=== block 1 ===
block_1/met2.png
Drawn at 3 px/µm.
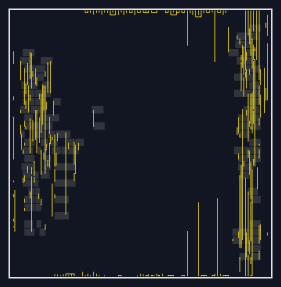

==> src/rtl/mem_pkg.sv <==
// Shared definitions for the memory arbiter: master ids and the default word-address width.
package mem_pkg;

  typedef enum logic {
    MST_I = 1'b0,
    MST_D = 1'b1
  } mst_e;

  localparam int MEM_WIDTH_DEFAULT = 13;

endpackage

==> src/rtl/mem_arbiter32.sv <==
// Two-master (instruction fetch / data) arbiter onto one zero-wait-state 32-bit memory port.
// Define MEMARB_RR_EN for round-robin contention; otherwise data always wins.
module mem_arbiter32
  import mem_pkg::*;
#(
  parameter int WIDTH = MEM_WIDTH_DEFAULT
) (
  input  logic             clk,
  input  logic             rst,

  input  logic             i_valid,
  input  logic [WIDTH-1:0] i_addr,
  output logic             i_ready,
  output logic [31:0]      i_rdata,
  output logic             i_rvalid,

  input  logic             d_valid,
  input  logic             d_write,
  input  logic [3:0]       d_wmask,
  input  logic [31:0]      d_wdata,
  input  logic [WIDTH-1:0] d_addr,
  output logic             d_ready,
  output logic [31:0]      d_rdata,
  output logic             d_rvalid,

  output logic             m_valid,
  output logic             m_write,
  output logic [3:0]       m_wmask,
  output logic [31:0]      m_wdata,
  output logic [WIDTH-1:0] m_addr,
  input  logic [31:0]      m_rdata
);

  mst_e last_grant;
  mst_e grant;
  mst_e resp_owner;
  logic resp_read;
  logic req_i;
  logic req_d;
  logic accept;

  // Grant selection and memory port steering, all resolved within the acceptance cycle.
  always_comb begin
    req_i   = i_valid & ~rst;
    req_d   = d_valid & ~rst;
    accept  = req_i | req_d;
    grant   = MST_D;
    if (req_i && req_d) begin
`ifdef MEMARB_RR_EN
      grant = (last_grant == MST_D) ? MST_I : MST_D;
`else
      grant = MST_D;
`endif
    end else if (req_i) begin
      grant = MST_I;
    end

    i_ready = req_i & (grant == MST_I);
    d_ready = req_d & (grant == MST_D);
    m_valid = accept;
    m_addr  = (grant == MST_D) ? d_addr : i_addr;
    m_wdata = d_wdata;
    m_write = 1'b0;
    m_wmask = 4'b0000;
    if (accept && (grant == MST_D)) begin
      m_write = d_write;
      m_wmask = d_wmask;
    end
  end

`ifndef MEMARB_RR_EN
  // Fixed priority ignores the last grant; the register is still kept for observability.
  logic unused_last_grant;
  assign unused_last_grant = last_grant;
`endif

  // One-deep response pipeline: remembers who owns the read data returning next cycle.
  always_ff @(posedge clk) begin
    if (rst) begin
      last_grant <= MST_I;
      resp_read  <= 1'b0;
      resp_owner <= MST_I;
    end else begin
      resp_read <= accept & ~m_write;
      if (accept) begin
        last_grant <= grant;
        resp_owner <= grant;
      end
    end
  end

  assign i_rdata  = m_rdata;
  assign d_rdata  = m_rdata;
  assign i_rvalid = resp_read & ~rst & (resp_owner == MST_I);
  assign d_rvalid = resp_read & ~rst & (resp_owner == MST_D);

endmodule

==> config.mk <==
export PLATFORM = sky130hd
export DESIGN_NAME = mem_arbiter32
export DESIGN_NICKNAME = d
export VERILOG_FILES = /design/src/rtl/mem_pkg.sv /design/src/rtl/mem_arbiter32.sv
export SDC_FILE = /design/constraint.sdc
export NUM_CORES = 1
export LEC_CHECK = 0
export CORE_AREA = 3 3 84 86
export DETAILED_ROUTE_END_ITERATION = 10
export DIE_AREA = 0 0 87 89
export GPL_ROUTABILITY_DRIVEN = 0
export PLACE_DENSITY = 0.72
export SLEW_MARGIN = 20
export SYNTH_ARGS = -nofsm -noshare
export SYNTH_HDL_FRONTEND = slang
export SYNTH_SLANG_ARGS = --single-unit
==> constraint.sdc <==
create_clock -name clk -period 1.4 [get_ports clk]
set_input_delay 0.28 -clock clk [delete_from_list [all_inputs] [get_ports clk]]
set_output_delay 0.28 -clock clk [all_outputs]
set_load 0.01 [all_outputs]
=== block 2 ===
## config.mk

```make
export PLATFORM = sky130hd
export DESIGN_NAME = shift_add_multiplier
export DESIGN_NICKNAME = d
export VERILOG_FILES = /design/src/rtl/shift_add_multiplier.sv
export SDC_FILE = /design/constraint.sdc
export NUM_CORES = 1
export LEC_CHECK = 0
export CORE_MARGIN = 3
export CORE_UTILIZATION = 50
export CTS_BUF_LIST = sky130_fd_sc_hd__clkbuf_2 sky130_fd_sc_hd__clkbuf_4 sky130_fd_sc_hd__clkbuf_8
export DETAILED_ROUTE_END_ITERATION = 16
export PLACE_DENSITY = 0.7
export SYNTH_ARGS = -nofsm -noshare
export SYNTH_HDL_FRONTEND = slang
export SYNTH_SLANG_ARGS = --single-unit
```

## constraint.sdc

```tcl
create_clock -name clk -period 10.7 [get_ports clk]
set_clock_uncertainty 0.2 [all_clocks]
set_input_delay 2.14 -clock clk [delete_from_list [all_inputs] [get_ports clk]]
set_output_delay 2.14 -clock clk [all_outputs]
set_load 0.01 [all_outputs]
```

## src/rtl/shift_add_multiplier.sv

```systemverilog
// Sequential signed multiplier: sign-magnitude shift-and-add, one partial product per clock.
// Optional macro SHIFT_ADD_ZERO_SKIP_EN: a zero operand skips the iteration phase entirely.
module shift_add_multiplier #(
  parameter int WIDTH = 32
) (
  input  logic                 clk,
  input  logic                 rst,
  input  logic                 start,
  input  logic [WIDTH-1:0]     multiplicand,
  input  logic [WIDTH-1:0]     multiplier,
  output logic [2*WIDTH-1:0]   product,
  output logic                 done,
  output logic                 overflow
);

  // state  | meaning
  // S_IDLE | waiting for start; product/overflow hold last result
  // S_CALC | one conditional add of the shifted multiplicand per clock
  // S_DONE | apply sign, register product/overflow, pulse done

  localparam int PW = 2 * WIDTH;
  localparam int CW = (WIDTH > 1) ? $clog2(WIDTH) : 1;

  typedef enum logic [1:0] {
    S_IDLE,
    S_CALC,
    S_DONE
  } state_t;

  state_t           r_state;
  logic [PW-1:0]    r_acc;
  logic [PW-1:0]    r_mcand_sh;
  logic [WIDTH:0]   r_mplier_mag;
  logic             r_sign;
  logic [CW-1:0]    r_cnt;

  logic [WIDTH:0]   w_a_ext;
  logic [WIDTH:0]   w_b_ext;
  logic [WIDTH:0]   w_a_mag;
  logic [WIDTH:0]   w_b_mag;
  logic [PW-1:0]    w_addend;
  logic [PW-1:0]    w_acc_next;
  logic [PW-1:0]    w_prod;
  logic             w_ov;
  logic             w_last_step;

  // One extra magnitude bit keeps |-2^(WIDTH-1)| exact.
  assign w_a_ext  = {multiplicand[WIDTH-1], multiplicand};
  assign w_b_ext  = {multiplier[WIDTH-1], multiplier};
  assign w_a_mag  = multiplicand[WIDTH-1] ? (~w_a_ext + {{WIDTH{1'b0}}, 1'b1}) : w_a_ext;
  assign w_b_mag  = multiplier[WIDTH-1]   ? (~w_b_ext + {{WIDTH{1'b0}}, 1'b1}) : w_b_ext;

  assign w_addend    = r_mplier_mag[0] ? r_mcand_sh : '0;
  assign w_acc_next  = r_acc + w_addend;
  assign w_last_step = (r_cnt == CW'(WIDTH - 1));

  // Negating a zero accumulator yields zero, so no negative-zero special case.
  assign w_prod = r_sign ? (~r_acc + PW'(1)) : r_acc;
  assign w_ov   = ~((&w_prod[PW-1:WIDTH-1]) | ~(|w_prod[PW-1:WIDTH-1]));

`ifdef SHIFT_ADD_ZERO_SKIP_EN
  logic w_zero_op;
  assign w_zero_op = ~(|multiplicand) | ~(|multiplier);
`endif

  always_ff @(posedge clk or negedge rst) begin
    if (!rst) begin
      r_state      <= S_IDLE;
      r_acc        <= '0;
      r_mcand_sh   <= '0;
      r_mplier_mag <= '0;
      r_sign       <= 1'b0;
      r_cnt        <= '0;
      product      <= '0;
      done         <= 1'b0;
      overflow     <= 1'b0;
    end else begin
      done <= 1'b0;
      case (r_state)
        S_IDLE: begin
          if (start) begin
            r_mcand_sh   <= {{(WIDTH-1){1'b0}}, w_a_mag};
            r_mplier_mag <= w_b_mag;
            r_sign       <= multiplicand[WIDTH-1] ^ multiplier[WIDTH-1];
            r_acc        <= '0;
            r_cnt        <= '0;
`ifdef SHIFT_ADD_ZERO_SKIP_EN
            r_state      <= w_zero_op ? S_DONE : S_CALC;
`else
            r_state      <= S_CALC;
`endif
          end
        end
        S_CALC: begin
          r_acc        <= w_acc_next;
          r_mcand_sh   <= r_mcand_sh << 1;
          r_mplier_mag <= r_mplier_mag >> 1;
          r_cnt        <= r_cnt + CW'(1);
          if (w_last_step) begin
            r_state <= S_DONE;
          end
        end
        S_DONE: begin
          product  <= w_prod;
          overflow <= w_ov;
          done     <= 1'b1;
          r_state  <= S_IDLE;
        end
        default: r_state <= S_IDLE;
      endcase
    end
  end

endmodule

```

=== block 3 ===
[src/rtl/buf_grant_arbiter.sv]
// rtl/buf_grant_arbiter.sv - round-robin req/rel grant arbiter for a shared single-port buffer
//
// Grants one requester at a time. Grants are registered and one-hot, and there is a
// dead cycle between owners. Optional hold timeout is enabled by BUF_ARB_TIMEOUT_EN.
//
// Ports:
//   clk           sole clock
//   rst           asynchronous active-high reset
//   enable        low forces all grants off; req is not arbitrated while low
//   req           level request per requester
//   rel           one-cycle release pulse per requester (only the owner's bit counts)
//   timeout_limit maximum hold cycles, 0 = unlimited (ignored without BUF_ARB_TIMEOUT_EN)
//   grant         one-hot registered grant (drives the memory mux select)
//   owner         binary index of the current/last owner, round-robin pointer
//   busy          OR of grant
//   timeout_evt   one-cycle pulse when a grant is revoked by timeout
module buf_grant_arbiter #(
  parameter int NUM_REQ   = 3,
  parameter int TIMEOUT_W = 16
) (
  input  logic                 clk,
  input  logic                 rst,
  input  logic                 enable,
  input  logic [NUM_REQ-1:0]   req,
  input  logic [NUM_REQ-1:0]   rel,
  input  logic [TIMEOUT_W-1:0] timeout_limit,
  output logic [NUM_REQ-1:0]   grant,
  output logic [2:0]           owner,
  output logic                 busy,
  output logic                 timeout_evt
);

  typedef enum logic [1:0] {IDLE, GRANT, RECOVER} state_t;

  state_t               state, state_d;
  logic [NUM_REQ-1:0]   grant_d;
  logic [2:0]           owner_d;
  logic                 evt_d;
  logic [2:0]           win;
  logic                 any_req;
  logic                 rel_own;
  logic                 to_hit;

  // Round-robin pick: scan owner+1, owner+2, ... modulo NUM_REQ. The outer loop runs
  // from the farthest offset down so that the nearest set request is the last write.
  always_comb begin
    win     = owner;
    any_req = |req;
    for (int k = NUM_REQ; k >= 1; k--) begin
      for (int j = 0; j < NUM_REQ; j++) begin
        if (req[j] && (((int'(owner) + k) % NUM_REQ) == j)) begin
          win = 3'(j);
        end
      end
    end
  end

  // Release pulse of the current owner; all other rel bits are ignored.
  always_comb begin
    rel_own = 1'b0;
    for (int j = 0; j < NUM_REQ; j++) begin
      if (owner == 3'(j)) begin
        rel_own = rel[j];
      end
    end
  end

`ifdef BUF_ARB_TIMEOUT_EN
  localparam logic [TIMEOUT_W-1:0] CNT_ONE = TIMEOUT_W'(1);

  logic [TIMEOUT_W-1:0] hold_cnt;

  // The counter reads 0 on the first grant cycle, so hitting limit-1 revokes after
  // exactly timeout_limit grant cycles.
  assign to_hit = (timeout_limit != '0) && (hold_cnt == (timeout_limit - CNT_ONE));

  always_ff @(posedge clk or posedge rst) begin
    if (rst) begin
      hold_cnt <= '0;
    end else if (enable && (state != GRANT) && any_req) begin
      hold_cnt <= '0;
    end else if (enable && (state == GRANT) && (hold_cnt != '1)) begin
      hold_cnt <= hold_cnt + CNT_ONE;
    end
  end
`else
  logic unused_timeout_limit;

  assign unused_timeout_limit = ^timeout_limit;
  assign to_hit = 1'b0;
`endif

  always_comb begin
    state_d = state;
    grant_d = grant;
    owner_d = owner;
    evt_d   = 1'b0;
    if (!enable) begin
      state_d = IDLE;
      grant_d = '0;
    end else begin
      case (state)
        IDLE, RECOVER: begin
          if (any_req) begin
            state_d = GRANT;
            owner_d = win;
            for (int j = 0; j < NUM_REQ; j++) begin
              grant_d[j] = (win == 3'(j));
            end
          end else begin
            state_d = IDLE;
            grant_d = '0;
          end
        end
        GRANT: begin
          // A release in the same cycle as a timeout wins and suppresses the event.
          if (rel_own) begin
            state_d = RECOVER;
            grant_d = '0;
          end else if (to_hit) begin
            state_d = RECOVER;
            grant_d = '0;
            evt_d   = 1'b1;
          end
        end
        default: begin
          state_d = IDLE;
          grant_d = '0;
        end
      endcase
    end
  end

  always_ff @(posedge clk or posedge rst) begin
    if (rst) begin
      state       <= IDLE;
      grant       <= '0;
      owner       <= 3'(NUM_REQ - 1);
      timeout_evt <= 1'b0;
    end else begin
      state       <= state_d;
      grant       <= grant_d;
      owner       <= owner_d;
      timeout_evt <= evt_d;
    end
  end

  assign busy = |grant;

endmodule

[config.mk]
export PLATFORM = sky130hd
export DESIGN_NAME = buf_grant_arbiter
export DESIGN_NICKNAME = d
export VERILOG_FILES = /design/src/rtl/buf_grant_arbiter.sv
export SDC_FILE = /design/constraint.sdc
export NUM_CORES = 1
export LEC_CHECK = 0
export CELL_PAD_IN_SITES_DETAIL_PLACEMENT = 0
export CELL_PAD_IN_SITES_GLOBAL_PLACEMENT = 2
export CORE_UTILIZATION = 28
export CTS_CLUSTER_DIAMETER = 40
export DETAILED_ROUTE_END_ITERATION = 10
export GPL_TIMING_DRIVEN = 0
export PLACE_DENSITY_LB_ADDON = 0.1
export RECOVER_POWER = 100
export SYNTH_ARGS = -nofsm -noshare
export SYNTH_HDL_FRONTEND = slang
export SYNTH_SLANG_ARGS = --single-unit
[constraint.sdc]
create_clock -name clk -period 4.7 [get_ports clk]
set_input_delay 0.94 -clock clk [delete_from_list [all_inputs] [get_ports clk]]
set_output_delay 0.94 -clock clk [all_outputs]
set_load 0.02 [all_outputs]
=== block 4 ===
==> config.mk <==
export PLATFORM = sky130hd
export DESIGN_NAME = sent_tx_crc_gen
export DESIGN_NICKNAME = d
export VERILOG_FILES = /design/src/rtl/sent_pkg.sv /design/src/rtl/sent_crc_step.sv /design/src/rtl/sent_tx_crc_gen.sv
export SDC_FILE = /design/constraint.sdc
export NUM_CORES = 1
export LEC_CHECK = 0
export CORE_MARGIN = 4
export CORE_UTILIZATION = 29
export CTS_BUF_LIST = sky130_fd_sc_hd__clkbuf_8
export DETAILED_ROUTE_END_ITERATION = 12
export GPL_ROUTABILITY_DRIVEN = 0
export SLEW_MARGIN = 20
export SYNTH_ARGS = -nofsm -noshare
export SYNTH_HDL_FRONTEND = slang
export SYNTH_HIERARCHICAL = 1
export SYNTH_SLANG_ARGS = --single-unit
==> constraint.sdc <==
create_clock -name clk -period 10 [get_ports clk]
set_input_delay 2 -clock clk [delete_from_list [all_inputs] [get_ports clk]]
set_output_delay 2 -clock clk [all_outputs]
set_load 0.1 [all_outputs]
==> src/rtl/sent_pkg.sv <==
// Shared constants and types for the SENT CRC logic.
// The RX checker uses the same seeds, polynomials and chunk ordering.
package sent_pkg;

    // 4-bit CRC: x^4+x^3+x^2+1. 6-bit CRC: x^6+x^4+x^3+1.
    localparam logic [3:0] SEED4 = 4'b0101;
    localparam logic [4:0] POLY4 = 5'b11101;
    localparam logic [5:0] SEED6 = 6'b010101;
    localparam logic [6:0] POLY6 = 7'b1011001;

    typedef enum logic [2:0] {
        MODE_FAST3  = 3'd0,
        MODE_FAST4  = 3'd1,
        MODE_FAST6  = 3'd2,
        MODE_SERIAL = 3'd3,
        MODE_ENH    = 3'd4
    } sent_mode_e;

    typedef enum logic [1:0] {
        ST_IDLE,
        ST_RUN,
        ST_DONE
    } state_e;

    // Steps per mode: data chunks plus one all-zero augmentation chunk.
    localparam logic [2:0] STEPS_FAST3  = 3'd4;
    localparam logic [2:0] STEPS_FAST4  = 3'd5;
    localparam logic [2:0] STEPS_FAST6  = 3'd7;
    localparam logic [2:0] STEPS_SERIAL = 3'd4;
    localparam logic [2:0] STEPS_ENH    = 3'd5;

    function automatic logic mode_is_legal(input logic [2:0] m);
        return (m <= MODE_ENH);
    endfunction

    // Counter value at which the final step is applied.
    function automatic logic [2:0] last_step(input sent_mode_e m);
        case (m)
            MODE_FAST4:  return STEPS_FAST4 - 3'd1;
            MODE_FAST6:  return STEPS_FAST6 - 3'd1;
            MODE_SERIAL: return STEPS_SERIAL - 3'd1;
            MODE_ENH:    return STEPS_ENH - 3'd1;
            default:     return STEPS_FAST3 - 3'd1;
        endcase
    endfunction

    // Move the right-justified payload to the top of the shift register so
    // every mode consumes chunks from bit 23 downward; zeros shifted in
    // behind the data form the augmentation chunk for free.
    function automatic logic [23:0] left_justify(input sent_mode_e m, input logic [23:0] d);
        case (m)
            MODE_FAST4:           return {d[15:0], 8'h00};
            MODE_FAST6, MODE_ENH: return d;
            default:              return {d[11:0], 12'h000};
        endcase
    endfunction

endpackage

==> src/rtl/sent_crc_step.sv <==
// Combinational one-chunk CRC update, MSB of the chunk first.
// poly_i is the generator without its implicit top term (x^CRC_W).
module sent_crc_step #(
    parameter int CRC_W   = 4,
    parameter int CHUNK_W = 4
) (
    input  logic [CRC_W-1:0]   crc_i,
    input  logic [CHUNK_W-1:0] chunk_i,
    input  logic [CRC_W-1:0]   poly_i,
    output logic [CRC_W-1:0]   crc_o
);

    logic [CRC_W-1:0] r;

    // Shift each chunk bit into the remainder, folding in the polynomial
    // whenever the bit falling off the top is set.
    always_comb begin
        // NOTE: blocking assignments here so each loop iteration sees the
        // previous iteration's value of r within the same evaluation.
        r = crc_i;
        for (int i = CHUNK_W - 1; i >= 0; i--) begin
            r = {r[CRC_W-2:0], chunk_i[i]} ^ (r[CRC_W-1] ? poly_i : '0);
        end
        crc_o = r;
    end

endmodule

==> src/rtl/sent_tx_crc_gen.sv <==
// SENT transmit CRC generator: accepts a payload and mode, then computes
// the CRC one chunk per clock and reports it with a single-cycle pulse.
module sent_tx_crc_gen
    import sent_pkg::*;
(
    input  logic        clk,
    input  logic        reset,
    input  logic        start,
    input  logic [2:0]  mode,
    input  logic [23:0] data_in,
    output logic        ready,
    output logic        busy,
    output logic        crc_valid,
    output logic        crc_err,
    output logic [5:0]  crc_out
);

    state_e      state_q, state_d;
    sent_mode_e  mode_q, mode_d;
    logic [23:0] shift_q, shift_d;
    logic [5:0]  crc_q, crc_d;
    logic [2:0]  cnt_q, cnt_d;
    logic        err_q, err_d;

    logic [3:0]  crc4_nxt;
    logic [5:0]  crc6_nxt;

    sent_crc_step #(.CRC_W(4), .CHUNK_W(4)) u_step4 (
        .crc_i   (crc_q[3:0]),
        .chunk_i (shift_q[23:20]),
        .poly_i  (POLY4[3:0]),
        .crc_o   (crc4_nxt)
    );

    sent_crc_step #(.CRC_W(6), .CHUNK_W(6)) u_step6 (
        .crc_i   (crc_q),
        .chunk_i (shift_q[23:18]),
        .poly_i  (POLY6[5:0]),
        .crc_o   (crc6_nxt)
    );

    // State, latched payload/mode, CRC register and step counter.
    always_ff @(posedge clk) begin
        // NOTE: non-blocking assignments for all registered state so every
        // register updates from pre-edge values regardless of statement order.
        if (reset) begin
            state_q <= ST_IDLE;
            mode_q  <= MODE_FAST3;
            shift_q <= '0;
            crc_q   <= '0;
            cnt_q   <= '0;
            err_q   <= 1'b0;
        end else begin
            state_q <= state_d;
            mode_q  <= mode_d;
            shift_q <= shift_d;
            crc_q   <= crc_d;
            cnt_q   <= cnt_d;
            err_q   <= err_d;
        end
    end

    // Next-state: accept in IDLE, one chunk per cycle in RUN, pulse in DONE.
    always_comb begin
        // NOTE: every signal gets a hold default first so no path leaves one
        // unassigned, which would otherwise infer a latch.
        state_d = state_q;
        mode_d  = mode_q;
        shift_d = shift_q;
        crc_d   = crc_q;
        cnt_d   = cnt_q;
        err_d   = err_q;

        case (state_q)
            ST_IDLE: begin
                if (start) begin
                    cnt_d = '0;
                    if (mode_is_legal(mode)) begin
                        mode_d  = sent_mode_e'(mode);
                        shift_d = left_justify(sent_mode_e'(mode), data_in);
                        crc_d   = (mode == MODE_ENH) ? SEED6 : {2'b00, SEED4};
                        err_d   = 1'b0;
                        state_d = ST_RUN;
                    end else begin
                        crc_d   = '0;
                        err_d   = 1'b1;
                        state_d = ST_DONE;
                    end
                end
            end
            ST_RUN: begin
                if (mode_q == MODE_ENH) begin
                    crc_d   = crc6_nxt;
                    shift_d = {shift_q[17:0], 6'b0};
                end else begin
                    crc_d   = {2'b00, crc4_nxt};
                    shift_d = {shift_q[19:0], 4'b0};
                end
                cnt_d = cnt_q + 3'd1;
                if (cnt_q == last_step(mode_q)) begin
                    state_d = ST_DONE;
                end
            end
            ST_DONE: state_d = ST_IDLE;
            default: state_d = ST_IDLE;
        endcase
    end

    assign ready     = (state_q == ST_IDLE);
    assign busy      = (state_q == ST_RUN);
    // Reset suppresses a pulse already on the wire so no result escapes.
    assign crc_valid = (state_q == ST_DONE) && !reset;
    assign crc_err   = err_q;
    assign crc_out   = crc_q;

endmodule

=== block 5 ===
--- src/rtl/hazard_ctrl.sv ---
// Hazard and forwarding controller for the pipelined LC-3b datapath.
// Produces per-operand forwarding selects, load-use bubbles, memory-wait
// freezes and a saturating stall-cycle counter.
module hazard_ctrl #(
    parameter int NUM_SRC      = 2,
    parameter int REG_W        = 3,
    parameter int NUM_FWD      = 2,
    parameter int LOAD_BUBBLES = 1,
    parameter int CNT_W        = 16,
    parameter int SEL_W        = $clog2(NUM_FWD + 1)
) (
    input  logic                       clk,
    input  logic                       rst,
    input  logic                       ex_valid,
    input  logic [NUM_SRC*REG_W-1:0]   ex_src,
    input  logic [NUM_SRC-1:0]         ex_src_valid,
    input  logic [NUM_FWD*REG_W-1:0]   fwd_dest,
    input  logic [NUM_FWD-1:0]         fwd_load,
    input  logic                       mem_read_mem,
    input  logic                       mem_access,
    input  logic                       mem_resp,
    output logic [NUM_SRC*SEL_W-1:0]   fwd_sel,
    output logic                       stall_load,
    output logic                       stall_mem,
    output logic [CNT_W-1:0]           stall_count
);

    localparam int BCNT_W = $clog2(LOAD_BUBBLES + 1);
    localparam logic [CNT_W-1:0] CNT_MAX = '1;

    typedef enum logic {RUN, BUBBLE} state_t;

    state_t              state;
    logic [BCNT_W-1:0]   bcnt;
    logic                src_hit;
    logic                luh;

    // Forwarding select: youngest matching stage wins, 0 selects the regfile.
    always_comb begin
        // NOTE: default every output first so no path through the loops leaves
        // a bit unassigned, which would otherwise infer a latch.
        fwd_sel = '0;
        for (int i = 0; i < NUM_SRC; i++) begin
            // Scan oldest to youngest so the smallest matching k is written last.
            for (int k = NUM_FWD; k >= 1; k--) begin
                if (ex_src_valid[i] && fwd_load[k-1] &&
                    ex_src[i*REG_W +: REG_W] == fwd_dest[(k-1)*REG_W +: REG_W])
                    fwd_sel[i*SEL_W +: SEL_W] = SEL_W'(k);
            end
        end
    end

    // Does any read operand of EX need the destination of the MEM stage.
    always_comb begin
        src_hit = 1'b0;
        for (int i = 0; i < NUM_SRC; i++) begin
            if (ex_src_valid[i] && ex_src[i*REG_W +: REG_W] == fwd_dest[0 +: REG_W])
                src_hit = 1'b1;
        end
    end

    assign luh = ex_valid & mem_read_mem & fwd_load[0] & src_hit;

    // Memory wait dominates; a bubble is only requested while not frozen.
    // Both are masked by reset so they drop without waiting for a clock edge.
    assign stall_mem  = ~rst & mem_access & ~mem_resp;
    assign stall_load = ~rst & ~stall_mem & ((state == BUBBLE) | luh);

    // Bubble sequencer: the detection cycle is the first bubble, BUBBLE adds the rest.
    always_ff @(posedge clk or posedge rst) begin
        if (rst) begin
            state <= RUN;
            bcnt  <= '0;
        end else begin
            // NOTE: non-blocking assignments so every register samples the
            // pre-edge values regardless of statement order.
            case (state)
                RUN: begin
                    if (stall_load && LOAD_BUBBLES > 1) begin
                        state <= BUBBLE;
                        bcnt  <= BCNT_W'(LOAD_BUBBLES - 1);
                    end
                end
                BUBBLE: begin
                    if (!stall_mem) begin
                        bcnt <= bcnt - 1'b1;
                        if (bcnt == BCNT_W'(1))
                            state <= RUN;
                    end
                end
                default: begin
                    state <= RUN;
                    bcnt  <= '0;
                end
            endcase
        end
    end

    // Saturating count of every cycle in which the pipeline was held.
    always_ff @(posedge clk or posedge rst) begin
        if (rst)
            stall_count <= '0;
        else if ((stall_load || stall_mem) && stall_count != CNT_MAX)
            stall_count <= stall_count + 1'b1;
    end

endmodule

--- config.mk ---
export PLATFORM = sky130hd
export DESIGN_NAME = hazard_ctrl
export DESIGN_NICKNAME = d
export VERILOG_FILES = /design/src/rtl/hazard_ctrl.sv
export SDC_FILE = /design/constraint.sdc
export NUM_CORES = 1
export LEC_CHECK = 0
export CAP_MARGIN = 20
export CORE_MARGIN = 2
export CORE_UTILIZATION = 40
export DETAILED_ROUTE_END_ITERATION = 8
export GPL_TIMING_DRIVEN = 0
export HOLD_SLACK_MARGIN = 0.08
export PLACE_DENSITY = 0.76
export SETUP_SLACK_MARGIN = 0.3
export SYNTH_ARGS = -nofsm -noshare
export SYNTH_HDL_FRONTEND = slang
export SYNTH_SLANG_ARGS = --single-unit
--- constraint.sdc ---
create_clock -name clk -period 2.85 [get_ports clk]
set_input_delay 0.285 -clock clk [delete_from_list [all_inputs] [get_ports clk]]
set_output_delay 0.285 -clock clk [all_outputs]
set_load 0.02 [all_outputs]
block_2/zoom.png
Region (72, 109) to (112, 149) µm. Cells in gray, sequential cells in the stronger gray; small squares are vias.
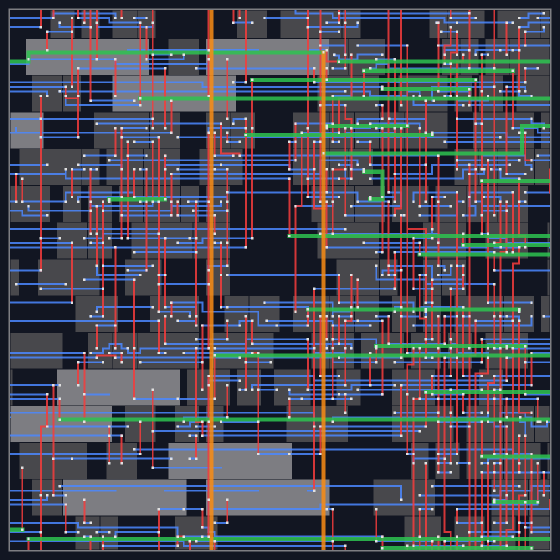
| layer | color |
|---|---|
| met3 | green |
| met1 | blue |
| met2 | red |
| met4 | orange |
most frequent: a21oi_1 (14), ha_1 (13), nand2_1 (12)
sequential cells in the window: 8
netlist names of flops here include: r_acc (5), r_mcand_sh (3)
cells with their middle in the window: 131

==> impl_metrics.csv, block 2 <==
group,metric,value,unit
timing,period_used_share,0.462,
layout,final_area,18300,µm²
flow_run,cap_violations,0,
layout,antenna_cells,0,
setup_path,crit_type,"in -> reg",
clocking,insertion_delay,0.55,ns
route,drt_wl_total,41.1,mm
yosys,mux_share,0.00252,
setup_path,crit_family,"simple AND/OR/NAND/NOR gates",
setup_path,critPathSlowestCell,"or4_1",
layout,fin_cells,2367,
clocking,cts_tree,"done",
yosys,xor_share,0.101,
route,via_per_inst,5.90,
setup_path,critical_path_required,10.90,ns
hold_path,hold_end,"product[44]",
yosys,ys_top_logic_family,"AND-OR/OR-AND gates",
setup_path,max_stage_delay,0.57,ns
place,io_buffers,132,
yosys,ys_sh_adder,0.0549,
route,dr_wl_met3,2.63,mm
route,firstDrtPassIters,6,
setup_path,path_max_fanout,4,
setup_path,reg2reg_depth,14,
setup_path,r2r-start,"r_mplier_mag[0]",
place,dp_cells,2297,
layout,area_delta_synth_final,15.1,%
yosys,ys_types,77,
floorplanning,tapCellCount,396,
route,routedWlPerCell,17.4,µm
yosys,ys_sh_aoi,0.235,
run_status,status,"finished, final reports clean",
layout,ff_latch_area,5880,µm²
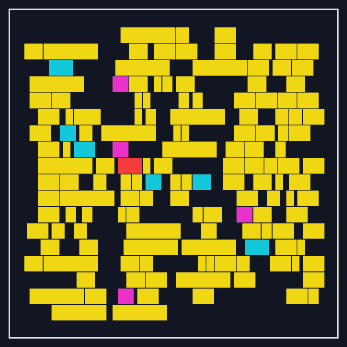
block_5/drive_strength.png
Drawn at 6 px/µm.
| size | color | cells |
|---|---|---|
| drive 1 or less | yellow | 137 |
| drive 3 to 4 | magenta | 4 |
| drive 6 and up | red | 1 |
| drive 2 | cyan | 6 |
final instance area: 1520 µm²
Setup WS post-layout: 0.487 ns
number of non-clock buffers in the layout: 44
Synth-to-Final Area Change: 48.4%

==> impl_metrics.csv, block 5 <==
group,metric,value,unit
layout,comb_share,0.359,
run_status,status,"finished, final reports clean",
floorplanning,row_count,18,
floorplanning,core,2450,µm²
setup_path,cp.depth,6,
setup_path,critPathSlowestCell,"clkdlybuf4s50_1",
grt,met1_usage,0.205,
yosys,flop_cell,"dfrtp_1",
setup_path,rrSetupSlack,0.93,ns
layout,clkbuf_count,3,
route,top_layer,"met4",
yosys,ys_seq_share,0.441,
setup_path,cp-startpoint,"fwd_dest[0]",
floorplanning,die_w,54.5,µm
grt,globalRoute.busiestLayer,"met2",
layout,inv_count,4,
floorplanning,die_area,2970,µm²
layout,top_register,"stall_count",
layout,fin_cells,178,
clocking,postCtsHoldBufs,0,
yosys,yosys_cells,102,
timing,worstMarginPinSlew,0.427,ns
flow_run,cap_violations,0,
route,drc,0,
setup_path,crit_arrival,2.08,ns
setup_path,r2r-start,"stall_count[0]",
floorplanning,die_h,54.5,µm
route,firstDrtPassIters,4,
route,wirelength_met1,971,µm
layout,reg.largest.list,"stall_count (16), bcnt (1), state (1)",
setup_path,max_stage_delay,0.59,ns
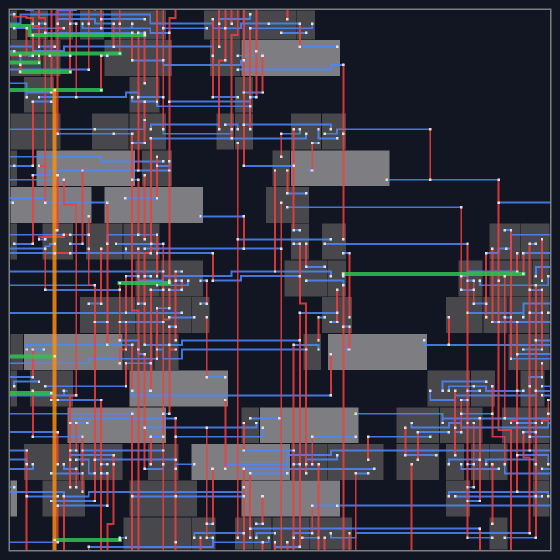
block_4/zoom.png
Region (45, 71) to (85, 111) µm. Cells in gray, sequential cells in the stronger gray; small squares are vias.
| layer | color |
|---|---|
| met4 | orange |
| met3 | green |
| met1 | blue |
| met2 | red |
sequential cells in the window: 12
cells with their middle in the window: 89
most frequent: dfxtp_1 (12), nor2_1 (11), nand2_1 (9)
netlist names of flops here include: shift_q (6), crc_out (5)

==> impl_metrics.csv, block 4 <==
group,metric,value,unit
setup_path,worstPathCellList,"clkdlybuf4s50_1 -> buf_4 -> nor3b_1 -> clkdlybuf4s50_1",
route,num_vias,4286,
route,firstDrtPassIters,5,
yosys,async_reset_ff_frac,0,
clocking,insertion_delay,0.29,ns
yosys,yosys-stat-area,4270,µm²
route,wirelength_met1,5.89,mm
layout,layout_top_cells,"nand2_1, o21ai_0, dfxtp_1, clkdlybuf4s50_1, nor2_1",
grt,grt_max_degree,42,
timing,finalSetupViolations,0,
yosys,top_area_cell,"dfxtp_1",
clocking,numCtsBuffers,5,
clocking,cts_root_buffer,"clkbuf_8",
run_status,status,"finished, final reports clean",
route,via_per_inst,5.62,
yosys,top_cells_by_area,"dfxtp_1, o21ai_0, xnor2_1",
layout,fin_cells,763,
setup_path,crit_path_end,"crc_valid",
place,placement.cell_area,4780,µm²
timing,hold_viol,0,
setup_path,critical_path_required,8.00,ns
grt,use_met3,0.0194,
timing,setup_tns,0,ns
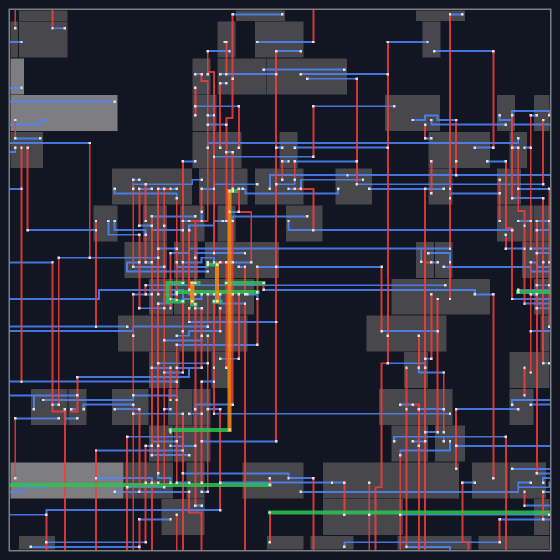
block_3/zoom.png
Region (21, 37) to (61, 77) µm. Cells in gray, sequential cells in the stronger gray; small squares are vias.
| layer | color |
|---|---|
| met2 | red |
| met4 | orange |
| met3 | green |
| met1 | blue |
netlist names of flops here include: grant (1), owner (1)
cells with their middle in the window: 66
sequential cells in the window: 2
most frequent: nand2_1 (6), a21oi_1 (5)

==> impl_metrics.csv, block 3 <==
group,metric,value,unit
setup_path,reg2reg_depth,21,
layout,final_util,0.386,
clocking,postCtsHoldBufs,0,
clocking,insertion_delay,0.23,ns
yosys,top_cells_by_area,"ha_1, dfrtp_1, nand2_1",
yosys,async_reset_ff_frac,1.00,
hold_path,hold_path_class,"reg -> reg",
route,final_antenna_net_count,0,
floorplanning,die_w,81.5,µm
setup_path,cp-startpoint,"owner[1]",
route,firstDrtPassIters,5,
route,wirelength_met1,2.50,mm
yosys,ys_sh_aoi,0.341,
setup_path,crit_arrival,4.58,ns
grt,grt_max_degree,11,
setup_path,worstPathCellList,"buf_4 -> ha_2 -> xnor2_4 -> nor2_1 -> ha_4 -> ha_4 -> inv_1 -> o21ai_1 -> a21o_1 -> xnor2_2 -> ha_2 -> and3b_1 -> a311o_1 -> o21ai_1 -> nand2_1 -> o211ai_1 -> buf_4 -> nor3_1 -> o41ai_2 -> o21ai_2 -> a32o_1",
timing,fmax,0.224,GHz
yosys,top_cell_area_share,0.163,
setup_path,cp.depth,21,
setup_path,crit_type,"reg -> reg",
layout,fillers,627,
grt,track_usage,0.162,
timing,worst_slack,0.241,ns
setup_path,path_max_fanout,9,
layout,sh_seq_area,0.0878,
layout,area_delta_synth_final,30.6,%
hold_path,whs_path_depth,1,
timing,finalSetupViolations,0,
setup_path,critPathSlowestCell,"dfstp_2",
run_status,status,"finished, final reports clean",
yosys,mux_share,0.0382,
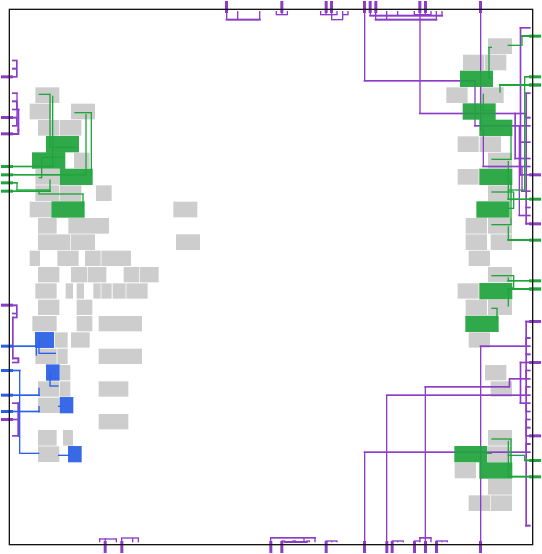
block_1/port_nets.png
Drawn at 6 px/µm.
| port | color | direction | edge | end cells | wire |
|---|---|---|---|---|---|
| d_wmask | blue | input | left | 4 | 44.9 µm |
| m_rdata | purple | input | 12 bottom, 10 top, 5 right, 5 left | 0 | 570 µm |
| m_addr | green | output | 9 right, 4 left | 13 | 231 µm |
IO Port Bufs: 57
Boundary Pins: 218

Notes on block_1/met2.png above:
nets with wire on the layer: 174
main direction: vertical
longest straight run: 43.5 µm
routed vias: 617
Routed WL: 2.49 mm
met2 usage: 0.110

==> impl_metrics.csv, block 1 <==
group,metric,value,unit
layout,fillers,728,
clocking,post_cts_buffers,3,
place,hpwl,2.07,mm
yosys,synth_top_cell_by_count,"buf_4",
clocking,numCtsBuffers,3,
yosys,synth-edff-count,0,
clocking,cts_root_buffer,"clkbuf_8",
run_status,violations,"negative setup slack",
yosys,simple_gate_share,0.0844,
timing,fmax,0.648,GHz
timing,period_used_share,1.10,
setup_path,crit_arrival,1.26,ns
setup_path,r2r-start,"resp_owner",
yosys,common_cells,"buf_4, mux2_4, and2_1, mux2_2",
yosys,flop_cell,"dfxtp_1",
yosys,ys_top_logic_family,"buffers and inverters",
setup_path,crit_type,"in -> out",
timing,worst_slack,-0.142,ns
timing,finalSetupViolations,13,
setup_path,critical_path_required,1.12,ns
run_status,status,"finished with violations",
yosys,top_cells_by_area,"buf_4, mux2_4, mux2_2",
route,dr_wl_met3,628,µm
layout,inv_count,1,
place,dp_slack,-0.904,ns
setup_path,crit_buf_inv,3,
layout,area_dominant_class,"non-clock buffers",
layout,seq_cell_count,2,
setup_path,critPathCaptureType,"primary output",
hold_path,timing.hold.worst.start,"rst",
layout,logic_area,300,µm²
route,met2_length,1.23,mm

=== block 6 ===
block_6/zoom.png
Region (16, 32) to (56, 72) µm. Cells in gray, sequential cells in the stronger gray; small squares are vias.
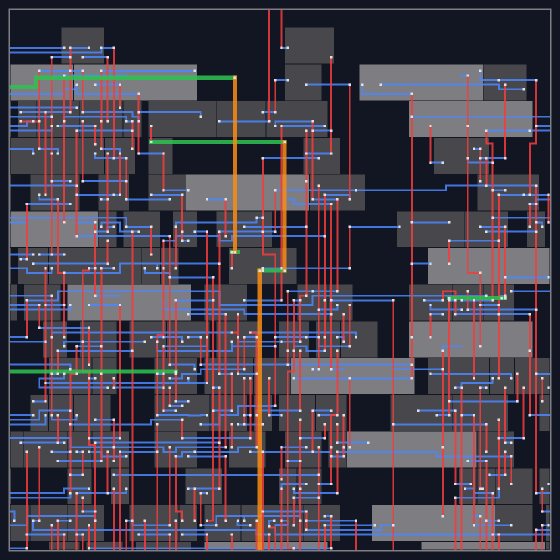

`config.mk`:
```
export PLATFORM = sky130hd
export DESIGN_NAME = led_breathe_pwm
export DESIGN_NICKNAME = d
export VERILOG_FILES = /design/src/rtl/led_breathe_pwm.sv
export SDC_FILE = /design/constraint.sdc
export NUM_CORES = 1
export LEC_CHECK = 0
export ABC_AREA = 0
export CAP_MARGIN = 10
export CORE_AREA = 2 2 71 73
export CTS_CLUSTER_SIZE = 10
export DETAILED_ROUTE_END_ITERATION = 7
export DIE_AREA = 0 0 73 75
export PLACE_DENSITY_LB_ADDON = 0.1
export SETUP_SLACK_MARGIN = 0.15
export SYNTH_ARGS = -nofsm -noshare
export SYNTH_HDL_FRONTEND = slang
export SYNTH_SLANG_ARGS = --single-unit
```
`constraint.sdc`:
```
create_clock -name clk -period 2.3 [get_ports clk]
set_clock_uncertainty 0.15 [all_clocks]
set_input_delay 0.46 -clock clk [delete_from_list [all_inputs] [get_ports clk]]
set_output_delay 0.46 -clock clk [all_outputs]
set_load 0.02 [all_outputs]
```
`src/rtl/led_breathe_pwm.sv`:
```
// led_breathe_pwm: LED driver with off/solid/breathe/blink modes and period-synchronous 8-bit PWM
module led_breathe_pwm #(
  parameter logic [7:0] STEP       = 8'd4,
  parameter logic [3:0] HOLD_TICKS = 4'd8
) (
  input  logic       clk,
  input  logic       rst_n,
  input  logic       ena,
  input  logic       tick_i,
  input  logic [1:0] mode_i,
  output logic       pwm_o,
  output logic [7:0] level_o,
  output logic [2:0] phase_o,
  output logic       period_o
);
  typedef enum logic [2:0] {IDLE = 3'd0, UP = 3'd1, HOLD_HI = 3'd2, DOWN = 3'd3, HOLD_LO = 3'd4} state_t;
  state_t     state, state_n;
  logic [7:0] lvl, lvl_n, pwm_cnt, act;
  logic [3:0] hold, hold_n;
  logic [1:0] mode_q;
  logic [8:0] sum;
  logic       mode_chg;
  assign level_o  = lvl;
  assign phase_o  = state;
  assign sum      = {1'b0, lvl} + {1'b0, STEP};
  assign mode_chg = mode_i != mode_q;
  // brightness/mode sequencing; a mode change wins over a same-cycle tick
  always_comb begin
    state_n = state;
    lvl_n   = lvl;
    hold_n  = hold;
    if (mode_i == 2'b00) begin
      state_n = IDLE;
      lvl_n   = 8'd0;
      hold_n  = 4'd0;
    end else if (mode_i == 2'b01) begin
      state_n = IDLE;
      lvl_n   = 8'hff;
    end else if (mode_i == 2'b11) begin
      state_n = IDLE;
      lvl_n   = mode_chg ? 8'd0 : tick_i ? ((lvl == 8'd0) ? 8'hff : 8'd0) : lvl;
    end else if (mode_chg || state == IDLE) begin
      state_n = UP;
      lvl_n   = 8'd0;
    end else if (tick_i) begin
      case (state)
        UP: begin
          state_n = (sum >= 9'd255) ? HOLD_HI : UP;
          lvl_n   = (sum >= 9'd255) ? 8'hff : sum[7:0];
          hold_n  = (sum >= 9'd255) ? HOLD_TICKS : hold;
        end
        DOWN: begin
          state_n = (lvl <= STEP) ? HOLD_LO : DOWN;
          lvl_n   = (lvl <= STEP) ? 8'd0 : lvl - STEP;
          hold_n  = (lvl <= STEP) ? HOLD_TICKS : hold;
        end
        HOLD_HI: begin
          state_n = (hold <= 4'd1) ? DOWN : HOLD_HI;
          hold_n  = (hold == 4'd0) ? 4'd0 : hold - 4'd1;
        end
        HOLD_LO: begin
          state_n = (hold <= 4'd1) ? UP : HOLD_LO;
          hold_n  = (hold == 4'd0) ? 4'd0 : hold - 4'd1;
        end
        default: state_n = IDLE;
      endcase
    end
  end
  // state registers and PWM; duty reloads only at the period boundary, ena low freezes everything
  always_ff @(posedge clk or negedge rst_n) begin
    if (!rst_n) begin
      state    <= IDLE;
      lvl      <= 8'd0;
      hold     <= 4'd0;
      mode_q   <= 2'b00;
      pwm_cnt  <= 8'd0;
      act      <= 8'd0;
      pwm_o    <= 1'b0;
      period_o <= 1'b0;
    end else if (ena) begin
      state    <= state_n;
      lvl      <= lvl_n;
      hold     <= hold_n;
      mode_q   <= mode_i;
      pwm_cnt  <= pwm_cnt + 8'd1;
      act      <= (pwm_cnt == 8'hff) ? lvl : act;
      pwm_o    <= (act == 8'hff) || (pwm_cnt < act);
      period_o <= pwm_cnt == 8'hff;
    end else begin
      pwm_o    <= 1'b0;
      period_o <= 1'b0;
    end
  end
endmodule

```
=== block 7 ===
File: src/rtl/mem_bus_arbiter.sv
// mem_bus_arbiter: shares one memory port between I-cache and D-cache block
// transfers and a DMA BR/BG handshake, with a one-cycle gap after every owner.
module mem_bus_arbiter #(
  parameter int WORD_SIZE   = 16,
  parameter int LATENCY     = 4,
  parameter int BLOCK_WORDS = 4
) (
  input  logic                           clk,
  input  logic                           reset,
  input  logic                           i_req,
  input  logic [WORD_SIZE-1:0]           i_addr,
  input  logic                           d_req,
  input  logic                           d_we,
  input  logic [WORD_SIZE-1:0]           d_addr,
  input  logic                           br,
  output logic                           bg,
  output logic                           i_grant,
  output logic                           d_grant,
  output logic                           i_done,
  output logic                           d_done,
  output logic                           word_valid,
  output logic [$clog2(BLOCK_WORDS)-1:0] word_idx,
  output logic                           mem_read,
  output logic                           mem_write,
  output logic [WORD_SIZE-1:0]           mem_addr
);
  localparam int IW = $clog2(BLOCK_WORDS);
  localparam int LW = LATENCY > 1 ? $clog2(LATENCY) : 1;
  typedef enum logic [2:0] {IDLE, D_XFER, I_XFER, DMA, GAP} state_t;
  state_t         state_q, state_d;
  logic [LW-1:0]  lat_q, lat_d;
  logic [IW-1:0]  idx_q, idx_d;
  logic           turn_q, turn_d, we_q, we_d, xfer, last;
  logic [WORD_SIZE-1:0] base_q, base_d;
  always_comb begin
    state_d = state_q;
    lat_d   = lat_q;
    idx_d   = idx_q;
    turn_d  = turn_q;
    base_d  = base_q;
    we_d    = we_q;
    xfer       = state_q == D_XFER || state_q == I_XFER;
    word_valid = xfer && lat_q == LW'(LATENCY - 1);
    last       = word_valid && idx_q == IW'(BLOCK_WORDS - 1);
    case (state_q)
      IDLE:
        if (br && (turn_q || (!d_req && !i_req))) begin
          state_d = DMA;
          turn_d  = 1'b0;
        end else if (d_req || i_req) begin
          state_d = d_req ? D_XFER : I_XFER;
          base_d  = d_req ? d_addr : i_addr;
          we_d    = d_we;
          lat_d   = '0;
          idx_d   = '0;
        end
      D_XFER, I_XFER: begin
        lat_d = word_valid ? '0 : lat_q + LW'(1);
        idx_d = idx_q + IW'(word_valid);
        if (last) begin
          state_d = GAP;
          turn_d  = turn_q | br;
        end
      end
      DMA:     state_d = br ? DMA : GAP;
      default: state_d = IDLE;
    endcase
  end
  always_ff @(posedge clk) begin
    if (reset) begin
      state_q <= IDLE;
      lat_q   <= '0;
      idx_q   <= '0;
      turn_q  <= 1'b0;
      base_q  <= '0;
      we_q    <= 1'b0;
    end else begin
      state_q <= state_d;
      lat_q   <= lat_d;
      idx_q   <= idx_d;
      turn_q  <= turn_d;
      base_q  <= base_d;
      we_q    <= we_d;
    end
  end
  assign bg        = state_q == DMA;
  assign i_grant   = state_q == I_XFER;
  assign d_grant   = state_q == D_XFER;
  assign i_done    = last && i_grant;
  assign d_done    = last && d_grant;
  assign word_idx  = xfer ? idx_q : '0;
  assign mem_write = d_grant && we_q;
  assign mem_read  = xfer && !mem_write;
  assign mem_addr  = xfer ? (base_q & ~WORD_SIZE'(BLOCK_WORDS - 1)) | WORD_SIZE'(idx_q) : '0;
endmodule

File: config.mk
export PLATFORM = sky130hd
export DESIGN_NAME = mem_bus_arbiter
export DESIGN_NICKNAME = d
export VERILOG_FILES = /design/src/rtl/mem_bus_arbiter.sv
export SDC_FILE = /design/constraint.sdc
export NUM_CORES = 1
export LEC_CHECK = 0
export CORE_ASPECT_RATIO = 1.1
export CORE_MARGIN = 2
export CORE_UTILIZATION = 43
export CTS_BUF_LIST = sky130_fd_sc_hd__clkbuf_4
export DETAILED_ROUTE_END_ITERATION = 8
export PLACE_DENSITY_LB_ADDON = 0.12
export SYNTH_ARGS = -nofsm -noshare
export SYNTH_HDL_FRONTEND = slang
export SYNTH_SLANG_ARGS = --single-unit
File: constraint.sdc
create_clock -name clk -period 1.9 [get_ports clk]
set_input_delay 0.38 -clock clk [delete_from_list [all_inputs] [get_ports clk]]
set_output_delay 0.38 -clock clk [all_outputs]
set_load 0.03 [all_outputs]
block_6/met2.png
Drawn at 4 px/µm.
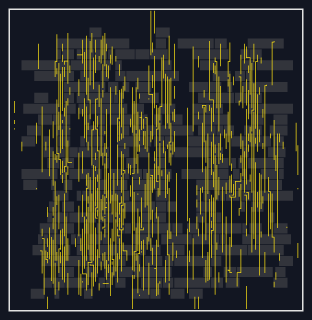
wire length on this layer: 2,810 µm
main direction: vertical
longest straight run: 34.7 µm

Notes on block_6/zoom.png above:
| layer | color |
|---|---|
| met1 | blue |
| met4 | orange |
| met3 | green |
| met2 | red |
sequential cells in the window: 12
netlist names of flops here include: pwm_cnt (4), hold (3), level_o (2)
cells with their middle in the window: 105
most frequent: buf_4 (16), dfrtp_1 (11)

==> impl_metrics.csv, block 6 <==
group,metric,value,unit
route,firstDrtPassIters,4,
timing,finalSetupViolations,0,
timing,max_slew_margin,0.708,
layout,comb_share,0.489,
route,drt_wl_total,5.59,mm
setup_path,r2r-start,"level_o[2]",
yosys,ys_sh_adder,0.0718,
timing,hold_viol,0,
power,pwr-share-clk,0.245,
timing,slew_viol_final,0,
layout,nets,318,
yosys,ys_types,61,
grt,grt_pass1_vias,1981,
yosys,synth-edff-count,0,
yosys,flop_cell,"dfrtp_1",
hold_path,hold_path_class,"reg -> reg",
route,met2_length,2.81,mm
hold_path,timing.hold.worst.start,"pwm_cnt[3]",
route,top_layer,"met4",
setup_path,critPathSlowestCell,"dfrtp_2",
yosys,synth_area,2260,µm²
floorplanning,initCoreUtil,0.486,
flow_run,warnings,33,
floorplanning,die_area,5480,µm²
layout,antenna_cells,0,
layout,final_util,0.624,
timing,period_needed,2.23,ns
setup_path,worstPathCellList,"inv_4 -> ha_4 -> nor2b_4 -> o2111a_2 -> o221a_4 -> o21bai_4 -> a2111oi_4 -> a31o_1",
place,hpwl,3.97,mm
layout,area_delta_synth_final,28.5,%
layout,inv_count,14,
layout,fillers,394,
hold_path,whs_path_depth,1,
power,p_comb,0.542,mW
grt,use_met3,0.0361,
layout,clkbuf_count,6,
floorplanning,row_count,25,
power,p_switching,0.605,mW
yosys,numSynthFlops,33,
timing,period_used_share,0.971,
grt,grt_overflow_total,0,
run_status,status,"finished, final reports clean",
yosys,simple_gate_share,0.215,
setup_path,critical_path_required,2.33,ns
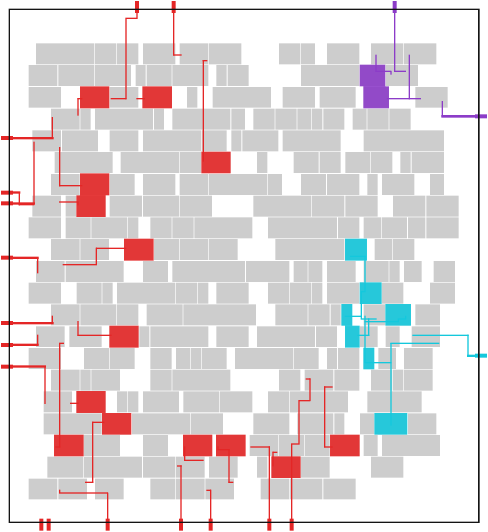
block_7/port_nets.png
Drawn at 8 px/µm.
| port | color | direction | edge | end cells | wire |
|---|---|---|---|---|---|
| word_idx | purple | output | 1 top, 1 right | 2 | 28.4 µm |
| i_addr | red | input | 7 bottom, 7 left, 2 top | 14 | 206 µm |
| br | cyan | input | right | 7 | 58.6 µm |
IO Port Bufs: 59
Boundary Pins: 64

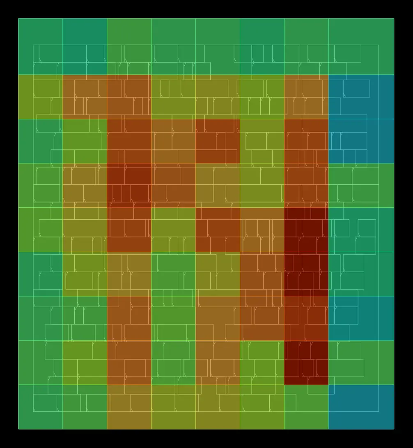
block_7/final_congestion.png
GR Util met3: 0.0324
Avg WL per Cell: 15.9 µm
final core area utilization: 0.790
Top Usage Layer GRT: met2
global routing met1 resource utilization: 0.246

==> impl_metrics.csv, block 7 <==
group,metric,value,unit
grt,track_usage,0.211,
layout,final_area,2430,µm²
yosys,async_reset_ff_frac,0,
hold_path,hold_path_class,"reg -> reg",
timing,finalSetupViolations,20,
floorplanning,core,3070,µm²
power,pg_clk,0.227,mW
run_status,violations,"negative setup slack",
place,dp_slack,-0.0202,ns
yosys,synth_area,1410,µm²
clocking,clkTransAtPathRegs,0.13,ns
clocking,ctsHtreeMaxLevel,1,
setup_path,r2r-start,"state_q[0]",
timing,worst_slack,-0.0528,ns
power,powerDensity,1510,nW/µm²
run_status,status,"finished with violations",
yosys,common_cells,"dfxtp_1, nor2_1, and2_1, mux2i_1, a211oi_2",
yosys,ys_seq_share,0.328,
yosys,synth_top_cell_by_count,"dfxtp_1",

=== block 8 ===
block_8/gate_families.png
Drawn at 4 px/µm.
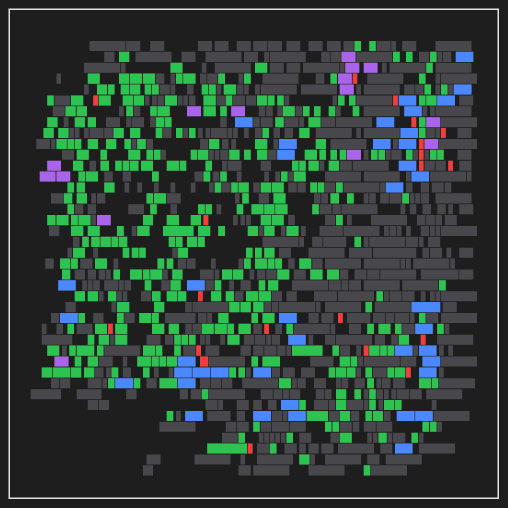

$ cat src/rtl/bfsk_pkg.sv
// -----------------------------------------------------------------------------
// bfsk_pkg
// Shared definitions for the BFSK modulator / demodulator pair.
//   - tx_state_t       : framing FSM states (IDLE, START, DATA, STOP)
//   - START/STOP/IDLE  : line levels of the framing bits
//   - phase_inc()      : NCO phase increment for a tone, rounded to nearest
//   - samples_per_bit(): samples per symbol, rounded to nearest
//   - sine_lut_entry() : elaboration-time offset-binary sine table entry
// -----------------------------------------------------------------------------
package bfsk_pkg;

  typedef enum logic [1:0] {
    IDLE  = 2'd0,
    START = 2'd1,
    DATA  = 2'd2,
    STOP  = 2'd3
  } tx_state_t;

  localparam logic START_BIT = 1'b0;
  localparam logic STOP_BIT  = 1'b1;
  localparam logic IDLE_BIT  = 1'b1;

  localparam real PI = 3.141592653589793;

  // Round half away from zero; $rtoi alone truncates.
  function automatic longint round_real(input real x);
    if (x >= 0.0) begin
      return longint'($rtoi(x + 0.5));
    end else begin
      return -longint'($rtoi(0.5 - x));
    end
  endfunction

  // round(f * 2^acc_w / fs)
  function automatic longint phase_inc(input real f, input real fs, input int acc_w);
    real scale;
    scale = 1.0;
    for (int i = 0; i < acc_w; i++) begin
      scale = scale * 2.0;
    end
    return round_real(f * scale / fs);
  endfunction

  // round(fs / baud)
  function automatic int samples_per_bit(input real fs, input real baud);
    return int'(round_real(fs / baud));
  endfunction

  // Taylor series for sin(x), |x| <= pi; 20 terms is far below 1 LSB of error.
  function automatic real sin_series(input real x);
    real term;
    real sum;
    term = x;
    sum  = x;
    for (int n = 1; n < 20; n++) begin
      term = -term * x * x / ((2.0 * real'(n)) * (2.0 * real'(n) + 1.0));
      sum  = sum + term;
    end
    return sum;
  endfunction

  // round((2^(sample_w-1)-1) * sin(2*pi*idx/2^addr_w)) + 2^(sample_w-1)
  function automatic int sine_lut_entry(input int idx, input int addr_w, input int sample_w);
    real angle;
    real amp;
    int  depth;
    int  mid;
    depth = 32'sd1 << addr_w;
    mid   = 32'sd1 << (sample_w - 1);
    angle = 2.0 * PI * real'(idx) / real'(depth);
    // Fold into [-pi, pi] where the series converges quickly.
    if (angle > PI) begin
      angle = angle - 2.0 * PI;
    end
    amp = real'(mid - 32'sd1);
    return int'(round_real(amp * sin_series(angle))) + mid;
  endfunction

endpackage

$ cat src/rtl/bfsk_mod_if.sv
// -----------------------------------------------------------------------------
// bfsk_mod_if
// Generic valid/ready stream used for both the byte input and the sample
// output of the modulator.
//   valid : producer has data
//   ready : consumer accepts data (transfer on valid && ready)
//   data  : WIDTH-bit payload
// Modports: master = producer side, slave = consumer side.
// -----------------------------------------------------------------------------
interface bfsk_mod_if #(
  parameter int WIDTH = 8
);

  logic             valid;
  logic             ready;
  logic [WIDTH-1:0] data;

  modport master (
    output valid,
    output data,
    input  ready
  );

  modport slave (
    input  valid,
    input  data,
    output ready
  );

endinterface

$ cat src/rtl/bfsk_nco.sv
// -----------------------------------------------------------------------------
// bfsk_nco
// Phase accumulator with registered sine lookup. On each advance the phase
// moves by inc (mod 2^ACC_WIDTH) and the sample register loads the LUT entry
// addressed by the top LUT_ADDR_WIDTH bits of the new phase, so sample always
// corresponds to the current phase. Both hold while advance is low.
//   clk, rst_n : clock, asynchronous active-low reset (phase 0, midscale out)
//   advance    : step the oscillator this cycle
//   inc        : phase increment for this step
//   sample     : offset-binary sine sample (registered)
// -----------------------------------------------------------------------------
module bfsk_nco
  import bfsk_pkg::*;
#(
  parameter int ACC_WIDTH      = 28,
  parameter int SAMPLE_WIDTH   = 12,
  parameter int LUT_ADDR_WIDTH = 8
) (
  input  logic                    clk,
  input  logic                    rst_n,
  input  logic                    advance,
  input  logic [ACC_WIDTH-1:0]    inc,
  output logic [SAMPLE_WIDTH-1:0] sample
);

  localparam int LUT_DEPTH = 32'sd1 << LUT_ADDR_WIDTH;
  localparam logic [SAMPLE_WIDTH-1:0] MIDSCALE = {1'b1, {(SAMPLE_WIDTH-1){1'b0}}};

  logic [SAMPLE_WIDTH-1:0] lut_s [LUT_DEPTH];

  logic [ACC_WIDTH-1:0]    phase_d;
  logic [ACC_WIDTH-1:0]    phase_q;
  logic [SAMPLE_WIDTH-1:0] sample_d;
  logic [SAMPLE_WIDTH-1:0] sample_q;

  // Full-cycle sine table, every entry fixed at elaboration.
  for (genvar g = 0; g < LUT_DEPTH; g++) begin : g_lut
    localparam logic [SAMPLE_WIDTH-1:0] ENTRY =
      SAMPLE_WIDTH'(sine_lut_entry(g, LUT_ADDR_WIDTH, SAMPLE_WIDTH));
    assign lut_s[g] = ENTRY;
  end

  // Next phase and the sample that goes with it.
  always_comb begin
    phase_d  = phase_q;
    sample_d = sample_q;
    if (advance) begin
      phase_d  = phase_q + inc;
      sample_d = lut_s[phase_d[ACC_WIDTH-1 -: LUT_ADDR_WIDTH]];
    end else begin
      phase_d  = phase_q;
      sample_d = sample_q;
    end
  end

  // Phase and sample registers.
  always_ff @(posedge clk or negedge rst_n) begin
    if (!rst_n) begin
      phase_q  <= '0;
      sample_q <= MIDSCALE;
    end else begin
      phase_q  <= phase_d;
      sample_q <= sample_d;
    end
  end

  assign sample = sample_q;

endmodule

$ cat src/rtl/bfsk_mod.sv
// -----------------------------------------------------------------------------
// bfsk_mod
// BFSK modulator. Bytes arriving on in_if are framed as one start bit,
// DATA_WIDTH data bits (LSB first) and one stop bit; each symbol lasts SPB
// accepted samples of a continuous-phase tone (F0 for 0, F1 for 1/idle).
// The sample stream never runs dry, so the downstream DAC FIFO paces
// everything through out_if.ready.
//   clk, rst_n : clock, asynchronous active-low reset
//   in_if      : byte stream (slave)   valid / ready / data[DATA_WIDTH]
//   out_if     : sample stream (master) valid / ready / data[SAMPLE_WIDTH]
//   busy       : a frame is being transmitted
// -----------------------------------------------------------------------------
module bfsk_mod
  import bfsk_pkg::*;
#(
  parameter int  SAMPLE_WIDTH   = 12,
  parameter int  ACC_WIDTH      = 28,
  parameter int  DATA_WIDTH     = 8,
  parameter int  LUT_ADDR_WIDTH = 8,
  parameter real SAMPLE_RATE    = 48000.0,
  parameter real BAUD           = 45.0,
  parameter real F0             = 2995.0,
  parameter real F1             = 2125.0
) (
  input  logic        clk,
  input  logic        rst_n,
  bfsk_mod_if.slave   in_if,
  bfsk_mod_if.master  out_if,
  output logic        busy
);

  localparam int SPB   = samples_per_bit(SAMPLE_RATE, BAUD);
  localparam int CNT_W = (SPB > 1) ? $clog2(SPB) : 1;
  localparam int BIT_W = (DATA_WIDTH > 1) ? $clog2(DATA_WIDTH) : 1;

  localparam logic [ACC_WIDTH-1:0] INC0     = ACC_WIDTH'(phase_inc(F0, SAMPLE_RATE, ACC_WIDTH));
  localparam logic [ACC_WIDTH-1:0] INC1     = ACC_WIDTH'(phase_inc(F1, SAMPLE_RATE, ACC_WIDTH));
  localparam logic [CNT_W-1:0]     SPB_LAST = CNT_W'(SPB - 1);
  localparam logic [BIT_W-1:0]     BIT_LAST = BIT_W'(DATA_WIDTH - 1);

  tx_state_t             state_d;
  tx_state_t             state_q;
  logic [DATA_WIDTH-1:0] shift_d;
  logic [DATA_WIDTH-1:0] shift_q;
  logic [CNT_W-1:0]      cnt_d;
  logic [CNT_W-1:0]      cnt_q;
  logic [BIT_W-1:0]      bit_idx_d;
  logic [BIT_W-1:0]      bit_idx_q;
  logic                  out_valid_d;
  logic                  out_valid_q;
  logic                  in_ready_d;
  logic                  in_ready_q;
  logic                  busy_d;
  logic                  busy_q;

  logic                  accept_s;
  logic                  sym_end_s;
  logic                  sym_bit_s;
  logic [ACC_WIDTH-1:0]  inc_s;

  assign accept_s  = out_valid_q && out_if.ready;
  assign sym_end_s = accept_s && (cnt_q == SPB_LAST);

  // Line level of the symbol currently on air.
  always_comb begin
    sym_bit_s = IDLE_BIT;
    case (state_q)
      IDLE:    sym_bit_s = IDLE_BIT;
      START:   sym_bit_s = START_BIT;
      DATA:    sym_bit_s = shift_q[0];
      STOP:    sym_bit_s = STOP_BIT;
      default: sym_bit_s = IDLE_BIT;
    endcase
  end

  assign inc_s = sym_bit_s ? INC1 : INC0;

  // Framing FSM: next state, shift register and bit index.
  always_comb begin
    state_d   = state_q;
    shift_d   = shift_q;
    bit_idx_d = bit_idx_q;
    case (state_q)
      IDLE: begin
        // in_ready is high exactly in IDLE, so in_valid alone is the handshake.
        if (in_if.valid) begin
          shift_d   = in_if.data;
          bit_idx_d = '0;
          state_d   = START;
        end else begin
          state_d   = IDLE;
        end
      end
      START: begin
        if (sym_end_s) begin
          bit_idx_d = '0;
          state_d   = DATA;
        end else begin
          state_d   = START;
        end
      end
      DATA: begin
        if (sym_end_s) begin
          shift_d = shift_q >> 1;
          if (bit_idx_q == BIT_LAST) begin
            state_d = STOP;
          end else begin
            bit_idx_d = bit_idx_q + 1'b1;
          end
        end else begin
          state_d = DATA;
        end
      end
      STOP: begin
        if (sym_end_s) begin
          state_d = IDLE;
        end else begin
          state_d = STOP;
        end
      end
      default: begin
        state_d = IDLE;
      end
    endcase
  end

  // Samples-per-symbol counter; parked at zero while idle so every frame
  // starts its start bit on a full symbol regardless of idle history.
  always_comb begin
    cnt_d = cnt_q;
    if (state_q == IDLE) begin
      cnt_d = '0;
    end else if (accept_s) begin
      if (sym_end_s) begin
        cnt_d = '0;
      end else begin
        cnt_d = cnt_q + 1'b1;
      end
    end else begin
      cnt_d = cnt_q;
    end
  end

  // Registered status outputs follow the next state.
  always_comb begin
    out_valid_d = 1'b1;
    in_ready_d  = (state_d == IDLE);
    busy_d      = (state_d != IDLE);
  end

  // State and output registers.
  always_ff @(posedge clk or negedge rst_n) begin
    if (!rst_n) begin
      state_q     <= IDLE;
      shift_q     <= '0;
      cnt_q       <= '0;
      bit_idx_q   <= '0;
      out_valid_q <= 1'b0;
      in_ready_q  <= 1'b1;
      busy_q      <= 1'b0;
    end else begin
      state_q     <= state_d;
      shift_q     <= shift_d;
      cnt_q       <= cnt_d;
      bit_idx_q   <= bit_idx_d;
      out_valid_q <= out_valid_d;
      in_ready_q  <= in_ready_d;
      busy_q      <= busy_d;
    end
  end

  bfsk_nco #(
    .ACC_WIDTH      (ACC_WIDTH),
    .SAMPLE_WIDTH   (SAMPLE_WIDTH),
    .LUT_ADDR_WIDTH (LUT_ADDR_WIDTH)
  ) u_nco (
    .clk     (clk),
    .rst_n   (rst_n),
    .advance (accept_s),
    .inc     (inc_s),
    .sample  (out_if.data)
  );

  assign out_if.valid = out_valid_q;
  assign in_if.ready  = in_ready_q;
  assign busy         = busy_q;

endmodule

$ cat src/flat_wrapper.sv
// flat-port wrapper written by rule: the top's interface ports become plain ports
module bfsk_mod_flat import bfsk_pkg::*;
#(
  parameter int  SAMPLE_WIDTH   = 12,
  parameter int  ACC_WIDTH      = 28,
  parameter int  DATA_WIDTH     = 8,
  parameter int  LUT_ADDR_WIDTH = 8,
  parameter real SAMPLE_RATE    = 48000.0,
  parameter real BAUD           = 45.0,
  parameter real F0             = 2995.0,
  parameter real F1             = 2125.0
)
  (clk, rst_n, busy, in_if_valid, in_if_data, in_if_ready, out_if_valid, out_if_data, out_if_ready);
  bfsk_mod_if #(.WIDTH(8)) in_if_i ();
  bfsk_mod_if #(.WIDTH(12)) out_if_i ();
  input  logic clk;
  input  logic rst_n;
  output logic busy;
  input wire logic [$bits(in_if_i.valid)-1:0] in_if_valid;
  input wire logic [$bits(in_if_i.data)-1:0] in_if_data;
  output wire logic [$bits(in_if_i.ready)-1:0] in_if_ready;
  output wire logic [$bits(out_if_i.valid)-1:0] out_if_valid;
  output wire logic [$bits(out_if_i.data)-1:0] out_if_data;
  input wire logic [$bits(out_if_i.ready)-1:0] out_if_ready;
  assign in_if_i.valid = in_if_valid;
  assign in_if_i.data = in_if_data;
  assign in_if_ready = in_if_i.ready;
  assign out_if_valid = out_if_i.valid;
  assign out_if_data = out_if_i.data;
  assign out_if_i.ready = out_if_ready;
  bfsk_mod #(.SAMPLE_WIDTH(SAMPLE_WIDTH), .ACC_WIDTH(ACC_WIDTH), .DATA_WIDTH(DATA_WIDTH), .LUT_ADDR_WIDTH(LUT_ADDR_WIDTH), .SAMPLE_RATE(SAMPLE_RATE), .BAUD(BAUD), .F0(F0), .F1(F1)) u_core (.clk(clk), .rst_n(rst_n), .in_if(in_if_i), .out_if(out_if_i), .busy(busy));
endmodule
$ cat config.mk
export PLATFORM = sky130hd
export DESIGN_NAME = bfsk_mod_flat
export DESIGN_NICKNAME = d
export VERILOG_FILES = /design/src/rtl/bfsk_pkg.sv /design/src/rtl/bfsk_mod_if.sv /design/src/rtl/bfsk_nco.sv /design/src/rtl/bfsk_mod.sv /design/src/flat_wrapper.sv
export SDC_FILE = /design/constraint.sdc
export NUM_CORES = 1
export LEC_CHECK = 0
export CAP_MARGIN = 20
export CORE_MARGIN = 5
export CORE_UTILIZATION = 59
export CTS_BUF_LIST = sky130_fd_sc_hd__clkbuf_16
export DETAILED_ROUTE_END_ITERATION = 7
export PLACE_DENSITY = 0.85
export SYNTH_ARGS = -nofsm -noshare
export SYNTH_HDL_FRONTEND = slang
export SYNTH_SLANG_ARGS = --single-unit
$ cat constraint.sdc
create_clock -name clk -period 7.5 [get_ports clk]
set_clock_uncertainty 0.05 [all_clocks]
set_input_delay 0.75 -clock clk [delete_from_list [all_inputs] [get_ports clk]]
set_output_delay 0.75 -clock clk [all_outputs]
set_load 0.02 [all_outputs]
=== block 9 ===
## config.mk

```make
export PLATFORM = sky130hd
export DESIGN_NAME = midi_tx
export DESIGN_NICKNAME = d
export VERILOG_FILES = /design/src/rtl/midi_tx.sv
export SDC_FILE = /design/constraint.sdc
export NUM_CORES = 1
export LEC_CHECK = 0
export ABC_AREA = 1
export CORE_ASPECT_RATIO = 1.25
export CORE_MARGIN = 1
export CORE_UTILIZATION = 55
export CTS_BUF_LIST = sky130_fd_sc_hd__clkbuf_2
export DETAILED_ROUTE_END_ITERATION = 10
export PLACE_DENSITY = 0.93
export REMOVE_ABC_BUFFERS = 1
export SYNTH_ARGS = -nofsm -noshare
export SYNTH_HDL_FRONTEND = slang
export SYNTH_SLANG_ARGS = --single-unit
```

## constraint.sdc

```tcl
create_clock -name clk_i -period 3.4 [get_ports clk_i]
set_input_delay 0.68 -clock clk_i [delete_from_list [all_inputs] [get_ports clk_i]]
set_output_delay 0.68 -clock clk_i [all_outputs]
set_load 0.005 [all_outputs]
```

## src/rtl/midi_tx.sv

```systemverilog
// MIDI note-on/note-off encoder: serialises each request into status/note/velocity
// bytes over a valid/ready byte handshake. Define MIDI_RUNNING_STATUS_EN for running status.
module midi_tx #(
  parameter int MIDI_CHANNEL = 0,
  parameter int OFF_VELOCITY = 64,
  parameter int RS_TIMEOUT   = 1024
) (
  input  logic       clk_i,
  input  logic       nrst_i,
  input  logic       noteOnReq_i,
  input  logic       noteOffReq_i,
  input  logic [6:0] note_i,
  input  logic [6:0] velocity_i,
  output logic       reqReady_o,
  output logic [7:0] midiByte_o,
  output logic       midiByteValid_o,
  input  logic       midiByteReady_i,
  output logic       busy_o
);

  typedef enum logic [1:0] {IDLE, STATUS, NOTE, VEL} state_t;

  typedef struct packed {
    logic [3:0] cmd;
    logic [6:0] note;
    logic [6:0] vel;
  } msg_t;

  localparam logic [3:0] CH    = 4'(MIDI_CHANNEL);
  localparam logic [6:0] OFF_V = 7'(OFF_VELOCITY);

  if (MIDI_CHANNEL < 0 || MIDI_CHANNEL > 15 || RS_TIMEOUT < 1) begin : g_param_check
    $error("midi_tx: MIDI_CHANNEL must be 0..15 and RS_TIMEOUT >= 1");
  end

  state_t     state;
  msg_t       msg;
  logic       ready_q;
  logic       req;
  logic       xfer;
  logic       rs_hit;
  logic [3:0] cmd_new;
  logic [6:0] vel_new;

  // Note-off wins when both requests arrive together.
  assign req     = noteOnReq_i | noteOffReq_i;
  assign cmd_new = noteOffReq_i ? 4'h8 : 4'h9;
  assign vel_new = noteOffReq_i ? OFF_V : velocity_i;
  assign xfer    = midiByteValid_o & midiByteReady_i;

  assign reqReady_o = ready_q;
  assign busy_o     = ~ready_q;

`ifdef MIDI_RUNNING_STATUS_EN
  localparam int CW = $clog2(RS_TIMEOUT + 1);

  logic [7:0]    last_status;
  logic          rs_vld;
  logic [CW-1:0] idle_cnt;

  assign rs_hit = rs_vld && (last_status == {cmd_new, CH});

  // Cache is dropped on the cycle the idle count reaches RS_TIMEOUT.
  always_ff @(posedge clk_i or negedge nrst_i) begin
    if (!nrst_i) begin
      last_status <= 8'h00;
      rs_vld      <= 1'b0;
      idle_cnt    <= '0;
    end else begin
      if (state == STATUS && xfer) begin
        last_status <= midiByte_o;
        rs_vld      <= 1'b1;
      end
      if (state == IDLE && !req) begin
        if (idle_cnt != CW'(RS_TIMEOUT)) begin
          idle_cnt <= idle_cnt + 1'b1;
          if (idle_cnt == CW'(RS_TIMEOUT - 1)) rs_vld <= 1'b0;
        end
      end else begin
        idle_cnt <= '0;
      end
    end
  end
`else
  assign rs_hit = 1'b0;
`endif

  always_ff @(posedge clk_i or negedge nrst_i) begin
    if (!nrst_i) begin
      state           <= IDLE;
      msg             <= '0;
      ready_q         <= 1'b1;
      midiByte_o      <= 8'h00;
      midiByteValid_o <= 1'b0;
    end else begin
      case (state)
        IDLE: begin
          if (req) begin
            msg             <= '{cmd: cmd_new, note: note_i, vel: vel_new};
            ready_q         <= 1'b0;
            midiByteValid_o <= 1'b1;
            if (rs_hit) begin
              state      <= NOTE;
              midiByte_o <= {1'b0, note_i};
            end else begin
              state      <= STATUS;
              midiByte_o <= {cmd_new, CH};
            end
          end
        end
        STATUS: begin
          if (xfer) begin
            state      <= NOTE;
            midiByte_o <= {1'b0, msg.note};
          end else begin
            midiByte_o <= {msg.cmd, CH};
          end
        end
        NOTE: begin
          if (xfer) begin
            state      <= VEL;
            midiByte_o <= {1'b0, msg.vel};
          end
        end
        VEL: begin
          if (xfer) begin
            state           <= IDLE;
            midiByte_o      <= 8'h00;
            midiByteValid_o <= 1'b0;
            ready_q         <= 1'b1;
          end
        end
        default: state <= IDLE;
      endcase
    end
  end

endmodule

```

=== block 10 ===
$ cat src/rtl/sysserv_status_monitor.sv
// Tracks system-services commands from start to completion, flags hangs, and
// drives stretched busy/ok/error LEDs plus saturating debug counters.
module sysserv_status_monitor #(
   parameter int unsigned TIMEOUT_CYCLES  = 50_000_000,
   parameter int unsigned LED_HOLD_CYCLES = 12_500_000,
   parameter int unsigned CNT_WIDTH       = 8
) (
   input  logic                 clock,
   input  logic                 reset,
   input  logic                 usr_busy,
   input  logic                 usr_cmd_error,
   input  logic                 usr_rdvld,
   input  logic                 clear_counts,
   output logic                 led_busy,
   output logic                 led_ok,
   output logic                 led_error,
   output logic                 timeout,
   output logic [CNT_WIDTH-1:0] cmd_count,
   output logic [CNT_WIDTH-1:0] err_count,
   output logic [7:0]           rdvld_count
);

   localparam int unsigned BUSY_W = $clog2(TIMEOUT_CYCLES);
   localparam int unsigned HOLD_W = (LED_HOLD_CYCLES > 1) ? $clog2(LED_HOLD_CYCLES) : 1;
   localparam logic [BUSY_W-1:0]    BUSY_LAST = BUSY_W'(TIMEOUT_CYCLES - 1);
   localparam logic [HOLD_W-1:0]    HOLD_LAST = HOLD_W'(LED_HOLD_CYCLES - 1);
   localparam logic [CNT_WIDTH-1:0] CNT_MAX   = '1;

   typedef enum logic [2:0] {
      ST_IDLE,
      ST_BUSY,
      ST_TIMEOUT,
      ST_HOLD_OK,
      ST_HOLD_ERR
   } state_e;

   state_e               state_q, state_d;
   logic [BUSY_W-1:0]    busy_cnt_q, busy_cnt_d;
   logic [HOLD_W-1:0]    hold_cnt_q, hold_cnt_d;
   logic                 err_seen_q, err_seen_d;
   logic                 timeout_q, timeout_d;
   logic [CNT_WIDTH-1:0] cmd_count_q, cmd_count_d;
   logic [CNT_WIDTH-1:0] err_count_q, err_count_d;
   logic [7:0]           rdvld_count_q, rdvld_count_d;
   logic                 led_busy_q, led_busy_d;
   logic                 led_ok_q, led_ok_d;
   logic                 led_error_q, led_error_d;
   logic                 start_cmd;
   logic                 cmd_inc;
   logic                 err_inc;
   logic                 rdvld_inc;

   // Next-state, counter and LED logic; LEDs are decoded from the next state
   // so they appear on the same edge the state changes.
   always_comb begin
      state_d       = state_q;
      busy_cnt_d    = busy_cnt_q;
      hold_cnt_d    = hold_cnt_q;
      err_seen_d    = err_seen_q;
      timeout_d     = timeout_q;
      cmd_count_d   = cmd_count_q;
      err_count_d   = err_count_q;
      rdvld_count_d = rdvld_count_q;
      start_cmd     = 1'b0;
      cmd_inc       = 1'b0;
      err_inc       = 1'b0;
      rdvld_inc     = 1'b0;

      case (state_q)
         ST_IDLE: begin
            start_cmd = usr_busy;
         end
         ST_BUSY: begin
            rdvld_inc  = usr_rdvld;
            err_seen_d = err_seen_q | usr_cmd_error;
            if (!usr_busy) begin
               cmd_inc    = 1'b1;
               hold_cnt_d = '0;
               if (err_seen_q | usr_cmd_error) begin
                  err_inc = 1'b1;
                  state_d = ST_HOLD_ERR;
               end else begin
                  state_d = ST_HOLD_OK;
               end
            end else if (busy_cnt_q == BUSY_LAST) begin
               state_d   = ST_TIMEOUT;
               timeout_d = 1'b1;
               err_inc   = 1'b1;
            end else begin
               busy_cnt_d = busy_cnt_q + BUSY_W'(1);
            end
         end
         ST_TIMEOUT: begin
            rdvld_inc = usr_rdvld;
            if (!usr_busy) begin
               cmd_inc    = 1'b1;
               hold_cnt_d = '0;
               state_d    = ST_HOLD_ERR;
            end
         end
         ST_HOLD_OK, ST_HOLD_ERR: begin
            if (usr_busy) begin
               start_cmd = 1'b1;
            end else if (hold_cnt_q == HOLD_LAST) begin
               state_d = ST_IDLE;
            end else begin
               hold_cnt_d = hold_cnt_q + HOLD_W'(1);
            end
         end
         default: begin
            state_d = ST_IDLE;
         end
      endcase

      if (start_cmd) begin
         state_d       = ST_BUSY;
         busy_cnt_d    = '0;
         rdvld_count_d = '0;
         err_seen_d    = usr_cmd_error;
      end

      if (rdvld_inc && (rdvld_count_q != 8'hFF)) begin
         rdvld_count_d = rdvld_count_q + 8'd1;
      end
      if (cmd_inc && (cmd_count_q != CNT_MAX)) begin
         cmd_count_d = cmd_count_q + CNT_WIDTH'(1);
      end
      if (err_inc && (err_count_q != CNT_MAX)) begin
         err_count_d = err_count_q + CNT_WIDTH'(1);
      end

      // Clear wins over any same-cycle increment
      if (clear_counts) begin
         cmd_count_d = '0;
         err_count_d = '0;
         timeout_d   = 1'b0;
      end

      led_busy_d  = (state_d == ST_BUSY) || (state_d == ST_TIMEOUT);
      led_ok_d    = (state_d == ST_HOLD_OK);
      led_error_d = (state_d == ST_HOLD_ERR) || (state_d == ST_TIMEOUT);
   end

   always_ff @(posedge clock) begin
      if (reset) begin
         state_q       <= ST_IDLE;
         busy_cnt_q    <= '0;
         hold_cnt_q    <= '0;
         err_seen_q    <= 1'b0;
         timeout_q     <= 1'b0;
         cmd_count_q   <= '0;
         err_count_q   <= '0;
         rdvld_count_q <= '0;
         led_busy_q    <= 1'b0;
         led_ok_q      <= 1'b0;
         led_error_q   <= 1'b0;
      end else begin
         state_q       <= state_d;
         busy_cnt_q    <= busy_cnt_d;
         hold_cnt_q    <= hold_cnt_d;
         err_seen_q    <= err_seen_d;
         timeout_q     <= timeout_d;
         cmd_count_q   <= cmd_count_d;
         err_count_q   <= err_count_d;
         rdvld_count_q <= rdvld_count_d;
         led_busy_q    <= led_busy_d;
         led_ok_q      <= led_ok_d;
         led_error_q   <= led_error_d;
      end
   end

   assign led_busy    = led_busy_q;
   assign led_ok      = led_ok_q;
   assign led_error   = led_error_q;
   assign timeout     = timeout_q;
   assign cmd_count   = cmd_count_q;
   assign err_count   = err_count_q;
   assign rdvld_count = rdvld_count_q;

endmodule

$ cat config.mk
export PLATFORM = sky130hd
export DESIGN_NAME = sysserv_status_monitor
export DESIGN_NICKNAME = d
export VERILOG_FILES = /design/src/rtl/sysserv_status_monitor.sv
export SDC_FILE = /design/constraint.sdc
export NUM_CORES = 1
export LEC_CHECK = 0
export CAP_MARGIN = 20
export CORE_MARGIN = 5
export CORE_UTILIZATION = 40
export CTS_CLUSTER_DIAMETER = 40
export CTS_CLUSTER_SIZE = 10
export DETAILED_ROUTE_END_ITERATION = 16
export GPL_TIMING_DRIVEN = 0
export SLEW_MARGIN = 20
export SYNTH_ARGS = -nofsm -noshare
export SYNTH_HDL_FRONTEND = slang
export SYNTH_SLANG_ARGS = --single-unit
$ cat constraint.sdc
create_clock -name clock -period 2.67 [get_ports clock]
set_clock_uncertainty 0.2 [all_clocks]
set_input_delay 0.534 -clock clock [delete_from_list [all_inputs] [get_ports clock]]
set_output_delay 0.534 -clock clock [all_outputs]
set_load 0.005 [all_outputs]
=== block 11 ===
<file path="src/rtl/fifo_rd_fwft_stage.sv">
// Read-side output stage of the async FIFO (rclk domain).
// Turns the FIFO's r_en/empty/registered-rdata interface into a
// first-word-fall-through valid/ready stream. A 3-entry skid buffer hides the
// one-cycle memory read latency so the stage sustains one word per cycle.
// r_en and m_valid are flops whose next state is computed here, so m_ready
// never reaches r_en combinationally.
module fifo_rd_fwft_stage #(
   parameter int DATA_WIDTH = 8
) (
   input  logic                  rclk,
   input  logic                  rrst_n,
   input  logic                  empty,
   output logic                  r_en,
   input  logic [DATA_WIDTH-1:0] rdata,
   output logic                  m_valid,
   input  logic                  m_ready,
   output logic [DATA_WIDTH-1:0] m_data,
   output logic [1:0]            buf_cnt
);

   // Advance a skid-buffer index modulo 3 (2 wraps to 0).
   function automatic logic [1:0] idx_inc(input logic [1:0] idx);
      logic [1:0] nxt;
      case (idx)
         2'd0:    nxt = 2'd1;
         2'd1:    nxt = 2'd2;
         default: nxt = 2'd0;
      endcase
      return nxt;
   endfunction

   logic [DATA_WIDTH-1:0] mem_r [0:2];
   logic                  pend_r;
   logic [1:0]            cnt_r;
   logic [1:0]            wr_idx_r;
   logic [1:0]            rd_idx_r;
   logic                  valid_r;
   logic                  ren_r;

   logic                  accept_s;
   logic                  push_s;
   logic                  pop_s;
   logic [1:0]            cnt_nxt_s;
   logic                  ren_nxt_s;
   logic                  valid_nxt_s;
   logic [DATA_WIDTH-1:0] head_s;

   // Handshake decode and next-state values for count, r_en and m_valid.
   always_comb begin
      accept_s  = ren_r & ~empty;
      push_s    = pend_r;
      pop_s     = valid_r & m_ready;
      cnt_nxt_s = cnt_r;
      case ({push_s, pop_s})
         2'b10:   cnt_nxt_s = cnt_r + 2'd1;
         2'b01:   cnt_nxt_s = cnt_r - 2'd1;
         default: cnt_nxt_s = cnt_r;
      endcase
      // Next r_en sees next count plus the word that the current accept puts in flight.
      ren_nxt_s   = (({1'b0, cnt_nxt_s}) + ({2'b00, accept_s})) < 3'd3;
      valid_nxt_s = (cnt_nxt_s != 2'd0);
   end

   // Control state: in-flight flag, occupancy, indices and registered outputs.
   always_ff @(posedge rclk or negedge rrst_n) begin
      if (!rrst_n) begin
         pend_r   <= 1'b0;
         cnt_r    <= 2'd0;
         wr_idx_r <= 2'd0;
         rd_idx_r <= 2'd0;
         valid_r  <= 1'b0;
         ren_r    <= 1'b1;
      end else begin
         pend_r  <= accept_s;
         cnt_r   <= cnt_nxt_s;
         valid_r <= valid_nxt_s;
         ren_r   <= ren_nxt_s;
         if (push_s) begin
            wr_idx_r <= idx_inc(wr_idx_r);
         end else begin
            wr_idx_r <= wr_idx_r;
         end
         if (pop_s) begin
            rd_idx_r <= idx_inc(rd_idx_r);
         end else begin
            rd_idx_r <= rd_idx_r;
         end
      end
   end

   // Skid-buffer storage; contents are meaningless until counted, so no reset.
   always_ff @(posedge rclk) begin
      if (push_s) begin
         mem_r[wr_idx_r] <= rdata;
      end
   end

   // Head-of-buffer select.
   always_comb begin
      head_s = mem_r[0];
      case (rd_idx_r)
         2'd0:    head_s = mem_r[0];
         2'd1:    head_s = mem_r[1];
         default: head_s = mem_r[2];
      endcase
   end

   assign r_en    = ren_r;
   assign m_valid = valid_r;
   assign m_data  = head_s;
   assign buf_cnt = cnt_r;

endmodule

</file>
<file path="config.mk">
export PLATFORM = sky130hd
export DESIGN_NAME = fifo_rd_fwft_stage
export DESIGN_NICKNAME = d
export VERILOG_FILES = /design/src/rtl/fifo_rd_fwft_stage.sv
export SDC_FILE = /design/constraint.sdc
export NUM_CORES = 1
export LEC_CHECK = 0
export CAP_MARGIN = 10
export CORE_AREA = 8 8 59 61
export DETAILED_ROUTE_END_ITERATION = 6
export DIE_AREA = 0 0 67 69
export PLACE_DENSITY = 0.79
export REMOVE_ABC_BUFFERS = 1
export SLEW_MARGIN = 20
export SYNTH_ARGS = -nofsm -noshare
export SYNTH_HDL_FRONTEND = slang
export SYNTH_SLANG_ARGS = --single-unit
</file>
<file path="constraint.sdc">
create_clock -name rclk -period 3.36 [get_ports rclk]
set_input_delay 0.336 -clock rclk [delete_from_list [all_inputs] [get_ports rclk]]
set_output_delay 0.336 -clock rclk [all_outputs]
set_load 0.05 [all_outputs]
</file>

==> screenshots <==
Layout detail.
shot_01.png
Region (41, 65) to (81, 105) µm. Cells in gray, sequential cells in the stronger gray; small squares are vias.
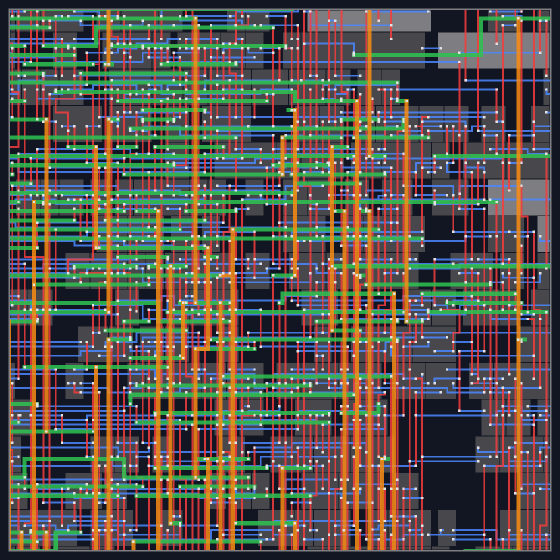
shot_02.png
Region (36, 59) to (76, 99) µm. Cells in gray, sequential cells in the stronger gray; small squares are vias.
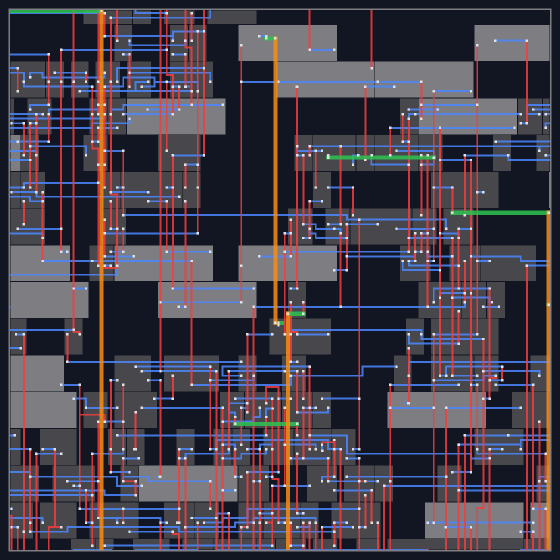
shot_03.png
Region (14, 28) to (54, 68) µm. Cells in gray, sequential cells in the stronger gray; small squares are vias.
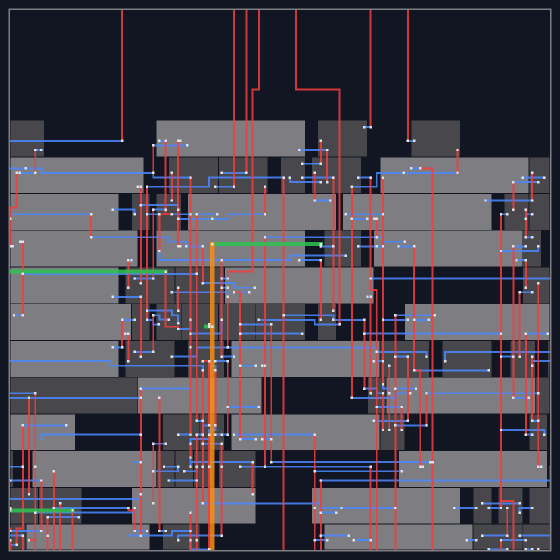
shot_03.png: block 11
shot_01.png: block 8
shot_02.png: block 10

block_11/met2.png
Drawn at 4 px/µm.
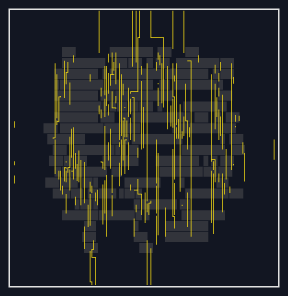
wire length on this layer: 1,150 µm
share of all routed wire: 53%
routed vias: 755
Routed WL: 2.16 mm
met2 usage: 0.179

==> impl_metrics.csv, block 11 <==
group,metric,value,unit
setup_path,crit_type,"reg -> out",
route,firstDrtPassIters,4,
timing,hold_viol,0,
setup_path,critPathCaptureType,"primary output",
setup_path,cp.depth,3,
place,io_buffers,23,
run_status,status,"finished, final reports clean",
yosys,ys_top_logic_family,"simple AND/OR/NAND/NOR gates",
yosys,synth-edff-count,24,
yosys,common_cells,"edfxtp_1, nand2_1, o21ai_0, dfrtp_1, mux2i_1",
layout,final_util,0.624,
floorplanning,die_area,4620,µm²
timing,worst_slack,0.835,ns
yosys,mux_share,0.0619,
clocking,post_cts_buffers,0,
layout,layout_top_cells,"edfxtp_1, clkdlybuf4s50_1, nand2_1",
clocking,clockBufferDepth,2,
floorplanning,die_w,67,µm
layout,largest_register_ffs,24,
layout,nets,131,
clocking,insertion_delay,0.33,ns
route,routedWlPerCell,14.6,µm
yosys,yosys_cells,87,
yosys,synth_top_cell_by_count,"edfxtp_1",
setup_path,reg2reg_depth,7,
clocking,ctsResizeCount,0,
clocking,ctsHtreeMaxLevel,2,
layout,drive_gt1_frac,0.0769,
layout,ff_latch_area,947,µm²
layout,signal_buffers,25,
floorplanning,initCoreUtil,0.495,
clocking,numCtsBuffers,5,
layout,comb_share,0.195,
route,wirelength_met1,824,µm
timing,period_needed,2.53,ns
layout,nonClkBufAreaFrac,0.150,
setup_path,crit_arrival,2.19,ns
yosys,yosys-stat-area,1290,µm²
clocking,cts_root_buffer,"clkbuf_4",
yosys,top_cell_area_share,0.557,
floorplanning,ios,24,
layout,final_area,1630,µm²
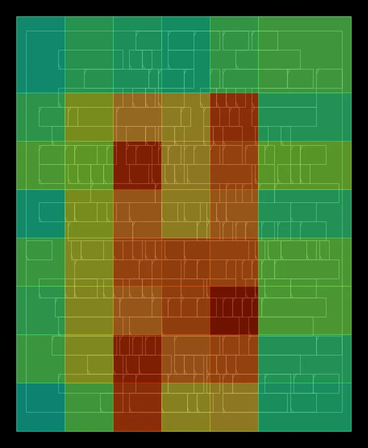
block_9/final_congestion.png
final core area utilization: 0.724
met2 usage: 0.417

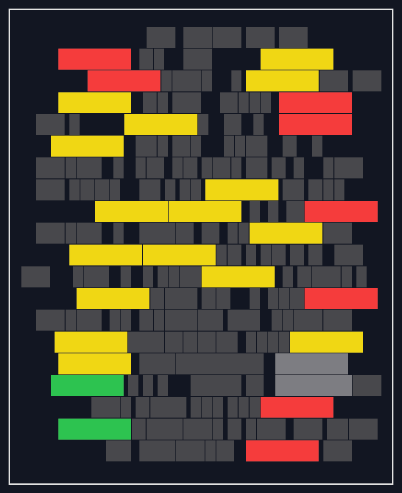
block_9/registers.png
Drawn at 8 px/µm. Other sequential cells in the stronger gray, the rest of the logic in the fainter gray.
| netlist name | color | flops |
|---|---|---|
| msg | yellow | 16 |
| midiByte_o | red | 8 |
| state | green | 2 |
not colored: 2
Seq/total area: 0.395
register area: 702 µm²

==> impl_metrics.csv, block 9 <==
group,metric,value,unit
grt,grt_pass1_vias,1113,
setup_path,path_max_fanout,2,
yosys,synth_top_cell_by_count,"nand2_1",
layout,top_register,"msg",
floorplanning,die_h,59.2,µm
place,hpwl,2.18,mm
route,routedWlPerCell,13.3,µm
setup_path,start_kind,"register",
layout,reg.largest.list,"msg (16), midiByte_o (8), state (2)",
layout,comb_share,0.359,
run_status,status,"finished, final reports clean",
layout,comb.multi_input.count,116,
timing,fmax,0.471,GHz
clocking,postCtsHoldBufs,0,
route,firstDrtPassIters,4,
floorplanning,tapCellCount,33,
yosys,flop_cell,"dfrtp_1",
layout,inv_count,12,
layout,antenna_cells,0,
layout,nonClkBufAreaFrac,0.172,
setup_path,critPathSlowestCell,"dfstp_2",
timing,period_used_share,0.624,
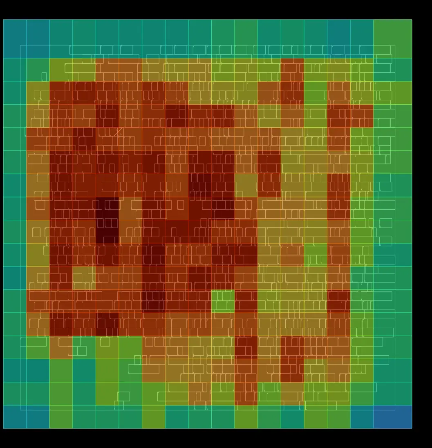
block_8/final_congestion.png
Avg WL per Cell: 24.4 µm
global routing met1 resource utilization: 0.469
overall routing resource usage: 0.360

Notes on block_8/gate_families.png above:
| family | color | cells | most used |
|---|---|---|---|
| inverting AOI/OAI gates | green | 336 | o21ai_0 |
| inverters | red | 20 | inv_1 |
| multiplexers | purple | 15 | mux2i_1 |
| adder and majority cells | blue | 40 | ha_1 |

==> impl_metrics.csv, block 8 <==
group,metric,value,unit
clocking,ctsResizeCount,0,
yosys,ys_types,94,
yosys,ys_sh_adder,0.0688,
yosys,common_cells,"nand2_1, o21ai_0, a21oi_1, nor2_1, dfrtp_1",
setup_path,reg2reg_depth,21,
run_status,status,"finished with violations",
run_status,violations,"design-rule violations",
hold_path,hold_end,"u_core.bit_idx_q[2]",
layout,fin_cells,1106,
yosys,xor_share,0.0437,
yosys,flop_cell,"dfrtp_1",
setup_path,crit_top_cell,"ha_1",
timing,hold_viol,0,
layout,sh_seq_area,0.211,
place,placement.cell_area,7660,µm²
route,wirelength_met1,10.0,mm
layout,logic_area,5260,µm²
route,drc,1,
layout,nets,985,
hold_path,timing.hold.worst.start,"u_core.bit_idx_q[2]",
route,met2_length,11.3,mm
grt,grt_pass1_vias,7852,
layout,seq_cell_count,67,
setup_path,r2r-start,"u_core.state_q[0]",
yosys,synth_top_cell_by_count,"nand2_1",
setup_path,rrSetupSlack,0.76,ns
timing,setup_tns,0,ns
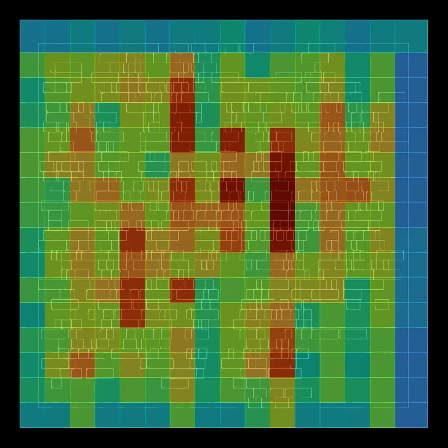
block_10/final_congestion.png
Avg WL per Cell: 14.6 µm
final core area utilization: 0.489

==> impl_metrics.csv, block 10 <==
group,metric,value,unit
run_status,status,"finished, final reports clean",
route,firstDrtPassIters,4,
hold_path,hold_path_class,"reg -> reg",
yosys,top_cell_area_share,0.391,
place,dp_slack,-0.479,ns
setup_path,reg2reg_depth,7,
yosys,yosys_cells,518,
setup_path,crit_buf_inv,2,
grt,met1_usage,0.211,
floorplanning,die_w,112,µm
yosys,synth_area,4200,µm²
floorplanning,tapCellCount,136,
layout,seq_cell_count,82,
clocking,cts_tree,"done",
yosys,synthCells,518,
layout,layout_top_cells,"dfxtp_1, nor2_1, nand2_1",
timing,fmax,0.389,GHz
clocking,numCtsBuffers,9,
grt,use_met2,0.274,
layout,inv_count,10,
layout,ff_latch_area,1640,µm²
clocking,ctsResizeCount,4,
timing,fin_worst_hold_slack,0.281,ns
flow_run,cap_violations,0,
grt,grt_overflow_total,0,
setup_path,rrSetupSlack,0.18,ns
clocking,cts_sinks,82,
setup_path,start_kind,"input port",
setup_path,critPathCaptureType,"register",
layout,top_register,"busy_cnt_q",
yosys,flop_cell,"dfxtp_1",
timing,period_needed,2.57,ns
place,placement.cell_area,4700,µm²
floorplanning,row_count,37,
yosys,synth-edff-count,0,
floorplanning,initCoreUtil,0.409,
grt,grt_pass1_wl,17.4,mm
route,met2_length,5.04,mm

=== block 12 ===
block_12/gate_families.png
Drawn at 3 px/µm.
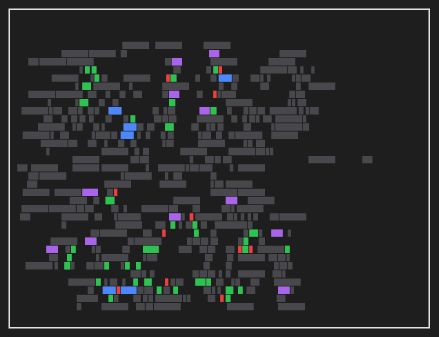

`src/rtl/tick_ctrl_pkg.sv`:
```
// rtl/tick_ctrl_pkg.sv - shared state encodings and switch bit indices for tick_ctrl
package tick_ctrl_pkg;

    typedef enum logic [1:0] {
        ST_IDLE         = 2'd0,
        ST_WAIT_PRESS   = 2'd1,
        ST_PRESSED      = 2'd2,
        ST_WAIT_RELEASE = 2'd3
    } db_state_t;

    localparam int SW_EN     = 0;
    localparam int SW_SPD_LO = 1;
    localparam int SW_SPD_HI = 2;

endpackage

```
`src/rtl/tick_ctrl_if.sv`:
```
// rtl/tick_ctrl_if.sv - switch/button inputs and strobe outputs of tick_ctrl
interface tick_ctrl_if #(
    parameter int NB_SW = 4
) ();
    logic [NB_SW-1:0] i_sw;
    logic             i_btn_reverse;
    logic             o_valid;
    logic             o_reverse;

    modport master (output i_sw, output i_btn_reverse, input o_valid, input o_reverse);
    modport slave  (input i_sw, input i_btn_reverse, output o_valid, output o_reverse);
endinterface

```
`src/rtl/tick_ctrl_btn_debounce.sv`:
```
// rtl/tick_ctrl_btn_debounce.sv - button synchronizer and debounce FSM, one-cycle pulse per accepted press
module tick_ctrl_btn_debounce
    import tick_ctrl_pkg::*;
#(
    parameter int          NB_DEBOUNCE    = 20,
    parameter int unsigned DEBOUNCE_LIMIT = 2**NB_DEBOUNCE - 1
) (
    input  logic clock,
    input  logic i_reset,
    input  logic i_btn,
    output logic o_press
);

    localparam logic [NB_DEBOUNCE-1:0] LIMIT = NB_DEBOUNCE'(DEBOUNCE_LIMIT);

    logic                   r_btn_meta;
    logic                   r_btn_s;
    db_state_t              r_state;
    logic [NB_DEBOUNCE-1:0] r_dcount;
    logic [NB_DEBOUNCE-1:0] w_dcount_inc;

    assign w_dcount_inc = r_dcount + NB_DEBOUNCE'(1);

    always_ff @(posedge clock or negedge i_reset) begin
        if (!i_reset) begin
            r_btn_meta <= 1'b0;
            r_btn_s    <= 1'b0;
            r_state    <= ST_IDLE;
            r_dcount   <= '0;
        end else begin
            r_btn_meta <= i_btn;
            r_btn_s    <= r_btn_meta;
            case (r_state)
                ST_IDLE: begin
                    if (r_btn_s) begin
                        r_state  <= ST_WAIT_PRESS;
                        r_dcount <= '0;
                    end
                end
                ST_WAIT_PRESS: begin
                    if (!r_btn_s) begin
                        r_state <= ST_IDLE;
                    end else begin
                        r_dcount <= w_dcount_inc;
                        if (w_dcount_inc == LIMIT) r_state <= ST_PRESSED;
                    end
                end
                ST_PRESSED: begin
                    if (!r_btn_s) begin
                        r_state  <= ST_WAIT_RELEASE;
                        r_dcount <= '0;
                    end
                end
                ST_WAIT_RELEASE: begin
                    if (r_btn_s) begin
                        r_state <= ST_PRESSED;
                    end else begin
                        r_dcount <= w_dcount_inc;
                        if (w_dcount_inc == LIMIT) r_state <= ST_IDLE;
                    end
                end
                default: r_state <= ST_IDLE;
            endcase
        end
    end

    // Pulse coincides with the WAIT_PRESS -> PRESSED transition so pending sets on that same edge.
    assign o_press = (r_state == ST_WAIT_PRESS) && r_btn_s && (w_dcount_inc == LIMIT);

endmodule

```
`src/rtl/tick_ctrl.sv`:
```
// rtl/tick_ctrl.sv - switch-selected prescaler strobe with debounced reverse request aligned to it
module tick_ctrl
    import tick_ctrl_pkg::*;
#(
    parameter int          NB_COUNTER     = 32,
    parameter int          NB_SW          = 4,
    parameter int unsigned LIMIT_0        = 2**(NB_COUNTER-10) - 1,
    parameter int unsigned LIMIT_1        = 2**(NB_COUNTER-11) - 1,
    parameter int unsigned LIMIT_2        = 2**(NB_COUNTER-12) - 1,
    parameter int unsigned LIMIT_3        = 2**(NB_COUNTER-13) - 1,
    parameter int          NB_DEBOUNCE    = 20,
    parameter int unsigned DEBOUNCE_LIMIT = 2**NB_DEBOUNCE - 1
) (
    input  logic        clock,
    input  logic        i_reset,
    tick_ctrl_if.slave  bus
);

    logic [NB_SW-1:0]      r_sw_meta;
    logic [NB_SW-1:0]      r_sw_s;
    logic [NB_COUNTER-1:0] r_counter;
    logic                  r_pending;
    logic                  r_valid;
    logic                  r_reverse;

    logic [NB_COUNTER-1:0] w_limit;
    logic                  w_en;
    logic                  w_fire;
    logic                  w_press;
    logic                  w_unused_sw;

    tick_ctrl_btn_debounce #(
        .NB_DEBOUNCE    (NB_DEBOUNCE),
        .DEBOUNCE_LIMIT (DEBOUNCE_LIMIT)
    ) u_btn_debounce (
        .clock   (clock),
        .i_reset (i_reset),
        .i_btn   (bus.i_btn_reverse),
        .o_press (w_press)
    );

    always_comb begin
        w_limit = NB_COUNTER'(LIMIT_0);
        case (r_sw_s[SW_SPD_HI:SW_SPD_LO])
            2'b00: w_limit = NB_COUNTER'(LIMIT_0);
            2'b01: w_limit = NB_COUNTER'(LIMIT_1);
            2'b10: w_limit = NB_COUNTER'(LIMIT_2);
            2'b11: w_limit = NB_COUNTER'(LIMIT_3);
            default: w_limit = NB_COUNTER'(LIMIT_0);
        endcase
    end

    // >= so a speed change that leaves the counter beyond the new limit fires at once instead of wrapping.
    assign w_en        = r_sw_s[SW_EN];
    assign w_fire      = w_en && (r_counter >= w_limit);
    assign w_unused_sw = ^{1'b0, r_sw_s[NB_SW-1:SW_SPD_HI+1]};

    always_ff @(posedge clock or negedge i_reset) begin
        if (!i_reset) begin
            r_sw_meta <= '0;
            r_sw_s    <= '0;
            r_counter <= '0;
            r_pending <= 1'b0;
            r_valid   <= 1'b0;
            r_reverse <= 1'b0;
        end else begin
            r_sw_meta <= bus.i_sw;
            r_sw_s    <= r_sw_meta;
            if (w_fire)
                r_counter <= '0;
            else if (w_en)
                r_counter <= r_counter + NB_COUNTER'(1);
            r_valid   <= w_fire;
            r_reverse <= w_fire && r_pending;
            // A press landing on the consuming strobe wins, so no request is lost.
            if (w_press)
                r_pending <= 1'b1;
            else if (w_fire)
                r_pending <= 1'b0;
        end
    end

    assign bus.o_valid   = r_valid;
    assign bus.o_reverse = r_reverse;

endmodule

```
`src/flat_wrapper.sv`:
```
// flat-port wrapper written by rule: the top's interface ports become plain ports
module tick_ctrl_flat import tick_ctrl_pkg::*;
#(
    parameter int          NB_COUNTER     = 32,
    parameter int          NB_SW          = 4,
    parameter int unsigned LIMIT_0        = 2**(NB_COUNTER-10) - 1,
    parameter int unsigned LIMIT_1        = 2**(NB_COUNTER-11) - 1,
    parameter int unsigned LIMIT_2        = 2**(NB_COUNTER-12) - 1,
    parameter int unsigned LIMIT_3        = 2**(NB_COUNTER-13) - 1,
    parameter int          NB_DEBOUNCE    = 20,
    parameter int unsigned DEBOUNCE_LIMIT = 2**NB_DEBOUNCE - 1
)
  (clock, i_reset, bus_i_sw, bus_i_btn_reverse, bus_o_valid, bus_o_reverse);
  tick_ctrl_if #(.NB_SW(NB_SW)) bus_i ();
  input  logic clock;
  input  logic i_reset;
  input wire logic [$bits(bus_i.i_sw)-1:0] bus_i_sw;
  input wire logic [$bits(bus_i.i_btn_reverse)-1:0] bus_i_btn_reverse;
  output wire logic [$bits(bus_i.o_valid)-1:0] bus_o_valid;
  output wire logic [$bits(bus_i.o_reverse)-1:0] bus_o_reverse;
  assign bus_i.i_sw = bus_i_sw;
  assign bus_i.i_btn_reverse = bus_i_btn_reverse;
  assign bus_o_valid = bus_i.o_valid;
  assign bus_o_reverse = bus_i.o_reverse;
  tick_ctrl #(.NB_COUNTER(NB_COUNTER), .NB_SW(NB_SW), .LIMIT_0(LIMIT_0), .LIMIT_1(LIMIT_1), .LIMIT_2(LIMIT_2), .LIMIT_3(LIMIT_3), .NB_DEBOUNCE(NB_DEBOUNCE), .DEBOUNCE_LIMIT(DEBOUNCE_LIMIT)) u_core (.clock(clock), .i_reset(i_reset), .bus(bus_i));
endmodule
```
`config.mk`:
```
export PLATFORM = sky130hd
export DESIGN_NAME = tick_ctrl_flat
export DESIGN_NICKNAME = d
export VERILOG_FILES = /design/src/rtl/tick_ctrl_pkg.sv /design/src/rtl/tick_ctrl_if.sv /design/src/rtl/tick_ctrl_btn_debounce.sv /design/src/rtl/tick_ctrl.sv /design/src/flat_wrapper.sv
export SDC_FILE = /design/constraint.sdc
export NUM_CORES = 1
export LEC_CHECK = 0
export CAP_MARGIN = 20
export CORE_ASPECT_RATIO = 0.75
export CORE_MARGIN = 2
export CORE_UTILIZATION = 25
export DETAILED_ROUTE_END_ITERATION = 10
export PLACE_DENSITY = 0.45
export SLEW_MARGIN = 20
export SYNTH_ARGS = -nofsm -noshare
export SYNTH_HDL_FRONTEND = slang
export SYNTH_SLANG_ARGS = --single-unit
```
`constraint.sdc`:
```
create_clock -name clock -period 2.5 [get_ports clock]
set_input_delay 0.375 -clock clock [delete_from_list [all_inputs] [get_ports clock]]
set_output_delay 0.375 -clock clock [all_outputs]
set_load 0.02 [all_outputs]
```
=== block 13 ===
## config.mk

```make
export PLATFORM = sky130hd
export DESIGN_NAME = muldiv_unit_flat
export DESIGN_NICKNAME = d
export VERILOG_FILES = /design/src/rtl/muldiv_if.sv /design/src/rtl/muldiv_unit.sv /design/src/flat_wrapper.sv
export SDC_FILE = /design/constraint.sdc
export NUM_CORES = 1
export LEC_CHECK = 0
export CAP_MARGIN = 20
export CORE_MARGIN = 1.5
export CORE_UTILIZATION = 40
export CTS_CLUSTER_DIAMETER = 100
export CTS_CLUSTER_SIZE = 20
export DETAILED_ROUTE_END_ITERATION = 10
export GPL_TIMING_DRIVEN = 0
export SYNTH_ARGS = -nofsm -noshare
export SYNTH_HDL_FRONTEND = slang
export SYNTH_SLANG_ARGS = --single-unit
```

## constraint.sdc

```tcl
create_clock -name clk -period 8.1 [get_ports clk]
set_input_delay 1.215 -clock clk [delete_from_list [all_inputs] [get_ports clk]]
set_output_delay 1.215 -clock clk [all_outputs]
set_load 0.005 [all_outputs]
```

## src/rtl/muldiv_if.sv

```systemverilog
// muldiv_if: issue/result bundle between the EX-stage decoder and muldiv_unit.
//   start, ALUop, a, b           : issue request (master -> slave)
//   busy, done, result, hi, lo,
//   div0                         : status and results (slave -> master)
interface muldiv_if #(
    parameter int WIDTH   = 32,
    parameter int ALUOP_W = 4
);
    logic               start;
    logic [ALUOP_W-1:0] ALUop;
    logic [WIDTH-1:0]   a;
    logic [WIDTH-1:0]   b;
    logic               busy;
    logic               done;
    logic [WIDTH-1:0]   result;
    logic [WIDTH-1:0]   hi;
    logic [WIDTH-1:0]   lo;
    logic               div0;

    modport master (
        output start, ALUop, a, b,
        input  busy, done, result, hi, lo, div0
    );

    modport slave (
        input  start, ALUop, a, b,
        output busy, done, result, hi, lo, div0
    );
endinterface

```

## src/rtl/muldiv_unit.sv

```systemverilog
// muldiv_unit: iterative signed multiply/divide with architectural HI/LO.
//   clk  : clock, rising edge
//   rst  : asynchronous reset, active-high
//   bus  : muldiv_if slave
//          start/ALUop/a/b issue a MUL, DIV or MFHI (other codes ignored)
//          busy   high while a MUL/DIV is iterating; new starts ignored
//          done   one-cycle completion pulse
//          result MUL: low product, DIV: quotient, MFHI: HI
//          hi/lo  HI/LO registers, div0 sticky divide-by-zero flag of last DIV
// ALU_* codes must match the decoder's ALUop encoding.
module muldiv_unit #(
    parameter int                WIDTH    = 32,
    parameter int                ALUOP_W  = 4,
    parameter logic [ALUOP_W-1:0] ALU_MUL  = ALUOP_W'(3),
    parameter logic [ALUOP_W-1:0] ALU_DIV  = ALUOP_W'(4),
    parameter logic [ALUOP_W-1:0] ALU_MFHI = ALUOP_W'(5)
) (
    input logic      clk,
    input logic      rst,
    muldiv_if.slave  bus
);
    localparam int CNT_W = $clog2(WIDTH);

    localparam logic [1:0] S_IDLE = 2'd0;
    localparam logic [1:0] S_CALC = 2'd1;
    localparam logic [1:0] S_FIX  = 2'd2;
    localparam logic [1:0] S_DONE = 2'd3;

    logic [1:0]         state;
    logic [CNT_W-1:0]   cnt;
    // MUL: acc_hi = partial upper product, acc_lo = multiplier / low product.
    // DIV: acc_hi = partial remainder,     acc_lo = dividend / quotient.
    logic [WIDTH-1:0]   acc_hi;
    logic [WIDTH-1:0]   acc_lo;
    logic [WIDTH-1:0]   opnd;       // |a| for MUL, |b| for DIV
    logic               op_div;
    logic               sign_a;
    logic               sign_b;
    logic               b_zero;
    logic [WIDTH-1:0]   result_r;
    logic [WIDTH-1:0]   hi_r;
    logic [WIDTH-1:0]   lo_r;
    logic               div0_r;

    logic               op_valid;
    logic               accept;
    logic [WIDTH-1:0]   abs_a;
    logic [WIDTH-1:0]   abs_b;
    logic [WIDTH:0]     mul_sum;
    logic [WIDTH:0]     div_shift;
    logic [WIDTH:0]     div_diff;
    logic [2*WIDTH-1:0] prod_fix;
    logic [WIDTH-1:0]   quot_fix;
    logic [WIDTH-1:0]   rem_fix;

    always_comb begin
        op_valid  = (bus.ALUop == ALU_MUL) || (bus.ALUop == ALU_DIV) ||
                    (bus.ALUop == ALU_MFHI);
        accept    = bus.start && op_valid && ((state == S_IDLE) || (state == S_DONE));
        abs_a     = bus.a[WIDTH-1] ? -bus.a : bus.a;
        abs_b     = bus.b[WIDTH-1] ? -bus.b : bus.b;
        mul_sum   = {1'b0, acc_hi} + (acc_lo[0] ? {1'b0, opnd} : '0);
        div_shift = {acc_hi, acc_lo[WIDTH-1]};
        // Bit WIDTH set means the trial subtraction borrowed: restore.
        div_diff  = div_shift - {1'b0, opnd};
        prod_fix  = (sign_a ^ sign_b) ? -{acc_hi, acc_lo} : {acc_hi, acc_lo};
        quot_fix  = (sign_a ^ sign_b) ? -acc_lo : acc_lo;
        rem_fix   = sign_a ? -acc_hi : acc_hi;
    end

    always_ff @(posedge clk or posedge rst) begin
        if (rst) begin
            state    <= S_IDLE;
            cnt      <= '0;
            acc_hi   <= '0;
            acc_lo   <= '0;
            opnd     <= '0;
            op_div   <= 1'b0;
            sign_a   <= 1'b0;
            sign_b   <= 1'b0;
            b_zero   <= 1'b0;
            result_r <= '0;
            hi_r     <= '0;
            lo_r     <= '0;
            div0_r   <= 1'b0;
        end else begin
            case (state)
                S_IDLE, S_DONE: begin
                    if (accept) begin
                        if (bus.ALUop == ALU_MFHI) begin
                            result_r <= hi_r;
                            state    <= S_DONE;
                        end else begin
                            op_div <= (bus.ALUop == ALU_DIV);
                            sign_a <= bus.a[WIDTH-1];
                            sign_b <= bus.b[WIDTH-1];
                            b_zero <= (bus.b == '0);
                            acc_hi <= '0;
                            acc_lo <= (bus.ALUop == ALU_DIV) ? abs_a : abs_b;
                            opnd   <= (bus.ALUop == ALU_DIV) ? abs_b : abs_a;
                            cnt    <= '0;
                            state  <= S_CALC;
                        end
                    end else begin
                        state <= S_IDLE;
                    end
                end
                S_CALC: begin
                    if (op_div) begin
                        if (!div_diff[WIDTH]) begin
                            acc_hi <= div_diff[WIDTH-1:0];
                            acc_lo <= {acc_lo[WIDTH-2:0], 1'b1};
                        end else begin
                            acc_hi <= div_shift[WIDTH-1:0];
                            acc_lo <= {acc_lo[WIDTH-2:0], 1'b0};
                        end
                    end else begin
                        acc_hi <= mul_sum[WIDTH:1];
                        acc_lo <= {mul_sum[0], acc_lo[WIDTH-1:1]};
                    end
                    cnt <= cnt + 1'b1;
                    if (cnt == CNT_W'(WIDTH - 1)) begin
                        state <= S_FIX;
                    end
                end
                S_FIX: begin
                    if (op_div) begin
                        // Zero divisor: quotient bits all set, remainder is |a|,
                        // so the signed remainder already equals a.
                        lo_r     <= b_zero ? '1 : quot_fix;
                        result_r <= b_zero ? '1 : quot_fix;
                        hi_r     <= rem_fix;
                        div0_r   <= b_zero;
                    end else begin
                        hi_r     <= prod_fix[2*WIDTH-1:WIDTH];
                        lo_r     <= prod_fix[WIDTH-1:0];
                        result_r <= prod_fix[WIDTH-1:0];
                    end
                    state <= S_DONE;
                end
                default: state <= S_IDLE;
            endcase
        end
    end

    assign bus.busy   = (state == S_CALC) || (state == S_FIX);
    assign bus.done   = (state == S_DONE);
    assign bus.result = result_r;
    assign bus.hi     = hi_r;
    assign bus.lo     = lo_r;
    assign bus.div0   = div0_r;
endmodule

```

## src/flat_wrapper.sv

```systemverilog
// flat-port wrapper written by rule: the top's interface ports become plain ports
module muldiv_unit_flat 
#(
    parameter int                WIDTH    = 32,
    parameter int                ALUOP_W  = 4,
    parameter logic [ALUOP_W-1:0] ALU_MUL  = ALUOP_W'(3),
    parameter logic [ALUOP_W-1:0] ALU_DIV  = ALUOP_W'(4),
    parameter logic [ALUOP_W-1:0] ALU_MFHI = ALUOP_W'(5)
)
  (clk, rst, bus_start, bus_ALUop, bus_a, bus_b, bus_busy, bus_done, bus_result, bus_hi, bus_lo, bus_div0);
  muldiv_if #(.WIDTH(WIDTH), .ALUOP_W(ALUOP_W)) bus_i ();
  input logic clk;
  input logic rst;
  input wire logic [$bits(bus_i.start)-1:0] bus_start;
  input wire logic [$bits(bus_i.ALUop)-1:0] bus_ALUop;
  input wire logic [$bits(bus_i.a)-1:0] bus_a;
  input wire logic [$bits(bus_i.b)-1:0] bus_b;
  output wire logic [$bits(bus_i.busy)-1:0] bus_busy;
  output wire logic [$bits(bus_i.done)-1:0] bus_done;
  output wire logic [$bits(bus_i.result)-1:0] bus_result;
  output wire logic [$bits(bus_i.hi)-1:0] bus_hi;
  output wire logic [$bits(bus_i.lo)-1:0] bus_lo;
  output wire logic [$bits(bus_i.div0)-1:0] bus_div0;
  assign bus_i.start = bus_start;
  assign bus_i.ALUop = bus_ALUop;
  assign bus_i.a = bus_a;
  assign bus_i.b = bus_b;
  assign bus_busy = bus_i.busy;
  assign bus_done = bus_i.done;
  assign bus_result = bus_i.result;
  assign bus_hi = bus_i.hi;
  assign bus_lo = bus_i.lo;
  assign bus_div0 = bus_i.div0;
  muldiv_unit #(.WIDTH(WIDTH), .ALUOP_W(ALUOP_W), .ALU_MUL(ALU_MUL), .ALU_DIV(ALU_DIV), .ALU_MFHI(ALU_MFHI)) u_core (.clk(clk), .rst(rst), .bus(bus_i));
endmodule
```

=== block 14 ===
File: src/rtl/scan_mux.sv
// Channel scan multiplexer: DIRECT / AUTO / HOLD selection with a 1-deep output register.
// Optional parity output out_par enabled by defining SCAN_MUX_PARITY_EN.
module scan_mux #(
    parameter int DATA_W = 8,
    parameter int CH = 32,
    localparam int SEL_W = $clog2(CH)
) (
    input  logic                 clk,
    input  logic                 rst_n,
    input  logic [CH*DATA_W-1:0] din,
    input  logic [SEL_W-1:0]     sel,
    input  logic [1:0]           mode,
    input  logic [CH-1:0]        ch_en,
    input  logic                 in_valid,
    output logic                 in_ready,
    output logic [DATA_W-1:0]    out_data,
    output logic [SEL_W-1:0]     out_ch,
    output logic                 out_valid,
    input  logic                 out_ready,
    output logic                 scan_done,
`ifdef SCAN_MUX_PARITY_EN
    output logic                 out_par,
`endif
    output logic                 err
);

    typedef enum logic [1:0] {
        S_DIRECT,
        S_AUTO,
        S_HOLD
    } state_t;

    localparam logic [SEL_W:0]   CH_N = (SEL_W+1)'(CH);
    localparam logic [SEL_W-1:0] LAST = SEL_W'(CH - 1);

    state_t             st;
    state_t             nxt_st;
    logic [SEL_W-1:0]   ptr;
    logic               acc;
    logic               sel_ok;
    logic [DATA_W-1:0]  direct_word;
    logic [DATA_W-1:0]  auto_word;
    logic [SEL_W-1:0]   lo_all;
    logic [SEL_W-1:0]   lo_hi;
    logic               any_en;
    logic               hit_hi;
    logic [SEL_W-1:0]   c;
    logic [SEL_W-1:0]   c_next;
    logic               more;
    logic               load;
    logic [DATA_W-1:0]  load_data;
    logic [SEL_W-1:0]   load_ch;

    assign in_ready = (st != S_HOLD) && (!out_valid || out_ready);
    assign acc      = in_valid && in_ready;
    assign sel_ok   = {1'b0, sel} < CH_N;

    // Decode the mode pins into the state that takes effect next cycle
    always_comb begin
        case (mode)
            2'b00:   nxt_st = S_DIRECT;
            2'b01:   nxt_st = S_AUTO;
            default: nxt_st = S_HOLD;
        endcase
    end

    // Word addressed by sel; out-of-range indices select nothing
    always_comb begin
        direct_word = '0;
        for (int k = 0; k < CH; k++) begin
            if (sel == SEL_W'(k)) direct_word = din[k*DATA_W +: DATA_W];
        end
    end

    // Find the first enabled channel at or after ptr, wrapping to the lowest enabled one
    always_comb begin
        lo_all = '0;
        lo_hi  = '0;
        any_en = 1'b0;
        hit_hi = 1'b0;
        for (int j = CH - 1; j >= 0; j--) begin
            if (ch_en[j]) begin
                lo_all = SEL_W'(j);
                any_en = 1'b1;
                if (SEL_W'(j) >= ptr) begin
                    lo_hi  = SEL_W'(j);
                    hit_hi = 1'b1;
                end
            end
        end
        c = hit_hi ? lo_hi : lo_all;
    end

    // Chosen AUTO word, whether c is the last enabled channel, and the following pointer
    always_comb begin
        auto_word = '0;
        more      = 1'b0;
        for (int j = 0; j < CH; j++) begin
            if (c == SEL_W'(j)) auto_word = din[j*DATA_W +: DATA_W];
            if (ch_en[j] && (SEL_W'(j) > c)) more = 1'b1;
        end
        c_next = (c == LAST) ? '0 : c + 1'b1;
    end

    // Select what an accept loads into the output register
    always_comb begin
        load      = acc && ((st != S_AUTO) || any_en);
        load_data = '0;
        load_ch   = sel;
        if (st == S_AUTO) begin
            load_data = auto_word;
            load_ch   = c;
        end else if (sel_ok) begin
            load_data = direct_word;
        end
    end

    // Mode state, scan pointer, output register and error pulse
    always_ff @(posedge clk or negedge rst_n) begin
        if (!rst_n) begin
            st        <= S_DIRECT;
            ptr       <= '0;
            out_data  <= '0;
            out_ch    <= '0;
            out_valid <= 1'b0;
            scan_done <= 1'b0;
            err       <= 1'b0;
`ifdef SCAN_MUX_PARITY_EN
            out_par   <= 1'b0;
`endif
        end else begin
            st  <= nxt_st;
            err <= acc && ((st == S_AUTO) ? !any_en : !sel_ok);
            if ((st != S_AUTO) && (nxt_st == S_AUTO)) begin
                ptr <= '0;
            end else if (load && (st == S_AUTO)) begin
                ptr <= c_next;
            end
            if (load) begin
                out_data  <= load_data;
                out_ch    <= load_ch;
                out_valid <= 1'b1;
                scan_done <= (st == S_AUTO) && !more;
`ifdef SCAN_MUX_PARITY_EN
                out_par   <= ^load_data;
`endif
            end else if (acc || (out_valid && out_ready)) begin
                out_valid <= 1'b0;
                scan_done <= 1'b0;
            end
        end
    end

endmodule

File: config.mk
export PLATFORM = sky130hd
export DESIGN_NAME = scan_mux
export DESIGN_NICKNAME = d
export VERILOG_FILES = /design/src/rtl/scan_mux.sv
export SDC_FILE = /design/constraint.sdc
export NUM_CORES = 1
export LEC_CHECK = 0
export ABC_AREA = 0
export CELL_PAD_IN_SITES_DETAIL_PLACEMENT = 1
export CELL_PAD_IN_SITES_GLOBAL_PLACEMENT = 2
export CORE_MARGIN = 1.5
export CORE_UTILIZATION = 24
export CTS_CLUSTER_DIAMETER = 50
export DETAILED_ROUTE_END_ITERATION = 10
export GPL_TIMING_DRIVEN = 0
export PLACE_DENSITY = 0.82
export SLEW_MARGIN = 20
export SYNTH_ARGS = -nofsm -noshare
export SYNTH_HDL_FRONTEND = slang
export SYNTH_SLANG_ARGS = --single-unit
File: constraint.sdc
create_clock -name clk -period 5.14 [get_ports clk]
set_input_delay 1.028 -clock clk [delete_from_list [all_inputs] [get_ports clk]]
set_output_delay 1.028 -clock clk [all_outputs]
set_load 0.02 [all_outputs]
=== block 15 ===
--- config.mk ---
export PLATFORM = sky130hd
export DESIGN_NAME = ucdp_clk_div
export DESIGN_NICKNAME = d
export VERILOG_FILES = /design/src/rtl/ucdp_clk_div.sv
export SDC_FILE = /design/constraint.sdc
export NUM_CORES = 1
export LEC_CHECK = 0
export CAP_MARGIN = 5
export CELL_PAD_IN_SITES_DETAIL_PLACEMENT = 0
export CELL_PAD_IN_SITES_GLOBAL_PLACEMENT = 1
export CORE_ASPECT_RATIO = 0.9
export CORE_MARGIN = 2
export CORE_UTILIZATION = 42
export CTS_CLUSTER_SIZE = 16
export DETAILED_ROUTE_END_ITERATION = 8
export PLACE_DENSITY_LB_ADDON = 0.05
export SLEW_MARGIN = 30
export SYNTH_ARGS = -nofsm -noshare
export SYNTH_HDL_FRONTEND = slang
export SYNTH_SLANG_ARGS = --single-unit
--- constraint.sdc ---
create_clock -name clk_i -period 2.9 [get_ports clk_i]
set_input_delay 0.58 -clock clk_i [delete_from_list [all_inputs] [get_ports clk_i]]
set_output_delay 0.58 -clock clk_i [all_outputs]
set_load 0.02 [all_outputs]
--- src/rtl/ucdp_clk_div.sv ---
// Glitch-free programmable integer clock divider, ratio R = div_i + 2.
// Ratio changes and stop requests only take effect at period boundaries.
module ucdp_clk_div #(
  parameter int unsigned WIDTH = 4
) (
  input  logic             clk_i,
  input  logic             rst_an_i,
  input  logic             en_i,
  input  logic [WIDTH-1:0] div_i,
  output logic             clk_o,
  output logic             stb_o,
  output logic             busy_o
);

  localparam int unsigned CW = WIDTH + 1;

  typedef enum logic {
    IDLE = 1'b0,
    RUN  = 1'b1
  } state_t;

  state_t        state_q;
  state_t        state_d;
  logic [CW-1:0] cnt_q;
  logic [CW-1:0] cnt_d;
  logic [CW-1:0] ratio_q;
  logic [CW-1:0] ratio_d;
  logic [CW-1:0] ratio_new;
  logic [CW-1:0] half;
  logic          clk_d;
  logic          stb_d;
  logic          busy_d;
  logic          high_end;
  logic          per_end;

  // High phase takes the ceiling so odd ratios run one cycle longer high.
  assign ratio_new = CW'(div_i) + CW'(2);
  assign half      = (ratio_q + CW'(1)) >> 1;
  assign high_end  = (cnt_q == half - CW'(1));
  assign per_end   = (cnt_q == ratio_q - CW'(1));

  always_ff @(posedge clk_i or negedge rst_an_i) begin
    if (!rst_an_i) begin
      state_q <= IDLE;
    end else begin
      state_q <= state_d;
    end
  end

  always_comb begin
    state_d = state_q;
    unique case (state_q)
      IDLE: if (en_i) state_d = RUN;
      RUN:  if (per_end && !en_i) state_d = IDLE;
      default: state_d = IDLE;
    endcase
  end

  always_comb begin
    cnt_d   = cnt_q;
    ratio_d = ratio_q;
    clk_d   = clk_o;
    stb_d   = 1'b0;
    unique case (state_q)
      IDLE: begin
        cnt_d = '0;
        clk_d = 1'b0;
        if (en_i) begin
          ratio_d = ratio_new;
          clk_d   = 1'b1;
          stb_d   = 1'b1;
        end
      end
      RUN: begin
        cnt_d = cnt_q + CW'(1);
        if (high_end) clk_d = 1'b0;
        if (per_end) begin
          cnt_d = '0;
          clk_d = 1'b0;
          if (en_i) begin
            ratio_d = ratio_new;
            clk_d   = 1'b1;
            stb_d   = 1'b1;
          end
        end
      end
      default: begin
        cnt_d = '0;
        clk_d = 1'b0;
      end
    endcase
    busy_d = (state_d == RUN);
  end

  always_ff @(posedge clk_i or negedge rst_an_i) begin
    if (!rst_an_i) begin
      cnt_q   <= '0;
      ratio_q <= CW'(2);
      clk_o   <= 1'b0;
      stb_o   <= 1'b0;
      busy_o  <= 1'b0;
    end else begin
      cnt_q   <= cnt_d;
      ratio_q <= ratio_d;
      clk_o   <= clk_d;
      stb_o   <= stb_d;
      busy_o  <= busy_d;
    end
  end

`ifndef SYNTHESIS
`ifndef UCDP_NO_CLK_VERIF
  // div_i only matters at edges where a new period may start.
  always @(posedge clk_i) begin
    if (rst_an_i === 1'b1) begin
      if ($isunknown(en_i)) $display("SIMERROR: %m");
      if (((state_q == IDLE) || per_end) && $isunknown(div_i))
        $display("SIMERROR: %m");
    end
  end
`endif
`endif

endmodule

block_12/zoom.png
Region (50, 54) to (90, 94) µm. Cells in gray, sequential cells in the stronger gray; small squares are vias.
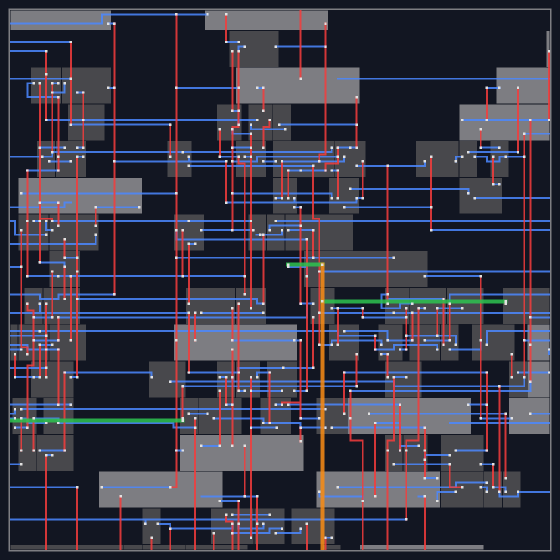
| layer | color |
|---|---|
| met2 | red |
| met4 | orange |
| met1 | blue |
| met3 | green |
netlist names of flops here include: u_core.r_counter (10)
most frequent: nor2_1 (10), dfrtp_1 (10)
sequential cells in the window: 10
cells with their middle in the window: 77

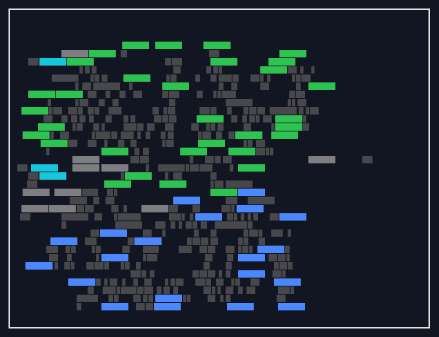
block_12/registers.png
Drawn at 3 px/µm. Other sequential cells in the stronger gray, the rest of the logic in the fainter gray.
| netlist name | color | flops |
|---|---|---|
| u_core.r_sw_meta | cyan | 3 |
| u_core.r_counter | green | 32 |
| u_core.u_btn_debounce.r_dcount | blue | 20 |

About block_12/gate_families.png:
| family | color | cells | most used |
|---|---|---|---|
| inverters | red | 11 | inv_1 |
| multiplexers | purple | 11 | mux2_2 |
| adder and majority cells | blue | 6 | ha_1 |
| inverting AOI/OAI gates | green | 37 | o21ai_0 |
Commonest Layout Cell: dfrtp_1
Finished Layout Cells: 561
combinational share of cell area: 0.411

==> impl_metrics.csv, block 12 <==
group,metric,value,unit
run_status,status,"finished, final reports clean",
layout,drive_gt1_frac,0.145,
timing,fmax,0.421,GHz
setup_path,critical_path_required,2.71,ns
grt,grt_overflow_total,0,
route,drt_wl_total,7.56,mm
timing,slew_viol_final,0,
grt,use_met3,0.0264,
layout,signal_buffers,31,
grt,antenna_found_initial,0,
grt,use_met2,0.149,
setup_path,crit_type,"reg -> reg",
yosys,synthCells,358,
route,routedWlPerCell,13.5,µm
power,seq_power,1.20,mW
power,pwr-share-seq,0.453,
yosys,top_cell_area_share,0.472,
place,place_congestion,0.774,
setup_path,start_kind,"register",
setup_path,reg2reg_depth,5,
place,hpwl,5.10,mm
yosys,ys_top_logic_family,"simple AND/OR/NAND/NOR gates",
timing,period_used_share,0.949,
timing,finalSetupViolations,0,
route,drc,0,
clocking,ctsHtreeMaxLevel,3,
clocking,cts_root_buffer,"clkbuf_16",
timing,fin_skew,0.00564,ns
layout,clkbuf_count,12,
floorplanning,initCoreUtil,0.253,
floorplanning,die_h,106,µm
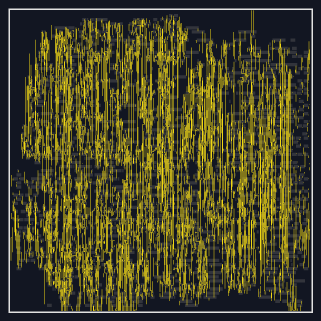
block_13/met2.png
Drawn at 1.5 px/µm.
wire length on this layer: 27.3 mm
nets with wire on the layer: 1,838
longest straight run: 95.3 µm
routed vias: 15,600
Routed WL: 60.7 mm
met2 usage: 0.479

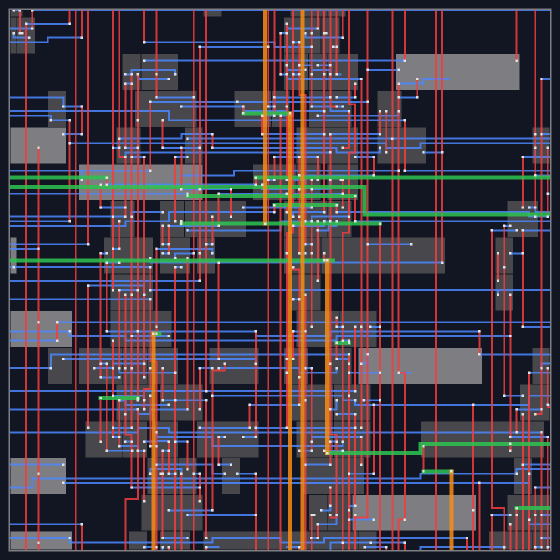
block_13/zoom.png
Region (80, 121) to (120, 161) µm. Cells in gray, sequential cells in the stronger gray; small squares are vias.
| layer | color |
|---|---|
| met3 | green |
| met2 | red |
| met1 | blue |
| met4 | orange |
cells with their middle in the window: 81
most frequent: nor2_1 (8), o21ai_0 (7), ha_1 (7)
netlist names of flops here include: u_core.acc_hi (6)
sequential cells in the window: 6

==> impl_metrics.csv, block 13 <==
group,metric,value,unit
run_status,status,"finished, final reports clean",
yosys,top_cell_area_share,0.326,
yosys,ys_types,68,
timing,period_needed,4.97,ns
setup_path,crit_path_end,"u_core.acc_hi[30]",
setup_path,rrSetupSlack,3.13,ns
route,dr_wl_met3,4.20,mm
floorplanning,die_w,201,µm
power,leakage,8.00,nW
setup_path,r2r-start,"u_core.acc_lo[0]",
yosys,numSynthFlops,204,
hold_path,hold_end,"u_core.cnt[4]",
power,peakVddDrop,0.148,mV
timing,finalSetupViolations,0,
timing,worstMarginPinSlew,1.11,ns
clocking,cts_sinks,204,
power,finalPower,8.00,mW
layout,comb.multi_input.count,1557,
yosys,syn_avg_cell_area,7.99,µm²
setup_path,critPathSlowestCell,"a221oi_1",
setup_path,r2r-end,"u_core.acc_hi[30]",
yosys,yosys_cells,1963,
route,top_layer,"met4",
layout,final_util,0.477,
timing,setup_tns,0,ns
power,p_comb,5.27,mW
clocking,numCtsBuffers,15,
layout,fin_cells,2668,
power,pwr-share-clk,0.094,
timing,rsz0062_at_grt,"no",
route,met2_length,27.3,mm
setup_path,crit_family,"AND-OR/OR-AND gates",
route,drtIter0Drc,1311,
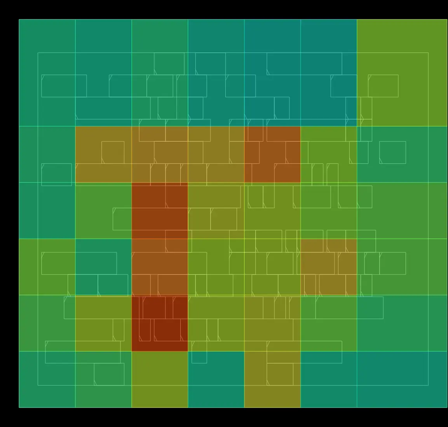
block_15/final_congestion.png
Avg WL per Cell: 14.3 µm
overall routing resource usage: 0.155
met2 usage: 0.225
Top Usage Layer GRT: met1
global routing met1 resource utilization: 0.230

==> impl_metrics.csv, block 15 <==
group,metric,value,unit
power,p_switching,0.576,mW
setup_path,crit_type,"reg -> reg",
layout,inv_count,4,
clocking,cts_sinks,13,
timing,slew_viol_final,0,
timing,fin_worst_hold_slack,0.537,ns
grt,use_met3,0.0281,
power,internal_power,0.719,mW
yosys,ys_warn_count,0,
floorplanning,row_count,15,
setup_path,r2r-start,"ratio_q[1]",
power,combPwrFrac,0.589,
layout,nonClkBufAreaFrac,0.0906,
run_status,status,"finished, final reports clean",
floorplanning,initCoreUtil,0.454,
power,powerDensity,1300,nW/µm²
route,drc,0,
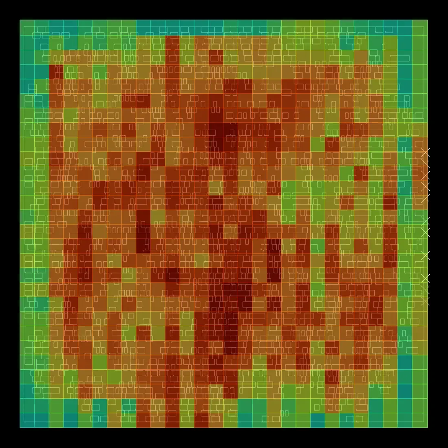
block_14/final_congestion.png
Top Usage Layer GRT: met2
final core area utilization: 0.389
global routing met1 resource utilization: 0.487
overall routing resource usage: 0.367

==> impl_metrics.csv, block 14 <==
group,metric,value,unit
layout,nonClkBufAreaFrac,0.301,
layout,fillers,4408,
route,drc,22,
yosys,top_cells_by_area,"o21ai_0, dfrtp_1, a21oi_1",
power,peakVddDrop,0.0892,mV
place,place_congestion,0.998,
run_status,status,"finished with violations",
timing,fin_worst_hold_slack,0.505,ns
setup_path,worstPathCellList,"clkdlybuf4s50_1 -> buf_2 -> clkbuf_4 -> clkbuf_4 -> buf_4 -> buf_2 -> buf_2 -> mux2i_1 -> a222oi_1 -> nor2_1 -> o21ai_1 -> nor2_1 -> a21oi_2",
route,dr_wl_met3,5.91,mm
timing,hold_viol,0,
floorplanning,die_w,194,µm
timing,finalSetupViolations,4,
clocking,clockBufferDepth,2,
yosys,ys_top_logic_family,"AND-OR/OR-AND gates",
route,wirelength_met1,30.1,mm
run_status,violations,"design-rule violations, negative setup slack",
grt,grt_overflow_total,0,
power,p_comb,1.49,mW
hold_path,hold_path_class,"reg -> reg",
timing,worst_slack,-0.0620,ns
layout,signal_buffers,463,
layout,nets,2011,

=== block 16 ===
## src/rtl/ad9854_sweep_ctrl_if.sv

```systemverilog
// Request/status handshake from the panel logic plus the AD9854 parallel-bus pins.
// The sweep controller is the slave of the request side and drives every DDS pin.
interface ad9854_sweep_ctrl_if;
  localparam int unsigned FTW_W  = 48;
  localparam int unsigned ADDR_W = 6;
  localparam int unsigned DATA_W = 8;

  logic              start;
  logic              mode;
  logic [FTW_W-1:0]  freq_start;
  logic [FTW_W-1:0]  freq_stop;
  logic [FTW_W-1:0]  freq_step;
  logic              busy;
  logic              done;
  logic [FTW_W-1:0]  cur_freq;
  logic              MRST;
  logic              WR;
  logic              RD;
  logic [ADDR_W-1:0] A;
  logic [DATA_W-1:0] D;
  logic              UDCLK;
  logic              FBH;
  logic              OSK;

  modport master (
    output start, mode, freq_start, freq_stop, freq_step,
    input  busy, done, cur_freq, MRST, WR, RD, A, D, UDCLK, FBH, OSK
  );

  modport slave (
    input  start, mode, freq_start, freq_stop, freq_step,
    output busy, done, cur_freq, MRST, WR, RD, A, D, UDCLK, FBH, OSK
  );
endinterface

```

## src/rtl/ad9854_sweep_ctrl.sv

```systemverilog
// AD9854 bus sequencer: chip reset + control-register init on first run, then
// FTW1 load and I/O update per point, stepping from start to stop in sweep mode.
module ad9854_sweep_ctrl #(
  parameter int unsigned WR_LOW    = 2,
  parameter int unsigned WR_HIGH   = 2,
  parameter int unsigned MRST_CYC  = 10,
  parameter int unsigned UDCLK_CYC = 4,
  parameter int unsigned DWELL     = 1000,
  parameter logic [31:0] CTRL_WORD = 32'h1044_0020
) (
  input  logic              clk,
  input  logic              rst_in,
  ad9854_sweep_ctrl_if.slave sweep
);
  localparam int unsigned FTW_W    = 48;
  localparam int unsigned ADDR_W   = 6;
  localparam int unsigned DATA_W   = 8;
  localparam int unsigned BYTE_CYC = WR_LOW + WR_HIGH;
  localparam int unsigned CNT_W    = $clog2(MRST_CYC + BYTE_CYC + UDCLK_CYC + DWELL + 1);
  localparam int unsigned BYTE_W   = 3;

  typedef enum logic [2:0] {
    S_IDLE,
    S_CHIPRST,
    S_INITCR,
    S_LOAD,
    S_UPDATE,
    S_DWELL
  } state_e;

  state_e              state_q, state_d;
  logic [CNT_W-1:0]    cnt_q, cnt_d;
  logic [BYTE_W-1:0]   byte_q, byte_d;
  logic                init_done_q, init_done_d;
  logic                mode_q, mode_d;
  logic [FTW_W-1:0]    stop_q, stop_d;
  logic [FTW_W-1:0]    step_q, step_d;
  logic [FTW_W-1:0]    ptr_q, ptr_d;

  logic                busy_q, busy_d;
  logic                done_q, done_d;
  logic [FTW_W-1:0]    cur_freq_q, cur_freq_d;
  logic                mrst_q, mrst_d;
  logic                wr_q, wr_d;
  logic [ADDR_W-1:0]   a_q, a_d;
  logic [DATA_W-1:0]   d_q, d_d;
  logic                udclk_q, udclk_d;

  logic [FTW_W:0]      sum;
  logic                byte_end;
  logic                write_state;

  // Next-state and sequencing; pin values are then derived from the next state
  // so that every pin comes straight out of a flop.
  always_comb begin
    state_d     = state_q;
    cnt_d       = cnt_q;
    byte_d      = byte_q;
    init_done_d = init_done_q;
    mode_d      = mode_q;
    stop_d      = stop_q;
    step_d      = step_q;
    ptr_d       = ptr_q;
    a_d         = a_q;
    d_d         = d_q;
    cur_freq_d  = cur_freq_q;
    sum         = {1'b0, ptr_q} + {1'b0, step_q};
    byte_end    = (cnt_q == CNT_W'(BYTE_CYC - 1));
    write_state = 1'b0;

    unique case (state_q)
      S_IDLE: begin
        if (sweep.start) begin
          mode_d  = sweep.mode;
          ptr_d   = sweep.freq_start;
          stop_d  = sweep.freq_stop;
          step_d  = sweep.freq_step;
          cnt_d   = '0;
          byte_d  = '0;
          state_d = init_done_q ? S_LOAD : S_CHIPRST;
        end
      end
      S_CHIPRST: begin
        if (cnt_q == CNT_W'(MRST_CYC - 1)) begin
          cnt_d   = '0;
          byte_d  = '0;
          state_d = S_INITCR;
        end else begin
          cnt_d = cnt_q + CNT_W'(1);
        end
      end
      S_INITCR: begin
        if (byte_end) begin
          cnt_d = '0;
          if (byte_q == BYTE_W'(3)) begin
            byte_d      = '0;
            init_done_d = 1'b1;
            state_d     = S_LOAD;
          end else begin
            byte_d = byte_q + BYTE_W'(1);
          end
        end else begin
          cnt_d = cnt_q + CNT_W'(1);
        end
      end
      S_LOAD: begin
        if (byte_end) begin
          cnt_d = '0;
          if (byte_q == BYTE_W'(5)) begin
            byte_d  = '0;
            state_d = S_UPDATE;
          end else begin
            byte_d = byte_q + BYTE_W'(1);
          end
        end else begin
          cnt_d = cnt_q + CNT_W'(1);
        end
      end
      S_UPDATE: begin
        if (cnt_q == CNT_W'(UDCLK_CYC - 1)) begin
          cnt_d      = '0;
          cur_freq_d = ptr_q;
          if (!mode_q || (ptr_q >= stop_q) || (step_q == '0)) begin
            state_d = S_IDLE;
          end else begin
            state_d = S_DWELL;
          end
        end else begin
          cnt_d = cnt_q + CNT_W'(1);
        end
      end
      S_DWELL: begin
        if (cnt_q == CNT_W'(DWELL - 1)) begin
          cnt_d   = '0;
          byte_d  = '0;
          // Clamp to the stop word on overshoot or 48-bit wrap.
          ptr_d   = (sum[FTW_W] || (sum[FTW_W-1:0] > stop_q)) ? stop_q : sum[FTW_W-1:0];
          state_d = S_LOAD;
        end else begin
          cnt_d = cnt_q + CNT_W'(1);
        end
      end
      default: begin
        state_d = S_IDLE;
      end
    endcase

    write_state = (state_d == S_INITCR) || (state_d == S_LOAD);

    // A/D change only on the first cycle of a byte and hold otherwise.
    if (write_state && (cnt_d == '0)) begin
      if (state_d == S_INITCR) begin
        a_d = 6'h1D + {4'b0000, byte_d[1:0]};
        d_d = 8'(CTRL_WORD >> (5'd24 - {byte_d[1:0], 3'b000}));
      end else begin
        a_d = 6'h04 + {3'b000, byte_d};
        d_d = 8'(ptr_d >> (6'd40 - {byte_d, 3'b000}));
      end
    end

    busy_d  = (state_d != S_IDLE);
    done_d  = (state_q != S_IDLE) && (state_d == S_IDLE);
    mrst_d  = (state_d == S_CHIPRST);
    udclk_d = (state_d == S_UPDATE);
    wr_d    = !(write_state && (cnt_d < CNT_W'(WR_LOW)));
  end

  // State, datapath and pin registers.
  always_ff @(posedge clk) begin
    if (rst_in) begin
      state_q     <= S_IDLE;
      cnt_q       <= '0;
      byte_q      <= '0;
      init_done_q <= 1'b0;
      mode_q      <= 1'b0;
      stop_q      <= '0;
      step_q      <= '0;
      ptr_q       <= '0;
      busy_q      <= 1'b0;
      done_q      <= 1'b0;
      cur_freq_q  <= '0;
      mrst_q      <= 1'b0;
      wr_q        <= 1'b1;
      a_q         <= '0;
      d_q         <= '0;
      udclk_q     <= 1'b0;
    end else begin
      state_q     <= state_d;
      cnt_q       <= cnt_d;
      byte_q      <= byte_d;
      init_done_q <= init_done_d;
      mode_q      <= mode_d;
      stop_q      <= stop_d;
      step_q      <= step_d;
      ptr_q       <= ptr_d;
      busy_q      <= busy_d;
      done_q      <= done_d;
      cur_freq_q  <= cur_freq_d;
      mrst_q      <= mrst_d;
      wr_q        <= wr_d;
      a_q         <= a_d;
      d_q         <= d_d;
      udclk_q     <= udclk_d;
    end
  end

  assign sweep.busy     = busy_q;
  assign sweep.done     = done_q;
  assign sweep.cur_freq = cur_freq_q;
  assign sweep.MRST     = mrst_q;
  assign sweep.WR       = wr_q;
  assign sweep.A        = a_q;
  assign sweep.D        = d_q;
  assign sweep.UDCLK    = udclk_q;
  assign sweep.RD       = 1'b1;
  assign sweep.FBH      = 1'b0;
  assign sweep.OSK      = 1'b1;
endmodule

```

## src/flat_wrapper.sv

```systemverilog
// flat-port wrapper written by rule: the top's interface ports become plain ports
module ad9854_sweep_ctrl_flat 
#(
  parameter int unsigned WR_LOW    = 2,
  parameter int unsigned WR_HIGH   = 2,
  parameter int unsigned MRST_CYC  = 10,
  parameter int unsigned UDCLK_CYC = 4,
  parameter int unsigned DWELL     = 1000,
  parameter logic [31:0] CTRL_WORD = 32'h1044_0020
)
  (clk, rst_in, sweep_start, sweep_mode, sweep_freq_start, sweep_freq_stop, sweep_freq_step, sweep_busy, sweep_done, sweep_cur_freq, sweep_MRST, sweep_WR, sweep_RD, sweep_A, sweep_D, sweep_UDCLK, sweep_FBH, sweep_OSK);
  ad9854_sweep_ctrl_if sweep_i ();
  input  logic clk;
  input  logic rst_in;
  input wire logic [$bits(sweep_i.start)-1:0] sweep_start;
  input wire logic [$bits(sweep_i.mode)-1:0] sweep_mode;
  input wire logic [$bits(sweep_i.freq_start)-1:0] sweep_freq_start;
  input wire logic [$bits(sweep_i.freq_stop)-1:0] sweep_freq_stop;
  input wire logic [$bits(sweep_i.freq_step)-1:0] sweep_freq_step;
  output wire logic [$bits(sweep_i.busy)-1:0] sweep_busy;
  output wire logic [$bits(sweep_i.done)-1:0] sweep_done;
  output wire logic [$bits(sweep_i.cur_freq)-1:0] sweep_cur_freq;
  output wire logic [$bits(sweep_i.MRST)-1:0] sweep_MRST;
  output wire logic [$bits(sweep_i.WR)-1:0] sweep_WR;
  output wire logic [$bits(sweep_i.RD)-1:0] sweep_RD;
  output wire logic [$bits(sweep_i.A)-1:0] sweep_A;
  output wire logic [$bits(sweep_i.D)-1:0] sweep_D;
  output wire logic [$bits(sweep_i.UDCLK)-1:0] sweep_UDCLK;
  output wire logic [$bits(sweep_i.FBH)-1:0] sweep_FBH;
  output wire logic [$bits(sweep_i.OSK)-1:0] sweep_OSK;
  assign sweep_i.start = sweep_start;
  assign sweep_i.mode = sweep_mode;
  assign sweep_i.freq_start = sweep_freq_start;
  assign sweep_i.freq_stop = sweep_freq_stop;
  assign sweep_i.freq_step = sweep_freq_step;
  assign sweep_busy = sweep_i.busy;
  assign sweep_done = sweep_i.done;
  assign sweep_cur_freq = sweep_i.cur_freq;
  assign sweep_MRST = sweep_i.MRST;
  assign sweep_WR = sweep_i.WR;
  assign sweep_RD = sweep_i.RD;
  assign sweep_A = sweep_i.A;
  assign sweep_D = sweep_i.D;
  assign sweep_UDCLK = sweep_i.UDCLK;
  assign sweep_FBH = sweep_i.FBH;
  assign sweep_OSK = sweep_i.OSK;
  ad9854_sweep_ctrl #(.WR_LOW(WR_LOW), .WR_HIGH(WR_HIGH), .MRST_CYC(MRST_CYC), .UDCLK_CYC(UDCLK_CYC), .DWELL(DWELL), .CTRL_WORD(CTRL_WORD)) u_core (.clk(clk), .rst_in(rst_in), .sweep(sweep_i));
endmodule
```

## config.mk

```make
export PLATFORM = sky130hd
export DESIGN_NAME = ad9854_sweep_ctrl_flat
export DESIGN_NICKNAME = d
export VERILOG_FILES = /design/src/rtl/ad9854_sweep_ctrl_if.sv /design/src/rtl/ad9854_sweep_ctrl.sv /design/src/flat_wrapper.sv
export SDC_FILE = /design/constraint.sdc
export NUM_CORES = 1
export LEC_CHECK = 0
export CORE_ASPECT_RATIO = 1.75
export CORE_MARGIN = 5
export CORE_UTILIZATION = 45
export CTS_BUF_LIST = sky130_fd_sc_hd__clkbuf_8 sky130_fd_sc_hd__clkbuf_16
export DETAILED_ROUTE_END_ITERATION = 8
export MAX_ROUTING_LAYER = met4
export PLACE_DENSITY = 0.79
export SLEW_MARGIN = 20
export SYNTH_ARGS = -nofsm -noshare
export SYNTH_HDL_FRONTEND = slang
export SYNTH_SLANG_ARGS = --single-unit
```

## constraint.sdc

```tcl
create_clock -name clk -period 15.1 [get_ports clk]
set_clock_uncertainty 0.1 [all_clocks]
set_input_delay 3.02 -clock clk [delete_from_list [all_inputs] [get_ports clk]]
set_output_delay 3.02 -clock clk [all_outputs]
set_load 0.02 [all_outputs]
```

=== block 17 ===
`config.mk`:
```
export PLATFORM = sky130hd
export DESIGN_NAME = fetch_queue
export DESIGN_NICKNAME = d
export VERILOG_FILES = /design/src/rtl/riscv_pkg.sv /design/src/rtl/fq_fifo.sv /design/src/rtl/fetch_queue.sv
export SDC_FILE = /design/constraint.sdc
export NUM_CORES = 1
export LEC_CHECK = 0
export ABC_AREA = 1
export CAP_MARGIN = 40
export CORE_UTILIZATION = 60
export CTS_BUF_LIST = sky130_fd_sc_hd__clkbuf_2
export DETAILED_ROUTE_END_ITERATION = 10
export DONT_BUFFER_PORTS = 1
export GPL_TIMING_DRIVEN = 0
export HOLD_SLACK_MARGIN = 0.15
export PLACE_DENSITY_LB_ADDON = 0.2
export SETUP_SLACK_MARGIN = 0.2
export SYNTH_ARGS = -nofsm -noshare
export SYNTH_HDL_FRONTEND = slang
export SYNTH_SLANG_ARGS = --single-unit
```
`constraint.sdc`:
```
create_clock -name clk -period 10.1 [get_ports clk]
set_input_delay 1.01 -clock clk [delete_from_list [all_inputs] [get_ports clk]]
set_output_delay 1.01 -clock clk [all_outputs]
set_load 0.005 [all_outputs]
```
`src/rtl/riscv_pkg.sv`:
```
// +--------------------------------------------------------------------+
// | riscv_pkg : shared widths and the fetch-queue entry type            |
// | Revision  : 1.0                                                     |
// +--------------------------------------------------------------------+
`default_nettype none

package riscv_pkg;

    localparam int XLEN = 64;
    localparam int ILEN = 32;

    typedef struct packed {
        logic [XLEN-1:0] pc;
        logic [ILEN-1:0] instr;
    } fq_entry_t;

endpackage

`default_nettype wire

```
`src/rtl/fq_fifo.sv`:
```
// +--------------------------------------------------------------------+
// | fq_fifo  : synchronous FIFO with push/pop/flush, count and head     |
// | Revision : 1.0                                                      |
// +--------------------------------------------------------------------+
`default_nettype none

module fq_fifo #(
    parameter int WIDTH = 32,
    parameter int DEPTH = 4
) (
    input  logic                       clk,
    input  logic                       rst,
    input  logic                       push_i,
    input  logic                       pop_i,
    input  logic                       flush_i,
    input  logic [WIDTH-1:0]           data_i,
    output logic [$clog2(DEPTH+1)-1:0] count_o,
    output logic [WIDTH-1:0]           head_o
);

    localparam int PW = (DEPTH > 1) ? $clog2(DEPTH) : 1;
    localparam int CW = $clog2(DEPTH + 1);
    localparam logic [PW-1:0] LAST = PW'(DEPTH - 1);
    localparam logic [CW-1:0] FULL = CW'(DEPTH);

    logic [WIDTH-1:0] mem_q [DEPTH];
    logic [PW-1:0]    rd_q, rd_d, wr_q, wr_d;
    logic [CW-1:0]    count_q, count_d;
    logic             do_push, do_pop;

    // A push into a full FIFO is accepted only when the head leaves in the same cycle.
    assign do_pop  = pop_i && (count_q != '0);
    assign do_push = push_i && ((count_q != FULL) || do_pop);

    always_comb begin
        rd_d    = rd_q;
        wr_d    = wr_q;
        count_d = count_q;
        if (flush_i) begin
            rd_d    = '0;
            wr_d    = '0;
            count_d = '0;
        end else begin
            if (do_pop) begin
                rd_d = (rd_q == LAST) ? '0 : rd_q + PW'(1);
            end
            if (do_push) begin
                wr_d = (wr_q == LAST) ? '0 : wr_q + PW'(1);
            end
            count_d = count_q + CW'(do_push) - CW'(do_pop);
        end
    end

    always_ff @(posedge clk or negedge rst) begin
        if (!rst) begin
            rd_q    <= '0;
            wr_q    <= '0;
            count_q <= '0;
        end else begin
            rd_q    <= rd_d;
            wr_q    <= wr_d;
            count_q <= count_d;
        end
    end

    always_ff @(posedge clk) begin
        if (do_push && !flush_i) begin
            mem_q[wr_q] <= data_i;
        end
    end

    assign count_o = count_q;
    assign head_o  = (count_q != '0) ? mem_q[rd_q] : '0;

endmodule

`default_nettype wire

```
`src/rtl/fetch_queue.sv`:
```
// +--------------------------------------------------------------------+
// | fetch_queue : sequential instruction prefetch with redirect flush   |
// | Option      : FETCH_QUEUE_BYPASS_EN enables empty-queue bypass      |
// | Revision    : 1.0                                                   |
// +--------------------------------------------------------------------+
`default_nettype none

module fetch_queue
    import riscv_pkg::*;
#(
    parameter int              DEPTH           = 4,
    parameter int              MAX_OUTSTANDING = 2,
    parameter logic [XLEN-1:0] RESET_PC        = 64'h0
) (
    input  logic            clk,
    input  logic            rst,
    output logic            imem_req,
    output logic [XLEN-1:0] imem_addr,
    input  logic            imem_gnt,
    input  logic            imem_rvalid,
    input  logic [ILEN-1:0] imem_rdata,
    input  logic            redirect_valid,
    input  logic [XLEN-1:0] redirect_pc,
    output logic            out_valid,
    input  logic            out_ready,
    output logic [ILEN-1:0] out_instr,
    output logic [XLEN-1:0] out_pc
);

    localparam int          CW      = $clog2(DEPTH + 1);
    localparam int          OW      = $clog2(MAX_OUTSTANDING + 1);
    localparam logic [31:0] DEPTH_U = 32'(DEPTH);
    localparam logic [31:0] MAXO_U  = 32'(MAX_OUTSTANDING);
    localparam logic [XLEN-1:0] ALIGN_MASK = ~XLEN'(3);

    logic [XLEN-1:0] fetch_pc_q, fetch_pc_d;
    logic [OW-1:0]   discard_q, discard_d;
    logic [CW-1:0]   count;
    logic [OW-1:0]   outstanding;
    logic [XLEN-1:0] pend_pc;
    fq_entry_t       entry_in, head;
    logic            grant, rsp, keep, bypass, push, pop;

    // Responses with nothing outstanding are protocol violations and are ignored.
    assign rsp  = imem_rvalid && (outstanding != '0);
    assign keep = rsp && (discard_q == '0);

    assign imem_req  = rst && !redirect_valid
                     && (32'(outstanding) < MAXO_U)
                     && ((32'(count) + 32'(outstanding)) < DEPTH_U);
    assign imem_addr = fetch_pc_q;
    assign grant     = imem_req && imem_gnt;

`ifdef FETCH_QUEUE_BYPASS_EN
    assign bypass = (count == '0) && keep && !redirect_valid;
`else
    assign bypass = 1'b0;
`endif

    assign entry_in = '{pc: pend_pc, instr: imem_rdata};
    assign push     = keep && !(bypass && out_ready);
    assign pop      = out_ready && (count != '0);

    assign out_valid = (count != '0) || bypass;
    assign out_instr = bypass ? imem_rdata : head.instr;
    assign out_pc    = bypass ? pend_pc : head.pc;

    always_comb begin
        fetch_pc_d = fetch_pc_q;
        discard_d  = discard_q;
        if (redirect_valid) begin
            // Everything still in flight after this edge belongs to the old path.
            fetch_pc_d = redirect_pc & ALIGN_MASK;
            discard_d  = outstanding - OW'(rsp);
        end else begin
            if (grant) begin
                fetch_pc_d = fetch_pc_q + XLEN'(4);
            end
            if (rsp && (discard_q != '0)) begin
                discard_d = discard_q - OW'(1);
            end
        end
    end

    always_ff @(posedge clk or negedge rst) begin
        if (!rst) begin
            fetch_pc_q <= RESET_PC & ALIGN_MASK;
            discard_q  <= '0;
        end else begin
            fetch_pc_q <= fetch_pc_d;
            discard_q  <= discard_d;
        end
    end

    fq_fifo #(
        .WIDTH ($bits(fq_entry_t)),
        .DEPTH (DEPTH)
    ) u_entry_q (
        .clk     (clk),
        .rst     (rst),
        .push_i  (push),
        .pop_i   (pop),
        .flush_i (redirect_valid),
        .data_i  (entry_in),
        .count_o (count),
        .head_o  (head)
    );

    fq_fifo #(
        .WIDTH (XLEN),
        .DEPTH (MAX_OUTSTANDING)
    ) u_pend_q (
        .clk     (clk),
        .rst     (rst),
        .push_i  (grant),
        .pop_i   (rsp),
        .flush_i (1'b0),
        .data_i  (fetch_pc_q),
        .count_o (outstanding),
        .head_o  (pend_pc)
    );

endmodule

`default_nettype wire

```
=== block 18 ===
File: config.mk
export PLATFORM = sky130hd
export DESIGN_NAME = solver_sequencer
export DESIGN_NICKNAME = d
export VERILOG_FILES = /design/src/rtl/solver_sequencer.sv
export SDC_FILE = /design/constraint.sdc
export NUM_CORES = 1
export LEC_CHECK = 0
export CAP_MARGIN = 0
export CORE_MARGIN = 10
export CORE_UTILIZATION = 38
export CTS_CLUSTER_SIZE = 40
export DETAILED_ROUTE_END_ITERATION = 6
export PLACE_DENSITY = 0.6
export SYNTH_ARGS = -nofsm -noshare
export SYNTH_HDL_FRONTEND = slang
export SYNTH_SLANG_ARGS = --single-unit
File: constraint.sdc
create_clock -name clock -period 3.65 [get_ports clock]
set_clock_uncertainty 0.15 [all_clocks]
set_input_delay 0.73 -clock clock [delete_from_list [all_inputs] [get_ports clock]]
set_output_delay 0.73 -clock clock [all_outputs]
set_load 0.03 [all_outputs]
File: src/rtl/solver_sequencer.sv
// Escape-time solver control sequencer: ABS pass, triangular limb-product schedule, flushes, divergence check.
// Optional feature macro: SOLVER_SEQUENCER_ABORT_EN enables the abort input.
module solver_sequencer #(
  parameter int LIMB_INDEX_BITS = 6,
  parameter int ITER_BITS       = 16,
  parameter int FLUSH_WAIT      = 4
) (
  input  logic                       clock,
  input  logic                       reset_n,
  input  logic                       cfg_wr_en,
  input  logic [LIMB_INDEX_BITS-1:0] cfg_num_limbs,
  input  logic [ITER_BITS-1:0]       cfg_iter_limit,
  input  logic                       cfg_mode,
  input  logic                       start,
  input  logic                       abort,
  input  logic                       zre_sign,
  input  logic                       zim_sign,
  input  logic                       diverged,
  output logic                       busy,
  output logic                       abs_en,
  output logic [LIMB_INDEX_BITS-1:0] abs_ind,
  output logic                       abs_first,
  output logic                       abs_re_neg,
  output logic                       abs_im_neg,
  output logic                       mul_en,
  output logic [LIMB_INDEX_BITS-1:0] mul_col,
  output logic [LIMB_INDEX_BITS-1:0] mul_a_ind,
  output logic [LIMB_INDEX_BITS-1:0] mul_b_ind,
  output logic                       mul_col_first,
  output logic                       mul_diag,
  output logic                       mul_im_neg,
  output logic                       col_wr_en,
  output logic                       result_valid,
  input  logic                       result_ready,
  output logic [ITER_BITS-1:0]       result_count,
  output logic                       result_escaped
);

  localparam int FW_BITS = $clog2(FLUSH_WAIT + 2);
  localparam logic [FW_BITS-1:0]         FW_LOAD  = FW_BITS'(FLUSH_WAIT);
  localparam logic [FW_BITS-1:0]         FW_ONE   = FW_BITS'(1);
  localparam logic [LIMB_INDEX_BITS-1:0] LIMB_ONE = LIMB_INDEX_BITS'(1);
  localparam logic [ITER_BITS-1:0]       ITER_ONE = ITER_BITS'(1);

  typedef enum logic [2:0] {
    S_IDLE, S_ABS, S_ABS_FLUSH, S_MUL, S_MUL_FLUSH, S_CHECK, S_DONE
  } state_t;

  state_t                     state_q, state_d;
  logic [LIMB_INDEX_BITS-1:0] n_q, n_d, idx_q, idx_d, col_q, col_d, p_q, p_d;
  logic                       flip_q, flip_d;
  logic [FW_BITS-1:0]         flush_q, flush_d;
  logic [ITER_BITS-1:0]       lim_q, lim_d, count_q, count_d;
  logic                       mode_q, mode_d, re_neg_q, re_neg_d, im_neg_q, im_neg_d;
  logic                       esc_q, esc_d;
  logic                       begin_iter, begin_mul, col_last;
  logic [LIMB_INDEX_BITS-1:0] a_ind, b_ind;

  assign col_last = (p_q == (col_q >> 1));
  assign a_ind    = flip_q ? p_q : col_q - p_q;
  assign b_ind    = flip_q ? col_q - p_q : p_q;

  always_comb begin
    state_d    = state_q;
    n_d        = n_q;
    idx_d      = idx_q;
    col_d      = col_q;
    p_d        = p_q;
    flip_d     = flip_q;
    flush_d    = flush_q;
    lim_d      = lim_q;
    count_d    = count_q;
    mode_d     = mode_q;
    re_neg_d   = re_neg_q;
    im_neg_d   = im_neg_q;
    esc_d      = esc_q;
    begin_iter = 1'b0;
    begin_mul  = 1'b0;
    case (state_q)
      S_IDLE: begin
        if (cfg_wr_en) begin
          n_d    = (cfg_num_limbs == '0) ? LIMB_ONE : cfg_num_limbs;
          lim_d  = cfg_iter_limit;
          mode_d = cfg_mode;
        end
        if (start) begin
          count_d    = '0;
          re_neg_d   = 1'b0;
          im_neg_d   = 1'b0;
          esc_d      = 1'b0;
          begin_iter = 1'b1;
        end
      end
      S_ABS: begin
        if (idx_q == '0) begin
          state_d = S_ABS_FLUSH;
          flush_d = FW_LOAD;
        end else begin
          idx_d = idx_q - LIMB_ONE;
        end
      end
      S_ABS_FLUSH: begin
        if (flush_q == '0) begin_mul = 1'b1;
        else               flush_d   = flush_q - FW_ONE;
      end
      // Each (column, p) pair issues two products: straight, then operands swapped.
      S_MUL: begin
        if (!flip_q) begin
          flip_d = 1'b1;
        end else begin
          flip_d = 1'b0;
          if (!col_last) begin
            p_d = p_q + LIMB_ONE;
          end else if (col_q == '0) begin
            state_d = S_MUL_FLUSH;
            flush_d = FW_LOAD;
          end else begin
            col_d = col_q - LIMB_ONE;
            p_d   = '0;
          end
        end
      end
      S_MUL_FLUSH: begin
        if (flush_q == '0) state_d = S_CHECK;
        else               flush_d = flush_q - FW_ONE;
      end
      S_CHECK: begin
        re_neg_d = zre_sign;
        im_neg_d = zim_sign;
        if (diverged) begin
          esc_d   = 1'b1;
          state_d = S_DONE;
        end else if (count_q == lim_q) begin
          count_d = '1;
          esc_d   = 1'b0;
          state_d = S_DONE;
        end else begin
          count_d    = count_q + ITER_ONE;
          begin_iter = 1'b1;
        end
      end
      S_DONE: begin
        if (result_ready) state_d = S_IDLE;
      end
      default: state_d = S_IDLE;
    endcase

    if (begin_iter && mode_q) begin
      state_d = S_ABS;
      idx_d   = n_q - LIMB_ONE;
    end else if (begin_iter || begin_mul) begin
      state_d = S_MUL;
      col_d   = n_q;
      p_d     = '0;
      flip_d  = 1'b0;
    end

`ifdef SOLVER_SEQUENCER_ABORT_EN
    if (abort && (state_q != S_IDLE)) begin
      state_d = S_IDLE;
      count_d = '0;
    end
`endif
  end

`ifndef SOLVER_SEQUENCER_ABORT_EN
  logic unused_abort;
  assign unused_abort = abort;
`endif

  always_ff @(posedge clock or negedge reset_n) begin
    if (!reset_n) begin
      state_q  <= S_IDLE;
      n_q      <= LIMB_ONE;
      idx_q    <= '0;
      col_q    <= '0;
      p_q      <= '0;
      flip_q   <= 1'b0;
      flush_q  <= '0;
      lim_q    <= '0;
      count_q  <= '0;
      mode_q   <= 1'b0;
      re_neg_q <= 1'b0;
      im_neg_q <= 1'b0;
      esc_q    <= 1'b0;
    end else begin
      state_q  <= state_d;
      n_q      <= n_d;
      idx_q    <= idx_d;
      col_q    <= col_d;
      p_q      <= p_d;
      flip_q   <= flip_d;
      flush_q  <= flush_d;
      lim_q    <= lim_d;
      count_q  <= count_d;
      mode_q   <= mode_d;
      re_neg_q <= re_neg_d;
      im_neg_q <= im_neg_d;
      esc_q    <= esc_d;
    end
  end

  // Indices and result fields read zero outside the phase that qualifies them.
  assign busy           = (state_q != S_IDLE);
  assign abs_en         = (state_q == S_ABS);
  assign abs_ind        = abs_en ? idx_q : '0;
  assign abs_first      = abs_en && (idx_q == n_q - LIMB_ONE);
  assign abs_re_neg     = re_neg_q;
  assign abs_im_neg     = im_neg_q;
  assign mul_en         = (state_q == S_MUL);
  assign mul_col        = mul_en ? col_q : '0;
  assign mul_a_ind      = mul_en ? a_ind : '0;
  assign mul_b_ind      = mul_en ? b_ind : '0;
  assign mul_col_first  = mul_en && (p_q == '0) && !flip_q;
  assign mul_diag       = mul_en && (a_ind == b_ind);
  assign mul_im_neg     = mode_q & (re_neg_q ^ im_neg_q);
  assign col_wr_en      = mul_en && flip_q && col_last && (col_q < n_q);
  assign result_valid   = (state_q == S_DONE);
  assign result_count   = result_valid ? count_q : '0;
  assign result_escaped = result_valid && esc_q;

endmodule

=== block 19 ===
### config.mk
export PLATFORM = sky130hd
export DESIGN_NAME = three_to_eight_decoder_seq
export DESIGN_NICKNAME = d
export VERILOG_FILES = /design/src/rtl/three_to_eight_decoder_seq.sv
export SDC_FILE = /design/constraint.sdc
export NUM_CORES = 1
export LEC_CHECK = 0
export CAP_MARGIN = 20
export CELL_PAD_IN_SITES_DETAIL_PLACEMENT = 1
export CELL_PAD_IN_SITES_GLOBAL_PLACEMENT = 1
export CORE_MARGIN = 3
export CORE_UTILIZATION = 40
export CTS_CLUSTER_SIZE = 40
export DETAILED_ROUTE_END_ITERATION = 6
export PLACE_DENSITY_LB_ADDON = 0.1
export SYNTH_ARGS = -nofsm -noshare
export SYNTH_HDL_FRONTEND = slang
export SYNTH_SLANG_ARGS = --single-unit
### constraint.sdc
create_clock -name clk -period 3.15 [get_ports clk]
set_clock_uncertainty 0.2 [all_clocks]
set_input_delay 0.63 -clock clk [delete_from_list [all_inputs] [get_ports clk]]
set_output_delay 0.63 -clock clk [all_outputs]
set_load 0.1 [all_outputs]
### src/rtl/three_to_eight_decoder_seq.sv
// -----------------------------------------------------------------------------
// three_to_eight_decoder_seq
//
// Registered 3-to-8 one-hot decoder. An upstream producer offers a 3-bit code
// with a valid/ready handshake. An accepted code is decoded onto a glitch-free,
// registered one-hot bus. The bus either holds the code (mode 0) or strobes it
// for PULSE_LEN cycles (mode 1). A saturating counter tracks accepted codes.
//
// Parameters:
//   PULSE_LEN  cycles the one-hot output stays asserted in pulse mode (1..255)
//   CNT_W      width of dec_count
//
// Ports:
//   clk        rising-edge clock
//   rst        synchronous, active-high reset
//   enable     block enable; low blocks acceptance and clears the output
//   in_valid   in_code is valid this cycle
//   in_ready   block can accept a code this cycle (combinational)
//   in_code    binary code to decode
//   mode       0 = hold, 1 = pulse; sampled only on an accepted transfer
//   outpt      registered one-hot output; zero when inactive
//   out_valid  high exactly when outpt is non-zero
//   busy       high while a pulse is in progress
//   dec_count  number of accepted codes, saturating at all-ones
// -----------------------------------------------------------------------------
module three_to_eight_decoder_seq #(
  parameter int PULSE_LEN = 4,
  parameter int CNT_W     = 8
) (
  input  logic             clk,
  input  logic             rst,
  input  logic             enable,
  input  logic             in_valid,
  output logic             in_ready,
  input  logic [2:0]       in_code,
  input  logic             mode,
  output logic [7:0]       outpt,
  output logic             out_valid,
  output logic             busy,
  output logic [CNT_W-1:0] dec_count
);

  typedef enum logic [1:0] {
    S_IDLE  = 2'd0,
    S_HOLD  = 2'd1,
    S_PULSE = 2'd2
  } state_t;

  // The pulse counter counts the remaining cycles after the first strobe cycle,
  // so a load of PULSE_LEN-1 yields exactly PULSE_LEN asserted cycles.
  localparam logic [7:0] PULSE_INIT = 8'(PULSE_LEN - 1);

  function automatic logic [CNT_W-1:0] sat_inc(input logic [CNT_W-1:0] v);
    return (&v) ? v : v + CNT_W'(1);
  endfunction

  function automatic logic [7:0] onehot(input logic [2:0] code);
    return 8'd1 << code;
  endfunction

  state_t           state_q,     state_d;
  logic [7:0]       outpt_q,     outpt_d;
  logic             out_valid_q, out_valid_d;
  logic [7:0]       pulse_cnt_q, pulse_cnt_d;
  logic [CNT_W-1:0] dec_count_q, dec_count_d;
  logic             accept;

  // Ready depends only on state and enable, never on in_valid.
  assign in_ready = enable && (state_q != S_PULSE);
  assign accept   = in_valid && in_ready;

  always_comb begin
    state_d     = state_q;
    outpt_d     = outpt_q;
    out_valid_d = out_valid_q;
    pulse_cnt_d = pulse_cnt_q;
    dec_count_d = dec_count_q;

    if (accept) begin
      dec_count_d = sat_inc(dec_count_q);
    end

    case (state_q)
      S_IDLE, S_HOLD: begin
        if (!enable) begin
          outpt_d     = 8'h00;
          out_valid_d = 1'b0;
          state_d     = S_IDLE;
        end else if (accept) begin
          outpt_d     = onehot(in_code);
          out_valid_d = 1'b1;
          if (mode) begin
            state_d     = S_PULSE;
            pulse_cnt_d = PULSE_INIT;
          end else begin
            state_d     = S_HOLD;
          end
        end
      end
      S_PULSE: begin
        // Enable-low aborts the pulse ahead of normal expiry.
        if (!enable || (pulse_cnt_q == 8'd0)) begin
          outpt_d     = 8'h00;
          out_valid_d = 1'b0;
          pulse_cnt_d = 8'd0;
          state_d     = S_IDLE;
        end else begin
          pulse_cnt_d = pulse_cnt_q - 8'd1;
        end
      end
      default: begin
        outpt_d     = 8'h00;
        out_valid_d = 1'b0;
        pulse_cnt_d = 8'd0;
        state_d     = S_IDLE;
      end
    endcase
  end

  // ---- register stage: state, one-hot bus, pulse timer, accept counter ----
  always_ff @(posedge clk) begin
    if (rst) begin
      state_q     <= S_IDLE;
      outpt_q     <= 8'h00;
      out_valid_q <= 1'b0;
      pulse_cnt_q <= 8'd0;
      dec_count_q <= '0;
    end else begin
      state_q     <= state_d;
      outpt_q     <= outpt_d;
      out_valid_q <= out_valid_d;
      pulse_cnt_q <= pulse_cnt_d;
      dec_count_q <= dec_count_d;
    end
  end

  assign outpt     = outpt_q;
  assign out_valid = out_valid_q;
  assign busy      = (state_q == S_PULSE);
  assign dec_count = dec_count_q;

endmodule

block_17/zoom.png
Region (83, 124) to (123, 164) µm. Cells in gray, sequential cells in the stronger gray; small squares are vias.
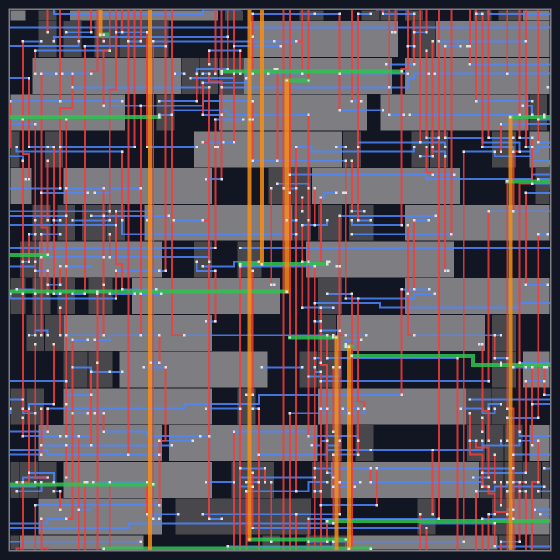
| layer | color |
|---|---|
| met1 | blue |
| met3 | green |
| met2 | red |
| met4 | orange |
sequential cells in the window: 27
cells with their middle in the window: 92
most frequent: nand2_1 (29), edfxtp_1 (23)
netlist names of flops here include: u_pend_q.mem_q (20), imem_addr (4), u_entry_q.mem_q (3)

==> impl_metrics.csv, block 17 <==
group,metric,value,unit
run_status,status,"finished with violations",
run_status,violations,"design-rule violations",
clocking,clockBufferDepth,3,
route,drc,2,
power,combPwrFrac,0.278,
timing,max_slew_margin,0.395,
setup_path,worstPathCellList,"buf_2 -> clkinv_1 -> clkbuf_1 -> clkbuf_1 -> nor2_1 -> o21ai_0 -> a21oi_1",
timing,finalSetupViolations,0,
grt,grt_pass1_wl,104,mm
route,drtIter0Drc,1734,
power,seq_power,3.08,mW
setup_path,cp-startpoint,"u_entry_q.rd_q[1]",
floorplanning,tapCellCount,532,
timing,rsz0062_at_grt,"no",
clocking,ctsResizeCount,0,
layout,final_area,28400,µm²
yosys,top_cell_area_share,0.612,
power,pwr-share-seq,0.477,
clocking,cts_sinks,579,
grt,track_usage,0.333,
setup_path,max_stage_delay,0.53,ns
setup_path,rrSetupSlack,6.99,ns
setup_path,start_kind,"register",
power,p_comb,1.79,mW
clocking,numCtsBuffers,142,
route,via_per_inst,5.73,
layout,ff_latch_area,17000,µm²
route,num_vias,18900,
route,wirelength_met1,27.5,mm
timing,fin_worst_hold_slack,0.238,ns
yosys,mux_share,0.000455,
yosys,simple_gate_share,0.177,
clocking,post_cts_buffers,0,
grt,use_met2,0.523,
layout,logic_area,6980,µm²
power,peakVddDrop,0.114,mV
yosys,ys_seq_share,0.687,
grt,grt_max_degree,76,
route,firstDrtPassIters,9,
grt,grt_pass1_vias,18500,
yosys,syn_avg_cell_area,10.5,µm²
yosys,top_area_cell,"edfxtp_1",
clocking,clkTransAtPathRegs,0.09,ns
layout,layout_top_cell,"nor2_1",
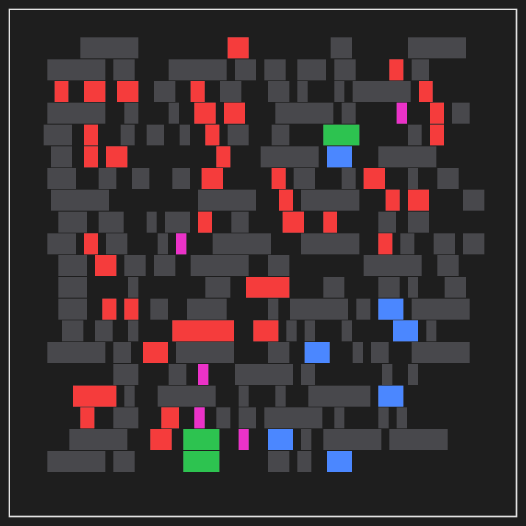
block_19/gate_families.png
Drawn at 8 px/µm.
| family | color | cells | most used |
|---|---|---|---|
| XOR/XNOR gates | blue | 7 | xor2_1 |
| adder and majority cells | green | 3 | ha_1 |
| inverters | magenta | 5 | inv_1 |
| inverting AOI/OAI gates | red | 38 | a21oi_1 |
Commonest Layout Cell: dfxtp_1
Finished Layout Cells: 218
combinational share of cell area: 0.447

==> impl_metrics.csv, block 19 <==
group,metric,value,unit
timing,fin_worst_hold_slack,0.311,ns
yosys,synth_area,1310,µm²
route,top_layer,"met4",
setup_path,r2r-end,"dec_count[6]",
run_status,status,"finished, final reports clean",
power,combPwrFrac,0.223,
setup_path,reg2reg_depth,5,
power,pwr-share-seq,0.548,
setup_path,start_kind,"input port",
power,p_switching,0.218,mW
setup_path,r2r-start,"dec_count[0]",
setup_path,crit_path_end,"in_ready",
layout,signal_buffers,29,
yosys,ys_seq_share,0.413,
timing,finalSetupViolations,0,
layout,nets,186,
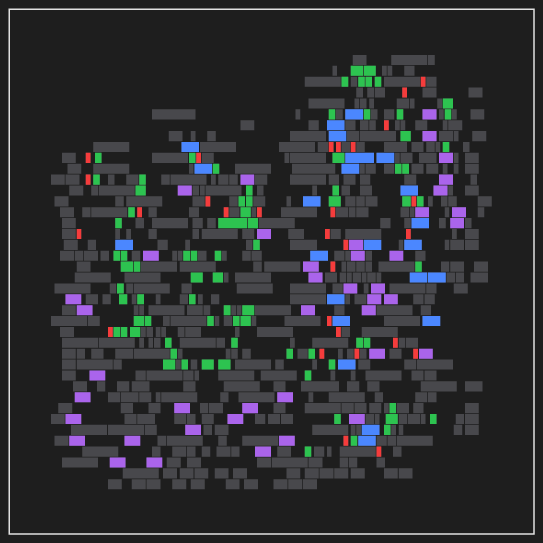
block_18/gate_families.png
Drawn at 4 px/µm.
| family | color | cells | most used |
|---|---|---|---|
| inverters | red | 29 | inv_1 |
| multiplexers | purple | 42 | mux2i_1 |
| adder and majority cells | blue | 23 | ha_1 |
| inverting AOI/OAI gates | green | 79 | a21oi_1 |

==> impl_metrics.csv, block 18 <==
group,metric,value,unit
run_status,status,"finished, final reports clean",
timing,worstMarginPinSlew,0.874,ns
route,wirelength_met1,5.37,mm
place,dp_slack,0.0787,ns
clocking,numCtsBuffers,9,
setup_path,critical_path_required,2.77,ns
timing,slew_viol_final,0,
place,placement.cell_area,5700,µm²
grt,use_met2,0.261,
floorplanning,initCoreUtil,0.388,
power,combPwrFrac,0.558,
route,via_per_inst,5.31,
layout,logic_area,2770,µm²
yosys,synth_area,4670,µm²
yosys,syn_nets,574,
setup_path,r2r-end,"col_q[1]",
layout,area_delta_synth_final,28.7,%
clocking,cts_tree,"done",
power,pg_clk,0.934,mW
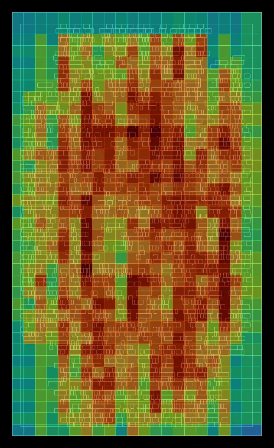
block_16/final_congestion.png
met2 usage: 0.554
Avg WL per Cell: 23.2 µm
overall routing resource usage: 0.322
Top Usage Layer GRT: met2
GR Util met3: 0.0386

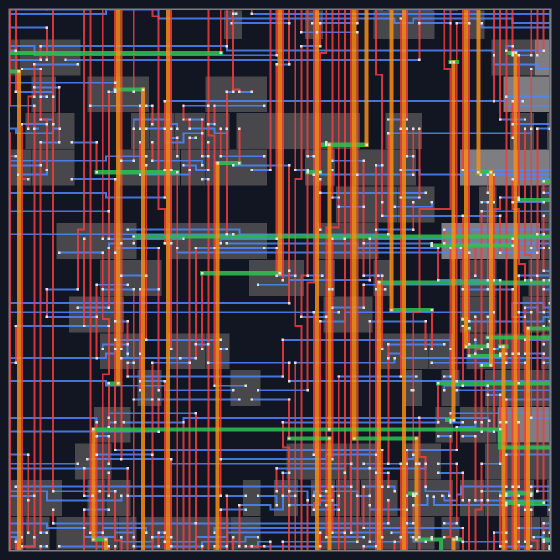
block_16/zoom.png
Region (55, 158) to (95, 198) µm. Cells in gray, sequential cells in the stronger gray; small squares are vias.
| layer | color |
|---|---|
| met4 | orange |
| met3 | green |
| met2 | red |
| met1 | blue |
cells with their middle in the window: 89
most frequent: ha_1 (15), a21oi_1 (10), o21ai_0 (9)
netlist names of flops here include: u_core.ptr_q (3)
sequential cells in the window: 3

==> impl_metrics.csv, block 16 <==
group,metric,value,unit
run_status,status,"finished, final reports clean",
layout,fin_cells,2667,
setup_path,reg2reg_depth,20,
yosys,ys_seq_share,0.298,
clocking,postCtsHoldBufs,0,
power,pwr-share-clk,0.340,
setup_path,critical_path_required,15.45,ns
yosys,xor_share,0.0273,
layout,sh_seq_area,0.246,
power,peakVddDrop,0.0869,mV
power,pwr-share-seq,0.353,
power,powerDensity,104,nW/µm²
yosys,async_reset_ff_frac,0,
floorplanning,row_count,89,
layout,layout_top_cells,"nand2_1, a21oi_1, dfxtp_1",
layout,seq_cell_count,229,
place,dp_slack,7.59,ns
power,combPwrFrac,0.307,
yosys,common_cells,"nand2_1, a21oi_1, dfxtp_1, ha_1, nor2_1",
layout,nonClkBufAreaFrac,0.121,
layout,inv_count,76,
clocking,cts_root_buffer,"clkbuf_16",
timing,fin_worst_hold_slack,0.356,ns
floorplanning,die_h,255,µm
power,seq_power,0.682,mW
power,power.group.top,"sequential cells",
timing,slew_viol_final,0,
clocking,numCtsBuffers,24,
timing,fmax,0.129,GHz
setup_path,crit_path_end,"u_core.sweep.D[2]",
power,pg_clk,0.659,mW


==> gallery <==
Nets reached from selected ports.
image #1
Drawn at 10 px/µm.
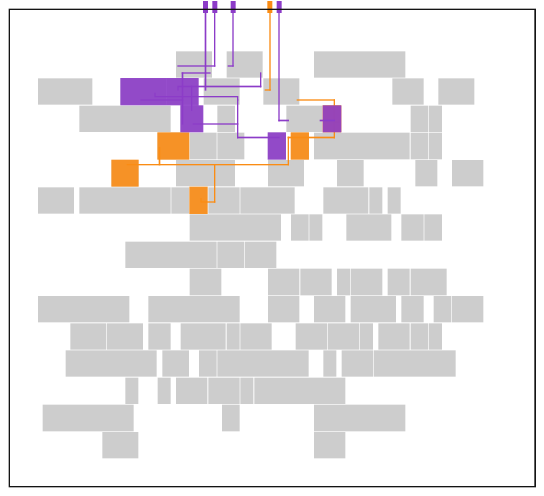
image #2
Drawn at 8 px/µm.
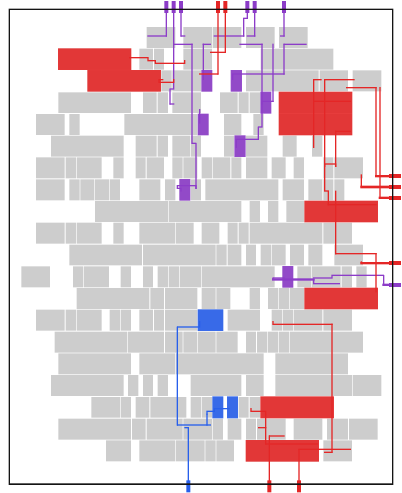
image #3
Drawn at 2 px/µm.
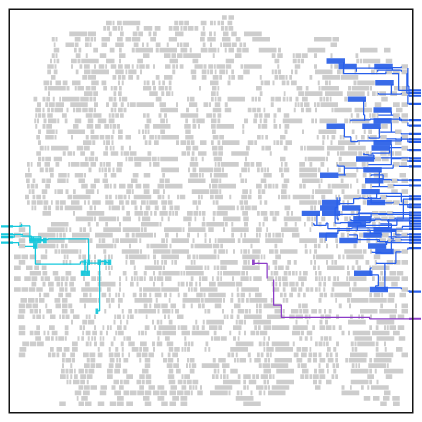
image #4
Drawn at 8 px/µm.
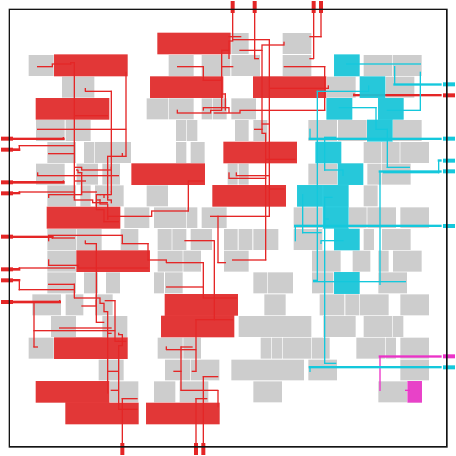
image #4: block 5
image #3: block 13
image #1: block 15
image #2: block 9
- most cells: image #3

Key to image #2:
| port | color | direction | edge | end cells | wire |
|---|---|---|---|---|---|
| noteOffReq_i | blue | input | bottom | 3 | 31.7 µm |
| midiByte_o | red | output | 4 right, 2 top, 2 bottom | 8 | 189 µm |
| note_i | purple | input | 6 top, 1 right | 7 | 129 µm |


## Gallery

Congestion heat map.
(a)
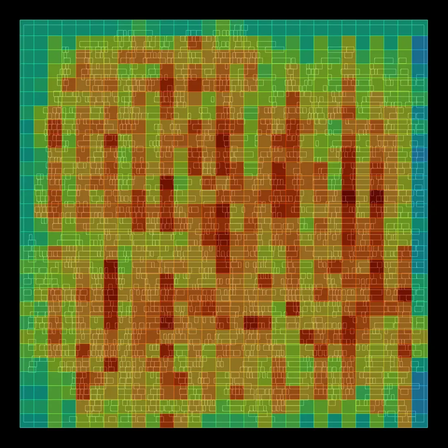
(b)
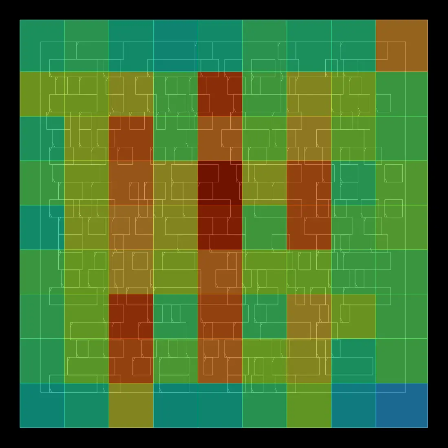
(c)
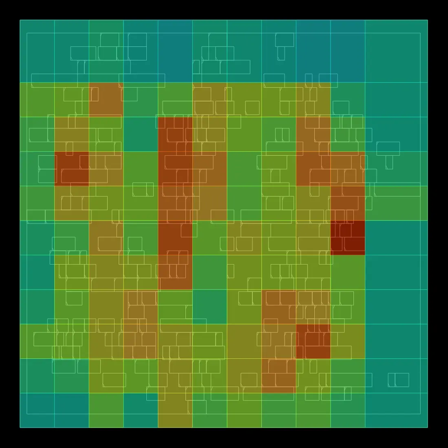
(d)
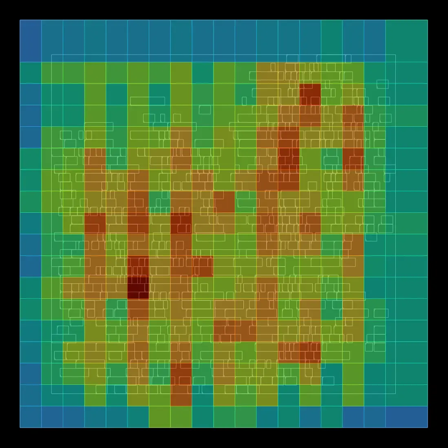
(e)
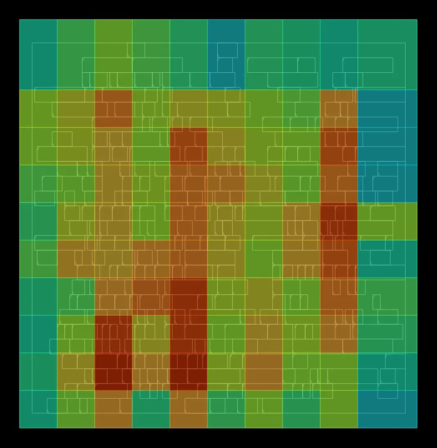
(f)
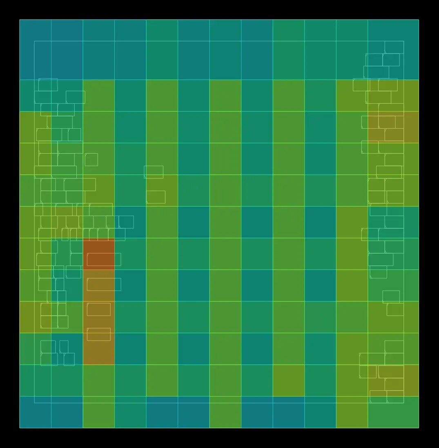
(e): block 6
(a): block 13
(c): block 3
(b): block 19
(f): block 1
(d): block 18
The one with the lowest utilization is (f).
The one with the lowest track usage is (f).

No activity file was given, so power comes from the tool's default toggle rates.
